# ---- digest_tx_scheduler ----
### M4 wires, digest_tx_scheduler

Drawn at 2 px/um. Supply wires on this layer in grey.
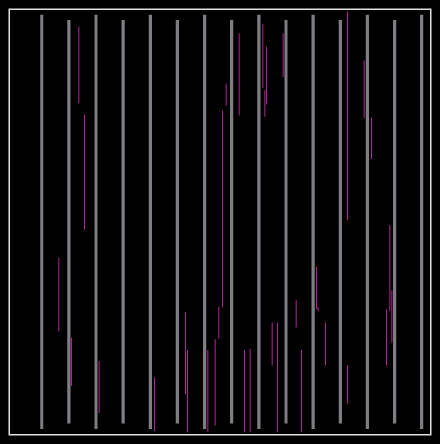
### I/O nets highlighted, digest_tx_scheduler

Drawn at 1 px/um.
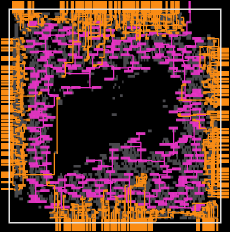
### config.mk
export PLATFORM = sky130hd
export DESIGN_NAME = digest_tx_scheduler
export DESIGN_NICKNAME = d
export VERILOG_FILES = /design/src/rtl/digest_tx_scheduler.sv
export SDC_FILE = /design/constraint.sdc
export NUM_CORES = 1
export LEC_CHECK = 0
export CAP_MARGIN = 5
export CORE_AREA = 2 2 208 210
export CTS_BUF_LIST = sky130_fd_sc_hd__clkbuf_2 sky130_fd_sc_hd__clkbuf_4 sky130_fd_sc_hd__clkbuf_8
export CTS_CLUSTER_DIAMETER = 80
export DETAILED_ROUTE_END_ITERATION = 12
export DIE_AREA = 0 0 210 212
export PLACE_DENSITY = 0.76
export SYNTH_ARGS = -nofsm -noshare
export SYNTH_HDL_FRONTEND = slang
export SYNTH_SLANG_ARGS = --single-unit
### constraint.sdc
create_clock -name Clk -period 6.54 [get_ports Clk]
set_input_delay 1.308 -clock Clk [delete_from_list [all_inputs] [get_ports Clk]]
set_output_delay 1.308 -clock Clk [all_outputs]
set_load 0.05 [all_outputs]
### src/rtl/digest_tx_scheduler.sv
// Round-robin arbiter between two SHA-256 cores that streams the granted 256-bit digest
// as 64 lowercase ASCII hex characters (MSB nibble first), optionally followed by CR/LF.
module digest_tx_scheduler #(
    parameter bit APPEND_CRLF = 1'b1
) (
    input  logic         Clk,
    input  logic         Reset,
    input  logic         Req0,
    input  logic [255:0] Digest0,
    input  logic         Req1,
    input  logic [255:0] Digest1,
    output logic         Grant0,
    output logic         Grant1,
    output logic [7:0]   TxData,
    output logic         TxValid,
    input  logic         TxReady,
    output logic         Busy,
    output logic         Done,
    output logic         Src
);

    typedef enum logic [1:0] {StIdle, StSendHex, StSendCr, StSendLf} state_e;

    state_e        state_q, state_d;
    logic [255:0]  digest_q, digest_d;
    logic [5:0]    idx_q, idx_d;
    logic          src_q, src_d;
    logic          last_q, last_d;
    logic          grant0_q, grant0_d;
    logic          grant1_q, grant1_d;
    logic [7:0]    tx_data_q, tx_data_d;
    logic          tx_valid_q, tx_valid_d;
    logic          busy_q, busy_d;
    logic          done_q, done_d;

    logic          xfer;
    logic          pick1;
    logic          finish;
    logic [255:0]  win;

    function automatic logic [7:0] to_ascii(input logic [3:0] n);
        to_ascii = (n < 4'd10) ? {4'h3, n} : (8'h57 + {4'h0, n});
    endfunction

    assign xfer = tx_valid_q & TxReady;

    always_comb begin
        state_d    = state_q;
        digest_d   = digest_q;
        idx_d      = idx_q;
        src_d      = src_q;
        last_d     = last_q;
        grant0_d   = 1'b0;
        grant1_d   = 1'b0;
        tx_data_d  = tx_data_q;
        tx_valid_d = tx_valid_q;
        busy_d     = busy_q;
        done_d     = 1'b0;
        finish     = 1'b0;
        // last_q holds the core served last; on a tie the other core wins.
        pick1      = Req1 & (~Req0 | ~last_q);
        win        = pick1 ? Digest1 : Digest0;

        unique case (state_q)
            StIdle: begin
                if (Req0 || Req1) begin
                    src_d      = pick1;
                    digest_d   = win;
                    grant0_d   = ~pick1;
                    grant1_d   = pick1;
                    busy_d     = 1'b1;
                    tx_valid_d = 1'b1;
                    tx_data_d  = to_ascii(win[255:252]);
                    idx_d      = 6'd0;
                    state_d    = StSendHex;
                end
            end
            StSendHex: begin
                if (xfer) begin
                    if (idx_q == 6'd63) begin
                        if (APPEND_CRLF) begin
                            tx_data_d = 8'h0D;
                            state_d   = StSendCr;
                        end else begin
                            finish = 1'b1;
                        end
                    end else begin
                        // Digest register shifts so the next nibble is always at [251:248].
                        idx_d     = idx_q + 6'd1;
                        digest_d  = {digest_q[251:0], 4'h0};
                        tx_data_d = to_ascii(digest_q[251:248]);
                    end
                end
            end
            StSendCr: begin
                if (xfer) begin
                    tx_data_d = 8'h0A;
                    state_d   = StSendLf;
                end
            end
            StSendLf: begin
                if (xfer) begin
                    finish = 1'b1;
                end
            end
            default: state_d = StIdle;
        endcase

        if (finish) begin
            tx_valid_d = 1'b0;
            busy_d     = 1'b0;
            done_d     = 1'b1;
            last_d     = src_q;
            state_d    = StIdle;
        end
    end

    always_ff @(posedge Clk or negedge Reset) begin
        if (!Reset) begin
            state_q    <= StIdle;
            digest_q   <= '0;
            idx_q      <= '0;
            src_q      <= 1'b0;
            last_q     <= 1'b1;
            grant0_q   <= 1'b0;
            grant1_q   <= 1'b0;
            tx_data_q  <= 8'h00;
            tx_valid_q <= 1'b0;
            busy_q     <= 1'b0;
            done_q     <= 1'b0;
        end else begin
            state_q    <= state_d;
            digest_q   <= digest_d;
            idx_q      <= idx_d;
            src_q      <= src_d;
            last_q     <= last_d;
            grant0_q   <= grant0_d;
            grant1_q   <= grant1_d;
            tx_data_q  <= tx_data_d;
            tx_valid_q <= tx_valid_d;
            busy_q     <= busy_d;
            done_q     <= done_d;
        end
    end

    assign Grant0  = grant0_q;
    assign Grant1  = grant1_q;
    assign TxData  = tx_data_q;
    assign TxValid = tx_valid_q;
    assign Busy    = busy_q;
    assign Done    = done_q;
    assign Src     = src_q;

endmodule

==> results_dict.tcl <==
# yosys + openroad results
set metrics [dict create \
    grt_pass1_vias 13600 \
    syn_nets 2049 \
    grt_pass1_wl_um 69400 \
    core_region_area_um2 42500 \
    crit_family "AND-OR/OR-AND gates" \
    final_cell_mix "528 x clkdlybuf4s50_1, 272 x dfrtp_1, 266 x nand2_1" \
    slowest_delay_ns 0.80 \
    yosysSeqAreaShare_pct 43.3 \
    regArea_um2 6830 \
    drt-met1-wl_um 18300 \
    fin_worst_skew_ns 0.0316 \
    yosys_warnings 0 \
    grt_util_met3_pct 3.77 \
    dr_wl_met3_um 2440 \
    powerClk_mw 1.69 \
    worstMarginPinSlew_ns 1.13 \
    fin_hold_ws_ns 0.498 \
    ys_top_cells_by_count "272 x dfrtp_1, 266 x nand2_1, 263 x o21ai_0" \
    cp.depth 6 \
    post_cts_resized 0 \
    worstPathCellList "clkdlybuf4s50_1, nor3b_1, a21o_1, a211o_4, buf_12, mux2_2" \
    largest_register "digest_q" \
    status "completed" \
    cts_tree "built" \
    grt_max_degree 145 \
    diodes 0 \
    sequentialPower_mw 3.08 \
    power.switching_mw 3.39 \
    drive_above_1_share_pct 17.8 \
    die_area_um2 44500 \
]
Notes on 'M4 wires' of digest_tx_scheduler above:
- nets with wire on the layer: 23
- longest straight run: 104 um

Notes on 'I/O nets highlighted' of digest_tx_scheduler above:
- Reset: magenta (bits 1; direction input; end cells 273; buffers 3; wire 2080 um)
- Digest1: orange (bits 256; direction input; end cells 263; buffers 256; wire 6630 um)

cell type report:
cell class / count / share of cell area (%)
clock buffers: 80 / 4.38
flip-flops and latches: 273 / 30.5
multi-input cells: 1123 / 37.3
well taps: 546 / 3.05
inverters: 7 / 0.117
repair buffers: 543 / 24.4
clock inverters: 7 / 0.307
cells by family (layout without fill, tap and decap cells):
group	Yosys count	in the layout	synth area share, %
AOI/OAI and AO/OA	304	304	10.2
adders and majority gates	8	8	0.635
muxes	510	510	34.4
buffers and inverters	128	637	3.91
xor gates and xnor gates	3	3	0.167
other	1	1	0.0238
DFF	273	273	43.3
and+or+nand+nor	297	297	7.39

# ---- regfile_wb_arbiter ----
### Clock wires, drivers and flops, regfile_wb_arbiter

Drawn at 2 px/um.
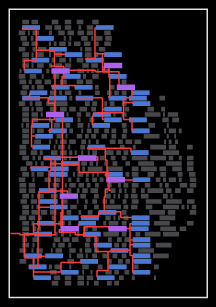
### Cell area per tile, regfile_wb_arbiter

Drawn at 2 px/um. 10 x 14 tiles, from dark blue (low) to red (high), 0 to 100% covered.
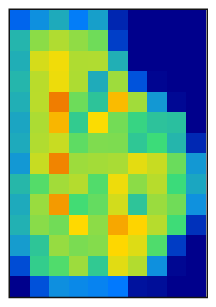
### I/O nets highlighted, regfile_wb_arbiter

Drawn at 2 px/um.
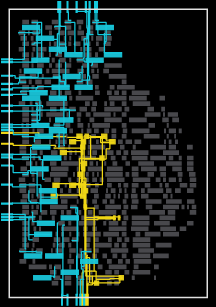
==> config.mk <==
export PLATFORM = sky130hd
export DESIGN_NAME = regfile_wb_arbiter
export DESIGN_NICKNAME = d
export VERILOG_FILES = /design/src/rtl/regfile_wb_arbiter_pkg.sv /design/src/rtl/regfile_wb_arbiter_scoreboard.sv /design/src/rtl/regfile_wb_arbiter.sv
export SDC_FILE = /design/constraint.sdc
export NUM_CORES = 1
export LEC_CHECK = 0
export CELL_PAD_IN_SITES_DETAIL_PLACEMENT = 1
export CELL_PAD_IN_SITES_GLOBAL_PLACEMENT = 1
export CORE_ASPECT_RATIO = 1.5
export CORE_MARGIN = 4
export CORE_UTILIZATION = 36
export CTS_BUF_LIST = sky130_fd_sc_hd__clkbuf_16
export DETAILED_ROUTE_END_ITERATION = 10
export GPL_TIMING_DRIVEN = 0
export PLACE_DENSITY = 0.85
export SYNTH_ARGS = -nofsm -noshare
export SYNTH_HDL_FRONTEND = slang
export SYNTH_SLANG_ARGS = --single-unit
==> constraint.sdc <==
create_clock -name clk -period 4 [get_ports clk]
set_input_delay 0.8 -clock clk [delete_from_list [all_inputs] [get_ports clk]]
set_output_delay 0.8 -clock clk [all_outputs]
set_load 0.01 [all_outputs]
==> src/rtl/regfile_wb_arbiter_pkg.sv <==
// Shared types and defaults for the register-file write-back arbiter.
// Optional feature macro used by the top: REGFILE_STARVE_GUARD_EN.
package regfile_wb_arbiter_pkg;

  // Default number of waiting cycles before the long-latency unit takes priority.
  localparam int STARVE_LIMIT_DEFAULT = 4;

  // Which requester owns the register-file write port this cycle.
  typedef enum logic [1:0] {
    WB_SEL_NONE = 2'd0,
    WB_SEL_PIPE = 2'd1,
    WB_SEL_LONG = 2'd2
  } wb_sel_e;

endpackage

==> src/rtl/regfile_wb_arbiter_scoreboard.sv <==
// Pending-destination scoreboard: one bit per architectural register
// (register 0 is hard-wired clear), with the lookups the arbiter needs.
module regfile_wb_arbiter_scoreboard #(
  parameter int ADDR_W = 5
) (
  input  logic              clk,
  input  logic              rst,
  input  logic              set_en,
  input  logic [ADDR_W-1:0] set_addr,
  input  logic              clr_en,
  input  logic [ADDR_W-1:0] clr_addr,
  input  logic [ADDR_W-1:0] iss_rd,
  output logic              iss_ready,
  input  logic [ADDR_W-1:0] p_waddr,
  output logic              p_pending,
  input  logic              re1,
  input  logic [ADDR_W-1:0] raddr1,
  input  logic              re2,
  input  logic [ADDR_W-1:0] raddr2,
  output logic              raw_hazard
);

  localparam int NREG = 1 << ADDR_W;

  logic [NREG-1:0] pending_q;
  logic [NREG-1:0] pending_d;

  // Clear first, then set, so a same-cycle issue to a retiring register stays pending.
  always_comb begin
    pending_d = pending_q;
    if (clr_en) pending_d[clr_addr] = 1'b0;
    if (set_en) pending_d[set_addr] = 1'b1;
    pending_d[0] = 1'b0;
  end

  // Scoreboard state; reset discards every outstanding result.
  always_ff @(posedge clk or negedge rst) begin
    if (!rst) pending_q <= '0;
    else      pending_q <= pending_d;
  end

  // An issue may reuse a pending destination only when that result retires this cycle.
  assign iss_ready  = (iss_rd == '0) | ~pending_q[iss_rd] | (clr_en & (clr_addr == iss_rd));
  assign p_pending  = (p_waddr != '0) & pending_q[p_waddr];
  assign raw_hazard = (re1 & (raddr1 != '0) & pending_q[raddr1]) |
                      (re2 & (raddr2 != '0) & pending_q[raddr2]);

endmodule

==> src/rtl/regfile_wb_arbiter.sv <==
// Arbitrates the single register-file write port between pipeline write-back
// and a long-latency result unit, tracks outstanding destinations and raises
// the decode stall. Optional macro REGFILE_STARVE_GUARD_EN adds a starvation
// counter that hands priority to the long-latency unit after STARVE_LIMIT waits.
module regfile_wb_arbiter
  import regfile_wb_arbiter_pkg::*;
#(
  parameter int ADDR_W       = 5,
  parameter int DATA_W       = 32,
  parameter int STARVE_LIMIT = STARVE_LIMIT_DEFAULT
) (
  input  logic              clk,
  input  logic              rst,
  input  logic              iss_valid,
  input  logic [ADDR_W-1:0] iss_rd,
  output logic              iss_ready,
  input  logic              p_we,
  input  logic [ADDR_W-1:0] p_waddr,
  input  logic [DATA_W-1:0] p_wdata,
  output logic              p_ready,
  input  logic              l_valid,
  input  logic [ADDR_W-1:0] l_waddr,
  input  logic [DATA_W-1:0] l_wdata,
  output logic              l_ready,
  input  logic              re1,
  input  logic [ADDR_W-1:0] raddr1,
  input  logic              re2,
  input  logic [ADDR_W-1:0] raddr2,
  output logic              we,
  output logic [ADDR_W-1:0] waddr,
  output logic [DATA_W-1:0] wdata,
  output logic              stall_req
);

  wb_sel_e           sel;
  logic              p_pending;
  logic              raw_hazard;
  logic              p_elig;
  logic              l_prio;
  logic              issue_fire;
  logic              we_q, we_d;
  logic [ADDR_W-1:0] waddr_q, waddr_d;
  logic [DATA_W-1:0] wdata_q, wdata_d;

`ifdef REGFILE_STARVE_GUARD_EN
  localparam int CNT_W = $clog2(STARVE_LIMIT + 1);

  logic [CNT_W-1:0] starve_q, starve_d;

  assign l_prio = (starve_q == CNT_W'(STARVE_LIMIT));

  // Count cycles the long unit waits; cleared once served or when it withdraws.
  always_comb begin
    starve_d = starve_q;
    if (!l_valid || l_ready) starve_d = '0;
    else if (!l_prio)        starve_d = starve_q + 1'b1;
  end

  // Starvation counter register.
  always_ff @(posedge clk or negedge rst) begin
    if (!rst) starve_q <= '0;
    else      starve_q <= starve_d;
  end
`else
  // Without the guard the pipeline always wins and the limit has no effect.
  logic unused_starve_limit;
  assign unused_starve_limit = (STARVE_LIMIT != 0);
  assign l_prio = 1'b0;
`endif

  // A pipeline write to a register still awaiting a long result must wait (WAW).
  assign p_elig     = p_we & ~p_pending;
  assign issue_fire = iss_valid & iss_ready & (iss_rd != '0);

  regfile_wb_arbiter_scoreboard #(.ADDR_W(ADDR_W)) u_scoreboard (
    .clk        (clk),
    .rst        (rst),
    .set_en     (issue_fire),
    .set_addr   (iss_rd),
    .clr_en     (l_ready),
    .clr_addr   (l_waddr),
    .iss_rd     (iss_rd),
    .iss_ready  (iss_ready),
    .p_waddr    (p_waddr),
    .p_pending  (p_pending),
    .re1        (re1),
    .raddr1     (raddr1),
    .re2        (re2),
    .raddr2     (raddr2),
    .raw_hazard (raw_hazard)
  );

  // Single-grant arbitration: starved long unit first, then pipeline, then long unit.
  always_comb begin
    sel = WB_SEL_NONE;
    if (l_valid && l_prio) sel = WB_SEL_LONG;
    else if (p_elig)       sel = WB_SEL_PIPE;
    else if (l_valid)      sel = WB_SEL_LONG;
  end

  assign p_ready   = (sel == WB_SEL_PIPE);
  assign l_ready   = (sel == WB_SEL_LONG);
  assign stall_req = raw_hazard | (p_we & ~p_ready);

  // Next write-port contents; writes to register 0 are granted but suppressed.
  always_comb begin
    we_d    = 1'b0;
    waddr_d = waddr_q;
    wdata_d = wdata_q;
    case (sel)
      WB_SEL_PIPE: begin
        we_d    = (p_waddr != '0);
        waddr_d = p_waddr;
        wdata_d = p_wdata;
      end
      WB_SEL_LONG: begin
        we_d    = (l_waddr != '0);
        waddr_d = l_waddr;
        wdata_d = l_wdata;
      end
      default: ;
    endcase
  end

  // Registered write port: a grant appears on the register file one cycle later.
  always_ff @(posedge clk or negedge rst) begin
    if (!rst) begin
      we_q    <= 1'b0;
      waddr_q <= '0;
      wdata_q <= '0;
    end else begin
      we_q    <= we_d;
      waddr_q <= waddr_d;
      wdata_q <= wdata_d;
    end
  end

  assign we    = we_q;
  assign waddr = waddr_q;
  assign wdata = wdata_q;

endmodule

==> results_dict.tcl <==
# yosys + openroad results
set metrics [dict create \
    status "completed" \
    inverters 3 \
    comb_area_um2 2460 \
    antenna_found_initial 0 \
    grt_max_degree 70 \
    ys_types 41 \
    warnings 27 \
    max_freq_mhz 254 \
    numPortBuffers 121 \
    num_io_pins 138 \
    fin_hold_ws_ns 0.562 \
    die_area_um2 14100 \
    post_drt_wl_per_cell_um 23.8 \
    nWellTaps 153 \
    peakVddDrop_mv 0.234 \
    yosys_warnings 0 \
    lay_top_count "clkdlybuf4s50_1" \
    grt_pass1_wl_um 26200 \
    numCtsBuffers 9 \
    power.leakage_nw 2.45 \
    crit_top_cell "clkdlybuf4s50_1" \
    sh_seq_area_pct 28.2 \
]
About 'Clock wires, drivers and flops' of regfile_wb_arbiter:
- clock drivers: purple (count 9)
- flip-flops: blue (count 69)
- clock wires: red (length 980 um)
- routed clock nets: 10

About 'Cell area per tile' of regfile_wb_arbiter:
- fullest tile: 86%
- mean over tiles: 42%
- emptiest ninth of the die: upper right
- tiles over 75% full: 6.4%
- nearly empty tiles: 17%

About 'I/O nets highlighted' of regfile_wb_arbiter:
- l_waddr: yellow (bits 5; direction input; end cells 24; buffers 5; wire 656 um)
- wdata: cyan (bits 32; direction output; end cells 32; buffers 32; wire 1290 um)

==> synth_stat cells, types with 4 or more instances <==
master	n
mux2i_1	51
o21ai_1	33
o22ai_1	4
mux4_2	25
nand3_1	9
o31ai_1	62
o21ai_0	7
nand2_1	47
dfrtp_1	69
clkbuf_1	17
nand3b_1	11
buf_2	11
mux2_2	6
buf_4	10
or3b_2	4
nor2_1	8
==> logic make-up (layout without fill, tap and decap cells) <==
family	after synthesis	after routing	synth area share (%)
flops	69	69	39.3
mux	82	82	25.9
simple gates	91	91	10.3
buf+inv	43	180	5.01
compound gates	120	120	18.5
xor+xnor	5	5	0.996

# ---- vga_timing ----
### I/O nets highlighted, vga_timing

Drawn at 4 px/um.
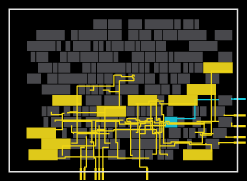
===== config.mk =====
export PLATFORM = sky130hd
export DESIGN_NAME = vga_timing
export DESIGN_NICKNAME = d
export VERILOG_FILES = /design/src/rtl/vga_timing.sv
export SDC_FILE = /design/constraint.sdc
export NUM_CORES = 1
export LEC_CHECK = 0
export ABC_CLOCK_PERIOD_IN_PS = 2680
export CAP_MARGIN = 20
export CORE_ASPECT_RATIO = 0.7
export CORE_UTILIZATION = 51
export CTS_CLUSTER_SIZE = 12
export DETAILED_ROUTE_END_ITERATION = 16
export PLACE_DENSITY = 0.92
export SLEW_MARGIN = 20
export SYNTH_ARGS = -nofsm -noshare
export SYNTH_HDL_FRONTEND = slang
export SYNTH_SLANG_ARGS = --single-unit

===== constraint.sdc =====
create_clock -name clk_pix -period 2.68 [get_ports clk_pix]
set_input_delay 0.536 -clock clk_pix [delete_from_list [all_inputs] [get_ports clk_pix]]
set_output_delay 0.536 -clock clk_pix [all_outputs]
set_load 0.05 [all_outputs]

===== src/rtl/vga_timing.sv =====
// VGA raster timing generator: free-running pixel/line counters with
// combinational sync, data-enable and line/frame strobe decode.
module vga_timing #(
    parameter int H_RES  = 640,
    parameter int H_FP   = 16,
    parameter int H_SYNC = 96,
    parameter int H_BP   = 48,
    parameter int V_RES  = 480,
    parameter int V_FP   = 10,
    parameter int V_SYNC = 2,
    parameter int V_BP   = 33
) (
    input  logic       clk_pix,
    input  logic       rst_pix,
    output logic [9:0] sx,
    output logic [9:0] sy,
    output logic       hsync,
    output logic       vsync,
    output logic       de,
    output logic       line,
    output logic       frame
);
    localparam int H_TOTAL = H_RES + H_FP + H_SYNC + H_BP;
    localparam int V_TOTAL = V_RES + V_FP + V_SYNC + V_BP;

    localparam logic [9:0] H_LAST   = 10'(H_TOTAL - 1);
    localparam logic [9:0] V_LAST   = 10'(V_TOTAL - 1);
    localparam logic [9:0] H_ACT    = 10'(H_RES);
    localparam logic [9:0] V_ACT    = 10'(V_RES);
    localparam logic [9:0] HS_START = 10'(H_RES + H_FP);
    localparam logic [9:0] HS_END   = 10'(H_RES + H_FP + H_SYNC);
    localparam logic [9:0] VS_START = 10'(V_RES + V_FP);
    localparam logic [9:0] VS_END   = 10'(V_RES + V_FP + V_SYNC);

    logic [9:0] sx_q, sx_d;
    logic [9:0] sy_q, sy_d;

    // sy only advances on the edge where sx wraps back to 0.
    always_comb begin
        sx_d = sx_q + 10'd1;
        sy_d = sy_q;
        if (sx_q == H_LAST) begin
            sx_d = '0;
            sy_d = (sy_q == V_LAST) ? 10'd0 : sy_q + 10'd1;
        end
    end

    always_ff @(posedge clk_pix) begin
        if (rst_pix) begin
            sx_q <= '0;
            sy_q <= '0;
        end else begin
            sx_q <= sx_d;
            sy_q <= sy_d;
        end
    end

    assign sx    = sx_q;
    assign sy    = sy_q;
    assign hsync = ~((sx_q >= HS_START) && (sx_q < HS_END));
    assign vsync = ~((sy_q >= VS_START) && (sy_q < VS_END));
    assign de    = (sx_q < H_ACT) && (sy_q < V_ACT);
    assign line  = (sx_q == 10'd0);
    assign frame = (sx_q == 10'd0) && (sy_q == V_ACT);
endmodule


==> results_dict.tcl <==
# yosys + openroad results
set metrics [dict create \
    status "finished with violations" \
    violations "design-rule violations" \
    mux_area_share_pct 0 \
    path_clk_slew_ns 0.10 \
    cts_tree "built" \
    fin_util_pct 72.4 \
    sh_seq_area_pct 28.8 \
    hold_class "reg -> reg" \
    drc 4 \
    vias 1036 \
    power_frac_comb_pct 11.2 \
    core_region_area_um2 1920 \
    ys_types 34 \
    worstMarginPinSlew_ns 0.552 \
    insertion_delay_ns 0.31 \
    crit_fanout 7 \
    logic_gates 95 \
    edf_count 0 \
    max-cap-violations 0 \
]
## Picture notes: 'I/O nets highlighted' of vga_timing
- de: cyan (bits 1; direction output; end cells 1; buffers 1; wire 16.4 um)
- sy: yellow (bits 10; direction output; end cells 10; buffers 10; wire 496 um)

-- worst paths after layout --
check             startpoint  endpoint  slack, ns  cells after the start
setup / recovery       sx[2]     frame       0.21                      4
hold / removal         sx[0]     sx[0]       0.53                      1
setup reg to reg       sx[0]     sy[8]       0.57                      5
hold reg to reg        sx[0]     sx[0]       0.53                      1
-- power by group through the flow --
stage          logic [mW]  clock network (mW)  registers, mW
4_1_cts            0.0568               0.146          0.306
3_5_place_dp       0.0566                   0          0.313
2_1_floorplan      0.0255                   0          0.326
3_3_place_gp       0.0546                   0          0.313
5_1_grt            0.0600               0.157          0.307
6_report           0.0569               0.145          0.307

# ---- pong_match_ctrl_flat ----
### Met3 routing, pong_match_ctrl_flat

Drawn at 6 px/um.
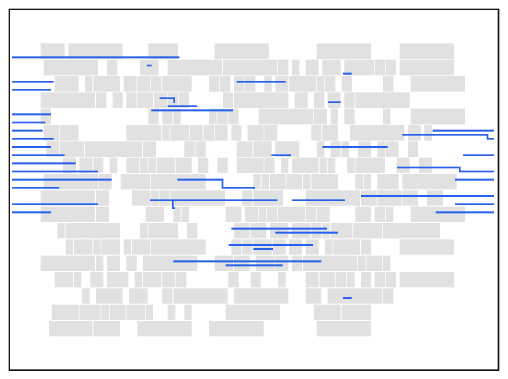
### Clock wires, drivers and flops, pong_match_ctrl_flat

Drawn at 4 px/um.
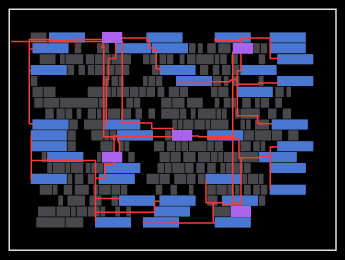
===== config.mk =====
export PLATFORM = sky130hd
export DESIGN_NAME = pong_match_ctrl_flat
export DESIGN_NICKNAME = d
export VERILOG_FILES = /design/src/rtl/pong_match_if.sv /design/src/rtl/pong_match_ctrl.sv /design/src/flat_wrapper.sv
export SDC_FILE = /design/constraint.sdc
export NUM_CORES = 1
export LEC_CHECK = 0
export CAP_MARGIN = 20
export CORE_ASPECT_RATIO = 0.7
export CORE_MARGIN = 5
export CORE_UTILIZATION = 63
export DETAILED_ROUTE_END_ITERATION = 12
export DONT_BUFFER_PORTS = 1
export PLACE_DENSITY_LB_ADDON = 0.25
export SLEW_MARGIN = 30
export SYNTH_ARGS = -nofsm -noshare
export SYNTH_HDL_FRONTEND = slang
export SYNTH_SLANG_ARGS = --single-unit
export TNS_END_PERCENT = 30

===== constraint.sdc =====
create_clock -name clk -period 2.9 [get_ports clk]
set_input_delay 0.435 -clock clk [delete_from_list [all_inputs] [get_ports clk]]
set_output_delay 0.435 -clock clk [all_outputs]
set_load 0.005 [all_outputs]

===== src/rtl/pong_match_if.sv =====
// Match-controller bus: frame/ball/button inputs and the match status outputs.
// Pure wiring, no latency of its own.
// No backpressure; every signal is a level or a single-cycle pulse.
interface pong_match_if;
  logic       frame_tick;
  logic [9:0] ball_x;
  logic       p1_srv;
  logic       p2_srv;
  logic       p1_hit;
  logic       p2_hit;
  logic [1:0] state;
  logic [1:0] serve_side;
  logic       ball_launch;
  logic       launch_dir;
  logic       ball_reset;
  logic [3:0] score_p1;
  logic [3:0] score_p2;
  logic [1:0] winner;
  logic       beep_lo;
  logic       beep_hi;

  // Stimulus side: drives buttons, collisions and ball position.
  modport master (
    output frame_tick, ball_x, p1_srv, p2_srv, p1_hit, p2_hit,
    input  state, serve_side, ball_launch, launch_dir, ball_reset,
    input  score_p1, score_p2, winner, beep_lo, beep_hi
  );

  // Controller side.
  modport slave (
    input  frame_tick, ball_x, p1_srv, p2_srv, p1_hit, p2_hit,
    output state, serve_side, ball_launch, launch_dir, ball_reset,
    output score_p1, score_p2, winner, beep_lo, beep_hi
  );
endinterface


===== src/rtl/pong_match_ctrl.sv =====
// Pong match sequencer: serve, launch, miss scoring, point delay, match end, beeps.
// Latency: one cycle from a sampled input edge to every registered output.
// No backpressure; inputs are sampled every cycle and never stalled.
module pong_match_ctrl #(
  parameter int         WIN_SCORE    = 11,      // 1..15
  parameter logic [9:0] LEFT_LIMIT   = 10'd8,
  parameter logic [9:0] RIGHT_LIMIT  = 10'd632,
  parameter logic [9:0] WRAP_MIN     = 10'd960,
  parameter int         POINT_FRAMES = 60,      // 1..255
  parameter int         BEEP_FRAMES  = 6        // 1..63
) (
  input  logic         clk,
  input  logic         rst_n,
  pong_match_if.slave  bus
);

  typedef enum logic [1:0] {
    S_SERVE = 2'b00,
    S_PLAY  = 2'b01,
    S_POINT = 2'b10,
    S_OVER  = 2'b11
  } state_t;

  localparam logic [3:0] WIN_Q     = 4'(WIN_SCORE);
  localparam logic [7:0] PT_LOAD   = 8'(POINT_FRAMES);
  localparam logic [5:0] BEEP_LOAD = 6'(BEEP_FRAMES);

  state_t     st;
  logic [1:0] serve_side;
  logic       ball_launch;
  logic       launch_dir;
  logic       ball_reset;
  logic [3:0] score_p1;
  logic [3:0] score_p2;
  logic [1:0] winner;
  logic       beep_lo;
  logic       beep_hi;
  logic [7:0] pt_cnt;
  logic [5:0] beep_cnt;
  logic       next_p1;   // 1 = p1 serves after the current point

  // Edge-detect history; resets low so an input held across reset is an edge.
  logic p1_srv_q, p2_srv_q, p1_hit_q, p2_hit_q;

  logic       p1_srv_re, p2_srv_re, p1_hit_re, p2_hit_re;
  logic       left_miss, right_miss;
  logic [3:0] p1_inc, p2_inc;
  logic       beep_start;
  logic [1:0] beep_set;  // [0] = lo, [1] = hi

  assign p1_srv_re = bus.p1_srv & ~p1_srv_q;
  assign p2_srv_re = bus.p2_srv & ~p2_srv_q;
  assign p1_hit_re = bus.p1_hit & ~p1_hit_q;
  assign p2_hit_re = bus.p2_hit & ~p2_hit_q;

  // Values at or above WRAP_MIN are the ball having underflowed past 0.
  assign left_miss  = bus.frame_tick &
                      ((bus.ball_x < LEFT_LIMIT) || (bus.ball_x >= WRAP_MIN));
  assign right_miss = bus.frame_tick &
                      (bus.ball_x > RIGHT_LIMIT) && (bus.ball_x < WRAP_MIN);

  assign p1_inc = (score_p1 == 4'hf) ? 4'hf : score_p1 + 4'd1;
  assign p2_inc = (score_p2 == 4'hf) ? 4'hf : score_p2 + 4'd1;

  // Beep request for this cycle: a miss beeps both tones and masks any hit.
  always_comb begin
    beep_start = 1'b0;
    beep_set   = 2'b00;
    if (st == S_PLAY) begin
      if (left_miss || right_miss) begin
        beep_start = 1'b1;
        beep_set   = 2'b11;
      end else if (p1_hit_re) begin
        beep_start = 1'b1;
        beep_set   = 2'b01;
      end else if (p2_hit_re) begin
        beep_start = 1'b1;
        beep_set   = 2'b10;
      end
    end
  end

  // Match state machine, scores, serve selection and single-cycle pulses.
  always_ff @(posedge clk or negedge rst_n) begin
    if (!rst_n) begin
      st          <= S_SERVE;
      serve_side  <= 2'b01;
      ball_launch <= 1'b0;
      launch_dir  <= 1'b0;
      ball_reset  <= 1'b0;
      score_p1    <= 4'd0;
      score_p2    <= 4'd0;
      winner      <= 2'b00;
      pt_cnt      <= 8'd0;
      next_p1     <= 1'b0;
      p1_srv_q    <= 1'b0;
      p2_srv_q    <= 1'b0;
      p1_hit_q    <= 1'b0;
      p2_hit_q    <= 1'b0;
    end else begin
      p1_srv_q    <= bus.p1_srv;
      p2_srv_q    <= bus.p2_srv;
      p1_hit_q    <= bus.p1_hit;
      p2_hit_q    <= bus.p2_hit;
      ball_launch <= 1'b0;
      ball_reset  <= 1'b0;
      case (st)
        S_SERVE: begin
          if (p1_srv_re && serve_side[1]) begin
            ball_launch <= 1'b1;
            launch_dir  <= 1'b1;
            serve_side  <= 2'b00;
            st          <= S_PLAY;
          end else if (p2_srv_re && serve_side[0]) begin
            ball_launch <= 1'b1;
            launch_dir  <= 1'b0;
            serve_side  <= 2'b00;
            st          <= S_PLAY;
          end
        end
        S_PLAY: begin
          if (left_miss) begin
            ball_reset <= 1'b1;
            pt_cnt     <= PT_LOAD;
            next_p1    <= 1'b1;
            score_p2   <= p2_inc;
            if (p2_inc == WIN_Q) begin
              winner <= 2'b10;
              st     <= S_OVER;
            end else begin
              st     <= S_POINT;
            end
          end else if (right_miss) begin
            ball_reset <= 1'b1;
            pt_cnt     <= PT_LOAD;
            next_p1    <= 1'b0;
            score_p1   <= p1_inc;
            if (p1_inc == WIN_Q) begin
              winner <= 2'b01;
              st     <= S_OVER;
            end else begin
              st     <= S_POINT;
            end
          end
        end
        S_POINT: begin
          if (bus.frame_tick) begin
            if (pt_cnt <= 8'd1) begin
              pt_cnt     <= 8'd0;
              serve_side <= next_p1 ? 2'b10 : 2'b01;
              st         <= S_SERVE;
            end else begin
              pt_cnt <= pt_cnt - 8'd1;
            end
          end
        end
        default: begin
          if (p1_srv_re || p2_srv_re) begin
            score_p1   <= 4'd0;
            score_p2   <= 4'd0;
            winner     <= 2'b00;
            serve_side <= 2'b01;
            ball_reset <= 1'b1;
            st         <= S_SERVE;
          end
        end
      endcase
    end
  end

  // Beep timer: a new request reloads and replaces; otherwise count frames down.
  always_ff @(posedge clk or negedge rst_n) begin
    if (!rst_n) begin
      beep_cnt <= 6'd0;
      beep_lo  <= 1'b0;
      beep_hi  <= 1'b0;
    end else if (beep_start) begin
      beep_cnt <= BEEP_LOAD;
      beep_lo  <= beep_set[0];
      beep_hi  <= beep_set[1];
    end else if (bus.frame_tick && (beep_cnt != 6'd0)) begin
      beep_cnt <= beep_cnt - 6'd1;
      if (beep_cnt == 6'd1) begin
        beep_lo <= 1'b0;
        beep_hi <= 1'b0;
      end
    end
  end

  assign bus.state       = st;
  assign bus.serve_side  = serve_side;
  assign bus.ball_launch = ball_launch;
  assign bus.launch_dir  = launch_dir;
  assign bus.ball_reset  = ball_reset;
  assign bus.score_p1    = score_p1;
  assign bus.score_p2    = score_p2;
  assign bus.winner      = winner;
  assign bus.beep_lo     = beep_lo;
  assign bus.beep_hi     = beep_hi;

endmodule


===== src/flat_wrapper.sv =====
// flat-port wrapper written by rule: the top's interface ports become plain ports
module pong_match_ctrl_flat 
#(
  parameter int         WIN_SCORE    = 11,              
  parameter logic [9:0] LEFT_LIMIT   = 10'd8,
  parameter logic [9:0] RIGHT_LIMIT  = 10'd632,
  parameter logic [9:0] WRAP_MIN     = 10'd960,
  parameter int         POINT_FRAMES = 60,               
  parameter int         BEEP_FRAMES  = 6                
)
  (clk, rst_n, bus_frame_tick, bus_ball_x, bus_p1_srv, bus_p2_srv, bus_p1_hit, bus_p2_hit, bus_state, bus_serve_side, bus_ball_launch, bus_launch_dir, bus_ball_reset, bus_score_p1, bus_score_p2, bus_winner, bus_beep_lo, bus_beep_hi);
  pong_match_if bus_i ();
  input  logic clk;
  input  logic rst_n;
  input wire logic [$bits(bus_i.frame_tick)-1:0] bus_frame_tick;
  input wire logic [$bits(bus_i.ball_x)-1:0] bus_ball_x;
  input wire logic [$bits(bus_i.p1_srv)-1:0] bus_p1_srv;
  input wire logic [$bits(bus_i.p2_srv)-1:0] bus_p2_srv;
  input wire logic [$bits(bus_i.p1_hit)-1:0] bus_p1_hit;
  input wire logic [$bits(bus_i.p2_hit)-1:0] bus_p2_hit;
  output wire logic [$bits(bus_i.state)-1:0] bus_state;
  output wire logic [$bits(bus_i.serve_side)-1:0] bus_serve_side;
  output wire logic [$bits(bus_i.ball_launch)-1:0] bus_ball_launch;
  output wire logic [$bits(bus_i.launch_dir)-1:0] bus_launch_dir;
  output wire logic [$bits(bus_i.ball_reset)-1:0] bus_ball_reset;
  output wire logic [$bits(bus_i.score_p1)-1:0] bus_score_p1;
  output wire logic [$bits(bus_i.score_p2)-1:0] bus_score_p2;
  output wire logic [$bits(bus_i.winner)-1:0] bus_winner;
  output wire logic [$bits(bus_i.beep_lo)-1:0] bus_beep_lo;
  output wire logic [$bits(bus_i.beep_hi)-1:0] bus_beep_hi;
  assign bus_i.frame_tick = bus_frame_tick;
  assign bus_i.ball_x = bus_ball_x;
  assign bus_i.p1_srv = bus_p1_srv;
  assign bus_i.p2_srv = bus_p2_srv;
  assign bus_i.p1_hit = bus_p1_hit;
  assign bus_i.p2_hit = bus_p2_hit;
  assign bus_state = bus_i.state;
  assign bus_serve_side = bus_i.serve_side;
  assign bus_ball_launch = bus_i.ball_launch;
  assign bus_launch_dir = bus_i.launch_dir;
  assign bus_ball_reset = bus_i.ball_reset;
  assign bus_score_p1 = bus_i.score_p1;
  assign bus_score_p2 = bus_i.score_p2;
  assign bus_winner = bus_i.winner;
  assign bus_beep_lo = bus_i.beep_lo;
  assign bus_beep_hi = bus_i.beep_hi;
  pong_match_ctrl #(.WIN_SCORE(WIN_SCORE), .LEFT_LIMIT(LEFT_LIMIT), .RIGHT_LIMIT(RIGHT_LIMIT), .WRAP_MIN(WRAP_MIN), .POINT_FRAMES(POINT_FRAMES), .BEEP_FRAMES(BEEP_FRAMES)) u_core (.clk(clk), .rst_n(rst_n), .bus(bus_i));
endmodule

==> results_dict.tcl <==
# yosys + openroad results
set metrics [dict create \
    status "completed" \
    drt-met1-wl_um 2400 \
    fin_util_pct 70.6 \
    synth_area_um2 2240 \
    nNetsFinal 278 \
    p_comb_uw 962 \
    min_to "u_core.p2_hit_q" \
    clockBufferDepth 2 \
    firstDrtPassIters 4 \
    hold_viol 0 \
    crit_path_start_kind "register" \
    cts_setup_buffers 0 \
    drt-initial-drc-count 142 \
    dp.cells 291 \
    grt_busiest_layer "met1" \
    grt_pass1_vias 1826 \
    clock_area_share_pct 4.50 \
    drt_wl_total_um 4970 \
    slew_viol_final 0 \
    regArea_um2 952 \
    htreeDepth 2 \
    sh_seq_area_pct 38.9 \
    hold_depth 0 \
    dr_wl_met3_um 405 \
    numPortBuffers 0 \
    pwr-share-clk_pct 19.2 \
    power_density_nw_per_um2 913 \
    grt_util_met3_pct 6.78 \
    fin_cells 301 \
]
Notes on 'Met3 routing' of pong_match_ctrl_flat above:
- longest straight run: 27.6 um
- share of all routed wire: 8.2%
- nets with wire on the layer: 36

Notes on 'Clock wires, drivers and flops' of pong_match_ctrl_flat above:
- clock wires: red (length 519 um)
- clock drivers: purple (count 5)
- flip-flops: blue (count 38)
- routed clock nets: 6
- flops lie: widely spread

## cell families after synthesis
family | Yosys count | share of synthesized area [%]
simple gates | 89 | 21.0
compound gates | 78 | 23.5
flops | 38 | 42.5
buf+inv | 17 | 3.02
fa+ha+maj | 11 | 6.14
xor+xnor | 5 | 1.95
mux | 4 | 1.95
## worst max-delay path, stage by stage, from the launching register on
cell,delay [ns]
dfrtp_1,0.44
inv_1,0.13
ha_1,0.18
inv_1,0.11
a221oi_1,0.56
o21ai_1,0.21
nand2b_1,0.27
o31ai_1,0.11

# ---- rose_burst_responder ----
### Cell area per tile, rose_burst_responder

Drawn at 8 px/um. 9 x 9 tiles, from dark blue (low) to red (high), 0 to 100% covered.
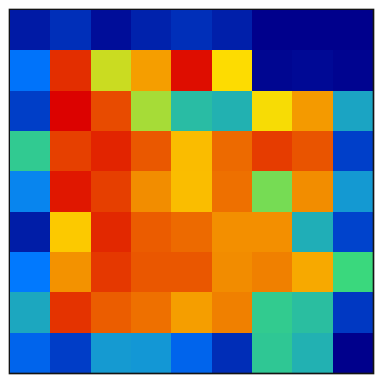
### I/O nets highlighted, rose_burst_responder

Drawn at 6 px/um.
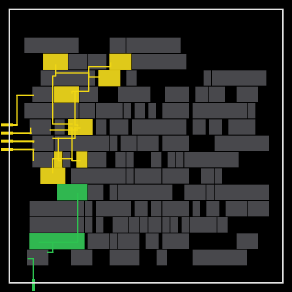
`config.mk`:
```
export PLATFORM = sky130hd
export DESIGN_NAME = rose_burst_responder
export DESIGN_NICKNAME = d
export VERILOG_FILES = /design/src/rtl/rose_burst_responder.sv
export SDC_FILE = /design/constraint.sdc
export NUM_CORES = 1
export LEC_CHECK = 0
export CORE_MARGIN = 2
export CORE_UTILIZATION = 56
export CTS_CLUSTER_DIAMETER = 120
export DETAILED_ROUTE_END_ITERATION = 10
export PLACE_DENSITY = 0.82
export SLEW_MARGIN = 20
export SYNTH_ARGS = -nofsm -noshare
export SYNTH_HDL_FRONTEND = slang
export SYNTH_SLANG_ARGS = --single-unit
```
`constraint.sdc`:
```
create_clock -name clk -period 4.3 [get_ports clk]
set_clock_uncertainty 0.2 [all_clocks]
set_input_delay 0.43 -clock clk [delete_from_list [all_inputs] [get_ports clk]]
set_output_delay 0.43 -clock clk [all_outputs]
set_load 0.02 [all_outputs]
```
`src/rtl/rose_burst_responder.sv`:
```
// Purpose : watches req for a rising edge, then emits pulse_cnt single-cycle ack
//           pulses, each preceded by max(gap_len,1) low cycles; done follows the
//           last ack. Latency: first ack g_eff cycles after the sampled rise.
//           Backpressure: none; a rise while busy is ignored and flagged on drop.
// Ports   : clk, rst_n (async active-low), req (level, rise-triggered),
//           pulse_cnt/gap_len (sampled on the accepted rise),
//           ack, busy, done, err (illegal count), drop (rise while busy).
module rose_burst_responder #(
  parameter int MAX_PULSES = 3,
  parameter int CNT_W      = 2,
  parameter int GAP_W      = 4
) (
  input  logic             clk,
  input  logic             rst_n,
  input  logic             req,
  input  logic [CNT_W-1:0] pulse_cnt,
  input  logic [GAP_W-1:0] gap_len,
  output logic             ack,
  output logic             busy,
  output logic             done,
  output logic             err,
  output logic             drop
);

  typedef enum logic [1:0] {IDLE, WAIT, PULSE, DONE} state_t;

  localparam logic [CNT_W:0]   MAX_CNT = MAX_PULSES[CNT_W:0];
  localparam logic [CNT_W-1:0] ONE_CNT = CNT_W'(1);
  localparam logic [GAP_W-1:0] ONE_GAP = GAP_W'(1);

  state_t           state, state_nxt;
  logic             req_q;
  logic [GAP_W-1:0] timer, timer_nxt;
  logic [GAP_W-1:0] gap_q, gap_nxt;
  logic [CNT_W-1:0] remaining, remaining_nxt;
  logic             ack_nxt, busy_nxt, done_nxt, err_nxt, drop_nxt;

  logic             rise;
  logic             cnt_ok;
  logic [GAP_W-1:0] g_in;

  // req_q resets low, so a req already high at the first edge counts as a rise.
  assign rise   = req & ~req_q;
  assign cnt_ok = (pulse_cnt != '0) && ({1'b0, pulse_cnt} <= MAX_CNT);
  // A zero gap is promoted to one so acks can never be back-to-back.
  assign g_in   = (gap_len == '0) ? ONE_GAP : gap_len;

  always_ff @(posedge clk or negedge rst_n) begin
    if (!rst_n) begin
      state     <= IDLE;
      req_q     <= 1'b0;
      timer     <= '0;
      gap_q     <= '0;
      remaining <= '0;
      ack       <= 1'b0;
      busy      <= 1'b0;
      done      <= 1'b0;
      err       <= 1'b0;
      drop      <= 1'b0;
    end else begin
      state     <= state_nxt;
      req_q     <= req;
      timer     <= timer_nxt;
      gap_q     <= gap_nxt;
      remaining <= remaining_nxt;
      ack       <= ack_nxt;
      busy      <= busy_nxt;
      done      <= done_nxt;
      err       <= err_nxt;
      drop      <= drop_nxt;
    end
  end

  always_comb begin
    state_nxt     = state;
    timer_nxt     = timer;
    gap_nxt       = gap_q;
    remaining_nxt = remaining;
    ack_nxt       = 1'b0;
    done_nxt      = 1'b0;
    err_nxt       = 1'b0;
    drop_nxt      = 1'b0;
    case (state)
      IDLE: begin
        if (rise) begin
          if (cnt_ok) begin
            remaining_nxt = pulse_cnt;
            gap_nxt       = g_in;
            timer_nxt     = g_in - ONE_GAP;
            state_nxt     = WAIT;
          end else begin
            err_nxt = 1'b1;
          end
        end
      end
      WAIT: begin
        drop_nxt = rise;
        if (timer == '0) begin
          ack_nxt   = 1'b1;
          state_nxt = PULSE;
        end else begin
          timer_nxt = timer - ONE_GAP;
        end
      end
      PULSE: begin
        drop_nxt      = rise;
        remaining_nxt = remaining - ONE_CNT;
        if (remaining == ONE_CNT) begin
          done_nxt  = 1'b1;
          state_nxt = DONE;
        end else begin
          // Reload so the next ack again sees exactly g_eff low cycles.
          timer_nxt = gap_q - ONE_GAP;
          state_nxt = WAIT;
        end
      end
      DONE: begin
        drop_nxt  = rise;
        state_nxt = IDLE;
      end
      default: state_nxt = IDLE;
    endcase
  end

  // busy is registered alongside the state it describes.
  assign busy_nxt = (state_nxt != IDLE);

endmodule

```
==> results_dict.tcl <==
# yosys + openroad results
set metrics [dict create \
    worstPathCellList "inv_1, ha_1, nand2_1, inv_1, or4b_1, mux2_4" \
    max-cap-violations 0 \
    crit_path_top_delay_cell "or4b_1" \
    grt_pass1_wl_um 3280 \
    finalPower_uw 709 \
    routed-wl-met2_um 962 \
    power.leakage_nw 0.518 \
    dieHeight_um 45.3 \
    logic_family "simple AND/OR/NAND/NOR gates" \
    num_io_pins 14 \
    cts.hold.buffers_added 0 \
    grt_use_met1_pct 26.1 \
    drt-met1-wl_um 794 \
    ys.flop_type "dfrtp_1" \
    final_cell_mix "18 x dfrtp_1, 13 x clkdlybuf4s50_1, 10 x nand2_1" \
    insertion_delay_ns 0.31 \
    largest_cell_class "logic gates" \
    status "completed" \
    drt-initial-drc-count 11 \
    yosys-top-cells-area "dfrtp_1 47%, ha_1 10%, nand2_1 3.9%" \
]
Notes on 'Cell area per tile' of rose_burst_responder above:
- nearly empty tiles: 8.6%
- tiles over 75% full: 46%
- densest ninth of the die: centre
- fullest tile: 100%
- mean over tiles: 54%

Notes on 'I/O nets highlighted' of rose_burst_responder above:
- req: green (bits 1; direction input; end cells 2; buffers 1; wire 21.7 um)
- gap_len: yellow (bits 4; direction input; end cells 9; buffers 4; wire 88.8 um)

worst paths after layout:
| check | cells past startpoint | end | slack (ns) | startpoint |
|---|---|---|---|---|
| min in group asynchronous | 1 | remaining[0] | 0.37 | rst_n |
| worst max-delay path | 6 | timer[0] | 1.97 | state[0] |
| max in group asynchronous | 1 | gap_q[1] | 3.03 | rst_n |
| worst min-delay path | 2 | gap_q[0] | 0.32 | gap_q[0] |
| worst max register to register | 6 | timer[0] | 1.97 | state[0] |
| worst min register to register | 2 | gap_q[0] | 0.32 | gap_q[0] |

# ---- video_line_fetcher ----
===== src/rtl/video_line_fetcher.sv =====
// video_line_fetcher
//
// Drives the video controller's AXI read port. Each scanline request fetches
// one graphic line and/or one text row from RAM into the controller's line
// buffers. A fetch is split into INCR bursts of at most MAX_BURST beats, none
// crossing a 4 KB boundary. Graphic data is always fetched before text data,
// and only one burst is outstanding at a time.
//
// Line-buffer write timing: the write is issued in the same cycle as the R
// beat. buf_we/buf_data come straight from axi_r_valid/axi_r_payload_data and
// buf_addr/buf_sel come from registered state, so there is no extra cycle of
// latency between a beat and its buffer write.
//
// Ports:
//   clk, reset             system clock, synchronous active-high reset
//   line_req               one-cycle request pulse for the next scanline
//   fetch_gfx, fetch_text  which parts to fetch (sampled with line_req)
//   gfx_line, text_row     line/row indices (sampled with line_req)
//   graphic_addr/_stride   graphic frame base and bytes per line
//   text_addr/_stride      text frame base and bytes per row
//   graphic_words          words per graphic line (0..2048)
//   text_words             words per text row (0..256)
//   axi_ar_*               read address channel (INCR bursts)
//   axi_r_*                read data channel (always ready)
//   buf_we/sel/addr/data   line-buffer write port (sel: 0 graphic, 1 text)
//   busy                   a fetch is in progress
//   done                   one-cycle pulse when a request completes
//   overrun                one-cycle pulse when a request is dropped while busy
//   protocol_err           sticky error for R-channel violations
module video_line_fetcher #(
    parameter int unsigned MAX_BURST = 16
) (
    input  logic        clk,
    input  logic        reset,
    input  logic        line_req,
    input  logic        fetch_gfx,
    input  logic        fetch_text,
    input  logic [9:0]  gfx_line,
    input  logic [5:0]  text_row,
    input  logic [31:0] graphic_addr,
    input  logic [31:0] text_addr,
    input  logic [15:0] graphic_stride,
    input  logic [15:0] text_stride,
    input  logic [11:0] graphic_words,
    input  logic [8:0]  text_words,
    output logic        axi_ar_valid,
    input  logic        axi_ar_ready,
    output logic [31:0] axi_ar_payload_addr,
    output logic [7:0]  axi_ar_payload_len,
    output logic [1:0]  axi_ar_payload_burst,
    input  logic        axi_r_valid,
    output logic        axi_r_ready,
    input  logic [31:0] axi_r_payload_data,
    input  logic        axi_r_payload_last,
    output logic        buf_we,
    output logic        buf_sel,
    output logic [10:0] buf_addr,
    output logic [31:0] buf_data,
    output logic        busy,
    output logic        done,
    output logic        overrun,
    output logic        protocol_err
);

    localparam logic [12:0] MaxBurstW = 13'(MAX_BURST);

    typedef enum logic [2:0] {
        StIdle,
        StCalc,
        StAddr,
        StData,
        StNext
    } state_e;

    state_e      state_q, state_d;
    logic        gfx_pend_q, gfx_pend_d;
    logic        text_pend_q, text_pend_d;
    logic        src_q, src_d;
    logic [9:0]  gfx_line_q, gfx_line_d;
    logic [5:0]  text_row_q, text_row_d;
    logic [31:0] addr_q, addr_d;
    logic [11:0] remaining_q, remaining_d;
    logic [10:0] word_idx_q, word_idx_d;
    logic [8:0]  beats_q, beats_d;
    logic [8:0]  beat_cnt_q, beat_cnt_d;
    logic        busy_q, busy_d;
    logic        done_q, done_d;
    logic        overrun_q, overrun_d;
    logic        perr_q, perr_d;

    logic        has_gfx, has_text;
    logic [12:0] to_4k;
    logic [12:0] beats_calc;
    logic [31:0] sum_addr;
    logic        last_exp;
    logic        unused_beats_hi;

    assign has_gfx  = fetch_gfx && (graphic_words != 12'd0);
    assign has_text = fetch_text && (text_words != 9'd0);

    // Words left before the next 4 KB boundary (1..1024).
    assign to_4k = (13'd4096 - {1'b0, addr_q[11:0]}) >> 2;

    always_comb begin
        beats_calc = {1'b0, remaining_q};
        if (beats_calc > MaxBurstW) begin
            beats_calc = MaxBurstW;
        end
        if (beats_calc > to_4k) begin
            beats_calc = to_4k;
        end
    end

    // beats_calc never exceeds MAX_BURST (<= 256), so the top bits are always zero.
    assign unused_beats_hi = ^beats_calc[12:9];

    assign last_exp = (beat_cnt_q == (beats_q - 9'd1));

    always_comb begin
        state_d     = state_q;
        gfx_pend_d  = gfx_pend_q;
        text_pend_d = text_pend_q;
        src_d       = src_q;
        gfx_line_d  = gfx_line_q;
        text_row_d  = text_row_q;
        addr_d      = addr_q;
        remaining_d = remaining_q;
        word_idx_d  = word_idx_q;
        beats_d     = beats_q;
        beat_cnt_d  = beat_cnt_q;
        busy_d      = busy_q;
        done_d      = 1'b0;
        overrun_d   = 1'b0;
        perr_d      = perr_q;
        sum_addr    = 32'd0;

        if (line_req && (state_q != StIdle)) begin
            overrun_d = 1'b1;
        end
        // R beats are only legal while a burst is being received.
        if (axi_r_valid && (state_q != StData)) begin
            perr_d = 1'b1;
        end

        unique case (state_q)
            StIdle: begin
                if (line_req) begin
                    gfx_pend_d  = has_gfx;
                    text_pend_d = has_text;
                    gfx_line_d  = gfx_line;
                    text_row_d  = text_row;
                    if (!has_gfx && !has_text) begin
                        done_d = 1'b1;
                    end else begin
                        busy_d  = 1'b1;
                        state_d = StCalc;
                    end
                end
            end
            StCalc: begin
                word_idx_d = 11'd0;
                if (gfx_pend_q && (graphic_words != 12'd0)) begin
                    src_d       = 1'b0;
                    gfx_pend_d  = 1'b0;
                    sum_addr    = graphic_addr
                                + ({22'd0, gfx_line_q} * {16'd0, graphic_stride});
                    remaining_d = graphic_words;
                    state_d     = StAddr;
                end else if (text_pend_q && (text_words != 9'd0)) begin
                    src_d       = 1'b1;
                    text_pend_d = 1'b0;
                    sum_addr    = text_addr
                                + ({26'd0, text_row_q} * {16'd0, text_stride});
                    remaining_d = {3'd0, text_words};
                    state_d     = StAddr;
                end else begin
                    // Word counts dropped to zero under us: nothing left to fetch.
                    gfx_pend_d  = 1'b0;
                    text_pend_d = 1'b0;
                    busy_d      = 1'b0;
                    done_d      = 1'b1;
                    state_d     = StIdle;
                end
                addr_d = {sum_addr[31:2], 2'b00};
            end
            StAddr: begin
                if (axi_ar_ready) begin
                    beats_d    = beats_calc[8:0];
                    beat_cnt_d = 9'd0;
                    state_d    = StData;
                end
            end
            StData: begin
                if (axi_r_valid) begin
                    word_idx_d  = word_idx_q + 11'd1;
                    remaining_d = remaining_q - 12'd1;
                    beat_cnt_d  = beat_cnt_q + 9'd1;
                    if (axi_r_payload_last != last_exp) begin
                        perr_d = 1'b1;
                    end
                    // Progress follows our own beat count, not r_last.
                    if (last_exp) begin
                        state_d = StNext;
                    end
                end
            end
            StNext: begin
                addr_d = addr_q + {21'd0, beats_q, 2'b00};
                if (remaining_q != 12'd0) begin
                    state_d = StAddr;
                end else if (!src_q && text_pend_q && (text_words != 9'd0)) begin
                    state_d = StCalc;
                end else begin
                    busy_d  = 1'b0;
                    done_d  = 1'b1;
                    state_d = StIdle;
                end
            end
            default: begin
                state_d = StIdle;
            end
        endcase
    end

    always_ff @(posedge clk) begin
        if (reset) begin
            state_q     <= StIdle;
            gfx_pend_q  <= 1'b0;
            text_pend_q <= 1'b0;
            src_q       <= 1'b0;
            gfx_line_q  <= 10'd0;
            text_row_q  <= 6'd0;
            addr_q      <= 32'd0;
            remaining_q <= 12'd0;
            word_idx_q  <= 11'd0;
            beats_q     <= 9'd0;
            beat_cnt_q  <= 9'd0;
            busy_q      <= 1'b0;
            done_q      <= 1'b0;
            overrun_q   <= 1'b0;
            perr_q      <= 1'b0;
        end else begin
            state_q     <= state_d;
            gfx_pend_q  <= gfx_pend_d;
            text_pend_q <= text_pend_d;
            src_q       <= src_d;
            gfx_line_q  <= gfx_line_d;
            text_row_q  <= text_row_d;
            addr_q      <= addr_d;
            remaining_q <= remaining_d;
            word_idx_q  <= word_idx_d;
            beats_q     <= beats_d;
            beat_cnt_q  <= beat_cnt_d;
            busy_q      <= busy_d;
            done_q      <= done_d;
            overrun_q   <= overrun_d;
            perr_q      <= perr_d;
        end
    end

    assign axi_ar_valid         = (state_q == StAddr);
    assign axi_ar_payload_addr  = addr_q;
    assign axi_ar_payload_len   = beats_calc[7:0] - 8'd1;
    assign axi_ar_payload_burst = 2'd1;
    assign axi_r_ready          = 1'b1;

    // Gated by reset so an aborted burst cannot write during the reset cycle.
    assign buf_we   = (state_q == StData) && axi_r_valid && !reset;
    assign buf_sel  = src_q;
    assign buf_addr = word_idx_q;
    assign buf_data = axi_r_payload_data;

    assign busy         = busy_q;
    assign done         = done_q;
    assign overrun      = overrun_q;
    assign protocol_err = perr_q;

endmodule


===== config.mk =====
export PLATFORM = sky130hd
export DESIGN_NAME = video_line_fetcher
export DESIGN_NICKNAME = d
export VERILOG_FILES = /design/src/rtl/video_line_fetcher.sv
export SDC_FILE = /design/constraint.sdc
export NUM_CORES = 1
export LEC_CHECK = 0
export CAP_MARGIN = 20
export CORE_ASPECT_RATIO = 1.5
export CORE_MARGIN = 8
export CORE_UTILIZATION = 45
export CTS_CLUSTER_DIAMETER = 30
export DETAILED_ROUTE_END_ITERATION = 8
export GPL_TIMING_DRIVEN = 0
export PLACE_DENSITY = 0.71
export SETUP_SLACK_MARGIN = 0.2
export SLEW_MARGIN = 0
export SYNTH_ARGS = -nofsm -noshare
export SYNTH_HDL_FRONTEND = slang
export SYNTH_SLANG_ARGS = --single-unit

===== constraint.sdc =====
create_clock -name clk -period 6.1 [get_ports clk]
set_input_delay 1.22 -clock clk [delete_from_list [all_inputs] [get_ports clk]]
set_output_delay 1.22 -clock clk [all_outputs]
set_load 0.1 [all_outputs]

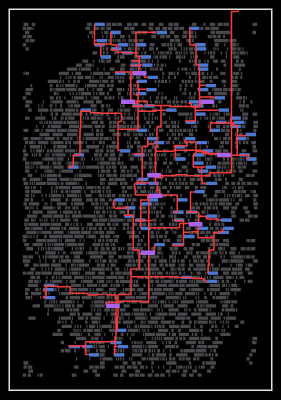
*Clock wires, drivers and flops, video_line_fetcher*
Drawn at 1.5 px/um.
- clock wires: red (length 1800 um)
- flip-flops: blue (count 97)
- clock drivers: purple (count 9)
- routed clock nets: 10

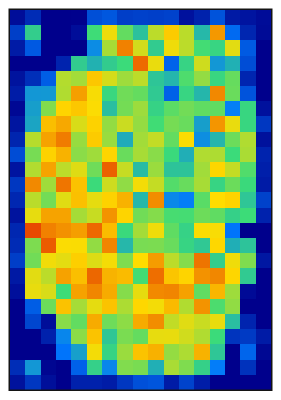
*Cell area per tile, video_line_fetcher*
Drawn at 1.5 px/um. 17 x 25 tiles, from dark blue (low) to red (high), 0 to 100% covered.
- mean over tiles: 47%
- emptiest ninth of the die: upper left
- tiles over 75% full: 18%
- nearly empty tiles: 9.9%
- fullest tile: 92%

==> results_dict.tcl <==
# yosys + openroad results
set metrics [dict create \
    status "completed" \
    top_layer_used "met5" \
    yosys_warnings 0 \
    antenna_found_initial 4 \
    min_period_ns 5.84 \
    clockRootBuffer "clkbuf_16" \
    grtUsageTotal_pct 24.8 \
    synth-simple-area-share_pct 21.7 \
    hpwl_um 46000 \
    fin_worst_skew_ns 0.0110 \
    ys_chip_area_um2 16900 \
    grt_pass1_vias 16900 \
    rsz0062_at_grt "true" \
    routed-wl-met2_um 29200 \
    crit_buf_inv 6 \
    nWellTaps 489 \
    maxPowerGroup "combinational logic" \
    crit_path_end "axi_ar_payload_addr[24]" \
    ys_types 79 \
    rows 87 \
]
## through the flow
| stage | instances | setup slack (ns) | hold WS [ns] | cell area, um2 |
|---|---|---|---|---|
| after floorplan | 2156 | 0.201 | 0.454 | 17200 |
| after global placement | 2857 | -0.641 | 0.438 | 20000 |
| after detailed placement | 2857 | -0.701 | 0.446 | 20000 |
| after CTS | 2879 | 0.0998 | 0.459 | 20500 |
| after global routing | 2898 | 0.101 | 0.491 | 21200 |
| final | 2900 | 0.257 | 0.455 | 21200 |

# ---- seq_detect_param_flat ----
[src/rtl/seq_detect_param_if.sv]
// Serial detector bus: qualified input stream and controls in, match pulse and count out.
`timescale 1ns/1ps
interface seq_detect_param_if #(
    parameter int CNT_W = 8
) ();
    logic             en;
    logic             in;
    logic             ovl;
    logic             count_clr;
    logic             out;
    logic [CNT_W-1:0] match_count;

    modport master (
        output en, in, ovl, count_clr,
        input  out, match_count
    );

    modport slave (
        input  en, in, ovl, count_clr,
        output out, match_count
    );
endinterface

[src/rtl/seq_detect_param.sv]
// Parametrised serial pattern detector with registered match pulse and saturating match counter.
// state | meaning
// k     | first k bits of PATTERN (MSB first) currently matched, k in 0..N-1
`timescale 1ns/1ps
module seq_detect_param #(
    parameter int             N       = 4,
    parameter logic [N-1:0]   PATTERN = 4'b1010,
    parameter int             CNT_W   = 8
) (
    input  logic             clk,
    input  logic             reset,
    seq_detect_param_if.slave bus
);
    localparam int SW = $clog2(N + 1);

    if (N < 2 || N > 32) begin : g_bad_n
        $error("seq_detect_param: N must be in 2..32");
    end

    typedef logic [SW-1:0] state_t;

    // Entry (k*2 + bit) holds the longest PATTERN prefix that is a suffix of prefix(k) & bit.
    function automatic logic [2*N*SW-1:0] build_tbl();
        logic [2*N*SW-1:0] t;
        logic [N-1:0]      s;
        int                best;
        logic              ok;
        t = '0;
        for (int k = 0; k < N; k++) begin
            for (int b = 0; b < 2; b++) begin
                s = '0;
                for (int i = 0; i < k; i++) s[i] = PATTERN[N-1-i];
                s[k] = (b != 0);
                best = 0;
                for (int l = 1; l <= k + 1; l++) begin
                    ok = 1'b1;
                    for (int j = 0; j < l; j++)
                        if (s[k+1-l+j] != PATTERN[N-1-j]) ok = 1'b0;
                    if (ok) best = l;
                end
                t[(k*2+b)*SW +: SW] = SW'(best);
            end
        end
        return t;
    endfunction

    function automatic state_t build_border();
        int   best;
        logic ok;
        best = 0;
        for (int l = 1; l < N; l++) begin
            ok = 1'b1;
            for (int j = 0; j < l; j++)
                if (PATTERN[N-1-j] != PATTERN[l-1-j]) ok = 1'b0;
            if (ok) best = l;
        end
        return SW'(best);
    endfunction

    localparam logic [2*N*SW-1:0] NXT_TBL = build_tbl();
    localparam state_t            BORDER  = build_border();
    localparam state_t            N_S     = SW'(N);
    localparam logic [CNT_W-1:0]  CNT_MAX = {CNT_W{1'b1}};

    state_t           state_q, state_nxt;
    state_t           k_nxt;
    logic             out_q, out_nxt;
    logic             match;
    logic [CNT_W-1:0] cnt_q;
    int               idx;

    always_ff @(posedge clk or negedge reset) begin
        if (!reset) begin
            state_q <= '0;
            out_q   <= 1'b0;
        end else begin
            state_q <= state_nxt;
            out_q   <= out_nxt;
        end
    end

    always_comb begin
        state_nxt = state_q;
        out_nxt   = 1'b0;
        match     = 1'b0;
        idx       = 0;
        k_nxt     = '0;
        if (state_q >= N_S) begin
            state_nxt = '0;
        end else if (bus.en) begin
            idx   = (int'(state_q) * 2 + int'(bus.in)) * SW;
            k_nxt = NXT_TBL[idx +: SW];
            if (k_nxt == N_S) begin
                match     = 1'b1;
                out_nxt   = 1'b1;
                state_nxt = bus.ovl ? BORDER : '0;
            end else begin
                state_nxt = k_nxt;
            end
        end
    end

    // Clear wins over a coincident match; the pulse on out is unaffected.
    always_ff @(posedge clk or negedge reset) begin
        if (!reset)
            cnt_q <= '0;
        else if (bus.count_clr)
            cnt_q <= '0;
        else if (match && cnt_q != CNT_MAX)
            cnt_q <= cnt_q + 1'b1;
    end

    assign bus.out         = out_q;
    assign bus.match_count = cnt_q;
endmodule

[src/flat_wrapper.sv]
// flat-port wrapper written by rule: the top's interface ports become plain ports
module seq_detect_param_flat 
#(
    parameter int             N       = 4,
    parameter logic [N-1:0]   PATTERN = 4'b1010,
    parameter int             CNT_W   = 8
)
  (clk, reset, bus_en, bus_in, bus_ovl, bus_count_clr, bus_out, bus_match_count);
  seq_detect_param_if #(.CNT_W(CNT_W)) bus_i ();
  input  logic clk;
  input  logic reset;
  input wire logic [$bits(bus_i.en)-1:0] bus_en;
  input wire logic [$bits(bus_i.in)-1:0] bus_in;
  input wire logic [$bits(bus_i.ovl)-1:0] bus_ovl;
  input wire logic [$bits(bus_i.count_clr)-1:0] bus_count_clr;
  output wire logic [$bits(bus_i.out)-1:0] bus_out;
  output wire logic [$bits(bus_i.match_count)-1:0] bus_match_count;
  assign bus_i.en = bus_en;
  assign bus_i.in = bus_in;
  assign bus_i.ovl = bus_ovl;
  assign bus_i.count_clr = bus_count_clr;
  assign bus_out = bus_i.out;
  assign bus_match_count = bus_i.match_count;
  seq_detect_param #(.N(N), .PATTERN(PATTERN), .CNT_W(CNT_W)) u_core (.clk(clk), .reset(reset), .bus(bus_i));
endmodule
[config.mk]
export PLATFORM = sky130hd
export DESIGN_NAME = seq_detect_param_flat
export DESIGN_NICKNAME = d
export VERILOG_FILES = /design/src/rtl/seq_detect_param_if.sv /design/src/rtl/seq_detect_param.sv /design/src/flat_wrapper.sv
export SDC_FILE = /design/constraint.sdc
export NUM_CORES = 1
export LEC_CHECK = 0
export ABC_AREA = 1
export CORE_UTILIZATION = 31
export DETAILED_ROUTE_END_ITERATION = 12
export GPL_TIMING_DRIVEN = 0
export PLACE_DENSITY_LB_ADDON = 0.3
export SLEW_MARGIN = 10
export SYNTH_ARGS = -nofsm -noshare
export SYNTH_HDL_FRONTEND = slang
export SYNTH_SLANG_ARGS = --single-unit
[constraint.sdc]
create_clock -name clk -period 2.9 [get_ports clk]
set_clock_uncertainty 0.15 [all_clocks]
set_input_delay 0.435 -clock clk [delete_from_list [all_inputs] [get_ports clk]]
set_output_delay 0.435 -clock clk [all_outputs]
set_load 0.01 [all_outputs]
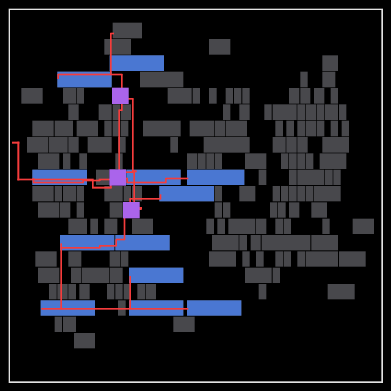
*Clock wires, drivers and flops, seq_detect_param_flat*
Drawn at 6 px/um.
- flip-flops: blue (count 12)
- clock drivers: purple (count 3)
- clock wires: red (length 182 um)
- routed clock nets: 4

==> results_dict.tcl <==
# yosys + openroad results
set metrics [dict create \
    clockBufferDepth 2 \
    synth_area_um2 1110 \
    numCtsBuffers 3 \
    overflow 0 \
    drt_wl_total_um 2420 \
    rsz0062_at_grt "false" \
    status "completed" \
    fin_util_pct 41.1 \
    grt_busiest_layer "met2" \
    grt_util_met3_pct 2.48 \
    nClkBuffers 4 \
    p_comb_uw 973 \
    yosysSeqAreaShare_pct 27.0 \
    hold_class "in -> async" \
    drc 0 \
    rr_endpoint "u_core.bus.match_count[0]" \
    grt_pass1_wl_um 4190 \
    r2r_slack_ns 0.20 \
    cp.depth 14 \
    htreeDepth 1 \
    crit_path_top_delay_cell "fa_2" \
]
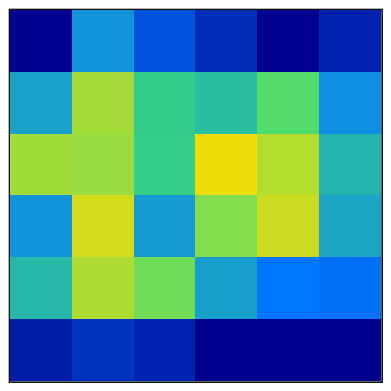
*Cell area per tile, seq_detect_param_flat*
Drawn at 6 px/um. 6 x 6 tiles, from dark blue (low) to red (high), 0 to 100% covered.
- fullest tile: 73%
- mean over tiles: 35%
- nearly empty tiles: 14%
- emptiest ninth of the die: lower right

[Yosys cell counts]
cell type  instances  area (um2)
nand4_4            1        21.3
nand2_4            1        11.3
nor2_1            13        48.8
nor2_4             2        22.5
nand3_2            1        10.0
o21ai_0            3        15.0
nand2_1           37         139
nand2_2            4        25.0
nand4_1            8        50.1
nand3_1           20         100
xor2_1             4        35.0
nor2_8             1        20.0
inv_1             22        82.6
o21ai_1            1        5.00
inv_2              4        15.0
dfrtp_1           12         300
buf_2              1        5.00
fa_1               1        20.0
nor3b_2            1        12.5
nand3_4            1        17.5
nor2_2             1        6.26
ha_1              12         150

# ---- egress_scheduler ----
==> src/rtl/egress_scheduler.sv <==
// Egress scheduler: round-robin drain of four egress FIFOs into one ready/valid output, with per-channel word counters.
// Define EGRESS_PARITY_EN to widen data_out by one bit carrying even parity of the word in its MSB.
module egress_scheduler #(
    parameter int WORD_SIZE = 10,
    parameter int CNT_W     = 5
) (
    input  logic                 clk,
    input  logic                 reset_L,
    input  logic [WORD_SIZE-1:0] fifo5_data_out,
    input  logic [WORD_SIZE-1:0] fifo6_data_out,
    input  logic [WORD_SIZE-1:0] fifo7_data_out,
    input  logic [WORD_SIZE-1:0] fifo8_data_out,
    input  logic [3:0]           fifo_empty,
    output logic                 fifo5_rd,
    output logic                 fifo6_rd,
    output logic                 fifo7_rd,
    output logic                 fifo8_rd,
`ifdef EGRESS_PARITY_EN
    output logic [WORD_SIZE:0]   data_out,
`else
    output logic [WORD_SIZE-1:0] data_out,
`endif
    output logic [1:0]           dest_out,
    output logic                 valid_out,
    input  logic                 ready_in,
    input  logic                 req,
    input  logic [1:0]           idx,
    output logic [CNT_W-1:0]     cnt_out,
    output logic                 cnt_valid,
    output logic                 idle_out
);

`ifdef EGRESS_PARITY_EN
    localparam int OUT_W = WORD_SIZE + 1;
`else
    localparam int OUT_W = WORD_SIZE;
`endif

    typedef enum logic [1:0] {
        IDLE = 2'd0,
        RD   = 2'd1,
        OUT  = 2'd2
    } state_t;

    state_t             state_q, state_d;
    logic [1:0]         ptr_q, ptr_d;
    logic [1:0]         gnt_q, gnt_d;
    logic               run_q, run_d;
    logic [OUT_W-1:0]   data_q, data_d;
    logic [1:0]         dest_q, dest_d;
    logic               valid_q, valid_d;
    logic [CNT_W-1:0]   cnt_q [4];
    logic [CNT_W-1:0]   cnt_d [4];
    logic [CNT_W-1:0]   cnt_out_q, cnt_out_d;
    logic               cnt_valid_q, cnt_valid_d;

    logic [1:0]         win;
    logic [1:0]         cand;
    logic               found;
    logic               accept;
    logic               issue;
    logic [3:0]         rd_vec;
    logic [WORD_SIZE-1:0] grant_word;

    // Round-robin search starting at ptr_q; found doubles as "some FIFO has data".
    always_comb begin
        win   = ptr_q;
        cand  = '0;
        found = 1'b0;
        for (int i = 0; i < 4; i++) begin
            cand = ptr_q + 2'(i);
            if (!found && !fifo_empty[cand]) begin
                win   = cand;
                found = 1'b1;
            end
        end
    end

    always_comb begin
        grant_word = fifo5_data_out;
        case (gnt_q)
            2'd0:    grant_word = fifo5_data_out;
            2'd1:    grant_word = fifo6_data_out;
            2'd2:    grant_word = fifo7_data_out;
            default: grant_word = fifo8_data_out;
        endcase
    end

    // The read strobe is combinational so FIFO data lands exactly in the RD cycle;
    // run_q keeps it quiet until the first clock edge after reset release.
    assign accept = valid_q && ready_in;
    assign issue  = run_q && found &&
                    ((state_q == IDLE) || ((state_q == OUT) && accept));
    assign rd_vec = issue ? (4'b0001 << win) : 4'b0000;

    always_comb begin
        state_d     = state_q;
        ptr_d       = ptr_q;
        gnt_d       = gnt_q;
        run_d       = 1'b1;
        data_d      = data_q;
        dest_d      = dest_q;
        valid_d     = valid_q;
        cnt_out_d   = cnt_out_q;
        cnt_valid_d = req;
        for (int k = 0; k < 4; k++) begin
            cnt_d[k] = cnt_q[k];
        end

        case (state_q)
            IDLE: begin
                if (issue) begin
                    state_d = RD;
                    gnt_d   = win;
                    ptr_d   = win + 2'd1;
                end
            end
            RD: begin
`ifdef EGRESS_PARITY_EN
                data_d = {^grant_word, grant_word};
`else
                data_d = grant_word;
`endif
                dest_d  = gnt_q;
                valid_d = 1'b1;
                state_d = OUT;
            end
            OUT: begin
                if (accept) begin
                    valid_d = 1'b0;
                    if (issue) begin
                        state_d = RD;
                        gnt_d   = win;
                        ptr_d   = win + 2'd1;
                    end else begin
                        state_d = IDLE;
                    end
                end
            end
            default: begin
                state_d = IDLE;
                valid_d = 1'b0;
            end
        endcase

        // Query reads cnt_q, so a same-cycle increment is not yet visible.
        if (req) begin
            cnt_out_d = cnt_q[idx];
        end
        if (accept) begin
            cnt_d[dest_q] = cnt_q[dest_q] + CNT_W'(1);
        end
    end

    always_ff @(posedge clk or negedge reset_L) begin
        if (!reset_L) begin
            state_q     <= IDLE;
            ptr_q       <= '0;
            gnt_q       <= '0;
            run_q       <= 1'b0;
            data_q      <= '0;
            dest_q      <= '0;
            valid_q     <= 1'b0;
            cnt_out_q   <= '0;
            cnt_valid_q <= 1'b0;
            for (int k = 0; k < 4; k++) begin
                cnt_q[k] <= '0;
            end
        end else begin
            state_q     <= state_d;
            ptr_q       <= ptr_d;
            gnt_q       <= gnt_d;
            run_q       <= run_d;
            data_q      <= data_d;
            dest_q      <= dest_d;
            valid_q     <= valid_d;
            cnt_out_q   <= cnt_out_d;
            cnt_valid_q <= cnt_valid_d;
            for (int k = 0; k < 4; k++) begin
                cnt_q[k] <= cnt_d[k];
            end
        end
    end

    assign fifo5_rd  = rd_vec[0];
    assign fifo6_rd  = rd_vec[1];
    assign fifo7_rd  = rd_vec[2];
    assign fifo8_rd  = rd_vec[3];
    assign data_out  = data_q;
    assign dest_out  = dest_q;
    assign valid_out = valid_q;
    assign cnt_out   = cnt_out_q;
    assign cnt_valid = cnt_valid_q;
    assign idle_out  = (state_q == IDLE) && (fifo_empty == 4'b1111);

endmodule

==> config.mk <==
export PLATFORM = sky130hd
export DESIGN_NAME = egress_scheduler
export DESIGN_NICKNAME = d
export VERILOG_FILES = /design/src/rtl/egress_scheduler.sv
export SDC_FILE = /design/constraint.sdc
export NUM_CORES = 1
export LEC_CHECK = 0
export CAP_MARGIN = 20
export CORE_MARGIN = 5
export CORE_UTILIZATION = 50
export DETAILED_ROUTE_END_ITERATION = 7
export GPL_TIMING_DRIVEN = 0
export PLACE_DENSITY = 0.85
export SYNTH_ARGS = -nofsm -noshare
export SYNTH_HDL_FRONTEND = slang
export SYNTH_SLANG_ARGS = --single-unit
==> constraint.sdc <==
create_clock -name clk -period 5 [get_ports clk]
set_clock_uncertainty 0.2 [all_clocks]
set_input_delay 0.75 -clock clk [delete_from_list [all_inputs] [get_ports clk]]
set_output_delay 0.75 -clock clk [all_outputs]
set_load 0.005 [all_outputs]
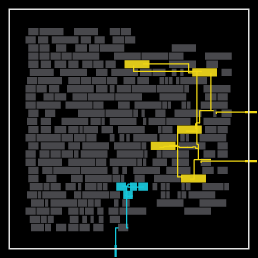
*I/O nets highlighted, egress_scheduler*
Drawn at 3 px/um.
- ready_in: cyan (bits 1; direction input; end cells 5; buffers 1; wire 34.2 um)
- idx: yellow (bits 2; direction input; end cells 5; buffers 2; wire 176 um)

==> results_dict.tcl <==
# yosys + openroad results
set metrics [dict create \
    required_ns 4.05 \
    max-cap-violations 0 \
    r2r_slack_ns 2.82 \
    ys_sh_aoi_pct 6.51 \
    vias 1741 \
    firstDrtPassIters 5 \
    synth_stat.cells 173 \
    grt_max_degree 31 \
    die_area_um2 6290 \
    path_clk_slew_ns 0.08 \
    ys_top_cells_by_count "46 x dfrtp_1, 24 x mux2_2, 20 x mux4_2" \
    hpwl_um 4090 \
    post_drt_wl_per_cell_um 17.7 \
    slew_viol_final 0 \
    synth_area_um2 2400 \
    diodes 0 \
    clockBufferDepth 2 \
    synthMostInstantiatedCell "dfrtp_1" \
    crit_path_top_delay_cell "clkdlybuf4s50_1" \
    crit_top_cell "clkdlybuf4s50_1" \
    drtAntennaViolNets 0 \
    status "completed" \
    crit_fanout 5 \
    drive_above_1_share_pct 25.2 \
    min_period_ns 3.80 \
    via_per_inst 5.65 \
    setup_ws_ns 1.20 \
    rsz0062_at_grt "false" \
]
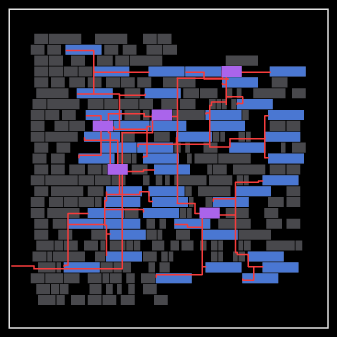
*Clock wires, drivers and flops, egress_scheduler*
Drawn at 4 px/um.
- flip-flops: blue (count 46)
- clock wires: red (length 566 um)
- clock drivers: purple (count 5)
- routed clock nets: 6

flip-flops by register name, summed over array words and instances, names as in the netlist, 2 cells and up:
register and cells:
ptr_q 2, gnt_q 2, cnt_q 20, state_q 2
dest_out 2, data_out 10, cnt_out 5
report_power, final:
part	total [mW]	leakage (nW)	switching, mW	internal [mW]
combinational	0.950	0.736	0.392	0.558
clock	0.235	0.0482	0.123	0.112
sequential	0.669	0.559	0.125	0.545
per-layer routing:
metal	vias to the layer above	GRT usage (%)	part of all wire, %
met2	68	32.2	50
li1	808	-	-
met5	-	0	0
met3	5	7.14	9.8
met1	860	22.2	39
met4	0	6.70	1.2

# ---- instr_fetch_unit ----
### M4 wires, instr_fetch_unit

Drawn at 2 px/um. Supply wires on this layer in grey.
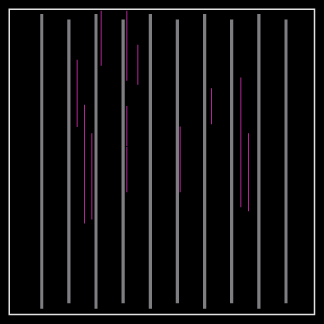
### Track usage over the die, instr_fetch_unit

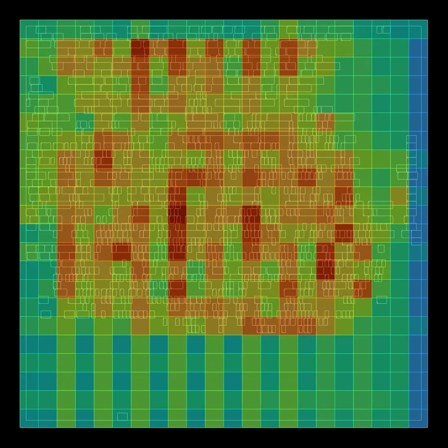
$ cat config.mk
export PLATFORM = sky130hd
export DESIGN_NAME = instr_fetch_unit
export DESIGN_NICKNAME = d
export VERILOG_FILES = /design/src/rtl/instr_fetch_unit.sv
export SDC_FILE = /design/constraint.sdc
export NUM_CORES = 1
export LEC_CHECK = 0
export ABC_AREA = 1
export CAP_MARGIN = 20
export CORE_MARGIN = 2
export CORE_UTILIZATION = 29
export DETAILED_ROUTE_END_ITERATION = 10
export MAX_ROUTING_LAYER = met4
export SETUP_SLACK_MARGIN = 0.5
export SYNTH_ARGS = -nofsm -noshare
export SYNTH_HDL_FRONTEND = slang
export SYNTH_SLANG_ARGS = --single-unit
$ cat constraint.sdc
create_clock -name CLK -period 6.4 [get_ports CLK]
set_clock_uncertainty 0.2 [all_clocks]
set_input_delay 0.64 -clock CLK [delete_from_list [all_inputs] [get_ports CLK]]
set_output_delay 0.64 -clock CLK [all_outputs]
set_load 0.05 [all_outputs]
$ cat src/rtl/instr_fetch_unit.sv
// Instruction fetch unit: fetches one word per instruction from instruction memory,
// holds it for execution, then steps or branches the PC before the next fetch.
module instr_fetch_unit #(
  parameter logic [31:0] RESET_PC = 32'h0000_0000,
  parameter logic [31:0] PC_STEP  = 32'd4
) (
  input  logic        CLK,
  input  logic        RESET,
  output logic        IMEM_READ,
  output logic [31:0] IMEM_ADDR,
  input  logic [31:0] IMEM_RDATA,
  input  logic        IMEM_BUSYWAIT,
  input  logic        STALL,
  input  logic        JUMP,
  input  logic        BRANCH,
  input  logic        ZERO,
  input  logic [7:0]  OFFSET,
  output logic [31:0] PC,
  output logic [31:0] INSTRUCTION,
  output logic        INSTR_VALID
);

  typedef enum logic [1:0] {S_RESET, S_FETCH, S_EXEC} state_t;

  state_t      state, state_next;
  logic [31:0] pc_q, pc_next;
  logic [31:0] instr_q, instr_next;
  logic        valid_q, valid_next;
  logic        read_q;
  logic [31:0] seq_pc, branch_offset;
  logic        take_target;

  // The offset counts words, so it is sign-extended and scaled to bytes.
  always_comb begin
    branch_offset = {{22{OFFSET[7]}}, OFFSET, 2'b00};
    seq_pc        = pc_q + PC_STEP;
    take_target   = JUMP | (BRANCH & ZERO);
  end

  always_comb begin
    state_next = state;
    pc_next    = pc_q;
    instr_next = instr_q;
    valid_next = valid_q;
    case (state)
      S_RESET: state_next = S_FETCH;
      S_FETCH: begin
        if (!IMEM_BUSYWAIT) begin
          instr_next = IMEM_RDATA;
          valid_next = 1'b1;
          state_next = S_EXEC;
        end
      end
      S_EXEC: begin
        if (!STALL) begin
          pc_next    = take_target ? (seq_pc + branch_offset) : seq_pc;
          valid_next = 1'b0;
          state_next = S_FETCH;
        end
      end
      default: state_next = S_RESET;
    endcase
  end

  // The read strobe gets its own flop so it never glitches on state decode.
  always_ff @(posedge CLK or negedge RESET) begin
    if (!RESET) begin
      state   <= S_RESET;
      pc_q    <= RESET_PC;
      instr_q <= 32'h0000_0000;
      valid_q <= 1'b0;
      read_q  <= 1'b0;
    end else begin
      state   <= state_next;
      pc_q    <= pc_next;
      instr_q <= instr_next;
      valid_q <= valid_next;
      read_q  <= (state_next == S_FETCH);
    end
  end

  assign IMEM_READ   = read_q;
  assign IMEM_ADDR   = pc_q;
  assign PC          = pc_q;
  assign INSTRUCTION = instr_q;
  assign INSTR_VALID = valid_q;

endmodule

==> results_dict.tcl <==
# yosys + openroad results
set metrics [dict create \
    status "completed" \
    cts_setup_buffers 0 \
    path_clk_slew_ns 0.06 \
    buf_share_pct 17.8 \
    crit_path_top_delay_cell "dfrtp_1" \
    dp.cells 1341 \
    grt_max_degree 67 \
    synth_area_um2 6340 \
    lay_top_count "nand2_1" \
    ff_count 66 \
    power_frac_comb_pct 71.6 \
    use_met2_pct 28.0 \
    yosysTopAreaCell "dfrtp_1" \
    max-cap-violations 0 \
    nClkBuffers 9 \
    worstPathCellList "ha_1, nand3_1, inv_1, nand2_1, inv_1, nand3_1, nand2_1, inv_1, ha_1, nand2_1, nor2_1, nand2_1, a21oi_1, nor2_1, nand3_1, nand3_1, a21boi_2" \
    ys_chip_area_um2 6340 \
    ys_top_cells_by_count "330 x nand2_1, 152 x inv_1, 69 x nand3_1" \
    yosys.area_share.xor_xnor_pct 2.74 \
    placed_cell_area_um2 7820 \
    pwr-share-clk_pct 10.1 \
    power.switching_mw 2.75 \
    p_int_mw 2.03 \
    largest_reg_flops 32 \
    place.gp.congestion 0.869 \
    nNonClkBuffers 146 \
    core_region_area_um2 21600 \
]
About 'M4 wires' of instr_fetch_unit:
- share of all routed wire: 2.1%
- nets with wire on the layer: 11

About 'Track usage over the die' of instr_fetch_unit:
final core utilization: 37.5%
M1 GR Usage: 23.4%
GR peak layer: met2

==> path summary, 6_finish.rpt <==
check	start	to	slack, ns	depth (start not counted)
max	IMEM_ADDR[2]	IMEM_ADDR[27]	2.72	17
max in group asynchronous	RESET	IMEM_ADDR[5]	5.08	2
max reg2reg	IMEM_ADDR[2]	IMEM_ADDR[27]	2.72	17
min reg2reg	INSTR_VALID	INSTR_VALID	0.28	2
min	INSTR_VALID	INSTR_VALID	0.28	2
min in group asynchronous	RESET	INSTRUCTION[0]	0.31	2

# ---- bf_io_arbiter_flat ----
### Cell area per tile, bf_io_arbiter_flat

Drawn at 6 px/um. 6 x 6 tiles, from dark blue (low) to red (high), 0 to 100% covered.
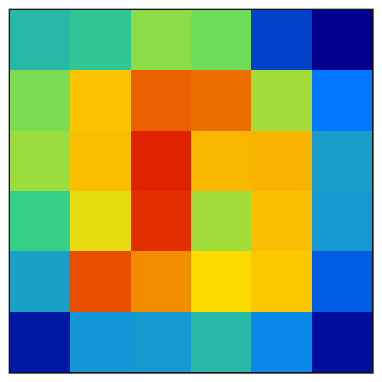
===== src/rtl/bf_io_arbiter_if.sv =====
// Byte-stream arbiter bus: requester side, CPU input handshake and CPU output routing.
interface bf_io_arbiter_if #(
  parameter int NUM_SRC = 2,
  parameter int SRC_W   = 3
);

  logic [8*NUM_SRC-1:0] src_data;
  logic [NUM_SRC-1:0]   src_valid;
  logic [NUM_SRC-1:0]   src_ready;
  logic [7:0]           data_in;
  logic                 data_available;
  logic                 data_read;
  logic [7:0]           data_out;
  logic                 data_out_en;
  logic [7:0]           sink_data;
  logic [NUM_SRC-1:0]   sink_valid;
  logic [SRC_W-1:0]     owner;

  // Peripherals and CPU together drive requests and consume results.
  modport master (
    output src_data, src_valid, data_read, data_out, data_out_en,
    input  src_ready, data_in, data_available, sink_data, sink_valid, owner
  );

  // The arbiter itself.
  modport slave (
    input  src_data, src_valid, data_read, data_out, data_out_en,
    output src_ready, data_in, data_available, sink_data, sink_valid, owner
  );

endinterface


===== src/rtl/bf_io_arbiter.sv =====
// Round-robin arbiter with optional burst lock that shares the CPU's single
// byte-input handshake between NUM_SRC requesters and routes CPU output bytes
// back to whichever requester supplied the last consumed input byte.
// The interface instance must use the same NUM_SRC and SRC_W as this module.
module bf_io_arbiter #(
  parameter int NUM_SRC = 2,
  parameter int BURST   = 1,
  parameter int SRC_W   = 3
) (
  input logic         clk,
  input logic         rst_n,
  bf_io_arbiter_if.slave bus
);

  // Index space padded to a power of two so runtime indices select exactly.
  localparam int PAD_N = 2 ** SRC_W;
  localparam int CNT_W = (BURST > 1) ? $clog2(BURST) : 1;

  logic [PAD_N-1:0]   validPad;
  logic [8*PAD_N-1:0] dataPad;

  logic [7:0]         dataIn_q,    dataIn_d;
  logic               avail_q,     avail_d;
  logic [SRC_W-1:0]   holdSrc_q,   holdSrc_d;
  logic [SRC_W-1:0]   cur_q,       cur_d;
  logic [CNT_W-1:0]   cnt_q,       cnt_d;
  logic [SRC_W-1:0]   owner_q,     owner_d;
  logic [7:0]         sinkData_q,  sinkData_d;
  logic [NUM_SRC-1:0] sinkValid_q, sinkValid_d;

  logic [SRC_W:0]     probe;
  logic [SRC_W-1:0]   scanSel;
  logic [SRC_W-1:0]   sel;
  logic               locked;
  logic               acc;
  logic               xfer;
  logic [PAD_N-1:0]   selHot;
  logic [PAD_N-1:0]   ownerHot;
  logic [CNT_W:0]     cntInc;

  assign validPad = PAD_N'(bus.src_valid);
  assign dataPad  = (8*PAD_N)'(bus.src_data);

  // Round-robin scan starting after cur; smaller offsets overwrite larger ones,
  // so the nearest valid requester wins and cur itself is taken only as last resort.
  always_comb begin
    probe   = '0;
    scanSel = cur_q;
    for (int k = NUM_SRC; k >= 1; k--) begin
      probe = {1'b0, cur_q} + (SRC_W+1)'(k);
      if (probe >= (SRC_W+1)'(NUM_SRC)) begin
        probe = probe - (SRC_W+1)'(NUM_SRC);
      end
      if (validPad[probe[SRC_W-1:0]]) begin
        scanSel = probe[SRC_W-1:0];
      end
    end
  end

  assign locked   = (cnt_q != '0) && validPad[cur_q];
  assign sel      = locked ? cur_q : scanSel;
  assign acc      = !avail_q || bus.data_read;
  assign xfer     = acc && (|bus.src_valid);
  assign selHot   = PAD_N'(1) << sel;
  assign ownerHot = PAD_N'(1) << owner_q;
  assign cntInc   = {1'b0, cnt_q} + (CNT_W+1)'(1);

  // Holding register, burst counter, owner tracking and output routing next state.
  always_comb begin
    dataIn_d    = dataIn_q;
    avail_d     = avail_q;
    holdSrc_d   = holdSrc_q;
    cur_d       = cur_q;
    cnt_d       = cnt_q;
    owner_d     = owner_q;
    sinkData_d  = bus.data_out;
    sinkValid_d = bus.data_out_en ? ownerHot[NUM_SRC-1:0] : '0;

    if (avail_q && bus.data_read) begin
      owner_d = holdSrc_q;
    end

    if (xfer) begin
      dataIn_d  = dataPad[{sel, 3'b000} +: 8];
      avail_d   = 1'b1;
      cur_d     = sel;
      holdSrc_d = sel;
      if (locked) begin
        cnt_d = (cntInc == (CNT_W+1)'(BURST)) ? '0 : cntInc[CNT_W-1:0];
      end else begin
        cnt_d = (BURST == 1) ? '0 : CNT_W'(1);
      end
    end else begin
      if (avail_q && bus.data_read) begin
        avail_d = 1'b0;
      end
      if ((cnt_q != '0) && !validPad[cur_q]) begin
        cnt_d = '0;
      end
    end
  end

  // State register with synchronous active-low reset; reset drops the held byte and any lock.
  always_ff @(posedge clk) begin
    if (!rst_n) begin
      dataIn_q    <= '0;
      avail_q     <= 1'b0;
      holdSrc_q   <= '0;
      cur_q       <= '0;
      cnt_q       <= '0;
      owner_q     <= '0;
      sinkData_q  <= '0;
      sinkValid_q <= '0;
    end else begin
      dataIn_q    <= dataIn_d;
      avail_q     <= avail_d;
      holdSrc_q   <= holdSrc_d;
      cur_q       <= cur_d;
      cnt_q       <= cnt_d;
      owner_q     <= owner_d;
      sinkData_q  <= sinkData_d;
      sinkValid_q <= sinkValid_d;
    end
  end

  assign bus.src_ready      = xfer ? selHot[NUM_SRC-1:0] : '0;
  assign bus.data_in        = dataIn_q;
  assign bus.data_available = avail_q;
  assign bus.sink_data      = sinkData_q;
  assign bus.sink_valid     = sinkValid_q;
  assign bus.owner          = owner_q;

endmodule


===== src/flat_wrapper.sv =====
// flat-port wrapper written by rule: the top's interface ports become plain ports
module bf_io_arbiter_flat 
#(
  parameter int NUM_SRC = 2,
  parameter int BURST   = 1,
  parameter int SRC_W   = 3
)
  (clk, rst_n, bus_src_data, bus_src_valid, bus_data_read, bus_data_out, bus_data_out_en, bus_src_ready, bus_data_in, bus_data_available, bus_sink_data, bus_sink_valid, bus_owner);
  bf_io_arbiter_if #(.NUM_SRC(NUM_SRC), .SRC_W(SRC_W)) bus_i ();
  input logic clk;
  input logic rst_n;
  input wire logic [$bits(bus_i.src_data)-1:0] bus_src_data;
  input wire logic [$bits(bus_i.src_valid)-1:0] bus_src_valid;
  input wire logic [$bits(bus_i.data_read)-1:0] bus_data_read;
  input wire logic [$bits(bus_i.data_out)-1:0] bus_data_out;
  input wire logic [$bits(bus_i.data_out_en)-1:0] bus_data_out_en;
  output wire logic [$bits(bus_i.src_ready)-1:0] bus_src_ready;
  output wire logic [$bits(bus_i.data_in)-1:0] bus_data_in;
  output wire logic [$bits(bus_i.data_available)-1:0] bus_data_available;
  output wire logic [$bits(bus_i.sink_data)-1:0] bus_sink_data;
  output wire logic [$bits(bus_i.sink_valid)-1:0] bus_sink_valid;
  output wire logic [$bits(bus_i.owner)-1:0] bus_owner;
  assign bus_i.src_data = bus_src_data;
  assign bus_i.src_valid = bus_src_valid;
  assign bus_i.data_read = bus_data_read;
  assign bus_i.data_out = bus_data_out;
  assign bus_i.data_out_en = bus_data_out_en;
  assign bus_src_ready = bus_i.src_ready;
  assign bus_data_in = bus_i.data_in;
  assign bus_data_available = bus_i.data_available;
  assign bus_sink_data = bus_i.sink_data;
  assign bus_sink_valid = bus_i.sink_valid;
  assign bus_owner = bus_i.owner;
  bf_io_arbiter #(.NUM_SRC(NUM_SRC), .BURST(BURST), .SRC_W(SRC_W)) u_core (.clk(clk), .rst_n(rst_n), .bus(bus_i));
endmodule

===== config.mk =====
export PLATFORM = sky130hd
export DESIGN_NAME = bf_io_arbiter_flat
export DESIGN_NICKNAME = d
export VERILOG_FILES = /design/src/rtl/bf_io_arbiter_if.sv /design/src/rtl/bf_io_arbiter.sv /design/src/flat_wrapper.sv
export SDC_FILE = /design/constraint.sdc
export NUM_CORES = 1
export LEC_CHECK = 0
export CORE_MARGIN = 3
export CORE_UTILIZATION = 46
export CTS_BUF_LIST = sky130_fd_sc_hd__clkbuf_16
export CTS_CLUSTER_DIAMETER = 30
export DETAILED_ROUTE_END_ITERATION = 16
export GPL_TIMING_DRIVEN = 0
export PLACE_DENSITY = 0.84
export SYNTH_ARGS = -nofsm -noshare
export SYNTH_HDL_FRONTEND = slang
export SYNTH_SLANG_ARGS = --single-unit

===== constraint.sdc =====
create_clock -name clk -period 3.55 [get_ports clk]
set_clock_uncertainty 0.2 [all_clocks]
set_input_delay 0.355 -clock clk [delete_from_list [all_inputs] [get_ports clk]]
set_output_delay 0.355 -clock clk [all_outputs]
set_load 0.01 [all_outputs]

==> results_dict.tcl <==
# yosys + openroad results
set metrics [dict create \
    buf_share_pct 28.8 \
    pwr-share-clk_pct 31.3 \
    crit_path_start_kind "register" \
    mux_area_share_pct 1.47 \
    yosys_warnings 0 \
    largest_cell_class "logic gates" \
    crit_path_top_delay_cell "clkdlybuf4s50_1" \
    final-setup-viol-count 0 \
    finalCritPeriodShare_pct 93.1 \
    path_clk_slew_ns 0.06 \
    cp.depth 8 \
    edf_count 0 \
    lay_top_count "clkdlybuf4s50_1" \
    max_freq_mhz 303 \
    min_to "u_core.bus.sink_valid[0]" \
    clock_area_share_pct 3.90 \
    status "completed" \
    clockRootBuffer "clkbuf_16" \
    num_io_pins 54 \
    finalPower_uw 763 \
    drt-initial-drc-count 80 \
    max-cap-violations 0 \
    synthArstFlopShare_pct 0 \
    synth-simple-area-share_pct 26.2 \
]
Notes on 'Cell area per tile' of bf_io_arbiter_flat above:
- fullest tile: 96%
- densest ninth of the die: centre
- nearly empty tiles: 2.8%
- mean over tiles: 55%

-- metal layers --
metal / vias up / share of wire, % / global-route usage [%]
li1: 688 / - / -
met1: 662 / 39 / 27.0
met4: 0 / 3.4 / 10.4
met3: 15 / 7.1 / 5.32
met5: - / 0 / 0
met2: 65 / 50 / 40.0
-- per-stage QoR --
stage	instance area (um2)	utilization (%)	setup WS (ns)	hold WS, ns
after floorplan	1360	-	1.16	0.282
after global placement	1930	69.3	0.203	0.260
after detailed placement	1930	69.3	0.173	0.270
after CTS	2010	72.2	0.142	0.276
after global routing	2020	72.7	0.0227	0.305
final	2020	72.7	0.246	0.278

# ---- counter_mod_n ----
### I/O nets highlighted, counter_mod_n

Drawn at 4 px/um.
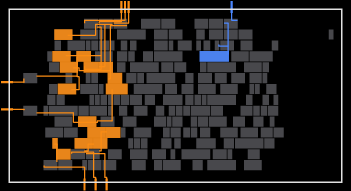
### Clock wires, drivers and flops, counter_mod_n

Drawn at 6 px/um.
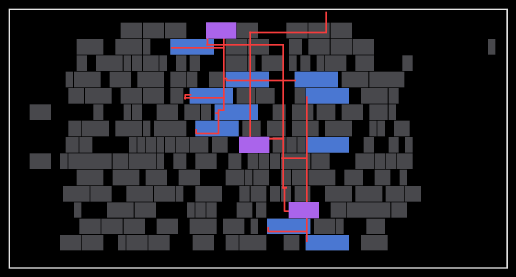
### Met3 routing, counter_mod_n

Drawn at 8 px/um.
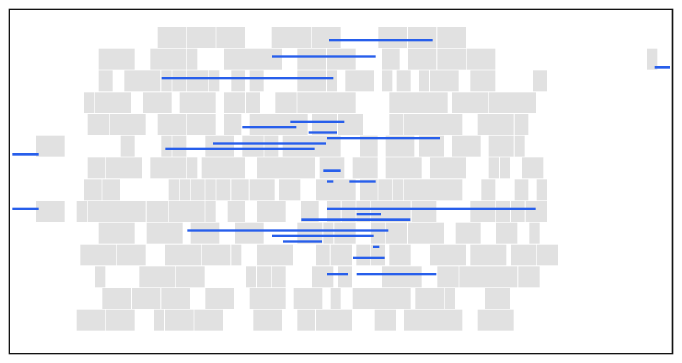
[src/rtl/counter_mod_n.sv]
// Run-gated up/down counter with programmable terminal value, load clamp,
// wrap or one-shot behaviour, registered terminal-count pulse and status.
//
//   state | meaning
//   IDLE  | count holds until i_run; entered on reset, clear or load
//   RUN   | counting while i_run=1, paused (holding) while i_run=0
//   DONE  | one-shot only: frozen at terminal value, i_run ignored
module counter_mod_n #(
   parameter int WIDTH   = 8,
   parameter int ONESHOT = 0
) (
   input  logic             clk,
   input  logic             reset,
   input  logic             i_run,
   input  logic             i_up,
   input  logic             i_clear,
   input  logic             i_load,
   input  logic [WIDTH-1:0] i_num,
   input  logic [WIDTH-1:0] i_max,
   output logic [WIDTH-1:0] o_cnt,
   output logic             o_tc,
   output logic             o_busy,
   output logic             o_done
);

   typedef enum logic [1:0] {
      IDLE = 2'd0,
      RUN  = 2'd1,
      DONE = 2'd2
   } state_t;

   localparam bit ONE_SHOT = (ONESHOT != 0);

   state_t           state_q, state_d;
   logic [WIDTH-1:0] cnt_q, cnt_d;
   logic             tc_q, tc_d;
   logic             at_term;

   always_ff @(posedge clk) begin
      if (reset) begin
         state_q <= IDLE;
         cnt_q   <= '0;
         tc_q    <= 1'b0;
      end else begin
         state_q <= state_d;
         cnt_q   <= cnt_d;
         tc_q    <= tc_d;
      end
   end

   // Up terminal uses >= so a count stranded above a lowered i_max still wraps/stops.
   assign at_term = i_up ? (cnt_q >= i_max) : (cnt_q == '0);

   always_comb begin
      state_d = state_q;
      cnt_d   = cnt_q;
      tc_d    = 1'b0;
      if (i_clear) begin
         cnt_d   = '0;
         state_d = IDLE;
      end else if (i_load) begin
         cnt_d   = (i_num > i_max) ? i_max : i_num;
         state_d = IDLE;
      end else if (state_q != DONE && i_run) begin
         state_d = RUN;
         if (at_term) begin
            tc_d = 1'b1;
            if (ONE_SHOT) begin
               state_d = DONE;
            end else begin
               cnt_d = i_up ? '0 : i_max;
            end
         end else begin
            cnt_d = i_up ? cnt_q + WIDTH'(1) : cnt_q - WIDTH'(1);
         end
      end
   end

   assign o_cnt  = cnt_q;
   assign o_tc   = tc_q;
   assign o_busy = (state_q == RUN);
   assign o_done = ONE_SHOT && (state_q == DONE);

endmodule
[config.mk]
export PLATFORM = sky130hd
export DESIGN_NAME = counter_mod_n
export DESIGN_NICKNAME = d
export VERILOG_FILES = /design/src/rtl/counter_mod_n.sv
export SDC_FILE = /design/constraint.sdc
export NUM_CORES = 1
export LEC_CHECK = 0
export CAP_MARGIN = 20
export CORE_ASPECT_RATIO = 0.5
export CORE_MARGIN = 1.5
export CORE_UTILIZATION = 40
export DETAILED_ROUTE_END_ITERATION = 8
export GPL_ROUTABILITY_DRIVEN = 0
export PLACE_DENSITY = 0.77
export SKIP_LAST_GASP = 1
export SYNTH_ARGS = -nofsm -noshare
export SYNTH_HDL_FRONTEND = slang
export SYNTH_SLANG_ARGS = --single-unit
[constraint.sdc]
create_clock -name clk -period 3.52 [get_ports clk]
set_input_delay 0.704 -clock clk [delete_from_list [all_inputs] [get_ports clk]]
set_output_delay 0.704 -clock clk [all_outputs]
set_load 0.03 [all_outputs]
==> results_dict.tcl <==
# yosys + openroad results
set metrics [dict create \
    slew_viol_final 0 \
    syn-instance-count 152 \
    synthToLayoutAreaGrowth_pct 31.7 \
    firstDrtPassIters 4 \
    drive_above_1_share_pct 8.70 \
    edf_count 0 \
    post_cts_resized 0 \
    status "completed" \
    ys.flop_type "dfxtp_1" \
    lay_top_count "clkdlybuf4s50_1" \
    cts_tree "built" \
    critPathCaptureType "register" \
    setup_ws_ns 0.777 \
    top_layer_used "met4" \
    largest_reg_flops 8 \
]
Notes on 'I/O nets highlighted' of counter_mod_n above:
- i_num: orange (bits 8; direction input; end cells 16; buffers 8; wire 218 um)
- o_busy: blue (bits 1; direction output; end cells 1; buffers 1; wire 15.0 um)

Notes on 'Clock wires, drivers and flops' of counter_mod_n above:
- clock wires: red (length 174 um)
- clock drivers: purple (count 3)
- flip-flops: blue (count 10)
- routed clock nets: 4

Notes on 'Met3 routing' of counter_mod_n above:
- share of all routed wire: 6.4%
- wire length on this layer: 221 um
- nets with wire on the layer: 22

## final cells by class
type	instances	area share, %
flip-flops and latches	10	12.0
inverters	12	2.69
repair buffers	32	19.0
well taps	40	2.99
multi-input cells	126	60.1
clock buffers	4	3.29
## power groups by stage
stage | logic (mW) | registers (mW) | clock network, mW
6_report | 0.215 | 0.131 | 0.149
3_3_place_gp | 0.207 | 0.133 | 0
2_1_floorplan | 0.130 | 0.143 | 0
3_5_place_dp | 0.211 | 0.133 | 0
4_1_cts | 0.215 | 0.131 | 0.149
5_1_grt | 0.235 | 0.132 | 0.156

# ---- mant_gate_pipe_flat ----
File: src/rtl/mant_gate_pkg.sv
// Shared types and default widths for the mantissa gate pipeline.
// Optional gate statistics are enabled with MANT_GATE_STATS_EN.
package mant_gate_pkg;

    typedef enum logic {
        MODE_FTZ    = 1'b0,
        MODE_DENORM = 1'b1
    } mode_e;

    typedef enum logic [1:0] {
        EMPTY = 2'd0,
        ONE   = 2'd1,
        TWO   = 2'd2
    } occ_e;

    localparam int DP_MANT_W = 52;
    localparam int DP_EXP_W  = 11;
    localparam int SP_MANT_W = 23;
    localparam int SP_EXP_W  = 8;

endpackage

File: src/rtl/mant_gate_pipe_if.sv
// Valid/ready bundle between operand unpack and the gate pipeline.
// master drives beats in and accepts results; slave is the pipeline.
interface mant_gate_if #(
    parameter int MANT_W = 52,
    parameter int EXP_W  = 11,
    parameter int LANES  = 2
);
    logic                        in_valid;
    logic                        in_ready;
    logic [LANES*MANT_W-1:0]     in_mant;
    logic [LANES*EXP_W-1:0]      in_exp;
    logic                        in_mode;
    logic                        out_valid;
    logic                        out_ready;
    logic [LANES*(MANT_W+1)-1:0] out_sig;
    logic [LANES-1:0]            out_zero;
    logic [LANES-1:0]            out_special;

    modport master (
        output in_valid,
        output in_mant,
        output in_exp,
        output in_mode,
        output out_ready,
        input  in_ready,
        input  out_valid,
        input  out_sig,
        input  out_zero,
        input  out_special
    );

    modport slave (
        input  in_valid,
        input  in_mant,
        input  in_exp,
        input  in_mode,
        input  out_ready,
        output in_ready,
        output out_valid,
        output out_sig,
        output out_zero,
        output out_special
    );

endinterface

File: src/rtl/mant_gate_lane.sv
// Combinational per-lane operand classifier and significand gate.
// Part of mant_gate_pipe (stats build: MANT_GATE_STATS_EN).
module mant_gate_lane
    import mant_gate_pkg::*;
#(
    parameter int MANT_W = DP_MANT_W,
    parameter int EXP_W  = DP_EXP_W
) (
    input  logic [MANT_W-1:0] mant,
    input  logic [EXP_W-1:0]  expn,
    input  mode_e             mode,
    output logic [MANT_W:0]   sig,
    output logic              zero,
    output logic              special,
    output logic              flushed
);

    always_comb begin
        sig     = '0;
        zero    = 1'b0;
        special = 1'b0;
        flushed = 1'b0;
        if (expn != '0) begin
            sig     = {1'b1, mant};
            special = &expn;
        end else if (mode == MODE_DENORM) begin
            sig  = {1'b0, mant};
            zero = (mant == '0);
        end else begin
            zero    = 1'b1;
            flushed = 1'b1;
        end
    end

endmodule

File: src/rtl/mant_gate_pipe.sv
// Multi-lane mantissa gate with a 2-entry skid buffer.
// Define MANT_GATE_STATS_EN to add the saturating gate_cnt counter.
module mant_gate_pipe
    import mant_gate_pkg::*;
#(
    parameter int MANT_W = DP_MANT_W,
    parameter int EXP_W  = DP_EXP_W,
    parameter int LANES  = 2
) (
    input  logic        clk,
    input  logic        rst,
    mant_gate_if.slave  bus
`ifdef MANT_GATE_STATS_EN
    ,
    output logic [31:0] gate_cnt
`endif
);

    localparam int SW = LANES * (MANT_W + 1);
    localparam int BW = SW + 2 * LANES;

    logic [SW-1:0]    sig_d;
    logic [LANES-1:0] zero_d;
    logic [LANES-1:0] spec_d;
    logic [BW-1:0]    beat_d;
    logic [BW-1:0]    out_q;
    logic [BW-1:0]    skid_q;

`ifdef MANT_GATE_STATS_EN
    logic [LANES-1:0] fl_d;
    logic [LANES-1:0] out_fl_q;
    logic [LANES-1:0] skid_fl_q;
`else
    logic [LANES-1:0] fl_unused;
`endif

    occ_e state_q;
    occ_e state_d;
    logic in_ready_q;
    logic out_valid;
    logic acc;
    logic pop;
    logic ld_out;
    logic ld_skid;
    logic out_from_skid;

    for (genvar l = 0; l < LANES; l++) begin : g_lane
        mant_gate_lane #(
            .MANT_W (MANT_W),
            .EXP_W  (EXP_W)
        ) u_lane (
            .mant    (bus.in_mant[l*MANT_W +: MANT_W]),
            .expn    (bus.in_exp[l*EXP_W +: EXP_W]),
            .mode    (mode_e'(bus.in_mode)),
            .sig     (sig_d[l*(MANT_W+1) +: MANT_W+1]),
            .zero    (zero_d[l]),
            .special (spec_d[l]),
`ifdef MANT_GATE_STATS_EN
            .flushed (fl_d[l])
`else
            .flushed (fl_unused[l])
`endif
        );
    end

    assign beat_d    = {sig_d, zero_d, spec_d};
    assign out_valid = (state_q != EMPTY);
    assign acc       = bus.in_valid & in_ready_q;
    assign pop       = out_valid & bus.out_ready;

    // Ready is a flop so out_ready never reaches in_ready combinationally.
    always_ff @(posedge clk) begin
        if (rst) begin
            state_q    <= EMPTY;
            in_ready_q <= 1'b1;
        end else begin
            state_q    <= state_d;
            in_ready_q <= (state_d != TWO);
        end
    end

    always_comb begin
        state_d = state_q;
        unique case (state_q)
            EMPTY: if (acc) state_d = ONE;
            ONE: begin
                if (acc && !pop)
                    state_d = TWO;
                else if (!acc && pop)
                    state_d = EMPTY;
            end
            TWO: if (!acc && pop) state_d = ONE;
            default: state_d = EMPTY;
        endcase
    end

    always_comb begin
        ld_out        = 1'b0;
        ld_skid       = 1'b0;
        out_from_skid = 1'b0;
        unique case (state_q)
            EMPTY: ld_out = acc;
            ONE: begin
                ld_out  = acc & pop;
                ld_skid = acc & ~pop;
            end
            TWO: begin
                ld_out        = pop;
                out_from_skid = pop;
                ld_skid       = acc & pop;
            end
            default: ;
        endcase
    end

    always_ff @(posedge clk) begin
        if (rst) begin
            out_q  <= '0;
            skid_q <= '0;
        end else begin
            if (ld_out)
                out_q <= out_from_skid ? skid_q : beat_d;
            if (ld_skid)
                skid_q <= beat_d;
        end
    end

    assign bus.in_ready  = in_ready_q;
    assign bus.out_valid = out_valid;
    assign bus.out_sig     = out_q[BW-1 -: SW];
    assign bus.out_zero    = out_q[2*LANES-1 -: LANES];
    assign bus.out_special = out_q[LANES-1:0];

`ifdef MANT_GATE_STATS_EN
    localparam int CW = $clog2(LANES + 1);

    logic [31:0]   gate_cnt_q;
    logic [CW-1:0] fl_n;
    logic [32:0]   cnt_sum;

    always_ff @(posedge clk) begin
        if (rst) begin
            out_fl_q  <= '0;
            skid_fl_q <= '0;
        end else begin
            if (ld_out)
                out_fl_q <= out_from_skid ? skid_fl_q : fl_d;
            if (ld_skid)
                skid_fl_q <= fl_d;
        end
    end

    always_comb begin
        fl_n = '0;
        for (int l = 0; l < LANES; l++)
            fl_n = fl_n + CW'(out_fl_q[l]);
    end

    assign cnt_sum = {1'b0, gate_cnt_q} + 33'(fl_n);

    // Counted on output transfer, so a reset flushes uncounted beats too.
    always_ff @(posedge clk) begin
        if (rst)
            gate_cnt_q <= '0;
        else if (pop)
            gate_cnt_q <= cnt_sum[32] ? '1 : cnt_sum[31:0];
    end

    assign gate_cnt = gate_cnt_q;
`endif

endmodule

File: src/flat_wrapper.sv
// flat-port wrapper written by rule: the top's interface ports become plain ports
module mant_gate_pipe_flat import mant_gate_pkg::*;
#(
    parameter int MANT_W = DP_MANT_W,
    parameter int EXP_W  = DP_EXP_W,
    parameter int LANES  = 2
)
  (clk, rst, bus_in_valid, bus_in_mant, bus_in_exp, bus_in_mode, bus_out_ready, bus_in_ready, bus_out_valid, bus_out_sig, bus_out_zero, bus_out_special);
  mant_gate_if #(.MANT_W(MANT_W), .EXP_W(EXP_W), .LANES(LANES)) bus_i ();
  input  logic clk;
  input  logic rst;
  input wire logic [$bits(bus_i.in_valid)-1:0] bus_in_valid;
  input wire logic [$bits(bus_i.in_mant)-1:0] bus_in_mant;
  input wire logic [$bits(bus_i.in_exp)-1:0] bus_in_exp;
  input wire logic [$bits(bus_i.in_mode)-1:0] bus_in_mode;
  input wire logic [$bits(bus_i.out_ready)-1:0] bus_out_ready;
  output wire logic [$bits(bus_i.in_ready)-1:0] bus_in_ready;
  output wire logic [$bits(bus_i.out_valid)-1:0] bus_out_valid;
  output wire logic [$bits(bus_i.out_sig)-1:0] bus_out_sig;
  output wire logic [$bits(bus_i.out_zero)-1:0] bus_out_zero;
  output wire logic [$bits(bus_i.out_special)-1:0] bus_out_special;
  assign bus_i.in_valid = bus_in_valid;
  assign bus_i.in_mant = bus_in_mant;
  assign bus_i.in_exp = bus_in_exp;
  assign bus_i.in_mode = bus_in_mode;
  assign bus_i.out_ready = bus_out_ready;
  assign bus_in_ready = bus_i.in_ready;
  assign bus_out_valid = bus_i.out_valid;
  assign bus_out_sig = bus_i.out_sig;
  assign bus_out_zero = bus_i.out_zero;
  assign bus_out_special = bus_i.out_special;
  mant_gate_pipe #(.MANT_W(MANT_W), .EXP_W(EXP_W), .LANES(LANES)) u_core (.clk(clk), .rst(rst), .bus(bus_i));
endmodule
File: config.mk
export PLATFORM = sky130hd
export DESIGN_NAME = mant_gate_pipe_flat
export DESIGN_NICKNAME = d
export VERILOG_FILES = /design/src/rtl/mant_gate_pkg.sv /design/src/rtl/mant_gate_pipe_if.sv /design/src/rtl/mant_gate_lane.sv /design/src/rtl/mant_gate_pipe.sv /design/src/flat_wrapper.sv
export SDC_FILE = /design/constraint.sdc
export NUM_CORES = 1
export LEC_CHECK = 0
export ABC_AREA = 1
export ABC_CLOCK_PERIOD_IN_PS = 1700
export CORE_ASPECT_RATIO = 0.8
export CORE_MARGIN = 2
export CORE_UTILIZATION = 25
export DETAILED_ROUTE_END_ITERATION = 10
export SYNTH_ARGS = -nofsm -noshare
export SYNTH_HDL_FRONTEND = slang
export SYNTH_SLANG_ARGS = --single-unit
File: constraint.sdc
create_clock -name clk -period 1.7 [get_ports clk]
set_clock_uncertainty 0.2 [all_clocks]
set_input_delay 0.255 -clock clk [delete_from_list [all_inputs] [get_ports clk]]
set_output_delay 0.255 -clock clk [all_outputs]
set_load 0.05 [all_outputs]
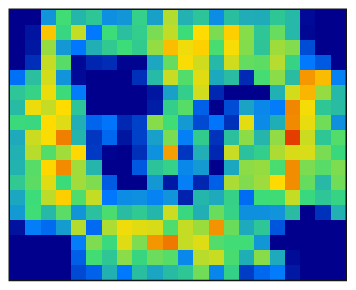
*Cell area per tile, mant_gate_pipe_flat*
Drawn at 1.5 px/um. 22 x 18 tiles, from dark blue (low) to red (high), 0 to 100% covered.
- densest ninth of the die: middle right
- fullest tile: 93%
- mean over tiles: 38%
- nearly empty tiles: 17%
- tiles over 75% full: 5.8%
- emptiest ninth of the die: lower right

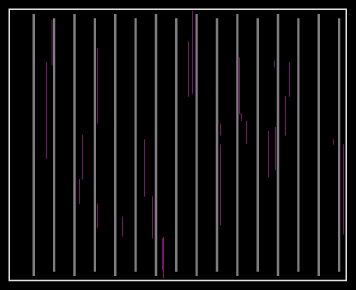
*M4 wires, mant_gate_pipe_flat*
Drawn at 1.5 px/um. Supply wires on this layer in grey.
- main direction: vertical
- wire length on this layer: 720 um

[through the flow]
stage          setup slack [ns]  hold slack [ns]
4_1_cts                  -0.198            0.150
5_1_grt                  -0.341            0.166
3_3_place_gp             -0.521            0.238
6_report                 -0.255            0.172
2_1_floorplan            -0.126            0.124
3_5_place_dp             -0.541            0.245
[worst max-delay path: stages, from the launching register on]
cell     delay (ns)
dfxtp_2        0.33
inv_2          0.06
ha_4           0.18
inv_8          0.06
nand2_8        0.05
inv_8          0.07
nand3_1        0.11
nand3_4        0.11
nand2_8        0.11
buf_12         0.18
buf_12         0.16
a21oi_2        0.12
a21oi_1        0.09
==> results_dict.tcl <==
# yosys + openroad results
set metrics [dict create \
    status "finished with violations" \
    violations "negative setup slack" \
    clockRootBuffer "clkbuf_16" \
    syn_nets 1455 \
    power.switching_mw 5.78 \
    setup_ws_ns -0.255 \
    finalCritPeriodShare_pct 115 \
    largest_cell_class "logic gates" \
    final-setup-viol-count 223 \
    grt_util_met3_pct 2.63 \
    grt_use_met1_pct 24.9 \
    synth_area_um2 9650 \
    top_layer_used "met5" \
    place.gp.congestion 0.794 \
    design_area_um2 16000 \
    dieHeight_um 180 \
    crit_path_end "u_core.out_q[96]" \
    rr_startpoint "u_core.state_q[0]" \
    worstHoldStart "bus_in_mant[46]" \
    final_cell_mix "222 x buf_4, 220 x dfxtp_1, 202 x nor2_1, 202 x a21oi_1, 130 x clkdlybuf4s50_1" \
    nNetsFinal 1801 \
    powerClk_mw 5.36 \
    yosys_warnings 0 \
    fin_util_pct 41.9 \
    yosys-top-cells-area "dfxtp_1 46%, a21oi_1 16%, o21ai_0 8.9%" \
    clock_sinks 223 \
    ys.flop_type "dfxtp_1" \
    regArea_um2 4470 \
]

# ---- pc_target_gen ----
$ cat src/rtl/pc_pkg.sv
// pc_pkg: shared next-PC operation encoding and instruction length.
package pc_pkg;
  localparam int ILEN_BYTES = 4;
  typedef enum logic [1:0] {OP_SEQ = 2'd0, OP_JAL = 2'd1, OP_JALR = 2'd2, OP_BRANCH = 2'd3} op_e;
endpackage

$ cat src/rtl/pc_skid_fifo.sv
// pc_skid_fifo: in-order valid/ready buffer with flush; data holds last shown value when empty.
module pc_skid_fifo #(
  parameter int WIDTH = 8,
  parameter int DEPTH = 2
) (
  input  logic             clk,
  input  logic             rst_n,
  input  logic             flush,
  input  logic             in_valid,
  output logic             in_ready,
  input  logic [WIDTH-1:0] in_data,
  output logic             out_valid,
  input  logic             out_ready,
  output logic [WIDTH-1:0] out_data
);
  localparam int PW = DEPTH > 1 ? $clog2(DEPTH) : 1;
  localparam int CW = $clog2(DEPTH + 1);
  logic [WIDTH-1:0] mem_q [DEPTH];
  logic [WIDTH-1:0] last_q, last_d;
  logic [PW-1:0] rd_q, rd_d, wr_q, wr_d;
  logic [CW-1:0] cnt_q, cnt_d;
  logic rdy_q, full, push, pop;
  function automatic logic [PW-1:0] nxt(input logic [PW-1:0] p);
    return (p == PW'(DEPTH - 1)) ? '0 : p + 1'b1;
  endfunction
  assign full      = cnt_q == CW'(DEPTH);
  assign out_valid = cnt_q != '0;
  assign in_ready  = rdy_q && (!full || out_ready);
  assign push      = in_valid && in_ready && !flush;
  assign pop       = out_valid && out_ready;
  assign out_data  = out_valid ? mem_q[rd_q] : last_q;
  always_comb begin
    rd_d   = flush ? '0 : pop ? nxt(rd_q) : rd_q;
    wr_d   = flush ? '0 : push ? nxt(wr_q) : wr_q;
    cnt_d  = flush ? '0 : cnt_q + CW'(push) - CW'(pop);
    last_d = out_valid ? mem_q[rd_q] : last_q;
  end
  always_ff @(posedge clk or negedge rst_n) begin
    if (!rst_n) begin
      rd_q   <= '0;
      wr_q   <= '0;
      cnt_q  <= '0;
      last_q <= '0;
      rdy_q  <= 1'b0;
    end else begin
      rd_q   <= rd_d;
      wr_q   <= wr_d;
      cnt_q  <= cnt_d;
      last_q <= last_d;
      rdy_q  <= 1'b1;
    end
  end
  always_ff @(posedge clk) begin
    if (push) mem_q[wr_q] <= in_data;
  end
endmodule

$ cat src/rtl/pc_target_gen.sv
// pc_target_gen: next-PC/link/redirect generator with skid output buffer; PC_TARGET_RVC_EN adds compressed-instruction support.
module pc_target_gen
  import pc_pkg::*;
#(
  parameter int XLEN       = 32,
  parameter int SKID_DEPTH = 2
) (
  input  logic            clk,
  input  logic            rst_n,
  input  logic            in_valid,
  output logic            in_ready,
  input  logic [XLEN-1:0] in_pc,
  input  logic [XLEN-1:0] in_imm,
  input  logic [XLEN-1:0] in_rs1,
  input  logic [1:0]      in_op,
  input  logic            in_taken,
`ifdef PC_TARGET_RVC_EN
  input  logic            in_is_c,
`endif
  input  logic            flush,
  output logic            out_valid,
  input  logic            out_ready,
  output logic [XLEN-1:0] out_target,
  output logic [XLEN-1:0] out_link,
  output logic            out_redirect,
  output logic            out_misalign
);
  op_e op;
  logic [XLEN-1:0] seq_inc, pc_seq, pc_rel, rs1_rel, target;
  logic redirect, misalign;
  always_comb begin
    op = op_e'(in_op);
`ifdef PC_TARGET_RVC_EN
    seq_inc = in_is_c ? XLEN'(2) : XLEN'(ILEN_BYTES);
`else
    seq_inc = XLEN'(ILEN_BYTES);
`endif
    pc_seq   = in_pc + seq_inc;
    pc_rel   = in_pc + in_imm;
    rs1_rel  = (in_rs1 + in_imm) & ~XLEN'(1);
    redirect = op == OP_JAL || op == OP_JALR || (op == OP_BRANCH && in_taken);
    target   = op == OP_JALR ? rs1_rel : redirect ? pc_rel : pc_seq;
`ifdef PC_TARGET_RVC_EN
    misalign = target[0];
`else
    misalign = |target[1:0];
`endif
  end
  pc_skid_fifo #(.WIDTH(2 * XLEN + 2), .DEPTH(SKID_DEPTH)) u_fifo (
    .clk       (clk),
    .rst_n     (rst_n),
    .flush     (flush),
    .in_valid  (in_valid),
    .in_ready  (in_ready),
    .in_data   ({target, pc_seq, redirect, misalign}),
    .out_valid (out_valid),
    .out_ready (out_ready),
    .out_data  ({out_target, out_link, out_redirect, out_misalign})
  );
endmodule

$ cat config.mk
export PLATFORM = sky130hd
export DESIGN_NAME = pc_target_gen
export DESIGN_NICKNAME = d
export VERILOG_FILES = /design/src/rtl/pc_pkg.sv /design/src/rtl/pc_skid_fifo.sv /design/src/rtl/pc_target_gen.sv
export SDC_FILE = /design/constraint.sdc
export NUM_CORES = 1
export LEC_CHECK = 0
export CELL_PAD_IN_SITES_DETAIL_PLACEMENT = 0
export CELL_PAD_IN_SITES_GLOBAL_PLACEMENT = 1
export CORE_UTILIZATION = 32
export DETAILED_ROUTE_END_ITERATION = 10
export MAX_ROUTING_LAYER = met4
export PLACE_DENSITY_LB_ADDON = 0.1
export SKIP_CTS_REPAIR_TIMING = 1
export SLEW_MARGIN = 5
export SYNTH_ARGS = -nofsm -noshare
export SYNTH_HDL_FRONTEND = slang
export SYNTH_SLANG_ARGS = --single-unit
export TNS_END_PERCENT = 100
$ cat constraint.sdc
create_clock -name clk -period 8.6 [get_ports clk]
set_clock_uncertainty 0.05 [all_clocks]
set_input_delay 0.86 -clock clk [delete_from_list [all_inputs] [get_ports clk]]
set_output_delay 0.86 -clock clk [all_outputs]
set_load 0.02 [all_outputs]
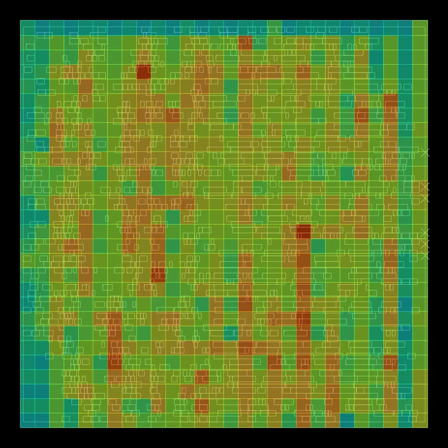
*Track usage over the die, pc_target_gen*
GR peak layer: met1
final core utilization: 40.4%

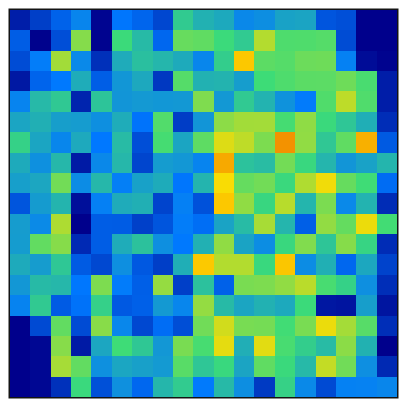
*Cell area per tile, pc_target_gen*
Drawn at 2 px/um. 19 x 19 tiles, from dark blue (low) to red (high), 0 to 100% covered.
- nearly empty tiles: 4.7%
- tiles over 75% full: 1.9%
- densest ninth of the die: middle right
- fullest tile: 83%

==> results_dict.tcl <==
# yosys + openroad results
set metrics [dict create \
    inverters 17 \
    crit_family "buffers and inverters" \
    antenna_found_initial 2 \
    ys_types 77 \
    crit_path_end "out_link[1]" \
    tns_ns 0 \
    p_seq_share_pct 34.4 \
    slew_viol_final 0 \
    sequentialPower_mw 1.31 \
    adder_share_pct 7.38 \
    drc 6 \
    path_class "reg -> out" \
    syn-instance-count 1109 \
    worstPathCellList "buf_4, mux2i_1, a21oi_1, clkdlybuf4s50_1" \
    crit_path_start_kind "register" \
    status "finished with violations" \
    yosysTopAreaCell "edfxtp_1" \
    drt-initial-drc-count 475 \
    nNonClkBuffers 179 \
    ys_top_cells_by_count "132 x edfxtp_1, 130 x a21oi_1, 125 x nor2_1" \
    ys_chip_area_um2 11700 \
    violations "design-rule violations" \
    path_clk_slew_ns 0.06 \
    rows 69 \
    synth_area_um2 11700 \
]
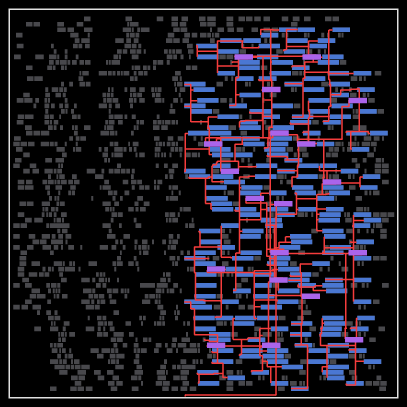
*Clock wires, drivers and flops, pc_target_gen*
Drawn at 2 px/um.
- clock drivers: purple (count 19)
- flip-flops: blue (count 203)
- clock wires: red (length 2460 um)
- routed clock nets: 20

metal layers:
layer	vias up	part of all wire (%)	GRT usage, %	wire [um]
li1	4416	-	-	-
met1	4099	53	27.7	17900
met2	194	42	26.3	14100
met3	24	3.3	1.31	1100
met4	0	1.0	2.87	345
met5	-	0	-	0
flip-flops by register name, indices dropped and copies added (netlist names):
name / cells
u_fifo.rd_q: 1
u_fifo.rdy_q: 1
u_fifo.wr_q: 1
u_fifo.last_q: 66
u_fifo.cnt_q: 2
u_fifo.mem_q: 132

# ---- vga_timing_gen_flat ----
### Track usage over the die, vga_timing_gen_flat

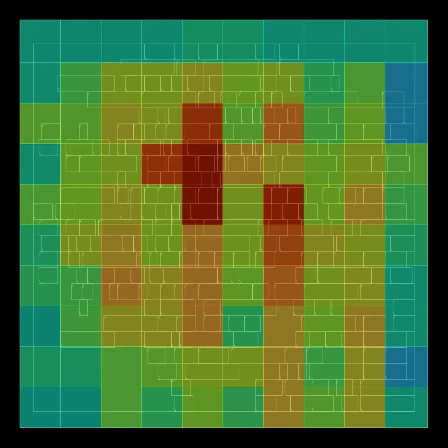
--- src/rtl/vga_pkg.sv ---
// Shared VGA timing presets, default colour type and counter-window helpers.
// Pure declarations: no state, no latency, no flow control.
package vga_pkg;

    typedef struct packed {
        int h_active;
        int h_fp;
        int h_sync;
        int h_bp;
        int v_active;
        int v_fp;
        int v_sync;
        int v_bp;
    } timing_t;

    // 800x525 and 1056x628 totals respectively
    localparam timing_t VGA_640X480_60  = '{640, 16, 96, 48, 480, 10, 2, 33};
    localparam timing_t SVGA_800X600_60 = '{800, 40, 128, 88, 600, 1, 4, 23};

    localparam int COLOR_W_DEF = 4;

    typedef struct packed {
        logic [COLOR_W_DEF-1:0] r;
        logic [COLOR_W_DEF-1:0] g;
        logic [COLOR_W_DEF-1:0] b;
    } rgb_t;

    function automatic logic in_window(input int unsigned cnt, input int unsigned lo,
                                       input int unsigned len);
        return (cnt >= lo) && (cnt < lo + len);
    endfunction

    function automatic logic cnt_bit(input logic [31:0] v, input int unsigned idx);
        return v[idx[4:0]];
    endfunction

endpackage

--- src/rtl/vga_timing_gen_if.sv ---
// Pixel request/response bus between the timing generator (master) and a frame source (slave).
// Source answers every request one cycle later; there is no backpressure, only pix_valid.
interface vga_timing_gen_if #(
    parameter int HW = 10,
    parameter int VW = 10,
    parameter int CW = 4
);
    logic            pix_req;
    logic [HW-1:0]   pix_x;
    logic [VW-1:0]   pix_y;
    logic [3*CW-1:0] pix_data;
    logic            pix_valid;

    modport master (output pix_req, pix_x, pix_y, input pix_data, pix_valid);
    modport slave  (input pix_req, pix_x, pix_y, output pix_data, pix_valid);
endinterface

--- src/rtl/vga_sync_counter.sv ---
// Free-running h/v raster counters with visible-area, sync-window and frame-origin decode.
// Counters registered, decode combinational from them; never stalls.
module vga_sync_counter
    import vga_pkg::*;
#(
    parameter int H_ACTIVE = 640,
    parameter int H_FP     = 16,
    parameter int H_SYNC   = 96,
    parameter int H_BP     = 48,
    parameter int V_ACTIVE = 480,
    parameter int V_FP     = 10,
    parameter int V_SYNC   = 2,
    parameter int V_BP     = 33,
    parameter int HW       = 10,
    parameter int VW       = 10
) (
    input  logic          clk,
    input  logic          reset,
    output logic [HW-1:0] h_cnt_o,
    output logic [VW-1:0] v_cnt_o,
    output logic          active_o,
    output logic          hs_act_o,
    output logic          vs_act_o,
    output logic          frame_o
);
    localparam int H_TOTAL = H_ACTIVE + H_FP + H_SYNC + H_BP;
    localparam int V_TOTAL = V_ACTIVE + V_FP + V_SYNC + V_BP;
    localparam logic [HW-1:0] H_LAST = HW'(H_TOTAL - 1);
    localparam logic [VW-1:0] V_LAST = VW'(V_TOTAL - 1);

    logic [HW-1:0] h_cnt_q, h_cnt_d;
    logic [VW-1:0] v_cnt_q, v_cnt_d;

    always_comb begin
        h_cnt_d = h_cnt_q + 1'b1;
        v_cnt_d = v_cnt_q;
        if (h_cnt_q == H_LAST) begin
            h_cnt_d = '0;
            v_cnt_d = (v_cnt_q == V_LAST) ? '0 : v_cnt_q + 1'b1;
        end
    end

    always_ff @(posedge clk or negedge reset) begin
        if (!reset) begin
            h_cnt_q <= '0;
            v_cnt_q <= '0;
        end else begin
            h_cnt_q <= h_cnt_d;
            v_cnt_q <= v_cnt_d;
        end
    end

    assign h_cnt_o  = h_cnt_q;
    assign v_cnt_o  = v_cnt_q;
    assign active_o = (h_cnt_q < HW'(H_ACTIVE)) && (v_cnt_q < VW'(V_ACTIVE));
    // vsync window depends on v_cnt only, so its edges land on h_cnt=0
    assign hs_act_o = in_window(32'(h_cnt_q), H_ACTIVE + H_FP, H_SYNC);
    assign vs_act_o = in_window(32'(v_cnt_q), V_ACTIVE + V_FP, V_SYNC);
    assign frame_o  = (h_cnt_q == '0) && (v_cnt_q == '0);

endmodule

--- src/rtl/vga_timing_gen.sv ---
// VGA raster timing + 2-stage pixel pipeline, 2 clk counter-to-pin; source has no backpressure,
// a missing pix_valid blanks rgb and sets sticky underflow. VGA_TEST_PATTERN_EN: internal x/y pattern.
module vga_timing_gen
    import vga_pkg::*;
#(
    parameter int H_ACTIVE  = VGA_640X480_60.h_active,
    parameter int H_FP      = VGA_640X480_60.h_fp,
    parameter int H_SYNC    = VGA_640X480_60.h_sync,
    parameter int H_BP      = VGA_640X480_60.h_bp,
    parameter int V_ACTIVE  = VGA_640X480_60.v_active,
    parameter int V_FP      = VGA_640X480_60.v_fp,
    parameter int V_SYNC    = VGA_640X480_60.v_sync,
    parameter int V_BP      = VGA_640X480_60.v_bp,
    parameter bit HSYNC_POL = 1'b0,
    parameter bit VSYNC_POL = 1'b0,
    parameter int COLOR_W   = COLOR_W_DEF
) (
    input  logic                 clk,
    input  logic                 reset,
    vga_timing_gen_if.master     pix,
    input  logic                 underflow_clr,
    output logic                 hsync,
    output logic                 vsync,
    output logic                 de,
    output logic [3*COLOR_W-1:0] rgb,
    output logic                 frame_start,
    output logic                 underflow
);
    localparam int H_TOTAL = H_ACTIVE + H_FP + H_SYNC + H_BP;
    localparam int V_TOTAL = V_ACTIVE + V_FP + V_SYNC + V_BP;
    localparam int HW      = $clog2(H_TOTAL);
    localparam int VW      = $clog2(V_TOTAL);

    logic [HW-1:0] h_cnt;
    logic [VW-1:0] v_cnt;
    logic          active, hs_act, vs_act, frame;

    vga_sync_counter #(
        .H_ACTIVE(H_ACTIVE), .H_FP(H_FP), .H_SYNC(H_SYNC), .H_BP(H_BP),
        .V_ACTIVE(V_ACTIVE), .V_FP(V_FP), .V_SYNC(V_SYNC), .V_BP(V_BP),
        .HW(HW), .VW(VW)
    ) u_cnt (
        .clk(clk), .reset(reset),
        .h_cnt_o(h_cnt), .v_cnt_o(v_cnt),
        .active_o(active), .hs_act_o(hs_act), .vs_act_o(vs_act), .frame_o(frame)
    );

    // Counters sit at (0,0) during reset; gate so no request escapes before release
    assign pix.pix_req = active & reset;
    assign pix.pix_x   = h_cnt;
    assign pix.pix_y   = v_cnt;

    logic s1_req_q, s1_hs_q, s1_vs_q, s1_fs_q;

    always_ff @(posedge clk or negedge reset) begin
        if (!reset) begin
            s1_req_q <= 1'b0;
            s1_hs_q  <= 1'b0;
            s1_vs_q  <= 1'b0;
            s1_fs_q  <= 1'b0;
        end else begin
            s1_req_q <= active;
            s1_hs_q  <= hs_act;
            s1_vs_q  <= vs_act;
            s1_fs_q  <= frame;
        end
    end

    logic                 src_vld;
    logic [3*COLOR_W-1:0] src_dat;

`ifdef VGA_TEST_PATTERN_EN
    logic [2:0] s1_pat_q;

    always_ff @(posedge clk or negedge reset) begin
        if (!reset) begin
            s1_pat_q <= '0;
        end else begin
            s1_pat_q <= {cnt_bit(32'(h_cnt), 5), cnt_bit(32'(v_cnt), 5),
                         cnt_bit(32'(h_cnt), 6) ^ cnt_bit(32'(v_cnt), 6)};
        end
    end

    assign src_vld = 1'b1;
    assign src_dat = {{COLOR_W{s1_pat_q[2]}}, {COLOR_W{s1_pat_q[1]}}, {COLOR_W{s1_pat_q[0]}}};
`else
    assign src_vld = pix.pix_valid;
    assign src_dat = pix.pix_data;
`endif

    logic                 hsync_q, hsync_d, vsync_q, vsync_d, de_q, de_d;
    logic                 fs_q, fs_d, underflow_q, underflow_d;
    logic [3*COLOR_W-1:0] rgb_q, rgb_d;

    always_comb begin
        hsync_d     = s1_hs_q ? HSYNC_POL : ~HSYNC_POL;
        vsync_d     = s1_vs_q ? VSYNC_POL : ~VSYNC_POL;
        de_d        = s1_req_q;
        fs_d        = s1_fs_q;
        rgb_d       = (s1_req_q && src_vld) ? src_dat : '0;
        underflow_d = underflow_q;
        // A fresh underflow outranks a simultaneous clear
        if (s1_req_q && !src_vld) begin
            underflow_d = 1'b1;
        end else if (underflow_clr) begin
            underflow_d = 1'b0;
        end
    end

    always_ff @(posedge clk or negedge reset) begin
        if (!reset) begin
            hsync_q     <= ~HSYNC_POL;
            vsync_q     <= ~VSYNC_POL;
            de_q        <= 1'b0;
            fs_q        <= 1'b0;
            rgb_q       <= '0;
            underflow_q <= 1'b0;
        end else begin
            hsync_q     <= hsync_d;
            vsync_q     <= vsync_d;
            de_q        <= de_d;
            fs_q        <= fs_d;
            rgb_q       <= rgb_d;
            underflow_q <= underflow_d;
        end
    end

    assign hsync       = hsync_q;
    assign vsync       = vsync_q;
    assign de          = de_q;
    assign rgb         = rgb_q;
    assign frame_start = fs_q;
    assign underflow   = underflow_q;

endmodule
--- src/flat_wrapper.sv ---
// flat-port wrapper written by rule: the top's interface ports become plain ports
module vga_timing_gen_flat import vga_pkg::*;
#(
    parameter int H_ACTIVE  = VGA_640X480_60.h_active,
    parameter int H_FP      = VGA_640X480_60.h_fp,
    parameter int H_SYNC    = VGA_640X480_60.h_sync,
    parameter int H_BP      = VGA_640X480_60.h_bp,
    parameter int V_ACTIVE  = VGA_640X480_60.v_active,
    parameter int V_FP      = VGA_640X480_60.v_fp,
    parameter int V_SYNC    = VGA_640X480_60.v_sync,
    parameter int V_BP      = VGA_640X480_60.v_bp,
    parameter bit HSYNC_POL = 1'b0,
    parameter bit VSYNC_POL = 1'b0,
    parameter int COLOR_W   = COLOR_W_DEF
)
  (clk, reset, underflow_clr, hsync, vsync, de, rgb, frame_start, underflow, pix_pix_req, pix_pix_x, pix_pix_y, pix_pix_data, pix_pix_valid);
  vga_timing_gen_if pix_i ();
  input  logic clk;
  input  logic reset;
  input  logic underflow_clr;
  output logic hsync;
  output logic vsync;
  output logic de;
  output logic [3*COLOR_W-1:0] rgb;
  output logic frame_start;
  output logic underflow;
  output wire logic [$bits(pix_i.pix_req)-1:0] pix_pix_req;
  output wire logic [$bits(pix_i.pix_x)-1:0] pix_pix_x;
  output wire logic [$bits(pix_i.pix_y)-1:0] pix_pix_y;
  input wire logic [$bits(pix_i.pix_data)-1:0] pix_pix_data;
  input wire logic [$bits(pix_i.pix_valid)-1:0] pix_pix_valid;
  assign pix_pix_req = pix_i.pix_req;
  assign pix_pix_x = pix_i.pix_x;
  assign pix_pix_y = pix_i.pix_y;
  assign pix_i.pix_data = pix_pix_data;
  assign pix_i.pix_valid = pix_pix_valid;
  vga_timing_gen #(.H_ACTIVE(H_ACTIVE), .H_FP(H_FP), .H_SYNC(H_SYNC), .H_BP(H_BP), .V_ACTIVE(V_ACTIVE), .V_FP(V_FP), .V_SYNC(V_SYNC), .V_BP(V_BP), .HSYNC_POL(HSYNC_POL), .VSYNC_POL(VSYNC_POL), .COLOR_W(COLOR_W)) u_core (.clk(clk), .reset(reset), .pix(pix_i), .underflow_clr(underflow_clr), .hsync(hsync), .vsync(vsync), .de(de), .rgb(rgb), .frame_start(frame_start), .underflow(underflow));
endmodule
--- config.mk ---
export PLATFORM = sky130hd
export DESIGN_NAME = vga_timing_gen_flat
export DESIGN_NICKNAME = d
export VERILOG_FILES = /design/src/rtl/vga_pkg.sv /design/src/rtl/vga_timing_gen_if.sv /design/src/rtl/vga_sync_counter.sv /design/src/rtl/vga_timing_gen.sv /design/src/flat_wrapper.sv
export SDC_FILE = /design/constraint.sdc
export NUM_CORES = 1
export LEC_CHECK = 0
export CAP_MARGIN = 25
export CORE_MARGIN = 2
export CORE_UTILIZATION = 42
export DETAILED_ROUTE_END_ITERATION = 12
export HOLD_SLACK_MARGIN = 0.1
export PLACE_DENSITY = 0.84
export SYNTH_ARGS = -nofsm -noshare
export SYNTH_HDL_FRONTEND = slang
export SYNTH_HIERARCHICAL = 1
export SYNTH_SLANG_ARGS = --single-unit
--- constraint.sdc ---
create_clock -name clk -period 1.6 [get_ports clk]
set_input_delay 0.32 -clock clk [delete_from_list [all_inputs] [get_ports clk]]
set_output_delay 0.32 -clock clk [all_outputs]
set_load 0.02 [all_outputs]
==> results_dict.tcl <==
# yosys + openroad results
set metrics [dict create \
    status "finished with violations" \
    violations "negative setup slack" \
    sh_seq_area_pct 38.9 \
    die_w_um 69.3 \
    critPathCaptureType "output port" \
    cp.depth 5 \
    clock_area_share_pct 3.10 \
    syn_nets 176 \
    hpwl_um 2820 \
    nNetsFinal 256 \
    grt_max_degree 42 \
    syn-instance-count 156 \
    peakVddDrop_mv 0.339 \
    cts.hold.buffers_added 0 \
    setup_ws_ns -0.0839 \
    vias 1484 \
    crit_path_end "pix_pix_req" \
    final-setup-viol-count 2 \
    dieHeight_um 69.3 \
    synth-simple-area-share_pct 23.2 \
]
About 'Track usage over the die' of vga_timing_gen_flat:
WL per Instance: 13.7 um
met2 usage: 26.4%
grt met3 use: 5.09%
GRT Total Usage: 17.1%

==> routing by layer <==
metal,GRT usage (%),vias up,share of wire [%]
met5,0,-,0
met3,5.09,9,5.7
met4,6.10,0,1.9
met2,26.4,55,47
met1,22.9,720,45
li1,-,700,-
==> worst reg2reg max path, cell delays in order (launching register included) <==
cell and delay (ns):
dfrtp_2 0.39, ha_4 0.13, and4_1 0.28, nand4_2 0.14
or4_1 0.48, a21oi_1 0.13
==> power by group <==
part	switching [mW]	leakage (nW)	internal, mW
Clock	0.349	0.0450	0.302
Combinational	0.0628	0.762	0.0761
Sequential	0.00453	0.521	1.05
Total	0.416	1.33	1.43

# ---- mdu_iter ----
**config.mk**
```make
export PLATFORM = sky130hd
export DESIGN_NAME = mdu_iter
export DESIGN_NICKNAME = d
export VERILOG_FILES = /design/src/rtl/mdu_iter.sv
export SDC_FILE = /design/constraint.sdc
export NUM_CORES = 1
export LEC_CHECK = 0
export ABC_AREA = 1
export ABC_CLOCK_PERIOD_IN_PS = 12700
export CELL_PAD_IN_SITES_DETAIL_PLACEMENT = 1
export CELL_PAD_IN_SITES_GLOBAL_PLACEMENT = 2
export CORE_MARGIN = 5
export CORE_UTILIZATION = 34
export CTS_CLUSTER_SIZE = 14
export DETAILED_ROUTE_END_ITERATION = 16
export GPL_ROUTABILITY_DRIVEN = 0
export MAX_ROUTING_LAYER = met4
export PLACE_DENSITY_LB_ADDON = 0.1
export SLEW_MARGIN = 20
export SYNTH_ARGS = -nofsm -noshare
export SYNTH_HDL_FRONTEND = slang
export SYNTH_SLANG_ARGS = --single-unit
```
**constraint.sdc**
```tcl
create_clock -name clk -period 12.7 [get_ports clk]
set_input_delay 3.175 -clock clk [delete_from_list [all_inputs] [get_ports clk]]
set_output_delay 3.175 -clock clk [all_outputs]
set_load 0.01 [all_outputs]
```
**src/rtl/mdu_iter.sv**
```systemverilog
// mdu_iter: iterative multiply/divide unit with architectural HI/LO registers.
//
// Multiplies with a one-bit-per-cycle shift-add datapath and divides with a
// one-bit-per-cycle restoring divider; both share one 2*WIDTH work register.
// An accepted op takes WIDTH+2 cycles (PREP, WIDTH x CALC, FIX) and commits
// HI/LO together with a one-cycle done pulse.
//
// Optional build macro: MDU_MADD_EN enables MADD/MADDU/MSUB/MSUBU (ops 4-7)
// and the accumulator snapshot register. Without it, ops 4-7 are refused.
//
// Ports:
//   clk, rst        clock, asynchronous active-high reset
//   start, op       op request (0 MULT,1 MULTU,2 DIV,3 DIVU,4-7 MADD/MADDU/MSUB/MSUBU)
//   rs1, rs2        multiplicand/dividend, multiplier/divisor
//   kill            abort the in-flight op (no commit, no done)
//   hi_we, lo_we    MTHI/MTLO strobes, honoured only while idle and not starting
//   wdata           MTHI/MTLO data
//   busy, done      op in flight; one-cycle commit pulse
//   hi_o, lo_o      HI and LO registers
module mdu_iter #(
  parameter int WIDTH = 32
) (
  input  logic             clk,
  input  logic             rst,
  input  logic             start,
  input  logic [2:0]       op,
  input  logic [WIDTH-1:0] rs1,
  input  logic [WIDTH-1:0] rs2,
  input  logic             kill,
  input  logic             hi_we,
  input  logic             lo_we,
  input  logic [WIDTH-1:0] wdata,
  output logic             busy,
  output logic             done,
  output logic [WIDTH-1:0] hi_o,
  output logic [WIDTH-1:0] lo_o
);

  localparam int CW = $clog2(WIDTH);

  typedef enum logic [1:0] {IDLE, PREP, CALC, FIX} state_t;

  state_t             state_q, state_d;
  logic [2:0]         op_q;
  logic [WIDTH-1:0]   rs1_q, rs2_q, opnd_q, hi_q, lo_q;
  logic [2*WIDTH-1:0] prod_q;
  logic [CW-1:0]      cnt_q;
  logic               sign_res_q, sign_rem_q, done_q;

  logic               op_legal, accept, op_signed, op_div;
  logic [WIDTH-1:0]   abs1, abs2;
  logic [WIDTH:0]     mul_sum, div_shift, div_diff;
  logic [2*WIDTH-1:0] prod_signed, result;

`ifdef MDU_MADD_EN
  logic [2*WIDTH-1:0] acc_q;
  assign op_legal = 1'b1;
`else
  assign op_legal = ~op[2];
`endif

  assign accept    = (state_q == IDLE) && start && op_legal;
  // Even op codes are the signed flavours; ops 2 and 3 are the divides.
  assign op_signed = ~op_q[0];
  assign op_div    = (op_q[2:1] == 2'b01);
  assign abs1      = (op_signed && rs1_q[WIDTH-1]) ? -rs1_q : rs1_q;
  assign abs2      = (op_signed && rs2_q[WIDTH-1]) ? -rs2_q : rs2_q;

  // Multiply step: prod_q holds {partial sum, remaining multiplier bits};
  // add the multiplicand into the top half when the multiplier LSB is set,
  // then shift the whole register right by one.
  assign mul_sum   = {1'b0, prod_q[2*WIDTH-1:WIDTH]} + (prod_q[0] ? {1'b0, opnd_q} : '0);
  // Divide step: prod_q holds {partial remainder, dividend/quotient bits};
  // shift the next dividend bit into the remainder and trial-subtract.
  assign div_shift = {prod_q[2*WIDTH-1:WIDTH], prod_q[WIDTH-1]};
  assign div_diff  = div_shift - {1'b0, opnd_q};

  // State register.
  always_ff @(posedge clk or posedge rst) begin
    if (rst) state_q <= IDLE;
    else     state_q <= state_d;
  end

  // Next-state logic; kill overrides every non-idle transition.
  always_comb begin
    state_d = state_q;
    case (state_q)
      IDLE: if (accept) state_d = PREP;
      PREP: state_d = CALC;
      CALC: if (cnt_q == '0) state_d = FIX;
      FIX:  state_d = IDLE;
      default: state_d = IDLE;
    endcase
    if (kill && state_q != IDLE) state_d = IDLE;
  end

  // Commit value. DIV of MIN by -1 needs no special case: |MIN| / 1 is the
  // unsigned value 2^(WIDTH-1), both signs are negative so no negation is
  // applied, and the remainder is zero.
  assign prod_signed = sign_res_q ? -prod_q : prod_q;

  always_comb begin
    result = prod_signed;
    if (op_div) begin
      if (rs2_q == '0)
        result = {rs1_q, (op_signed && rs1_q[WIDTH-1]) ? WIDTH'(1) : {WIDTH{1'b1}}};
      else
        result = {sign_rem_q ? -prod_q[2*WIDTH-1:WIDTH] : prod_q[2*WIDTH-1:WIDTH],
                  sign_res_q ? -prod_q[WIDTH-1:0]       : prod_q[WIDTH-1:0]};
    end
`ifdef MDU_MADD_EN
    if (!op_div && op_q[2])
      result = op_q[1] ? acc_q - prod_signed : acc_q + prod_signed;
`endif
  end

  // Datapath: latch operands on accept, normalise signs in PREP, then run
  // one multiply or divide step per CALC cycle.
  always_ff @(posedge clk or posedge rst) begin
    if (rst) begin
      op_q       <= '0;
      rs1_q      <= '0;
      rs2_q      <= '0;
      opnd_q     <= '0;
      prod_q     <= '0;
      cnt_q      <= '0;
      sign_res_q <= 1'b0;
      sign_rem_q <= 1'b0;
`ifdef MDU_MADD_EN
      acc_q      <= '0;
`endif
    end else begin
      case (state_q)
        IDLE: if (accept) begin
          op_q  <= op;
          rs1_q <= rs1;
          rs2_q <= rs2;
        end
        PREP: begin
          opnd_q     <= op_div ? abs2 : abs1;
          prod_q     <= {{WIDTH{1'b0}}, op_div ? abs1 : abs2};
          cnt_q      <= CW'(WIDTH - 1);
          sign_res_q <= op_signed & (rs1_q[WIDTH-1] ^ rs2_q[WIDTH-1]);
          sign_rem_q <= op_signed & rs1_q[WIDTH-1];
`ifdef MDU_MADD_EN
          acc_q      <= {hi_q, lo_q};
`endif
        end
        CALC: begin
          cnt_q <= cnt_q - 1'b1;
          if (op_div) begin
            if (!div_diff[WIDTH])
              prod_q <= {div_diff[WIDTH-1:0], prod_q[WIDTH-2:0], 1'b1};
            else
              prod_q <= {div_shift[WIDTH-1:0], prod_q[WIDTH-2:0], 1'b0};
          end else begin
            prod_q <= {mul_sum, prod_q[WIDTH-1:1]};
          end
        end
        default: ;
      endcase
    end
  end

  // HI/LO: committed by an unkilled FIX, otherwise written by MTHI/MTLO only
  // when idle and no start is being accepted on the same edge.
  always_ff @(posedge clk or posedge rst) begin
    if (rst) begin
      hi_q   <= '0;
      lo_q   <= '0;
      done_q <= 1'b0;
    end else begin
      done_q <= (state_q == FIX) && !kill;
      if (state_q == FIX && !kill) begin
        hi_q <= result[2*WIDTH-1:WIDTH];
        lo_q <= result[WIDTH-1:0];
      end else if (state_q == IDLE && !accept) begin
        if (hi_we) hi_q <= wdata;
        if (lo_we) lo_q <= wdata;
      end
    end
  end

  assign busy = (state_q != IDLE);
  assign done = done_q;
  assign hi_o = hi_q;
  assign lo_o = lo_q;

endmodule

```
==> results_dict.tcl <==
# yosys + openroad results
set metrics [dict create \
    setup_ws_ns 6.86 \
    r2r_slack_ns 8.59 \
    numPortBuffers 170 \
    grt_pass1_wl_um 159000 \
    status "completed" \
    p_seq_share_pct 20.9 \
    slew_viol_final 0 \
    sh_seq_area_pct 23.4 \
    firstDrtPassIters 5 \
    p_comb_mw 5.14 \
    yosysSeqAreaShare_pct 27.1 \
    die_area_um2 69400 \
    ys.flop_type "dfrtp_1" \
    lay_top_count "nand2_1" \
    switching_share_pct 58.5 \
    rsz0062_at_grt "false" \
    max_freq_mhz 171 \
    preCtsSetupSlack_ns 6.54 \
    peakVddDrop_mv 0.137 \
    drtAntennaViolNets 0 \
    rr_worst_depth 17 \
    powerClk_uw 937 \
    htreeDepth 1 \
]
## stage by stage
step                total power, mW  instance area (um2)  cells
floorplan                      4.62                21900   3686
global placement               6.55                24300   4596
detailed placement             6.65                24300   4596
CTS                            7.62                25300   4653
global route                   8.23                25300   4656
finish                         7.69                25300   4656
## worst reg2reg max path: cells and delay by family (launching register included)
kind,cells,cell delay (ns)
DFF,1,0.95
AOI/OAI and AO/OA,1,0.53
buffers and inverters,2,0.20
adders and majority gates,2,0.70
and+or+nand+nor,12,1.62
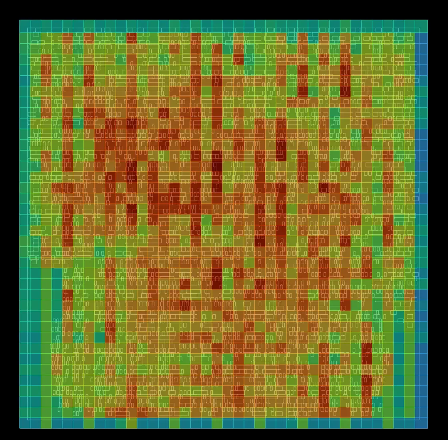
*Track usage over the die, mdu_iter*
GR peak layer: met2
met2 usage: 46.6%
final core utilization: 39.6%
GRT Total Usage: 30.2%


# ---- enc8_arb ----
### Clock wires, drivers and flops, enc8_arb

Drawn at 6 px/um.
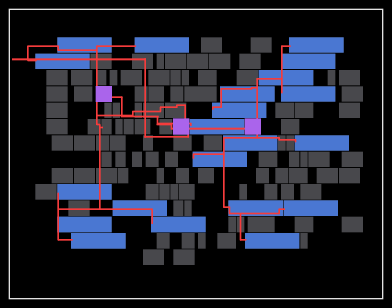
### I/O nets highlighted, enc8_arb

Drawn at 4 px/um.
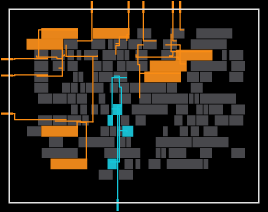
[src/rtl/enc8_arb.sv]
// -----------------------------------------------------------------------------
// enc8_arb -- sequential 8-to-3 arbitrating encoder.
//
// This block samples eight request lines and picks one winner. It registers
// the winner's 3-bit index and holds it until a valid/ready handshake accepts
// it. It drives the 3-to-8 select decoder: sel_out feeds sel and valid feeds en.
//
// Configuration macro ENC8_RR_EN:
//   defined   : round-robin priority. The search pointer moves to winner+1
//               after every handshake.
//   undefined : fixed priority. The lowest set index always wins and the
//               pointer is tied to 0.
//
// Parameters:
//   CNT_W    width of the accepted-grant counter
//   RST_PTR  round-robin pointer value after reset (0..7)
//
// Ports:
//   clk      in   1      system clock, rising edge
//   rst      in   1      asynchronous active-high reset
//   en       in   1      arbitration enable; gates loading of a new grant only
//   req      in   8      level request lines, bit i requests index i
//   ready    in   1      consumer accepts current sel_out
//   sel_out  out  3      registered winner index
//   grant    out  8      one-hot copy of sel_out, zero when valid is low
//   valid    out  1      an unaccepted grant is being held
//   gnt_cnt  out  CNT_W  number of accepted grants, wrapping
// -----------------------------------------------------------------------------
module enc8_arb #(
    parameter int CNT_W   = 8,
    parameter int RST_PTR = 0
) (
    input  logic             clk,
    input  logic             rst,
    input  logic             en,
    input  logic [7:0]       req,
    input  logic             ready,
    output logic [2:0]       sel_out,
    output logic [7:0]       grant,
    output logic             valid,
    output logic [CNT_W-1:0] gnt_cnt
);

    if (RST_PTR < 0 || RST_PTR > 7) begin : g_bad_ptr
        $error("enc8_arb: RST_PTR must be in 0..7");
    end

    typedef enum logic {IDLE, HOLD} state_t;

    state_t           state_q;
    logic [2:0]       sel_q;
    logic [7:0]       grant_q;
    logic             valid_q;
    logic [CNT_W-1:0] cnt_q;

    logic       hs;
    logic       load;
    logic [2:0] ptr_d;
    logic [2:0] winner;

    // This function scans from index p upward and wraps from 7 to 0. It
    // returns the first set request bit it finds.
    function automatic logic [2:0] pick(input logic [7:0] r, input logic [2:0] p);
        logic [2:0] idx;
        logic       found;
        pick  = p;
        found = 1'b0;
        for (int i = 0; i < 8; i++) begin
            idx = p + 3'(i);
            if (!found && r[idx]) begin
                pick  = idx;
                found = 1'b1;
            end
        end
    endfunction

    assign hs   = valid_q & ready;
    // A new grant can load from IDLE, or in HOLD on the cycle the current
    // grant is accepted. That second case gives back-to-back grants.
    assign load = en & (|req) & (~valid_q | hs);

`ifdef ENC8_RR_EN
    logic [2:0] ptr_q;
    // The pointer advances on the handshake cycle itself. A grant loaded in
    // that same cycle therefore already sees the served requester at lowest
    // priority.
    assign ptr_d = hs ? sel_q + 3'd1 : ptr_q;

    always_ff @(posedge clk or posedge rst) begin
        if (rst) ptr_q <= 3'(RST_PTR);
        else     ptr_q <= ptr_d;
    end
`else
    assign ptr_d = 3'd0;
`endif

    assign winner = pick(req, ptr_d);

    always_ff @(posedge clk or posedge rst) begin
        if (rst) begin
            state_q <= IDLE;
            sel_q   <= 3'd0;
            grant_q <= 8'd0;
            valid_q <= 1'b0;
            cnt_q   <= '0;
        end else begin
            if (hs) cnt_q <= cnt_q + CNT_W'(1);
            case (state_q)
                IDLE: begin
                    if (load) begin
                        sel_q   <= winner;
                        grant_q <= 8'd1 << winner;
                        valid_q <= 1'b1;
                        state_q <= HOLD;
                    end
                end
                HOLD: begin
                    if (hs) begin
                        if (load) begin
                            sel_q   <= winner;
                            grant_q <= 8'd1 << winner;
                        end else begin
                            grant_q <= 8'd0;
                            valid_q <= 1'b0;
                            state_q <= IDLE;
                        end
                    end
                end
                default: state_q <= IDLE;
            endcase
        end
    end

    assign sel_out = sel_q;
    assign grant   = grant_q;
    assign valid   = valid_q;
    assign gnt_cnt = cnt_q;

endmodule

[config.mk]
export PLATFORM = sky130hd
export DESIGN_NAME = enc8_arb
export DESIGN_NICKNAME = d
export VERILOG_FILES = /design/src/rtl/enc8_arb.sv
export SDC_FILE = /design/constraint.sdc
export NUM_CORES = 1
export LEC_CHECK = 0
export ABC_CLOCK_PERIOD_IN_PS = 5100
export CAP_MARGIN = 15
export CORE_AREA = 3 3 59 45
export DETAILED_ROUTE_END_ITERATION = 6
export DIE_AREA = 0 0 62 48
export PLACE_DENSITY = 0.8
export RECOVER_POWER = 100
export SLEW_MARGIN = 30
export SYNTH_ARGS = -nofsm -noshare
export SYNTH_HDL_FRONTEND = slang
export SYNTH_SLANG_ARGS = --single-unit
[constraint.sdc]
create_clock -name clk -period 5.1 [get_ports clk]
set_input_delay 1.02 -clock clk [delete_from_list [all_inputs] [get_ports clk]]
set_output_delay 1.02 -clock clk [all_outputs]
set_load 0.005 [all_outputs]
==> results_dict.tcl <==
# yosys + openroad results
set metrics [dict create \
    finalCritPeriodShare_pct 61.5 \
    max-cap-violations 0 \
    mux_area_share_pct 1.52 \
    fin_hold_ws_ns 0.484 \
    yosys_warnings 0 \
    p_comb_uw 20.1 \
    rows 14 \
    grt_util_met3_pct 6.47 \
    nNetsFinal 138 \
    final_cell_mix "23 x dlygate4sd3_1, 21 x dfrtp_1, 9 x nand2_1" \
    status "completed" \
    yosysSeqAreaShare_pct 53.0 \
    ys_sh_aoi_pct 18.3 \
    pwr-share-clk_pct 30.2 \
    antenna_found_initial 0 \
    power.switching_uw 62.7 \
    placed_cell_area_um2 1330 \
    path_clk_slew_ns 0.12 \
    hold_depth 1 \
    diodes 0 \
    path_class "in -> reg" \
    max_freq_mhz 319 \
    comb_area_um2 413 \
    cts_setup_buffers 0 \
    relSlewSlack_pct 48.5 \
    nNonClkBuffers 31 \
]
## Picture notes: 'Clock wires, drivers and flops' of enc8_arb
- flip-flops: blue (count 21)
- clock wires: red (length 262 um)
- clock drivers: purple (count 3)
- flops lie: widely spread

## Picture notes: 'I/O nets highlighted' of enc8_arb
- en: cyan (bits 1; direction input; end cells 4; buffers 1; wire 68.0 um)
- grant: orange (bits 8; direction output; end cells 8; buffers 8; wire 239 um)

==> cell usage after synthesis, types with 2 or more instances <==
cell	number	share of area, %
o21ai_0	4	2.0
a21oi_1	4	2.0
xor2_1	2	1.8
and3_1	2	1.3
xnor2_1	5	4.4
buf_2	2	1.0
nor3_1	3	1.5
nand2_1	9	3.4
a32o_1	3	3.0
dfrtp_1	21	53
nor2_1	5	1.9
a22o_1	2	1.8
nand4_1	5	3.2
a31oi_1	3	1.9
inv_1	5	1.9
==> metal layers <==
metal,wire length (um),vias to the layer above
met5,0,-
met4,44,0
met3,162,6
met2,1030,36
met1,1040,410
li1,-,398

# ---- mem_stage ----
## config.mk

```make
export PLATFORM = sky130hd
export DESIGN_NAME = mem_stage
export DESIGN_NICKNAME = d
export VERILOG_FILES = /design/src/rtl/mem_stage.sv
export SDC_FILE = /design/constraint.sdc
export NUM_CORES = 1
export LEC_CHECK = 0
export CAP_MARGIN = 20
export CORE_ASPECT_RATIO = 0.9
export CORE_MARGIN = 10
export CORE_UTILIZATION = 55
export CTS_CLUSTER_DIAMETER = 200
export DETAILED_ROUTE_END_ITERATION = 10
export DONT_BUFFER_PORTS = 1
export GPL_ROUTABILITY_DRIVEN = 0
export PLACE_DENSITY = 0.66
export SETUP_SLACK_MARGIN = 0.02
export SYNTH_ARGS = -nofsm -noshare
export SYNTH_HDL_FRONTEND = slang
export SYNTH_SLANG_ARGS = --single-unit
```

## constraint.sdc

```tcl
create_clock -name clock -period 3.3 [get_ports clock]
set_input_delay 0.495 -clock clock [delete_from_list [all_inputs] [get_ports clock]]
set_output_delay 0.495 -clock clock [all_outputs]
set_load 0.02 [all_outputs]
```

## src/rtl/mem_stage.sv

```systemverilog
// MEM pipeline stage: data-memory access over a req/ack handshake, branch resolve,
// and the MEM/WB pipeline register with bubble insertion on stall or timeout abort.
module mem_stage #(
  parameter int ADDR_BITS = 10,
  parameter int TIMEOUT   = 15
) (
  input  logic                 clock,
  input  logic                 reset,
  input  logic [31:0]          aluResult,
  input  logic [31:0]          writeData,
  input  logic [6:0]           branchAddress,
  input  logic [4:0]           rd,
  input  logic [1:0]           wb,
  input  logic                 ZF,
  input  logic                 memRead,
  input  logic                 memWrite,
  input  logic                 branch,
  input  logic                 BNE,
  output logic                 dmem_req,
  output logic                 dmem_we,
  output logic [ADDR_BITS-1:0] dmem_addr,
  output logic [31:0]          dmem_wdata,
  input  logic [31:0]          dmem_rdata,
  input  logic                 dmem_ack,
  output logic                 stall,
  output logic                 pcSrc,
  output logic [6:0]           branchTarget,
  output logic                 memError,
  output logic [31:0]          wbReadData,
  output logic [31:0]          wbAluResult,
  output logic [4:0]           wbRd,
  output logic [1:0]           wbCtrl
);

  typedef enum logic {S_IDLE, S_WAIT} state_t;

  localparam logic [7:0] LAST_COUNT = 8'(TIMEOUT - 1);

  state_t      state_q, state_d;
  logic [7:0]  count_q, count_d;
  logic        mem_error_q, mem_error_d;
  logic [31:0] wb_read_data_q, wb_read_data_d;
  logic [31:0] wb_alu_result_q, wb_alu_result_d;
  logic [4:0]  wb_rd_q, wb_rd_d;
  logic [1:0]  wb_ctrl_q, wb_ctrl_d;

  logic access;
  logic abort;
  logic timeout;

  assign access       = memRead | memWrite;
  assign dmem_req     = ~reset & access;
  assign dmem_we      = memWrite;
  assign dmem_addr    = aluResult[ADDR_BITS+1:2];
  assign dmem_wdata   = writeData;
  assign abort        = (state_q == S_WAIT) && (count_q == LAST_COUNT);
  // An ack arriving on the last allowed cycle still completes the access normally.
  assign timeout      = abort & dmem_req & ~dmem_ack;
  assign stall        = dmem_req & ~dmem_ack & ~abort;
  assign pcSrc        = branch & (ZF ^ BNE);
  assign branchTarget = branchAddress;

  assign memError    = mem_error_q;
  assign wbReadData  = wb_read_data_q;
  assign wbAluResult = wb_alu_result_q;
  assign wbRd        = wb_rd_q;
  assign wbCtrl      = wb_ctrl_q;

  always_comb begin
    state_d     = state_q;
    count_d     = count_q;
    mem_error_d = 1'b0;
    case (state_q)
      S_IDLE: begin
        if (dmem_req && !dmem_ack) begin
          state_d = S_WAIT;
          count_d = 8'd0;
        end
      end
      S_WAIT: begin
        if (dmem_ack || !dmem_req) begin
          state_d = S_IDLE;
        end else if (abort) begin
          state_d     = S_IDLE;
          mem_error_d = 1'b1;
        end else begin
          count_d = count_q + 8'd1;
        end
      end
      default: state_d = S_IDLE;
    endcase
  end

  always_comb begin
    wb_read_data_d  = wb_read_data_q;
    wb_alu_result_d = wb_alu_result_q;
    wb_rd_d         = wb_rd_q;
    wb_ctrl_d       = wb_ctrl_q;
    if (stall || timeout) begin
      wb_ctrl_d = 2'b00;
    end else begin
      wb_alu_result_d = aluResult;
      wb_rd_d         = rd;
      wb_ctrl_d       = wb;
      if (memRead && !memWrite && dmem_ack) begin
        wb_read_data_d = dmem_rdata;
      end
    end
  end

  always_ff @(posedge clock or posedge reset) begin
    if (reset) begin
      state_q         <= S_IDLE;
      count_q         <= 8'd0;
      mem_error_q     <= 1'b0;
      wb_read_data_q  <= 32'd0;
      wb_alu_result_q <= 32'd0;
      wb_rd_q         <= 5'd0;
      wb_ctrl_q       <= 2'b00;
    end else begin
      state_q         <= state_d;
      count_q         <= count_d;
      mem_error_q     <= mem_error_d;
      wb_read_data_q  <= wb_read_data_d;
      wb_alu_result_q <= wb_alu_result_d;
      wb_rd_q         <= wb_rd_d;
      wb_ctrl_q       <= wb_ctrl_d;
    end
  end

endmodule

```

==> results_dict.tcl <==
# yosys + openroad results
set metrics [dict create \
    fin_util_pct 56.6 \
    path_clk_slew_ns 0.08 \
    design_area_um2 3520 \
    crit_start "count_q[0]" \
    ys_sh_aoi_pct 3.73 \
    fin_cells 380 \
    diodes 0 \
    required_ns 2.80 \
    insertion_delay_ns 0.34 \
    yosys_warnings 0 \
    hold_class "in -> reg" \
    crit_path_top_delay_cell "a211oi_4" \
    crit_arrival_ns 1.73 \
    die_area_um2 10200 \
    core_region_area_um2 6220 \
    hold_viol 0 \
    syn_avg_cell_area_um2 10.7 \
    firstDrtPassIters 4 \
    min_to "state_q" \
    dr_wl_met3_um 1170 \
    ys.flops 81 \
    power.leakage_nw 1.69 \
    slew_viol_final 0 \
    crit_path_end "stall" \
    fp_util_pct 57.8 \
    critPathCaptureType "output port" \
    cts.hold.buffers_added 1 \
    placed_cell_area_um2 3300 \
    status "completed" \
]
==> where the power goes <==
group	switching [mW]	internal, mW	leakage [nW]
Combinational	0.0909	0.0912	0.609
Clock	0.339	0.388	0.102
Sequential	0.237	1.11	0.980
Total	0.668	1.59	1.69
==> layout make-up <==
type	count	area (um2)	share of cell area [%]
Clock inverter	4	51.3	1.46
Timing Repair Buffer	5	40.0	1.14
Inverter	4	16.3	0.462
Tap cell	87	109	3.09
Sequential cell	81	2030	57.6
Multi-Input combinational cell	188	1120	31.9
Clock buffer	11	151	4.30
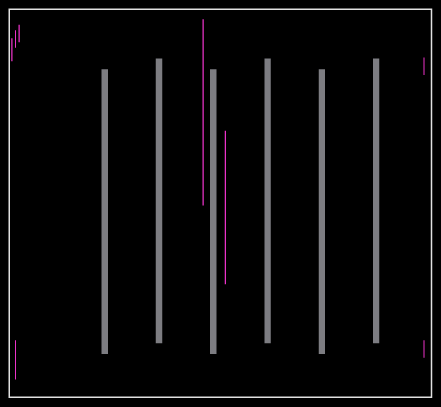
*M4 wires, mem_stage*
Drawn at 4 px/um. Supply wires on this layer in grey.
- longest straight run: 46.2 um
- nets with wire on the layer: 8
- main direction: vertical
- wire length on this layer: 116 um
- share of all routed wire: 1.5%


# ---- mux_load_counter_flat ----
### Track usage over the die, mux_load_counter_flat

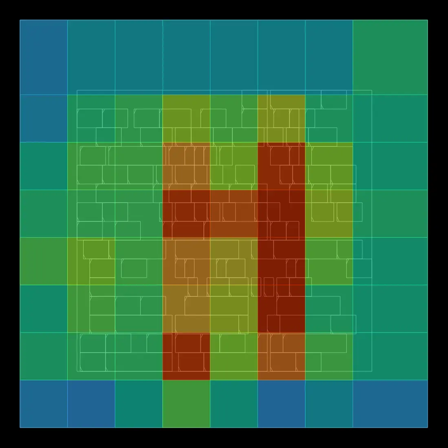
### I/O nets highlighted, mux_load_counter_flat

Drawn at 4 px/um.
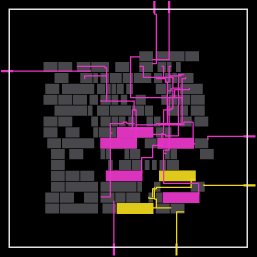
### Cell area per tile, mux_load_counter_flat

Drawn at 6 px/um. 12 x 12 tiles, from dark blue (low) to red (high), 0 to 100% covered.
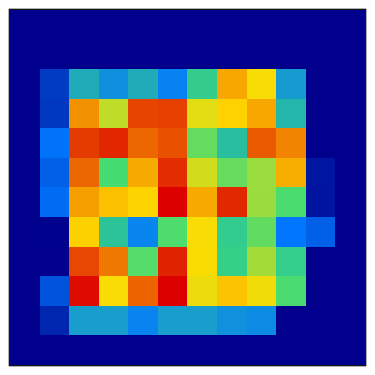
--- src/rtl/mux_load_counter_pkg.sv ---
// Shared definitions for the mux_load_counter slice: FSM state encoding
// and the channel-slice helper used by the selector.
package mux_load_counter_pkg;

   typedef enum logic [1:0] {
      IDLE = 2'b00,
      RUN  = 2'b01,
      HOLD = 2'b10,
      DONE = 2'b11
   } cntState_e;

   // Bit offset of load channel k inside the packed din bus.
   function automatic int chanBase(int k, int width);
      return k * width;
   endfunction

endpackage

--- src/rtl/mux_load_counter_if.sv ---
// Bus interface for mux_load_counter: control/load inputs driven by the
// master, registered count/flag/state returned by the slave.
interface mux_load_counter_if #(
   parameter int WIDTH = 5,
   parameter int NCH   = 4
);
   localparam int SELW = $clog2(NCH);

   logic                 enable;
   logic                 load;
   logic [SELW-1:0]      sel;
   logic [NCH*WIDTH-1:0] din;
   logic                 up;
   logic [WIDTH-1:0]     limit;
   logic [WIDTH-1:0]     out;
   logic                 tc;
   logic [1:0]           state;

   modport master (
      output enable, load, sel, din, up, limit,
      input  out, tc, state
   );

   modport slave (
      input  enable, load, sel, din, up, limit,
      output out, tc, state
   );
endinterface

--- src/rtl/mux_load_counter_mux_nch.sv ---
// mux_nch: combinational NCH:1 channel selector; a select value with no
// matching channel falls back to channel 0.
module mux_nch
   import mux_load_counter_pkg::*;
#(
   parameter int WIDTH = 5,
   parameter int NCH   = 4,
   parameter int SELW  = $clog2(NCH)
) (
   input  logic [SELW-1:0]      sel_i,
   input  logic [NCH*WIDTH-1:0] din_i,
   output logic [WIDTH-1:0]     dout_o
);

   // Channel 0 is the default; any in-range select overrides it.
   always_comb begin
      dout_o = din_i[WIDTH-1:0];
      for (int k = 1; k < NCH; k++) begin
         if (sel_i == SELW'(k)) begin
            dout_o = din_i[chanBase(k, WIDTH) +: WIDTH];
         end
      end
   end

endmodule

--- src/rtl/mux_load_counter.sv ---
// mux_load_counter: loadable up/down counter wrapping modulo (limit+1),
// load value picked from NCH channels, with a 4-state run FSM.
// Optional macro CNT_SAT_EN: saturate at the terminal value in DONE
// instead of wrapping.
module mux_load_counter
   import mux_load_counter_pkg::*;
#(
   parameter int WIDTH = 5,
   parameter int NCH   = 4
) (
   input logic               clk,
   input logic               rst,
   mux_load_counter_if.slave bus
);

   localparam int SELW = $clog2(NCH);

   logic [WIDTH-1:0] loadValue;
   logic [WIDTH-1:0] count_q, count_d;
   logic             tc_q, tc_d;
   cntState_e        state_q, state_d;
   logic             terminal;

   mux_nch #(
      .WIDTH (WIDTH),
      .NCH   (NCH),
      .SELW  (SELW)
   ) uMux (
      .sel_i  (bus.sel),
      .din_i  (bus.din),
      .dout_o (loadValue)
   );

   // Next count, flag and state: load beats enable beats idle.
   always_comb begin
      count_d  = count_q;
      tc_d     = 1'b0;
      state_d  = state_q;
      terminal = bus.up ? (count_q == bus.limit) : (count_q == '0);

      if (bus.load) begin
         count_d = loadValue;
         state_d = bus.enable ? RUN : HOLD;
`ifdef CNT_SAT_EN
      end else if (state_q == DONE) begin
         tc_d = 1'b1;
`endif
      end else if (bus.enable) begin
         state_d = RUN;
         if (terminal) begin
            tc_d = 1'b1;
`ifdef CNT_SAT_EN
            state_d = DONE;
`else
            count_d = bus.up ? '0 : bus.limit;
`endif
         end else begin
            count_d = bus.up ? count_q + WIDTH'(1) : count_q - WIDTH'(1);
         end
      end else if (state_q == RUN) begin
         state_d = HOLD;
      end
   end

   // Count, flag and FSM registers with asynchronous active-low clear.
   always_ff @(posedge clk or negedge rst) begin
      if (!rst) begin
         count_q <= '0;
         tc_q    <= 1'b0;
         state_q <= IDLE;
      end else begin
         count_q <= count_d;
         tc_q    <= tc_d;
         state_q <= state_d;
      end
   end

   assign bus.out   = count_q;
   assign bus.tc    = tc_q;
   assign bus.state = state_q;

endmodule
--- src/flat_wrapper.sv ---
// flat-port wrapper written by rule: the top's interface ports become plain ports
module mux_load_counter_flat import mux_load_counter_pkg::*;
#(
   parameter int WIDTH = 5,
   parameter int NCH   = 4
)
  (clk, rst, bus_enable, bus_load, bus_sel, bus_din, bus_up, bus_limit, bus_out, bus_tc, bus_state);
  mux_load_counter_if #(.WIDTH(WIDTH), .NCH(NCH)) bus_i ();
  input logic clk;
  input logic rst;
  input wire logic [$bits(bus_i.enable)-1:0] bus_enable;
  input wire logic [$bits(bus_i.load)-1:0] bus_load;
  input wire logic [$bits(bus_i.sel)-1:0] bus_sel;
  input wire logic [$bits(bus_i.din)-1:0] bus_din;
  input wire logic [$bits(bus_i.up)-1:0] bus_up;
  input wire logic [$bits(bus_i.limit)-1:0] bus_limit;
  output wire logic [$bits(bus_i.out)-1:0] bus_out;
  output wire logic [$bits(bus_i.tc)-1:0] bus_tc;
  output wire logic [$bits(bus_i.state)-1:0] bus_state;
  assign bus_i.enable = bus_enable;
  assign bus_i.load = bus_load;
  assign bus_i.sel = bus_sel;
  assign bus_i.din = bus_din;
  assign bus_i.up = bus_up;
  assign bus_i.limit = bus_limit;
  assign bus_out = bus_i.out;
  assign bus_tc = bus_i.tc;
  assign bus_state = bus_i.state;
  mux_load_counter #(.WIDTH(WIDTH), .NCH(NCH)) u_core (.clk(clk), .rst(rst), .bus(bus_i));
endmodule
--- config.mk ---
export PLATFORM = sky130hd
export DESIGN_NAME = mux_load_counter_flat
export DESIGN_NICKNAME = d
export VERILOG_FILES = /design/src/rtl/mux_load_counter_pkg.sv /design/src/rtl/mux_load_counter_if.sv /design/src/rtl/mux_load_counter_mux_nch.sv /design/src/rtl/mux_load_counter.sv /design/src/flat_wrapper.sv
export SDC_FILE = /design/constraint.sdc
export NUM_CORES = 1
export LEC_CHECK = 0
export CORE_MARGIN = 8
export CORE_UTILIZATION = 42
export DETAILED_ROUTE_END_ITERATION = 10
export PLACE_DENSITY_LB_ADDON = 0.12
export RECOVER_POWER = 50
export SLEW_MARGIN = 10
export SYNTH_ARGS = -nofsm -noshare
export SYNTH_HDL_FRONTEND = slang
export SYNTH_SLANG_ARGS = --single-unit
--- constraint.sdc ---
create_clock -name clk -period 4.7 [get_ports clk]
set_input_delay 0.94 -clock clk [delete_from_list [all_inputs] [get_ports clk]]
set_output_delay 0.94 -clock clk [all_outputs]
set_load 0.02 [all_outputs]
==> results_dict.tcl <==
# yosys + openroad results
set metrics [dict create \
    status "completed" \
    buf_share_pct 32.7 \
    routed-wl-met2_um 1050 \
    min_to "u_core.bus.state[1]" \
    nNonClkBuffers 39 \
    p_int_uw 182 \
    ys.flop_type "dfrtp_1" \
    rsz0062_at_grt "false" \
    hpwl_um 1920 \
    power.leakage_nw 0.487 \
    path_clk_slew_ns 0.06 \
    syn-instance-count 82 \
    dieHeight_um 59.2 \
    crit_path_start_kind "primary input" \
    inverters 6 \
    min_period_ns 2.65 \
    syn_avg_cell_area_um2 9.54 \
    die_w_um 59.2 \
    via_per_inst 5.60 \
    dr_wl_met3_um 289 \
]
Notes on 'Track usage over the die' of mux_load_counter_flat above:
GRT Total Usage: 14.1%
met2 usage: 21.8%
GR peak layer: met2
final core utilization: 68.5%

Notes on 'I/O nets highlighted' of mux_load_counter_flat above:
- bus_out: magenta (bits 5; direction output; end cells 5; buffers 5; wire 354 um)
- bus_state: yellow (bits 2; direction output; end cells 2; buffers 2; wire 47.1 um)

Notes on 'Cell area per tile' of mux_load_counter_flat above:
- densest ninth of the die: centre
- tiles over 75% full: 21%
- mean over tiles: 33%

==> power groups by stage <==
stage | registers [mW] | logic (mW) | clock network (mW)
floorplan | 0.103 | 0.0657 | 0
global placement | 0.0962 | 0.132 | 0
detailed placement | 0.0964 | 0.136 | 0
CTS | 0.0951 | 0.137 | 0.0542
global route | 0.0966 | 0.149 | 0.0586
finish | 0.0952 | 0.136 | 0.0525
==> worst max-delay path: stages <==
cell and delay, ns:
clkdlybuf4s50_1 0.55, inv_1 0.19, ha_1 0.31, a21o_1 0.18, a21oi_1 0.21, xnor2_1 0.11, a221oi_2 0.23, nor3_1 0.06

# ---- register_writeback_queue ----
### M4 wires, register_writeback_queue

Drawn at 2 px/um. Supply wires on this layer in grey.
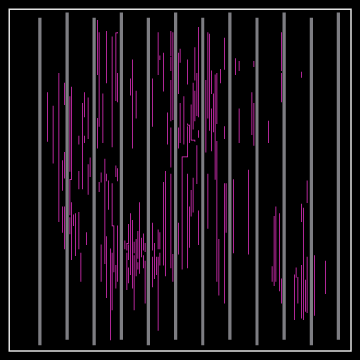
### I/O nets highlighted, register_writeback_queue

Drawn at 1.5 px/um.
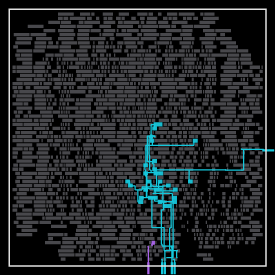
===== config.mk =====
export PLATFORM = sky130hd
export DESIGN_NAME = register_writeback_queue
export DESIGN_NICKNAME = d
export VERILOG_FILES = /design/src/rtl/register_writeback_queue.sv
export SDC_FILE = /design/constraint.sdc
export NUM_CORES = 1
export LEC_CHECK = 0
export CORE_UTILIZATION = 55
export DETAILED_ROUTE_END_ITERATION = 10
export GPL_ROUTABILITY_DRIVEN = 1
export PLACE_DENSITY = 0.77
export SLEW_MARGIN = 10
export SYNTH_ARGS = -nofsm -noshare
export SYNTH_HDL_FRONTEND = slang
export SYNTH_SLANG_ARGS = --single-unit

===== constraint.sdc =====
create_clock -name clk -period 4.1 [get_ports clk]
set_input_delay 0.82 -clock clk [delete_from_list [all_inputs] [get_ports clk]]
set_output_delay 0.82 -clock clk [all_outputs]
set_load 0.05 [all_outputs]

===== src/rtl/register_writeback_queue.sv =====
// Register write-back queue: in-order buffer between multi-cycle producers
// and the register bank write port, with bypass lookup and a pending bitmap.
module register_writeback_queue #(
    parameter int DEPTH = 4,
    parameter int CW    = 3
) (
    input  logic          clk,
    input  logic          reset,
    input  logic          req_valid,
    output logic          req_ready,
    input  logic [4:0]    req_address,
    input  logic [31:0]   req_data,
    input  logic          hold,
    output logic          bank_write,
    output logic [4:0]    bank_write_address,
    output logic [31:0]   bank_write_data,
    input  logic [4:0]    lookup_address_1,
    input  logic [4:0]    lookup_address_2,
    output logic          lookup_hit_1,
    output logic          lookup_hit_2,
    output logic [31:0]   lookup_data_1,
    output logic [31:0]   lookup_data_2,
    output logic [31:0]   pending,
    output logic [CW-1:0] count
);

    localparam int            AW      = (DEPTH > 1) ? $clog2(DEPTH) : 1;
    localparam logic [CW-1:0] DEPTH_C = CW'(DEPTH);

    typedef struct packed {
        logic [4:0]  addr;
        logic [31:0] data;
    } wb_entry_t;

    wb_entry_t     mem [DEPTH];
    logic [AW-1:0] head;
    logic [AW-1:0] tail;
    logic [CW-1:0] count_q;
    logic          push;
    logic          pop;

    assign count     = count_q;
    // Full blocks acceptance even when a pop frees a slot at the same edge.
    assign req_ready = !reset && (count_q < DEPTH_C);
    // Writes to r0 complete the handshake but are dropped here.
    assign push      = req_valid && req_ready && (req_address != 5'd0);
    assign pop       = !hold && (count_q != '0);

    // Entry storage; no reset needed since occupancy is tracked by count.
    always_ff @(posedge clk) begin
        if (push) mem[tail] <= '{addr: req_address, data: req_data};
    end

    // Pointers, occupancy and the registered bank write port.
    always_ff @(posedge clk) begin
        if (reset) begin
            head               <= '0;
            tail               <= '0;
            count_q            <= '0;
            bank_write         <= 1'b0;
            bank_write_address <= '0;
            bank_write_data    <= '0;
        end else begin
            if (push) tail <= tail + 1'b1;
            if (pop) begin
                head               <= head + 1'b1;
                bank_write         <= 1'b1;
                bank_write_address <= mem[head].addr;
                bank_write_data    <= mem[head].data;
            end else begin
                bank_write <= 1'b0;
            end
            count_q <= count_q + CW'(push) - CW'(pop);
        end
    end

    // Bypass search oldest-to-newest so later matches overwrite earlier ones;
    // the presented entry is older than anything still queued.
    always_comb begin
        logic [AW-1:0] idx;
        idx           = '0;
        lookup_hit_1  = 1'b0;
        lookup_hit_2  = 1'b0;
        lookup_data_1 = '0;
        lookup_data_2 = '0;
        pending       = '0;
        if (bank_write) begin
            pending[bank_write_address] = 1'b1;
            if (bank_write_address == lookup_address_1) begin
                lookup_hit_1  = 1'b1;
                lookup_data_1 = bank_write_data;
            end
            if (bank_write_address == lookup_address_2) begin
                lookup_hit_2  = 1'b1;
                lookup_data_2 = bank_write_data;
            end
        end
        for (int i = 0; i < DEPTH; i++) begin
            idx = head + AW'(i);
            if (CW'(i) < count_q) begin
                pending[mem[idx].addr] = 1'b1;
                if (mem[idx].addr == lookup_address_1) begin
                    lookup_hit_1  = 1'b1;
                    lookup_data_1 = mem[idx].data;
                end
                if (mem[idx].addr == lookup_address_2) begin
                    lookup_hit_2  = 1'b1;
                    lookup_data_2 = mem[idx].data;
                end
            end
        end
        if (lookup_address_1 == 5'd0) begin
            lookup_hit_1  = 1'b0;
            lookup_data_1 = '0;
        end
        if (lookup_address_2 == 5'd0) begin
            lookup_hit_2  = 1'b0;
            lookup_data_2 = '0;
        end
        pending[0] = 1'b0;
    end

endmodule


==> results_dict.tcl <==
# yosys + openroad results
set metrics [dict create \
    status "finished with violations" \
    violations "negative setup slack" \
    post_drt_wl_per_cell_um 28.0 \
    relSlewSlack_pct 29.2 \
    ys_types 59 \
    powerClk_mw 1.77 \
    grt_pass1_wl_um 84600 \
    finalCritPeriodShare_pct 103 \
    htreeDepth 4 \
    largest_reg_flops 148 \
    numCtsBuffers 17 \
    dieHeight_um 170 \
    dr_wl_met3_um 8390 \
    critPathCaptureType "output port" \
    crit_arrival_ns 3.41 \
    diodes 0 \
    path_clk_slew_ns 0.08 \
    setup_ws_ns -0.134 \
    final-setup-viol-count 4 \
    tns_ns -0.223 \
    slew_viol_final 0 \
    power_frac_comb_pct 59.8 \
]
About 'M4 wires' of register_writeback_queue:
- share of all routed wire: 5.9%
- nets with wire on the layer: 118
- longest straight run: 74.1 um
- main direction: vertical
- wire length on this layer: 3380 um

About 'I/O nets highlighted' of register_writeback_queue:
- hold: purple (bits 1; direction input; end cells 1; buffers 1; wire 15.6 um)
- lookup_address_2: cyan (bits 5; direction input; end cells 29; buffers 9; wire 635 um)

[Yosys cell counts (all sizes together), types with 33 or more instances]
| cell type | instances | area [um2] |
|---|---|---|
| and2 | 37 | 231 |
| dfxtp | 47 | 941 |
| edfxtp | 148 | 4440 |
| nand2 | 160 | 601 |
| nand3 | 126 | 631 |
| nor3 | 109 | 551 |
| a211oi | 33 | 248 |
| clkbuf | 101 | 379 |
| nor2 | 75 | 282 |
| a21oi | 73 | 369 |
| buf | 67 | 424 |
| a22oi | 60 | 450 |
| mux4 | 147 | 3310 |

# ---- pic_int_ctrl ----
### Met3 routing, pic_int_ctrl

Drawn at 6 px/um.
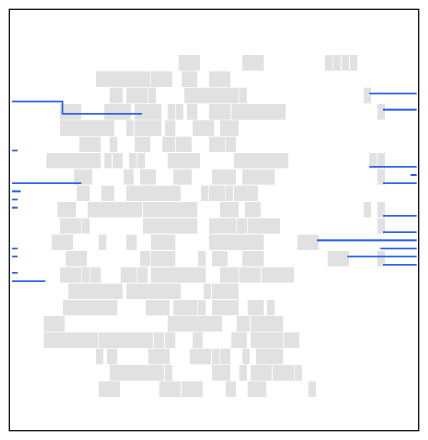
### Cell area per tile, pic_int_ctrl

Drawn at 6 px/um. 7 x 7 tiles, from dark blue (low) to red (high), 0 to 100% covered.
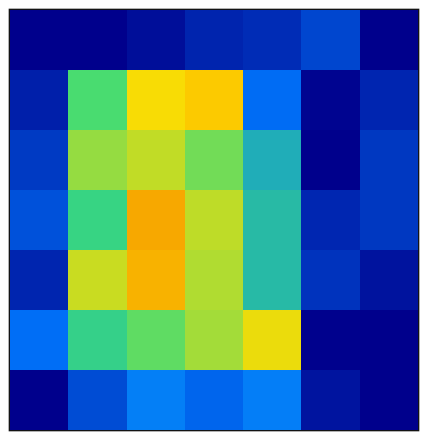
### I/O nets highlighted, pic_int_ctrl

Drawn at 4 px/um.
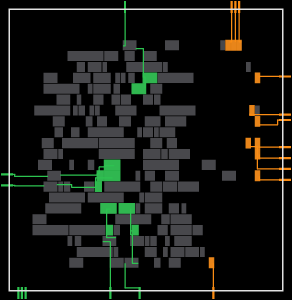
File: src/rtl/pic_int_pkg.sv
// Shared types and constants for the PIC16-style interrupt controller.
// Contents: FSM state enum, register addresses, INTCON bit positions,
// and the default interrupt vector address.
package pic_int_pkg;

  typedef enum logic [1:0] {
    IDLE    = 2'd0,
    REQ     = 2'd1,
    SERVICE = 2'd2
  } state_t;

  localparam logic [1:0] INTCON_A = 2'd0;
  localparam logic [1:0] IE_A     = 2'd1;
  localparam logic [1:0] IF_A     = 2'd2;

  localparam int GIE_B = 7;
  localparam int ACT_B = 6;

  localparam logic [10:0] VECTOR_DEF = 11'h004;

endpackage

File: src/rtl/int_edge_det.sv
// Rising-edge detector for one interrupt source: registers the level and
// pulses rise_o for the cycle in which the level goes 0 -> 1.
// Ports: clk, rst (async high), lvl_i (synchronous level), rise_o (pulse).
module int_edge_det (
  input  logic clk,
  input  logic rst,
  input  logic lvl_i,
  output logic rise_o
);

  logic prev_q;

  // prev resets low, so a level already high at reset release counts as an edge.
  always_ff @(posedge clk or posedge rst) begin
    if (rst) prev_q <= 1'b0;
    else     prev_q <= lvl_i;
  end

  assign rise_o = lvl_i & ~prev_q;

endmodule

File: src/rtl/pic_int_ctrl.sv
// Vectored interrupt controller: edge-captured flags, per-source and global
// enables, lowest-index priority, request/ack/RETFIE handshake with the core.
// Ports: clk, rst, irq_in, reg_we/addr/wdata/rdata, insn_boundary, int_ack,
// retfie, int_req, vector, int_id, active.
module pic_int_ctrl
  import pic_int_pkg::*;
#(
  parameter int          N_SRC  = 4,
  parameter logic [10:0] VECTOR = VECTOR_DEF
) (
  input  logic             clk,
  input  logic             rst,
  input  logic [N_SRC-1:0] irq_in,
  input  logic             reg_we,
  input  logic [1:0]       reg_addr,
  input  logic [7:0]       reg_wdata,
  output logic [7:0]       reg_rdata,
  input  logic             insn_boundary,
  input  logic             int_ack,
  input  logic             retfie,
  output logic             int_req,
  output logic [10:0]      vector,
  output logic [2:0]       int_id,
  output logic             active
);

  state_t           state_q;
  logic             gie_q;
  logic [N_SRC-1:0] ie_q, ie_d;
  logic [N_SRC-1:0] if_q, if_d;
  logic [2:0]       int_id_q;
  logic             int_req_q;
  logic             active_q;

  logic [N_SRC-1:0] rise;
  logic [N_SRC-1:0] req_vec;
  logic             pending;
  logic [2:0]       win_id;
  logic             wr_intcon, wr_gie_clr;
  logic             wdata_unused;

  assign wdata_unused = ^reg_wdata;

  for (genvar g = 0; g < N_SRC; g++) begin : g_src
    int_edge_det u_det (
      .clk    (clk),
      .rst    (rst),
      .lvl_i  (irq_in[g]),
      .rise_o (rise[g])
    );
  end

  assign wr_intcon  = reg_we && (reg_addr == INTCON_A);
  assign wr_gie_clr = wr_intcon && !reg_wdata[GIE_B];

  // Hardware edge is OR'd in after the software clear so a new edge wins.
  always_comb begin
    ie_d = ie_q;
    if_d = if_q;
    if (reg_we && reg_addr == IE_A) ie_d = reg_wdata[N_SRC-1:0];
    if (reg_we && reg_addr == IF_A) if_d = if_q & reg_wdata[N_SRC-1:0];
    if_d = if_d | rise;
  end

  assign req_vec = if_q & ie_q;
  assign pending = |req_vec;

  // Scan downward so the last hit is the lowest set index.
  always_comb begin
    win_id = '0;
    for (int i = N_SRC - 1; i >= 0; i--) begin
      if (req_vec[i]) win_id = 3'(i);
    end
  end

  always_ff @(posedge clk or posedge rst) begin
    if (rst) begin
      state_q   <= IDLE;
      gie_q     <= 1'b0;
      ie_q      <= '0;
      if_q      <= '0;
      int_id_q  <= '0;
      int_req_q <= 1'b0;
      active_q  <= 1'b0;
    end else begin
      ie_q <= ie_d;
      if_q <= if_d;
      if (wr_intcon) gie_q <= reg_wdata[GIE_B];
      // FSM updates below override a same-cycle software GIE write.
      case (state_q)
        IDLE: begin
          if (gie_q && pending && insn_boundary) begin
            int_id_q  <= win_id;
            int_req_q <= 1'b1;
            state_q   <= REQ;
          end
        end
        REQ: begin
          if (int_ack) begin
            gie_q     <= 1'b0;
            int_req_q <= 1'b0;
            active_q  <= 1'b1;
            state_q   <= SERVICE;
          end else if (!gie_q || wr_gie_clr || !pending) begin
            int_req_q <= 1'b0;
            state_q   <= IDLE;
          end
        end
        SERVICE: begin
          if (retfie) begin
            gie_q    <= 1'b1;
            active_q <= 1'b0;
            state_q  <= IDLE;
          end
        end
        default: begin
          int_req_q <= 1'b0;
          active_q  <= 1'b0;
          state_q   <= IDLE;
        end
      endcase
    end
  end

  always_comb begin
    reg_rdata = '0;
    case (reg_addr)
      INTCON_A: begin
        reg_rdata[GIE_B] = gie_q;
        reg_rdata[ACT_B] = active_q;
        reg_rdata[2:0]   = int_id_q;
      end
      IE_A:    reg_rdata[N_SRC-1:0] = ie_q;
      IF_A:    reg_rdata[N_SRC-1:0] = if_q;
      default: reg_rdata = '0;
    endcase
  end

  assign int_req = int_req_q;
  assign active  = active_q;
  assign int_id  = int_id_q;
  assign vector  = VECTOR;

endmodule

File: config.mk
export PLATFORM = sky130hd
export DESIGN_NAME = pic_int_ctrl
export DESIGN_NICKNAME = d
export VERILOG_FILES = /design/src/rtl/pic_int_pkg.sv /design/src/rtl/int_edge_det.sv /design/src/rtl/pic_int_ctrl.sv
export SDC_FILE = /design/constraint.sdc
export NUM_CORES = 1
export LEC_CHECK = 0
export CAP_MARGIN = 25
export CORE_AREA = 5 5 63 65
export CTS_CLUSTER_SIZE = 16
export DETAILED_ROUTE_END_ITERATION = 16
export DIE_AREA = 0 0 68 70
export GPL_ROUTABILITY_DRIVEN = 0
export PLACE_DENSITY = 0.62
export SLEW_MARGIN = 0
export SYNTH_ARGS = -nofsm -noshare
export SYNTH_HDL_FRONTEND = slang
export SYNTH_SLANG_ARGS = --single-unit
File: constraint.sdc
create_clock -name clk -period 2.7 [get_ports clk]
set_clock_uncertainty 0.15 [all_clocks]
set_input_delay 0.54 -clock clk [delete_from_list [all_inputs] [get_ports clk]]
set_output_delay 0.54 -clock clk [all_outputs]
set_load 0.01 [all_outputs]
==> results_dict.tcl <==
# yosys + openroad results
set metrics [dict create \
    overflow 0 \
    ys.flop_type "dfrtp_1" \
    yosys.area_share.xor_xnor_pct 0 \
    nNetsFinal 170 \
    rr_worst_depth 6 \
    crit_path_end "reg_rdata[3]" \
    rr_startpoint "state_q[1]" \
    p_int_uw 645 \
    adder_share_pct 7.74 \
    grt_max_degree 20 \
    ys_top_cells_by_count "19 x dfrtp_1, 14 x buf_4, 10 x inv_1" \
    num_io_pins 44 \
    clock_area_share_pct 1.82 \
    status "completed" \
    crit_path_start_kind "primary input" \
    grtUsageTotal_pct 9.80 \
    power_frac_comb_pct 44.3 \
    slew_viol_final 0 \
    rr_endpoint "state_q[1]" \
    p_seq_share_pct 41.1 \
    sh_seq_area_pct 33.0 \
    largest_cell_class "logic gates" \
    relSlewSlack_pct 52.1 \
    placed_cell_area_um2 1420 \
    synth_stat.cells 110 \
    worstPathCellList "clkdlybuf4s50_1, inv_1, ha_2, buf_4, a22oi_1, nor2b_1, dlygate4sd2_1" \
    rsz0062_at_grt "false" \
    required_ns 2.01 \
    nWellTaps 46 \
]
## Picture notes: 'Met3 routing' of pic_int_ctrl
- longest straight run: 16.3 um
- main direction: horizontal

## Picture notes: 'Cell area per tile' of pic_int_ctrl
- nearly empty tiles: 18%
- densest ninth of the die: centre
- fullest tile: 81%
- tiles over 75% full: 6.1%

## Picture notes: 'I/O nets highlighted' of pic_int_ctrl
- reg_wdata: green (bits 8; direction input; end cells 10; buffers 5; wire 121 um)
- vector: orange (bits 11; direction output; end cells 11; buffers 0; wire 80.8 um)

-- registers in the layout (all words and copies together) (netlist names) --
register,flops
active,1
g_src.u_det.prev_q,4
gie_q,1
ie_q,4
if_q,4
int_id,2
int_req,1
state_q,2
-- what timing repair did --
action | CTS | global route
pin swaps | 2 | 2
endpoints found under the setup margin | 6 | 4
gates resized | 9 | 5
-- routing by layer --
| layer | track usage, % | routed length, um |
|---|---|---|
| met3 | 2.24 | 120 |
| met2 | 17.2 | 1150 |
| met4 | 2.65 | 0 |
| met5 | 0 | 0 |
| met1 | 11.6 | 1000 |

# ---- add_result_accum ----
`config.mk`:
```
export PLATFORM = sky130hd
export DESIGN_NAME = add_result_accum
export DESIGN_NICKNAME = d
export VERILOG_FILES = /design/src/rtl/add_pkg.sv /design/src/rtl/add_result_accum.sv
export SDC_FILE = /design/constraint.sdc
export NUM_CORES = 1
export LEC_CHECK = 0
export ABC_AREA = 1
export ABC_CLOCK_PERIOD_IN_PS = 1800
export CORE_ASPECT_RATIO = 1.25
export CORE_MARGIN = 4
export CORE_UTILIZATION = 31
export CTS_BUF_LIST = sky130_fd_sc_hd__clkbuf_8
export DETAILED_ROUTE_END_ITERATION = 10
export PLACE_DENSITY = 0.59
export SETUP_SLACK_MARGIN = 0.2
export SYNTH_ARGS = -nofsm -noshare
export SYNTH_HDL_FRONTEND = slang
export SYNTH_SLANG_ARGS = --single-unit
```
`constraint.sdc`:
```
create_clock -name clk -period 1.8 [get_ports clk]
set_input_delay 0.18 -clock clk [delete_from_list [all_inputs] [get_ports clk]]
set_output_delay 0.18 -clock clk [all_outputs]
set_load 0.02 [all_outputs]
```
`src/rtl/add_pkg.sv`:
```
// Shared definitions for the adder result-side datapath.
//   - default widths and burst length for add_result_accum
//   - state encoding of the burst accumulator FSM
//   - type of one raw adder result: {carry, sum}
package add_pkg;

  localparam int ADD_DATA_W    = 8;
  localparam int ADD_ACC_W     = 16;
  localparam int ADD_BURST_LEN = 4;

  typedef logic [ADD_DATA_W:0] add_res_t;

  typedef enum logic [1:0] {
    IDLE  = 2'd0,
    ACCUM = 2'd1,
    HOLD  = 2'd2
  } acc_state_e;

endpackage

```
`src/rtl/add_result_accum.sv`:
```
// add_result_accum: accumulates BURST_LEN adder results into one burst total.
//
// Ports
//   clk        system clock, rising edge
//   rst_n      asynchronous active-low reset
//   in_valid   adder result valid
//   in_ready   result can be accepted this cycle (registered, low in HOLD)
//   in_sum     adder sum, DATA_W bits
//   in_carry   adder carry-out
//   clear      synchronous abort, drops any partial or pending burst
//   out_valid  burst total available
//   out_ready  consumer accepts the total
//   out_total  burst total, ACC_W bits, 0 when out_valid is low
//   out_count  samples in the burst, 0 when out_valid is low
//   out_ovf    some accumulation in the burst wrapped, 0 when out_valid is low
module add_result_accum
  import add_pkg::*;
#(
  parameter int DATA_W    = ADD_DATA_W,
  parameter int ACC_W     = ADD_ACC_W,
  parameter int BURST_LEN = ADD_BURST_LEN
) (
  input  logic              clk,
  input  logic              rst_n,
  input  logic              in_valid,
  output logic              in_ready,
  input  logic [DATA_W-1:0] in_sum,
  input  logic              in_carry,
  input  logic              clear,
  output logic              out_valid,
  input  logic              out_ready,
  output logic [ACC_W-1:0]  out_total,
  output logic [7:0]        out_count,
  output logic              out_ovf
);

  localparam logic [7:0] BURST_CNT = 8'(BURST_LEN);

  acc_state_e        state_q, state_d;
  logic [ACC_W-1:0]  acc_q, acc_d;
  logic [7:0]        cnt_q, cnt_d;
  logic              ovf_q, ovf_d;
  logic              rdy_q, rdy_d;

  logic              accept;
  logic [ACC_W-1:0]  sample;
  logic [ACC_W:0]    add_w;
  logic [7:0]        cnt_inc;

  // clear wins over a simultaneous accept, so it gates the handshake itself.
  assign accept  = in_valid && rdy_q && !clear;
  assign sample  = ACC_W'({in_carry, in_sum});
  // One extra bit on the adder captures the wrap past 2^ACC_W.
  assign add_w   = {1'b0, acc_q} + {1'b0, sample};
  assign cnt_inc = cnt_q + 8'd1;

  // State and datapath registers.
  always_ff @(posedge clk or negedge rst_n) begin
    if (!rst_n) begin
      state_q <= IDLE;
      acc_q   <= '0;
      cnt_q   <= '0;
      ovf_q   <= 1'b0;
      rdy_q   <= 1'b0;
    end else begin
      state_q <= state_d;
      acc_q   <= acc_d;
      cnt_q   <= cnt_d;
      ovf_q   <= ovf_d;
      rdy_q   <= rdy_d;
    end
  end

  // Next-state logic.
  always_comb begin
    state_d = state_q;
    if (clear) begin
      state_d = IDLE;
    end else begin
      case (state_q)
        IDLE: begin
          if (accept) state_d = (BURST_CNT == 8'd1) ? HOLD : ACCUM;
        end
        ACCUM: begin
          if (accept && (cnt_inc == BURST_CNT)) state_d = HOLD;
        end
        HOLD: begin
          if (out_ready) state_d = IDLE;
        end
        default: state_d = IDLE;
      endcase
    end
  end

  // Accumulator, counter and sticky overflow next values.
  always_comb begin
    acc_d = acc_q;
    cnt_d = cnt_q;
    ovf_d = ovf_q;
    if (clear) begin
      acc_d = '0;
      cnt_d = '0;
      ovf_d = 1'b0;
    end else if (accept) begin
      if (state_q == IDLE) begin
        // First sample of a burst restarts the total and the sticky flag.
        acc_d = sample;
        cnt_d = 8'd1;
        ovf_d = 1'b0;
      end else begin
        acc_d = add_w[ACC_W-1:0];
        cnt_d = cnt_inc;
        ovf_d = ovf_q | add_w[ACC_W];
      end
    end
  end

  // in_ready is registered from the next state, so it never depends
  // combinationally on out_ready and stays low throughout reset.
  assign rdy_d = (state_d != HOLD);

  // Outputs.
  always_comb begin
    in_ready  = rdy_q;
    out_valid = (state_q == HOLD);
    out_total = '0;
    out_count = '0;
    out_ovf   = 1'b0;
    if (state_q == HOLD) begin
      out_total = acc_q;
      out_count = cnt_q;
      out_ovf   = ovf_q;
    end
  end

endmodule
```
==> results_dict.tcl <==
# yosys + openroad results
set metrics [dict create \
    status "completed" \
    yosys_warnings 0 \
    min_period_ns 1.68 \
    setup_ws_ns 0.123 \
    slowest_delay_ns 0.43 \
    nWellTaps 87 \
    grt_pass1_vias 2324 \
    dr_wl_met3_um 183 \
    crit_path_top_delay_cell "dfrtp_1" \
    antenna_found_initial 0 \
    drtAntennaViolNets 0 \
    mux_area_share_pct 0 \
    clock_area_share_pct 1.85 \
    ys_top_cells_by_count "90 x nand2_1, 51 x inv_1, 50 x nor2_1" \
    drt_wl_total_um 6120 \
    finalCritPeriodShare_pct 93.1 \
]
[timing repair]
action | in CTS | in global routing
hold buffers | 0 | 0
resized | 64 | 60
endpoints found under the setup margin | 35 | 42
setup buffers | 0 | 7
pin swaps | 1 | 20
[final timing paths]
path                                   to  cells after the start
worst max-delay path            acc_q[10]                     10
worst min-delay path             acc_q[8]                      2
worst max register to register  acc_q[10]                     10
worst min register to register      ovf_q                      2
max in group asynchronous        cnt_q[0]                      2
min in group clk                 acc_q[1]                      3
[registers in the layout, indices dropped and copies added (netlist names)]
signal    flops
ovf_q         1
acc_q        16
cnt_q         8
state_q       2
in_ready      1
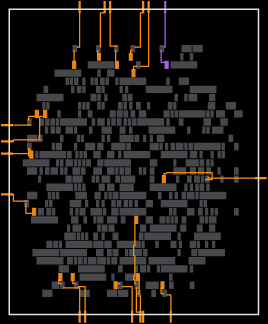
*I/O nets highlighted, add_result_accum*
Drawn at 3 px/um.
- out_total: orange (bits 16; direction output; end cells 16; buffers 16; wire 288 um)
- out_ovf: purple (bits 1; direction output; end cells 1; buffers 1; wire 18.0 um)

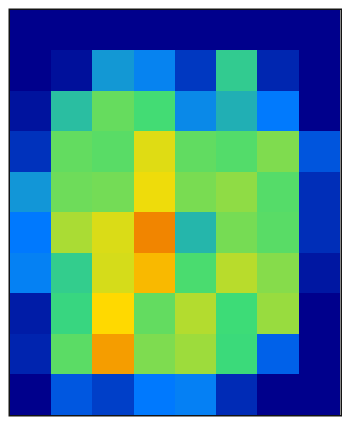
*Cell area per tile, add_result_accum*
Drawn at 4 px/um. 8 x 10 tiles, from dark blue (low) to red (high), 0 to 100% covered.
- fullest tile: 85%
- nearly empty tiles: 20%
- densest ninth of the die: centre
- tiles over 75% full: 5.0%
- emptiest ninth of the die: upper right
- mean over tiles: 34%

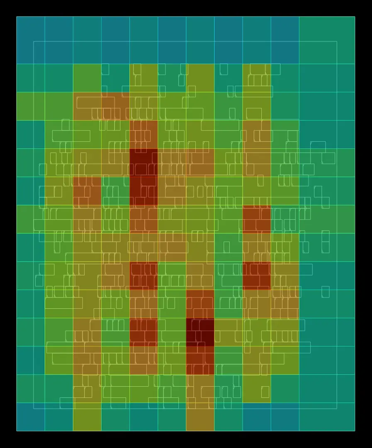
*Track usage over the die, add_result_accum*
M1 GR Usage: 19.2%
WL per Instance: 12.6 um
GR peak layer: met2
GRT Total Usage: 15.3%
grt met3 use: 1.16%


# ---- wb_register_file ----
### Cell area per tile, wb_register_file

24 x 24 tiles, from dark blue (low) to red (high), 0 to 100% covered.
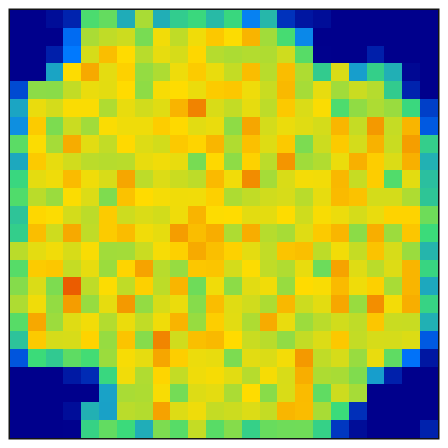
[src/rtl/wb_register_file.sv]
// wb_register_file: architectural register file at the write-back boundary.
// Two combinational read ports with a same-cycle write-to-read bypass, a
// hardwired zero register, and a wrapping count of committed writes.
module wb_register_file #(
  parameter int DATA_WIDTH = 64,
  parameter int ADDR_WIDTH = 5,
  parameter int ZERO_REG   = 31
) (
  input  logic                  clk,
  input  logic                  rst_n,
  input  logic                  RegWrite,
  input  logic [ADDR_WIDTH-1:0] writeReg,
  input  logic [DATA_WIDTH-1:0] writeData,
  input  logic [ADDR_WIDTH-1:0] readReg1,
  input  logic [ADDR_WIDTH-1:0] readReg2,
  output logic [DATA_WIDTH-1:0] readData1,
  output logic [DATA_WIDTH-1:0] readData2,
  output logic [15:0]           writeCount
);

  localparam int                  DEPTH    = 1 << ADDR_WIDTH;
  localparam logic [ADDR_WIDTH-1:0] ZERO_IDX = ADDR_WIDTH'(ZERO_REG);

  logic [DATA_WIDTH-1:0] regs [DEPTH];
  logic                  writeEn;

  // A write commits only when enabled and not aimed at the zero register.
  assign writeEn = RegWrite && (writeReg != ZERO_IDX);

  // Read rule: zero register, then reset, then bypass, then stored value.
  function automatic logic [DATA_WIDTH-1:0] readPort(input logic [ADDR_WIDTH-1:0] idx);
    logic [DATA_WIDTH-1:0] val;
    if (idx == ZERO_IDX) begin
      val = '0;
    end else if (!rst_n) begin
      val = '0;
    end else if (RegWrite && (writeReg == idx)) begin
      val = writeData;
    end else begin
      val = regs[idx];
    end
    return val;
  endfunction

  // Register storage; the zero-register entry stays at its reset value forever.
  always_ff @(posedge clk or negedge rst_n) begin
    if (!rst_n) begin
      for (int i = 0; i < DEPTH; i++) begin
        regs[i] <= '0;
      end
    end else if (writeEn) begin
      regs[writeReg] <= writeData;
    end
  end

  // Committed-write counter, wraps naturally at 16 bits.
  always_ff @(posedge clk or negedge rst_n) begin
    if (!rst_n) begin
      writeCount <= '0;
    end else if (writeEn) begin
      writeCount <= writeCount + 16'd1;
    end
  end

  // Read port 1, combinational.
  always_comb begin
    readData1 = readPort(readReg1);
  end

  // Read port 2, combinational.
  always_comb begin
    readData2 = readPort(readReg2);
  end

endmodule

[config.mk]
export PLATFORM = sky130hd
export DESIGN_NAME = wb_register_file
export DESIGN_NICKNAME = d
export VERILOG_FILES = /design/src/rtl/wb_register_file.sv
export SDC_FILE = /design/constraint.sdc
export NUM_CORES = 2
export LEC_CHECK = 0
export CORE_UTILIZATION = 50
export DETAILED_ROUTE_END_ITERATION = 8
export PLACE_DENSITY = 0.66
export SLEW_MARGIN = 5
export SYNTH_ARGS = -nofsm -noshare
export SYNTH_HDL_FRONTEND = slang
export SYNTH_SLANG_ARGS = --single-unit
[constraint.sdc]
create_clock -name clk -period 4.09 [get_ports clk]
set_clock_uncertainty 0.2 [all_clocks]
set_input_delay 0.818 -clock clk [delete_from_list [all_inputs] [get_ports clk]]
set_output_delay 0.818 -clock clk [all_outputs]
set_load 0.01 [all_outputs]
==> results_dict.tcl <==
# yosys + openroad results
set metrics [dict create \
    power_density_nw_per_um2 472 \
    drive_above_1_share_pct 54.1 \
    status "finished with violations" \
    setup_ws_ns -0.0548 \
    inverters 6 \
    crit_path_start_kind "primary input" \
    design_area_um2 132000 \
    dp.cells 10500 \
    finalCritPeriodShare_pct 101 \
    r2r_slack_ns 2.15 \
    yosys-top-cells-area "dfrtp_1 47%, mux2_2 20%, mux4_2 18%" \
    final-setup-viol-count 8 \
    rr_endpoint "writeCount[14]" \
    ys_sh_aoi_pct 5.85 \
    violations "negative setup slack" \
    diodes 13 \
    clockRootBuffer "clkbuf_16" \
    grt_pass1_wl_um 584000 \
    max_freq_mhz 241 \
    fp_util_pct 50.4 \
    crit_path_end "readData1[28]" \
    ys.flop_type "dfrtp_1" \
]
Notes on 'Cell area per tile' of wb_register_file above:
- mean over tiles: 58%
- nearly empty tiles: 10%
- fullest tile: 90%
- tiles over 75% full: 21%
- emptiest ninth of the die: upper right

## repair_timing
item	4_1_cts	5_1_grt
pin swaps	43	12
hold buffers	1	0
gates cloned	17	1
endpoints found under the hold margin	11	0
resized	319	50
buffers inserted	57	19
setup endpoints to repair	128	58
## report_power, final
group | internal, mW | switching (mW)
Sequential | 24.3 | 2.99
Combinational | 8.09 | 5.63
Clock | 12.5 | 8.98
Total | 44.9 | 17.6

# ---- key_capture_pio ----
### M4 wires, key_capture_pio

Drawn at 3 px/um. Supply wires on this layer in grey.
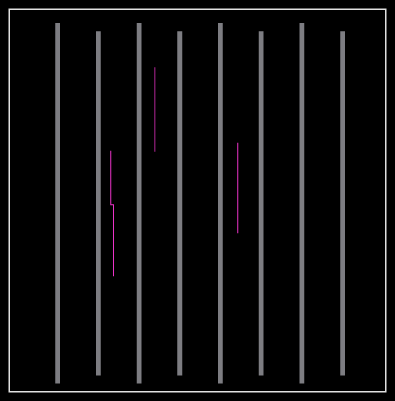
### Track usage over the die, key_capture_pio

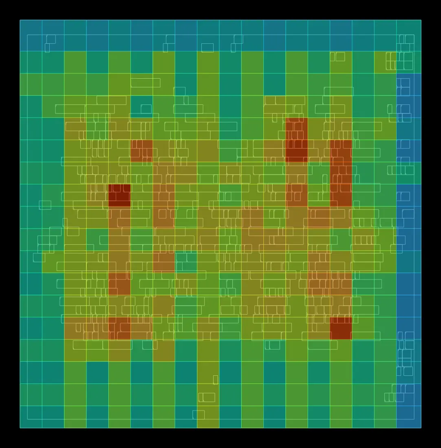
### I/O nets highlighted, key_capture_pio

Drawn at 2 px/um.
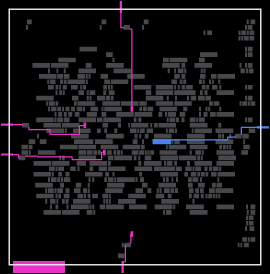
[config.mk]
export PLATFORM = sky130hd
export DESIGN_NAME = key_capture_pio
export DESIGN_NICKNAME = d
export VERILOG_FILES = /design/src/rtl/key_capture_pio_pkg.sv /design/src/rtl/key_capture_pio_debounce.sv /design/src/rtl/key_capture_pio.sv
export SDC_FILE = /design/constraint.sdc
export NUM_CORES = 1
export LEC_CHECK = 0
export CAP_MARGIN = 5
export CORE_AREA = 2 2 123 125
export CTS_CLUSTER_DIAMETER = 60
export DETAILED_ROUTE_END_ITERATION = 6
export DIE_AREA = 0 0 125 127
export GPL_TIMING_DRIVEN = 0
export HOLD_SLACK_MARGIN = 0.06
export SYNTH_ARGS = -nofsm -noshare
export SYNTH_HDL_FRONTEND = slang
export SYNTH_SLANG_ARGS = --single-unit
[constraint.sdc]
create_clock -name clk -period 5.75 [get_ports clk]
set_clock_uncertainty 0.15 [all_clocks]
set_input_delay 0.8625 -clock clk [delete_from_list [all_inputs] [get_ports clk]]
set_output_delay 0.8625 -clock clk [all_outputs]
set_load 0.02 [all_outputs]
[src/rtl/key_capture_pio_pkg.sv]
// rtl/key_capture_pio_pkg.sv - register map, bus width and counter sizing for key_capture_pio
package key_capture_pio_pkg;

  localparam int         DATA_W       = 32;
  localparam logic [1:0] ADDR_DATA    = 2'd0;
  localparam logic [1:0] ADDR_IRQMASK = 2'd1;
  localparam logic [1:0] ADDR_RELEASE = 2'd2;
  localparam logic [1:0] ADDR_EDGE    = 2'd3;

  // Width that holds 0..cycles-1, i.e. ceil(log2(cycles)).
  function automatic int cnt_width(input int cycles);
    return (cycles < 2) ? 1 : $clog2(cycles);
  endfunction

endpackage

[src/rtl/key_capture_pio_debounce.sv]
// rtl/key_capture_pio_debounce.sv - key_debounce: one channel's synchroniser, polarity fix, counter and stable flop
module key_debounce
  import key_capture_pio_pkg::*;
#(
  parameter int DEBOUNCE_CYCLES = 50000,
  parameter bit ACTIVE_LOW      = 1'b1
) (
  input  logic i_clk,
  input  logic i_reset,
  input  logic i_key,
  output logic o_stable,
  output logic o_rise_pulse,
  output logic o_fall_pulse
);

  localparam int             CW       = cnt_width(DEBOUNCE_CYCLES);
  localparam logic [CW-1:0]  CNT_LAST = CW'(DEBOUNCE_CYCLES - 1);

  logic          r_meta;
  logic          r_sync;
  logic          r_stable;
  logic [CW-1:0] r_cnt;
  logic          w_mismatch;
  logic          w_accept;

  assign w_mismatch = r_sync ^ r_stable;
  assign w_accept   = w_mismatch && (r_cnt == CNT_LAST);

  // Polarity is fixed ahead of the flops so their reset value 0 means "released".
  always_ff @(posedge i_clk or posedge i_reset) begin
    if (i_reset) begin
      r_meta   <= 1'b0;
      r_sync   <= 1'b0;
      r_stable <= 1'b0;
      r_cnt    <= '0;
    end else begin
      r_meta <= i_key ^ ACTIVE_LOW;
      r_sync <= r_meta;
      if (w_accept) begin
        r_stable <= r_sync;
        r_cnt    <= '0;
      end else if (w_mismatch) begin
        r_cnt <= r_cnt + 1'b1;
      end else begin
        r_cnt <= '0;
      end
    end
  end

  assign o_stable     = r_stable;
  assign o_rise_pulse = w_accept & r_sync;
  assign o_fall_pulse = w_accept & ~r_sync;

endmodule

[src/rtl/key_capture_pio.sv]
// rtl/key_capture_pio.sv - debounced key PIO with press-edge flags and level irq
// Optional macro KEY_CAPTURE_PIO_RELEASE_EN adds the W1C RELEASE register at address 2.
module key_capture_pio
  import key_capture_pio_pkg::*;
#(
  parameter int NUM_KEYS        = 4,
  parameter int DEBOUNCE_CYCLES = 50000,
  parameter bit ACTIVE_LOW      = 1'b1
) (
  input  logic                clk,
  input  logic                reset,
  input  logic [NUM_KEYS-1:0] key_in,
  input  logic [1:0]          avs_address,
  input  logic                avs_read,
  input  logic                avs_write,
  input  logic [DATA_W-1:0]   avs_writedata,
  output logic [DATA_W-1:0]   avs_readdata,
  output logic                irq
);

  logic [NUM_KEYS-1:0] w_stable;
  logic [NUM_KEYS-1:0] w_rise;
  logic [NUM_KEYS-1:0] w_fall;
  logic [NUM_KEYS-1:0] w_release;
  logic [NUM_KEYS-1:0] w_edge_clr;
  logic                w_wr_mask;
  logic [DATA_W-1:0]   w_rd_data;
  logic                w_unused;

  logic [NUM_KEYS-1:0] r_mask;
  logic [NUM_KEYS-1:0] r_edge;
  logic [DATA_W-1:0]   r_readdata;
  logic                r_irq;

  for (genvar g = 0; g < NUM_KEYS; g++) begin : g_key
    key_debounce #(
      .DEBOUNCE_CYCLES(DEBOUNCE_CYCLES),
      .ACTIVE_LOW     (ACTIVE_LOW)
    ) u_debounce (
      .i_clk       (clk),
      .i_reset     (reset),
      .i_key       (key_in[g]),
      .o_stable    (w_stable[g]),
      .o_rise_pulse(w_rise[g]),
      .o_fall_pulse(w_fall[g])
    );
  end

  assign w_wr_mask  = avs_write && (avs_address == ADDR_IRQMASK);
  assign w_edge_clr = (avs_write && (avs_address == ADDR_EDGE)) ? avs_writedata[NUM_KEYS-1:0] : '0;

`ifdef KEY_CAPTURE_PIO_RELEASE_EN
  logic [NUM_KEYS-1:0] r_release;
  logic [NUM_KEYS-1:0] w_rel_clr;

  assign w_rel_clr = (avs_write && (avs_address == ADDR_RELEASE)) ? avs_writedata[NUM_KEYS-1:0] : '0;

  always_ff @(posedge clk or posedge reset) begin
    if (reset) begin
      r_release <= '0;
    end else begin
      r_release <= (r_release & ~w_rel_clr) | w_fall;
    end
  end

  assign w_release = r_release;
  assign w_unused  = ^avs_writedata;
`else
  assign w_release = '0;
  assign w_unused  = ^{avs_writedata, w_fall};
`endif

  always_comb begin
    w_rd_data = '0;
    case (avs_address)
      ADDR_DATA:    w_rd_data[NUM_KEYS-1:0] = w_stable;
      ADDR_IRQMASK: w_rd_data[NUM_KEYS-1:0] = r_mask;
      ADDR_RELEASE: w_rd_data[NUM_KEYS-1:0] = w_release;
      default:      w_rd_data[NUM_KEYS-1:0] = r_edge;
    endcase
  end

  // Set terms are OR-ed after the clear so a coincident press survives a W1C.
  always_ff @(posedge clk or posedge reset) begin
    if (reset) begin
      r_mask     <= '0;
      r_edge     <= '0;
      r_readdata <= '0;
      r_irq      <= 1'b0;
    end else begin
      if (avs_read) begin
        r_readdata <= w_rd_data;
      end
      if (w_wr_mask) begin
        r_mask <= avs_writedata[NUM_KEYS-1:0];
      end
      r_edge <= (r_edge & ~w_edge_clr) | w_rise;
      r_irq  <= |((r_edge | w_release) & r_mask);
    end
  end

  assign avs_readdata = r_readdata;
  assign irq          = r_irq;

endmodule

==> results_dict.tcl <==
# yosys + openroad results
set metrics [dict create \
    drc 0 \
    edf_count 0 \
    yosys-top-cells-area "dfrtp_1 52%, xnor2_1 9.6%, nor2_1 6.7%" \
    yosys_warnings 0 \
    synthToLayoutAreaGrowth_pct 19.5 \
    crit_start "irq" \
    sequentialPower_uw 661 \
    r2r_slack_ns 3.53 \
    post_drt_wl_per_cell_um 11.7 \
    numPortBuffers 15 \
    yosysSeqAreaShare_pct 51.7 \
    warnings 54 \
    placed_cell_area_um2 4820 \
    crit_fanout 1 \
    rr_startpoint "g_key[0].u_debounce.r_cnt[0]" \
    fin_hold_ws_ns 0.199 \
    ys.flops 89 \
    final-setup-viol-count 0 \
    ff_count 89 \
    min_to "g_key[2].u_debounce.r_sync" \
    status "completed" \
    p_seq_share_pct 47.3 \
    nWellTaps 184 \
    inverters 20 \
    crit_arrival_ns 1.30 \
    cts_tree "built" \
    crit_path_start_kind "register" \
]
Notes on 'M4 wires' of key_capture_pio above:
- wire length on this layer: 100 um
- share of all routed wire: 1.3%

Notes on 'Track usage over the die' of key_capture_pio above:
M1 GR Usage: 14.9%
met2 usage: 17.6%
final core utilization: 35.7%
GR peak layer: met2
grt met3 use: 2.81%

Notes on 'I/O nets highlighted' of key_capture_pio above:
- irq: blue (bits 1; direction output; end cells 1; buffers 1; wire 46.4 um)
- avs_writedata: magenta (bits 32; direction input; end cells 4; buffers 4; wire 159 um)

[per-layer routing]
layer / vias to the layer above / share of wire, % / track usage (%) / wire length [um]
met1: 1427 / 49 / 14.9 / 3870
met3: 9 / 4.4 / 2.81 / 348
met5: - / 0 / 0 / 0
met4: 0 / 1.3 / 2.94 / 100
li1: 1506 / - / - / -
met2: 59 / 45 / 17.6 / 3560
[sequential cells by signal, indices dropped and copies added (netlist names)]
register and count:
g_key.u_debounce.r_cnt 64, avs_readdata 4, g_key.u_debounce.o_stable 4, g_key.u_debounce.r_meta 4
g_key.u_debounce.r_sync 4, r_edge 4, r_mask 4, irq 1

# ---- ev_latency_stats ----
### I/O nets highlighted, ev_latency_stats

Drawn at 1 px/um.
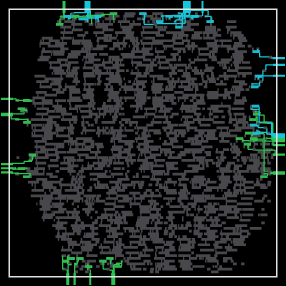
`config.mk`:
```
export PLATFORM = sky130hd
export DESIGN_NAME = ev_latency_stats
export DESIGN_NICKNAME = d
export VERILOG_FILES = /design/src/rtl/ev_latency_stats.sv
export SDC_FILE = /design/constraint.sdc
export NUM_CORES = 1
export LEC_CHECK = 0
export CAP_MARGIN = 20
export CORE_UTILIZATION = 38
export CTS_CLUSTER_DIAMETER = 60
export DETAILED_ROUTE_END_ITERATION = 10
export HOLD_SLACK_MARGIN = 0.15
export PLACE_DENSITY = 0.52
export SLEW_MARGIN = 20
export SYNTH_ARGS = -nofsm -noshare
export SYNTH_HDL_FRONTEND = slang
export SYNTH_SLANG_ARGS = --single-unit
```
`constraint.sdc`:
```
create_clock -name clk -period 6.5 [get_ports clk]
set_input_delay 1.625 -clock clk [delete_from_list [all_inputs] [get_ports clk]]
set_output_delay 1.625 -clock clk [all_outputs]
set_load 0.01 [all_outputs]
```
`src/rtl/ev_latency_stats.sv`:
```
// rtl/ev_latency_stats.sv - per-ID latency statistics accumulator with snapshot/clear read port
//
// Purpose: consumes (id, delta) samples from the event timer and keeps
//   count / min / max / saturating sum / sticky sat per ID. A request/response
//   port returns a snapshot of one ID, optionally clearing it atomically.
// Ports:
//   clk, rst                     clock, synchronous active-high reset
//   in_valid/in_ready            sample handshake; in_id, in_delta sample payload
//   rd_req_valid/rd_req_ready    read request handshake; rd_id, rd_clear request payload
//   rd_resp_valid/rd_resp_ready  response handshake
//   rd_resp_id/count/min/max/sum/sat  snapshot of the requested entry

module ev_latency_stats #(
  parameter int ID_W  = 3,
  parameter int TS_W  = 8,
  parameter int CNT_W = 16,
  parameter int SUM_W = 24
) (
  input  logic             clk,
  input  logic             rst,
  input  logic             in_valid,
  output logic             in_ready,
  input  logic [ID_W-1:0]  in_id,
  input  logic [TS_W-1:0]  in_delta,
  input  logic             rd_req_valid,
  output logic             rd_req_ready,
  input  logic [ID_W-1:0]  rd_id,
  input  logic             rd_clear,
  output logic             rd_resp_valid,
  input  logic             rd_resp_ready,
  output logic [ID_W-1:0]  rd_resp_id,
  output logic [CNT_W-1:0] rd_resp_count,
  output logic [TS_W-1:0]  rd_resp_min,
  output logic [TS_W-1:0]  rd_resp_max,
  output logic [SUM_W-1:0] rd_resp_sum,
  output logic             rd_resp_sat
);

  localparam int DEPTH = 1 << ID_W;

  typedef enum logic {S_EMPTY, S_FULL} state_t;

  state_t state_q, state_d;

  logic [CNT_W-1:0] count_q [DEPTH];
  logic [TS_W-1:0]  min_q   [DEPTH];
  logic [TS_W-1:0]  max_q   [DEPTH];
  logic [SUM_W-1:0] sum_q   [DEPTH];
  logic             sat_q   [DEPTH];

  logic rd_take;
  logic in_take;
  logic collision;

  logic [CNT_W:0]   cnt_ext;
  logic [SUM_W:0]   sum_ext;
  logic [CNT_W-1:0] upd_count;
  logic [SUM_W-1:0] upd_sum;
  logic [TS_W-1:0]  upd_min;
  logic [TS_W-1:0]  upd_max;
  logic             upd_sat;

  // Handshakes. A clearing read of the same ID as the incoming sample stalls
  // the sample for one cycle so it lands in the cleared entry, never in the
  // discarded snapshot.
  assign rd_req_ready = !rst && ((state_q == S_EMPTY) || rd_resp_ready);
  assign rd_take      = rd_req_valid && rd_req_ready;
  assign collision    = rd_take && rd_clear && (rd_id == in_id);
  assign in_ready     = !rst && !collision;
  assign in_take      = in_valid && in_ready;

  // Sample update, computed one bit wider than the field and then clamped.
  always_comb begin
    cnt_ext   = {1'b0, count_q[in_id]} + {{CNT_W{1'b0}}, 1'b1};
    sum_ext   = {1'b0, sum_q[in_id]} + {{(SUM_W + 1 - TS_W){1'b0}}, in_delta};
    upd_count = cnt_ext[CNT_W] ? {CNT_W{1'b1}} : cnt_ext[CNT_W-1:0];
    upd_sum   = sum_ext[SUM_W] ? {SUM_W{1'b1}} : sum_ext[SUM_W-1:0];
    upd_min   = (in_delta < min_q[in_id]) ? in_delta : min_q[in_id];
    upd_max   = (in_delta > max_q[in_id]) ? in_delta : max_q[in_id];
    upd_sat   = sat_q[in_id] | cnt_ext[CNT_W] | sum_ext[SUM_W];
  end

  // Entry storage. The clear and the sample update never address the same
  // entry in one cycle (collision stall), so their writes are independent.
  always_ff @(posedge clk) begin
    if (rst) begin
      for (int i = 0; i < DEPTH; i++) begin
        count_q[i] <= '0;
        min_q[i]   <= '1;
        max_q[i]   <= '0;
        sum_q[i]   <= '0;
        sat_q[i]   <= 1'b0;
      end
    end else begin
      if (rd_take && rd_clear) begin
        count_q[rd_id] <= '0;
        min_q[rd_id]   <= '1;
        max_q[rd_id]   <= '0;
        sum_q[rd_id]   <= '0;
        sat_q[rd_id]   <= 1'b0;
      end
      if (in_take) begin
        count_q[in_id] <= upd_count;
        min_q[in_id]   <= upd_min;
        max_q[in_id]   <= upd_max;
        sum_q[in_id]   <= upd_sum;
        sat_q[in_id]   <= upd_sat;
      end
    end
  end

  // Response register FSM.
  always_ff @(posedge clk) begin
    if (rst) begin
      state_q <= S_EMPTY;
    end else begin
      state_q <= state_d;
    end
  end

  always_comb begin
    state_d = state_q;
    case (state_q)
      S_EMPTY: if (rd_take) state_d = S_FULL;
      S_FULL:  if (rd_resp_ready && !rd_take) state_d = S_EMPTY;
      default: state_d = S_EMPTY;
    endcase
  end

  assign rd_resp_valid = (state_q == S_FULL);

  // Snapshot is taken from pre-edge entry state, so a same-cycle sample is excluded.
  always_ff @(posedge clk) begin
    if (rst) begin
      rd_resp_id    <= '0;
      rd_resp_count <= '0;
      rd_resp_min   <= '0;
      rd_resp_max   <= '0;
      rd_resp_sum   <= '0;
      rd_resp_sat   <= 1'b0;
    end else if (rd_take) begin
      rd_resp_id    <= rd_id;
      rd_resp_count <= count_q[rd_id];
      rd_resp_min   <= min_q[rd_id];
      rd_resp_max   <= max_q[rd_id];
      rd_resp_sum   <= sum_q[rd_id];
      rd_resp_sat   <= sat_q[rd_id];
    end
  end

endmodule

```
==> results_dict.tcl <==
# yosys + openroad results
set metrics [dict create \
    yosysTopAreaCell "edfxtp_1" \
    hold_depth 2 \
    power.switching_mw 2.18 \
    synth_stat.cells 2049 \
    fp_util_pct 38.5 \
    maxPowerGroup "registers" \
    drt_wl_total_um 87500 \
    post_cts_resized 0 \
    p_int_mw 6.13 \
    yosys_warnings 0 \
    nClkBuffers 83 \
    crit_fanout 29 \
    routed-wl-met2_um 41000 \
    status "completed" \
    hold_viol 0 \
    antenna_found_initial 1 \
    clockBufferDepth 3 \
    path_class "in -> out" \
    syn_nets 2094 \
    cts_tree "built" \
    syn_avg_cell_area_um2 12.9 \
    required_ns 4.88 \
    ys_chip_area_um2 26500 \
    buf_share_pct 5.41 \
]
Notes on 'I/O nets highlighted' of ev_latency_stats above:
- rd_resp_sum: green (bits 24; direction output; end cells 24; buffers 24; wire 716 um)
- rd_resp_count: cyan (bits 16; direction output; end cells 16; buffers 16; wire 478 um)

## flip-flops by register name, indices dropped and copies added (netlist names)
signal / count
sum_q: 192
min_q: 64
count_q: 128
rd_resp_sat: 1
rd_resp_count: 16
rd_resp_min: 8
rd_resp_id: 3
sat_q: 8
max_q: 64
rd_resp_valid: 1
rd_resp_sum: 24
rd_resp_max: 8
## worst min-delay path, cell delays in order (launching register included)
cell and delay, ns:
dfxtp_1 0.31, nand2_1 0.05, a21oi_1 0.06

# ---- sat_counter ----
$ cat src/rtl/count_seq_checker_pkg.sv
// Shared types and defaults for the count sequence checker.
package count_pkg;

    localparam int COUNT_W    = 4;
    localparam int LOCK_N_DEF = 4;
    localparam int STAT_W_DEF = 8;

    typedef enum logic [1:0] {
        IDLE   = 2'd0,
        HUNT   = 2'd1,
        LOCKED = 2'd2
    } state_t;

    // Increment v unless it already sits at max.
    function automatic logic [31:0] sat_inc(input logic [31:0] v, input logic [31:0] max);
        return (v == max) ? v : v + 32'd1;
    endfunction

endpackage

$ cat src/rtl/count_seq_checker_sat_counter.sv
// Saturating statistics counter; clear wins over increment.
module sat_counter
    import count_pkg::*;
#(
    parameter int STAT_W = STAT_W_DEF
) (
    input  logic              clk,
    input  logic              reset,
    input  logic              inc,
    input  logic              clr,
    output logic [STAT_W-1:0] cnt
);
    localparam logic [STAT_W-1:0] MAX = {STAT_W{1'b1}};

    // Count register: async reset, sync clear with priority, saturating increment.
    always_ff @(posedge clk or posedge reset) begin
        if (reset)
            cnt <= '0;
        else if (clr)
            cnt <= '0;
        else if (inc)
            cnt <= STAT_W'(sat_inc(32'(cnt), 32'(MAX)));
    end
endmodule

$ cat config.mk
export PLATFORM = sky130hd
export DESIGN_NAME = sat_counter
export DESIGN_NICKNAME = d
export VERILOG_FILES = /design/src/rtl/count_seq_checker_pkg.sv /design/src/rtl/count_seq_checker_sat_counter.sv
export SDC_FILE = /design/constraint.sdc
export NUM_CORES = 1
export LEC_CHECK = 0
export ABC_CLOCK_PERIOD_IN_PS = 2740
export CAP_MARGIN = 20
export CELL_PAD_IN_SITES_DETAIL_PLACEMENT = 1
export CELL_PAD_IN_SITES_GLOBAL_PLACEMENT = 1
export CORE_AREA = 2 2 39 41
export CTS_CLUSTER_SIZE = 25
export DETAILED_ROUTE_END_ITERATION = 12
export DIE_AREA = 0 0 41 43
export DONT_BUFFER_PORTS = 1
export PLACE_DENSITY_LB_ADDON = 0.15
export SLEW_MARGIN = 20
export SYNTH_ARGS = -nofsm -noshare
export SYNTH_HDL_FRONTEND = slang
export SYNTH_SLANG_ARGS = --single-unit
$ cat constraint.sdc
create_clock -name clk -period 2.74 [get_ports clk]
set_clock_uncertainty 0.2 [all_clocks]
set_input_delay 0.548 -clock clk [delete_from_list [all_inputs] [get_ports clk]]
set_output_delay 0.548 -clock clk [all_outputs]
set_load 0.1 [all_outputs]
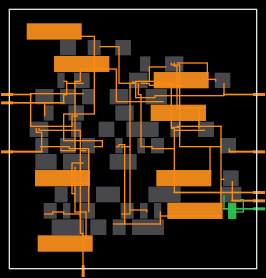
*I/O nets highlighted, sat_counter*
Drawn at 6 px/um.
- cnt: orange (bits 8; direction output; end cells 8; buffers 8; wire 465 um)
- reset: green (bits 1; direction input; end cells 1; buffers 1; wire 11.7 um)

==> results_dict.tcl <==
# yosys + openroad results
set metrics [dict create \
    clockBufferDepth 2 \
    hold_viol 0 \
    status "completed" \
    top_area_share_pct 39.3 \
    ys.flop_type "dfrtp_1" \
    power_frac_comb_pct 16.9 \
    drive_above_1_share_pct 34.5 \
    min_period_ns 1.82 \
    fin_util_pct 43.9 \
    diodes 0 \
    switching_share_pct 29.4 \
    finalCritPeriodShare_pct 66.6 \
    rsz0062_at_grt "false" \
    dr_wl_met3_um 66 \
    routed-wl-met2_um 660 \
    worstPathCellList "buf_4" \
    final_cell_mix "8 x dfrtp_1, 8 x buf_4, 4 x nor2b_1, 4 x nor2_1, 4 x mux2_4" \
    via_per_inst 5.78 \
    nNetsFinal 65 \
    drt_wl_total_um 1250 \
    crit_path_top_delay_cell "dfrtp_1" \
    regArea_um2 200 \
]
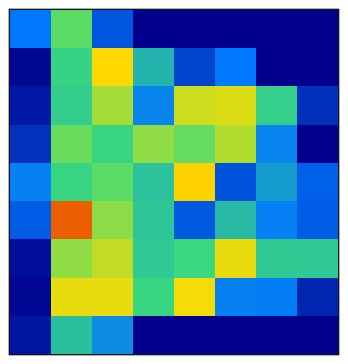
*Cell area per tile, sat_counter*
Drawn at 8 px/um. 8 x 9 tiles, from dark blue (low) to red (high), 0 to 100% covered.
- nearly empty tiles: 21%
- tiles over 75% full: 4.2%
- fullest tile: 89%
- mean over tiles: 33%
- emptiest ninth of the die: upper right
- densest ninth of the die: centre

-- area by class of cell --
type,count,share of cell area [%]
inverter,1,0.619
clock buffer,3,3.71
tap,16,3.30
sequential,8,33.0
multi-input combinational,37,47.8
timing repair buffer,9,11.5
-- worst paths after layout --
check | slack (ns) | end | startpoint | cells after the start
max | 0.92 | cnt[3] | cnt[3] | 1
min | 0.16 | cnt[2] | clr | 1
max reg2reg | 0.94 | cnt[5] | cnt[1] | 4
min reg2reg | 0.48 | cnt[6] | cnt[7] | 2
max in group asynchronous | 1.61 | cnt[2] | reset | 2
min in group asynchronous | 0.49 | cnt[4] | reset | 2

# ---- cp0_timer_unit ----
**src/rtl/cp0_timer_unit.sv**
```systemverilog
// Coprocessor-0 for the P7/P8 pipeline: exception/interrupt control beside the M stage,
// with a configurable number of hardware interrupt lines and an optional Count/Compare timer.
module cp0_timer_unit #(
    parameter int unsigned NUM_HWINT = 6,
    parameter bit          TIMER_EN  = 1'b1,
    parameter int unsigned COUNT_DIV = 1,
    parameter logic [31:0] PRID_VAL  = 32'h0000_5000
) (
    input  logic                 clk,
    input  logic                 reset,
    input  logic [4:0]           rd_addr,
    input  logic [4:0]           wr_addr,
    input  logic [31:0]          wdata,
    input  logic                 we,
    input  logic [31:0]          pc,
    input  logic                 bd,
    input  logic [4:0]           exc_code,
    input  logic [NUM_HWINT-1:0] hwint,
    input  logic                 eret,
    output logic                 req,
    output logic [31:0]          epc,
    output logic [31:0]          rdata,
    output logic                 timer_irq
);

    localparam logic [4:0] AddrCount   = 5'd9;
    localparam logic [4:0] AddrCompare = 5'd11;
    localparam logic [4:0] AddrSr      = 5'd12;
    localparam logic [4:0] AddrCause   = 5'd13;
    localparam logic [4:0] AddrEpc     = 5'd14;
    localparam logic [4:0] AddrPrid    = 5'd15;
    localparam logic [7:0] DivLast     = 8'(COUNT_DIV - 1);

    logic [5:0]  sr_im_q, sr_im_d;
    logic        sr_exl_q, sr_exl_d;
    logic        sr_ie_q, sr_ie_d;
    logic        cause_bd_q, cause_bd_d;
    logic [5:0]  cause_ip_q, cause_ip_d;
    logic [4:0]  cause_exc_q, cause_exc_d;
    logic        ti_q, ti_d;
    logic [31:0] epc_q, epc_d;
    logic [31:0] count_q, count_d;
    logic [31:0] compare_q, compare_d;
    logic [7:0]  div_q, div_d;

    logic [5:0]  hw_ext;
    logic [5:0]  pend;
    logic        int_req;
    logic        exc_req;
    logic        wr_count, wr_compare, wr_sr, wr_epc;
    logic [31:0] count_inc;
    logic        unused_pc;

    assign unused_pc = ^pc[1:0];

    always_comb begin
        hw_ext                = '0;
        hw_ext[NUM_HWINT-1:0] = hwint;
        pend                  = hw_ext;
        pend[5]               = hw_ext[5] | ti_q;
    end

    assign int_req = (|(pend & sr_im_q)) & sr_ie_q & ~sr_exl_q;
    assign exc_req = (exc_code != 5'd0) & ~sr_exl_q;
    assign req     = int_req | exc_req;

    assign wr_count   = we && (wr_addr == AddrCount);
    assign wr_compare = we && (wr_addr == AddrCompare);
    assign wr_sr      = we && (wr_addr == AddrSr);
    assign wr_epc     = we && (wr_addr == AddrEpc);
    assign count_inc  = count_q + 32'd1;

    always_comb begin
        sr_im_d     = sr_im_q;
        sr_exl_d    = sr_exl_q;
        sr_ie_d     = sr_ie_q;
        cause_bd_d  = cause_bd_q;
        cause_exc_d = cause_exc_q;
        cause_ip_d  = pend;
        epc_d       = epc_q;

        if (wr_sr) begin
            sr_im_d  = wdata[15:10];
            sr_exl_d = wdata[1];
            sr_ie_d  = wdata[0];
        end
        if (wr_epc) begin
            epc_d = wdata;
        end
        if (eret) begin
            sr_exl_d = 1'b0;
        end
        // Exception entry overrides any same-cycle mtc0 of EPC/EXL and any eret.
        if (req) begin
            sr_exl_d    = 1'b1;
            cause_bd_d  = bd;
            cause_exc_d = int_req ? 5'd0 : exc_code;
            epc_d       = bd ? {pc[31:2] - 30'd1, 2'b00} : {pc[31:2], 2'b00};
        end
    end

    always_comb begin
        count_d   = count_q;
        compare_d = compare_q;
        div_d     = div_q;
        ti_d      = ti_q;

        if (TIMER_EN) begin
            if (wr_count) begin
                count_d = wdata;
                div_d   = 8'd0;
            end else if (div_q == DivLast) begin
                div_d   = 8'd0;
                count_d = count_inc;
                if (count_inc == compare_q) begin
                    ti_d = 1'b1;
                end
            end else begin
                div_d = div_q + 8'd1;
            end
            // Compare write acknowledges the timer and beats a same-cycle match.
            if (wr_compare) begin
                compare_d = wdata;
                ti_d      = 1'b0;
            end
        end else begin
            count_d   = '0;
            compare_d = '0;
            div_d     = '0;
            ti_d      = 1'b0;
        end
    end

    always_ff @(posedge clk) begin
        if (reset) begin
            sr_im_q     <= '0;
            sr_exl_q    <= 1'b0;
            sr_ie_q     <= 1'b0;
            cause_bd_q  <= 1'b0;
            cause_ip_q  <= '0;
            cause_exc_q <= '0;
            ti_q        <= 1'b0;
            epc_q       <= '0;
            count_q     <= '0;
            compare_q   <= '0;
            div_q       <= '0;
        end else begin
            sr_im_q     <= sr_im_d;
            sr_exl_q    <= sr_exl_d;
            sr_ie_q     <= sr_ie_d;
            cause_bd_q  <= cause_bd_d;
            cause_ip_q  <= cause_ip_d;
            cause_exc_q <= cause_exc_d;
            ti_q        <= ti_d;
            epc_q       <= epc_d;
            count_q     <= count_d;
            compare_q   <= compare_d;
            div_q       <= div_d;
        end
    end

    assign epc       = epc_q;
    assign timer_irq = ti_q;

    always_comb begin
        rdata = '0;
        unique case (rd_addr)
            AddrCount:   rdata = count_q;
            AddrCompare: rdata = compare_q;
            AddrSr:      rdata = {16'h0, sr_im_q, 8'h0, sr_exl_q, sr_ie_q};
            AddrCause:   rdata = {cause_bd_q, ti_q, 14'h0, cause_ip_q, 3'h0, cause_exc_q, 2'h0};
            AddrEpc:     rdata = epc_q;
            AddrPrid:    rdata = PRID_VAL;
            default:     rdata = '0;
        endcase
    end

endmodule

```
**config.mk**
```make
export PLATFORM = sky130hd
export DESIGN_NAME = cp0_timer_unit
export DESIGN_NICKNAME = d
export VERILOG_FILES = /design/src/rtl/cp0_timer_unit.sv
export SDC_FILE = /design/constraint.sdc
export NUM_CORES = 1
export LEC_CHECK = 0
export CORE_MARGIN = 8
export CORE_UTILIZATION = 45
export DETAILED_ROUTE_END_ITERATION = 7
export GPL_ROUTABILITY_DRIVEN = 0
export PLACE_DENSITY = 0.76
export SYNTH_ARGS = -nofsm -noshare
export SYNTH_HDL_FRONTEND = slang
export SYNTH_SLANG_ARGS = --single-unit
```
**constraint.sdc**
```tcl
create_clock -name clk -period 6.19 [get_ports clk]
set_input_delay 1.5475 -clock clk [delete_from_list [all_inputs] [get_ports clk]]
set_output_delay 1.5475 -clock clk [all_outputs]
set_load 0.01 [all_outputs]
```
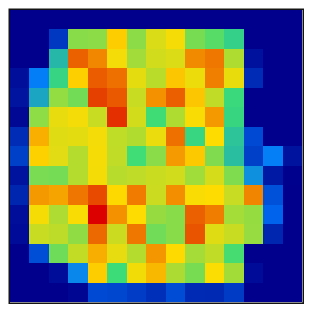
*Cell area per tile, cp0_timer_unit*
Drawn at 2 px/um. 15 x 15 tiles, from dark blue (low) to red (high), 0 to 100% covered.
- tiles over 75% full: 19%
- densest ninth of the die: centre
- nearly empty tiles: 24%
- mean over tiles: 45%
- fullest tile: 100%
- emptiest ninth of the die: upper right

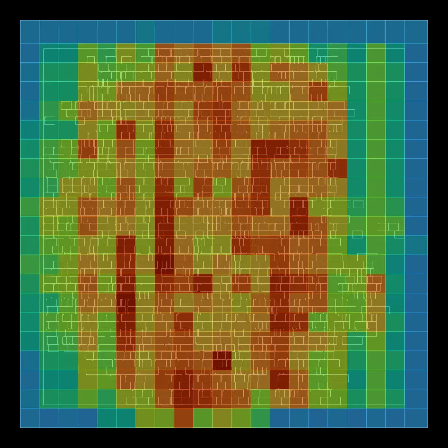
*Track usage over the die, cp0_timer_unit*
GR peak layer: met2
grt met3 use: 4.14%
M1 GR Usage: 29.7%

==> results_dict.tcl <==
# yosys + openroad results
set metrics [dict create \
    status "completed" \
    post_cts_resized 0 \
    hold_depth 2 \
    crit_fanout 17 \
    setup_ws_ns 0.696 \
    crit_start "rd_addr[3]" \
    crit_family "buffers and inverters" \
    syn_nets 1039 \
    final_cell_mix "151 x clkdlybuf4s50_1, 125 x dfxtp_1, 118 x nor2_1" \
    ys_types 61 \
    overflow 0 \
    routed-wl-met2_um 11700 \
    antenna_found_initial 0 \
    die_w_um 146 \
    firstDrtPassIters 6 \
    preCtsSetupSlack_ns 0.708 \
    post_drt_wl_per_cell_um 19.4 \
    worstMarginPinSlew_ns 1.05 \
    min_period_ns 5.49 \
    rows 47 \
    logic_gates 736 \
    edf_count 0 \
    dieHeight_um 146 \
    crit_top_cell "clkdlybuf4s50_1" \
]
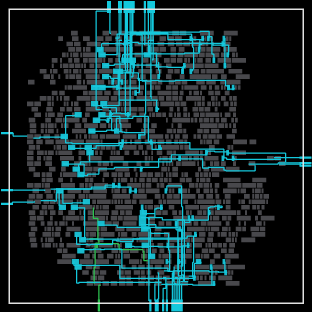
*I/O nets highlighted, cp0_timer_unit*
Drawn at 2 px/um.
- req: green (bits 1; direction output; end cells 1; buffers 1; wire 89.1 um)
- wdata: cyan (bits 32; direction input; end cells 104; buffers 32; wire 2920 um)

sequential cells by signal, summed over array words and instances, names as in the netlist:
register,count
sr_ie_q,1
sr_exl_q,1
cause_exc_q,5
compare_q,32
div_q,8
epc,32
cause_ip_q,6
sr_im_q,6
count_q,32
timer_irq,1
cause_bd_q,1
power groups by stage:
stage	sequential [mW]	clock [mW]	combinational [mW]
CTS	0.871	0.987	0.284
finish	0.872	0.981	0.285
floorplan	0.882	0	0.127
global placement	0.887	0	0.280
global route	0.875	1.02	0.306
detailed placement	0.888	0	0.282


==> gallery <==
Met3 routing.
Plate I
Drawn at 6 px/um.
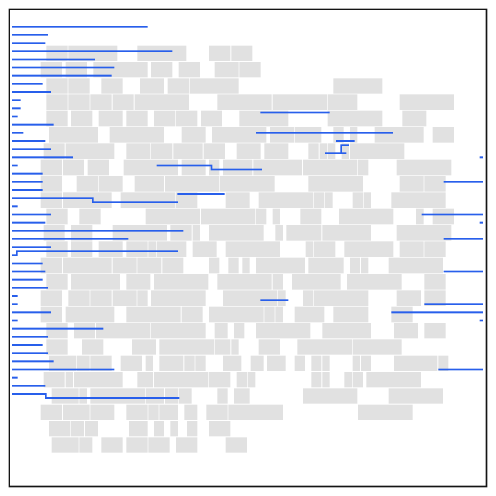
Plate II
Drawn at 6 px/um.
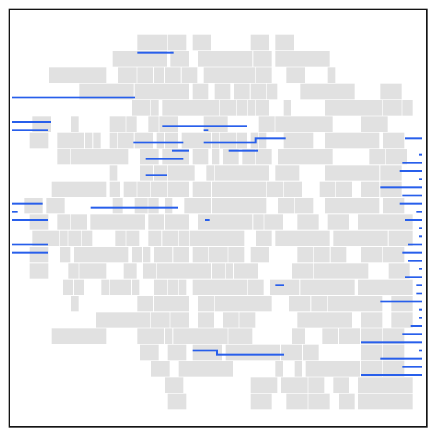
Plate III
Drawn at 8 px/um.
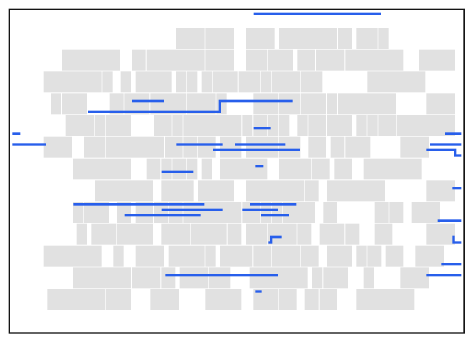
Plate IV
Drawn at 8 px/um.
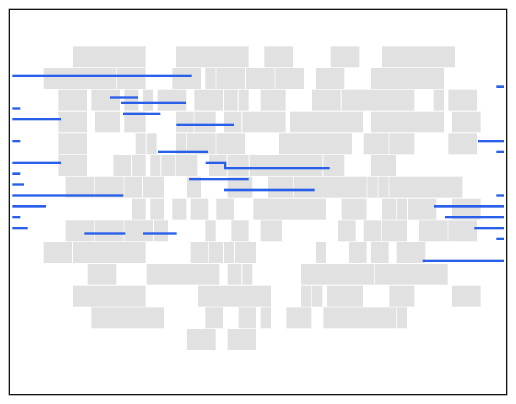
Plate V
Drawn at 4 px/um.
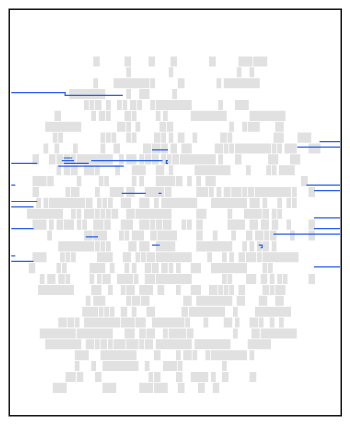
Plate VI
Drawn at 10 px/um.
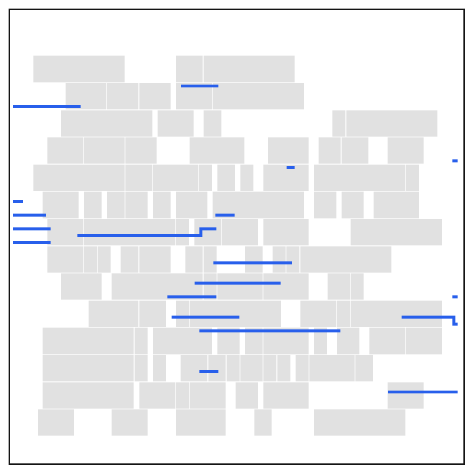
| picture | from |
|---|---|
| Plate III | vga_timing |
| Plate IV | enc8_arb |
| Plate I | egress_scheduler |
| Plate VI | rose_burst_responder |
| Plate V | add_result_accum |
| Plate II | vga_timing_gen_flat |
The one with the largest die is Plate V.

Key to Plate IV:
- wire length on this layer: 162 um
- main direction: horizontal
- share of all routed wire: 7.1%
- longest straight run: 22.1 um


==> layout pictures side by side <==
M4 wires.
shot_01.png
Drawn at 1.5 px/um. Supply wires on this layer in grey.
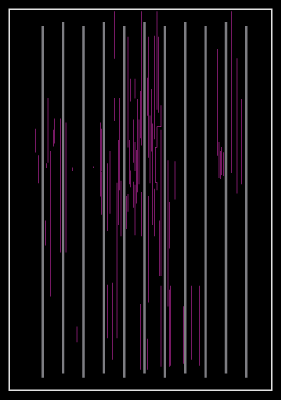
shot_02.png
Drawn at 1.5 px/um. Supply wires on this layer in grey.
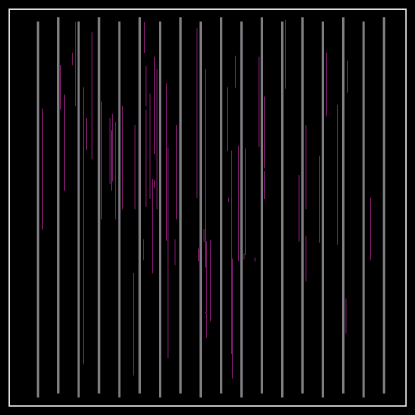
shot_03.png
Drawn at 1 px/um. Supply wires on this layer in grey.
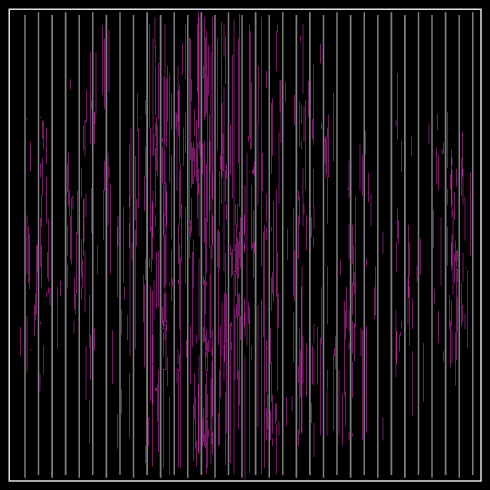
shot_04.png
Drawn at 6 px/um. Supply wires on this layer in grey.
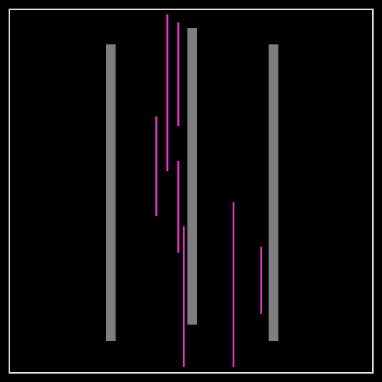
shot_05.png
Drawn at 2 px/um. Supply wires on this layer in grey.
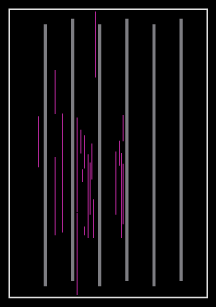
shot_06.png
Drawn at 1.5 px/um. Supply wires on this layer in grey.
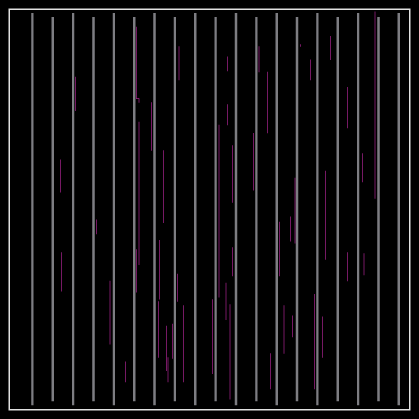
shot_03.png -> wb_register_file
shot_04.png -> bf_io_arbiter_flat
shot_06.png -> ev_latency_stats
shot_05.png -> regfile_wb_arbiter
shot_01.png -> video_line_fetcher
shot_02.png -> mdu_iter
Of these, largest die: shot_03.png

Power figures rest on the tool's default switching activity, not on a simulated workload.
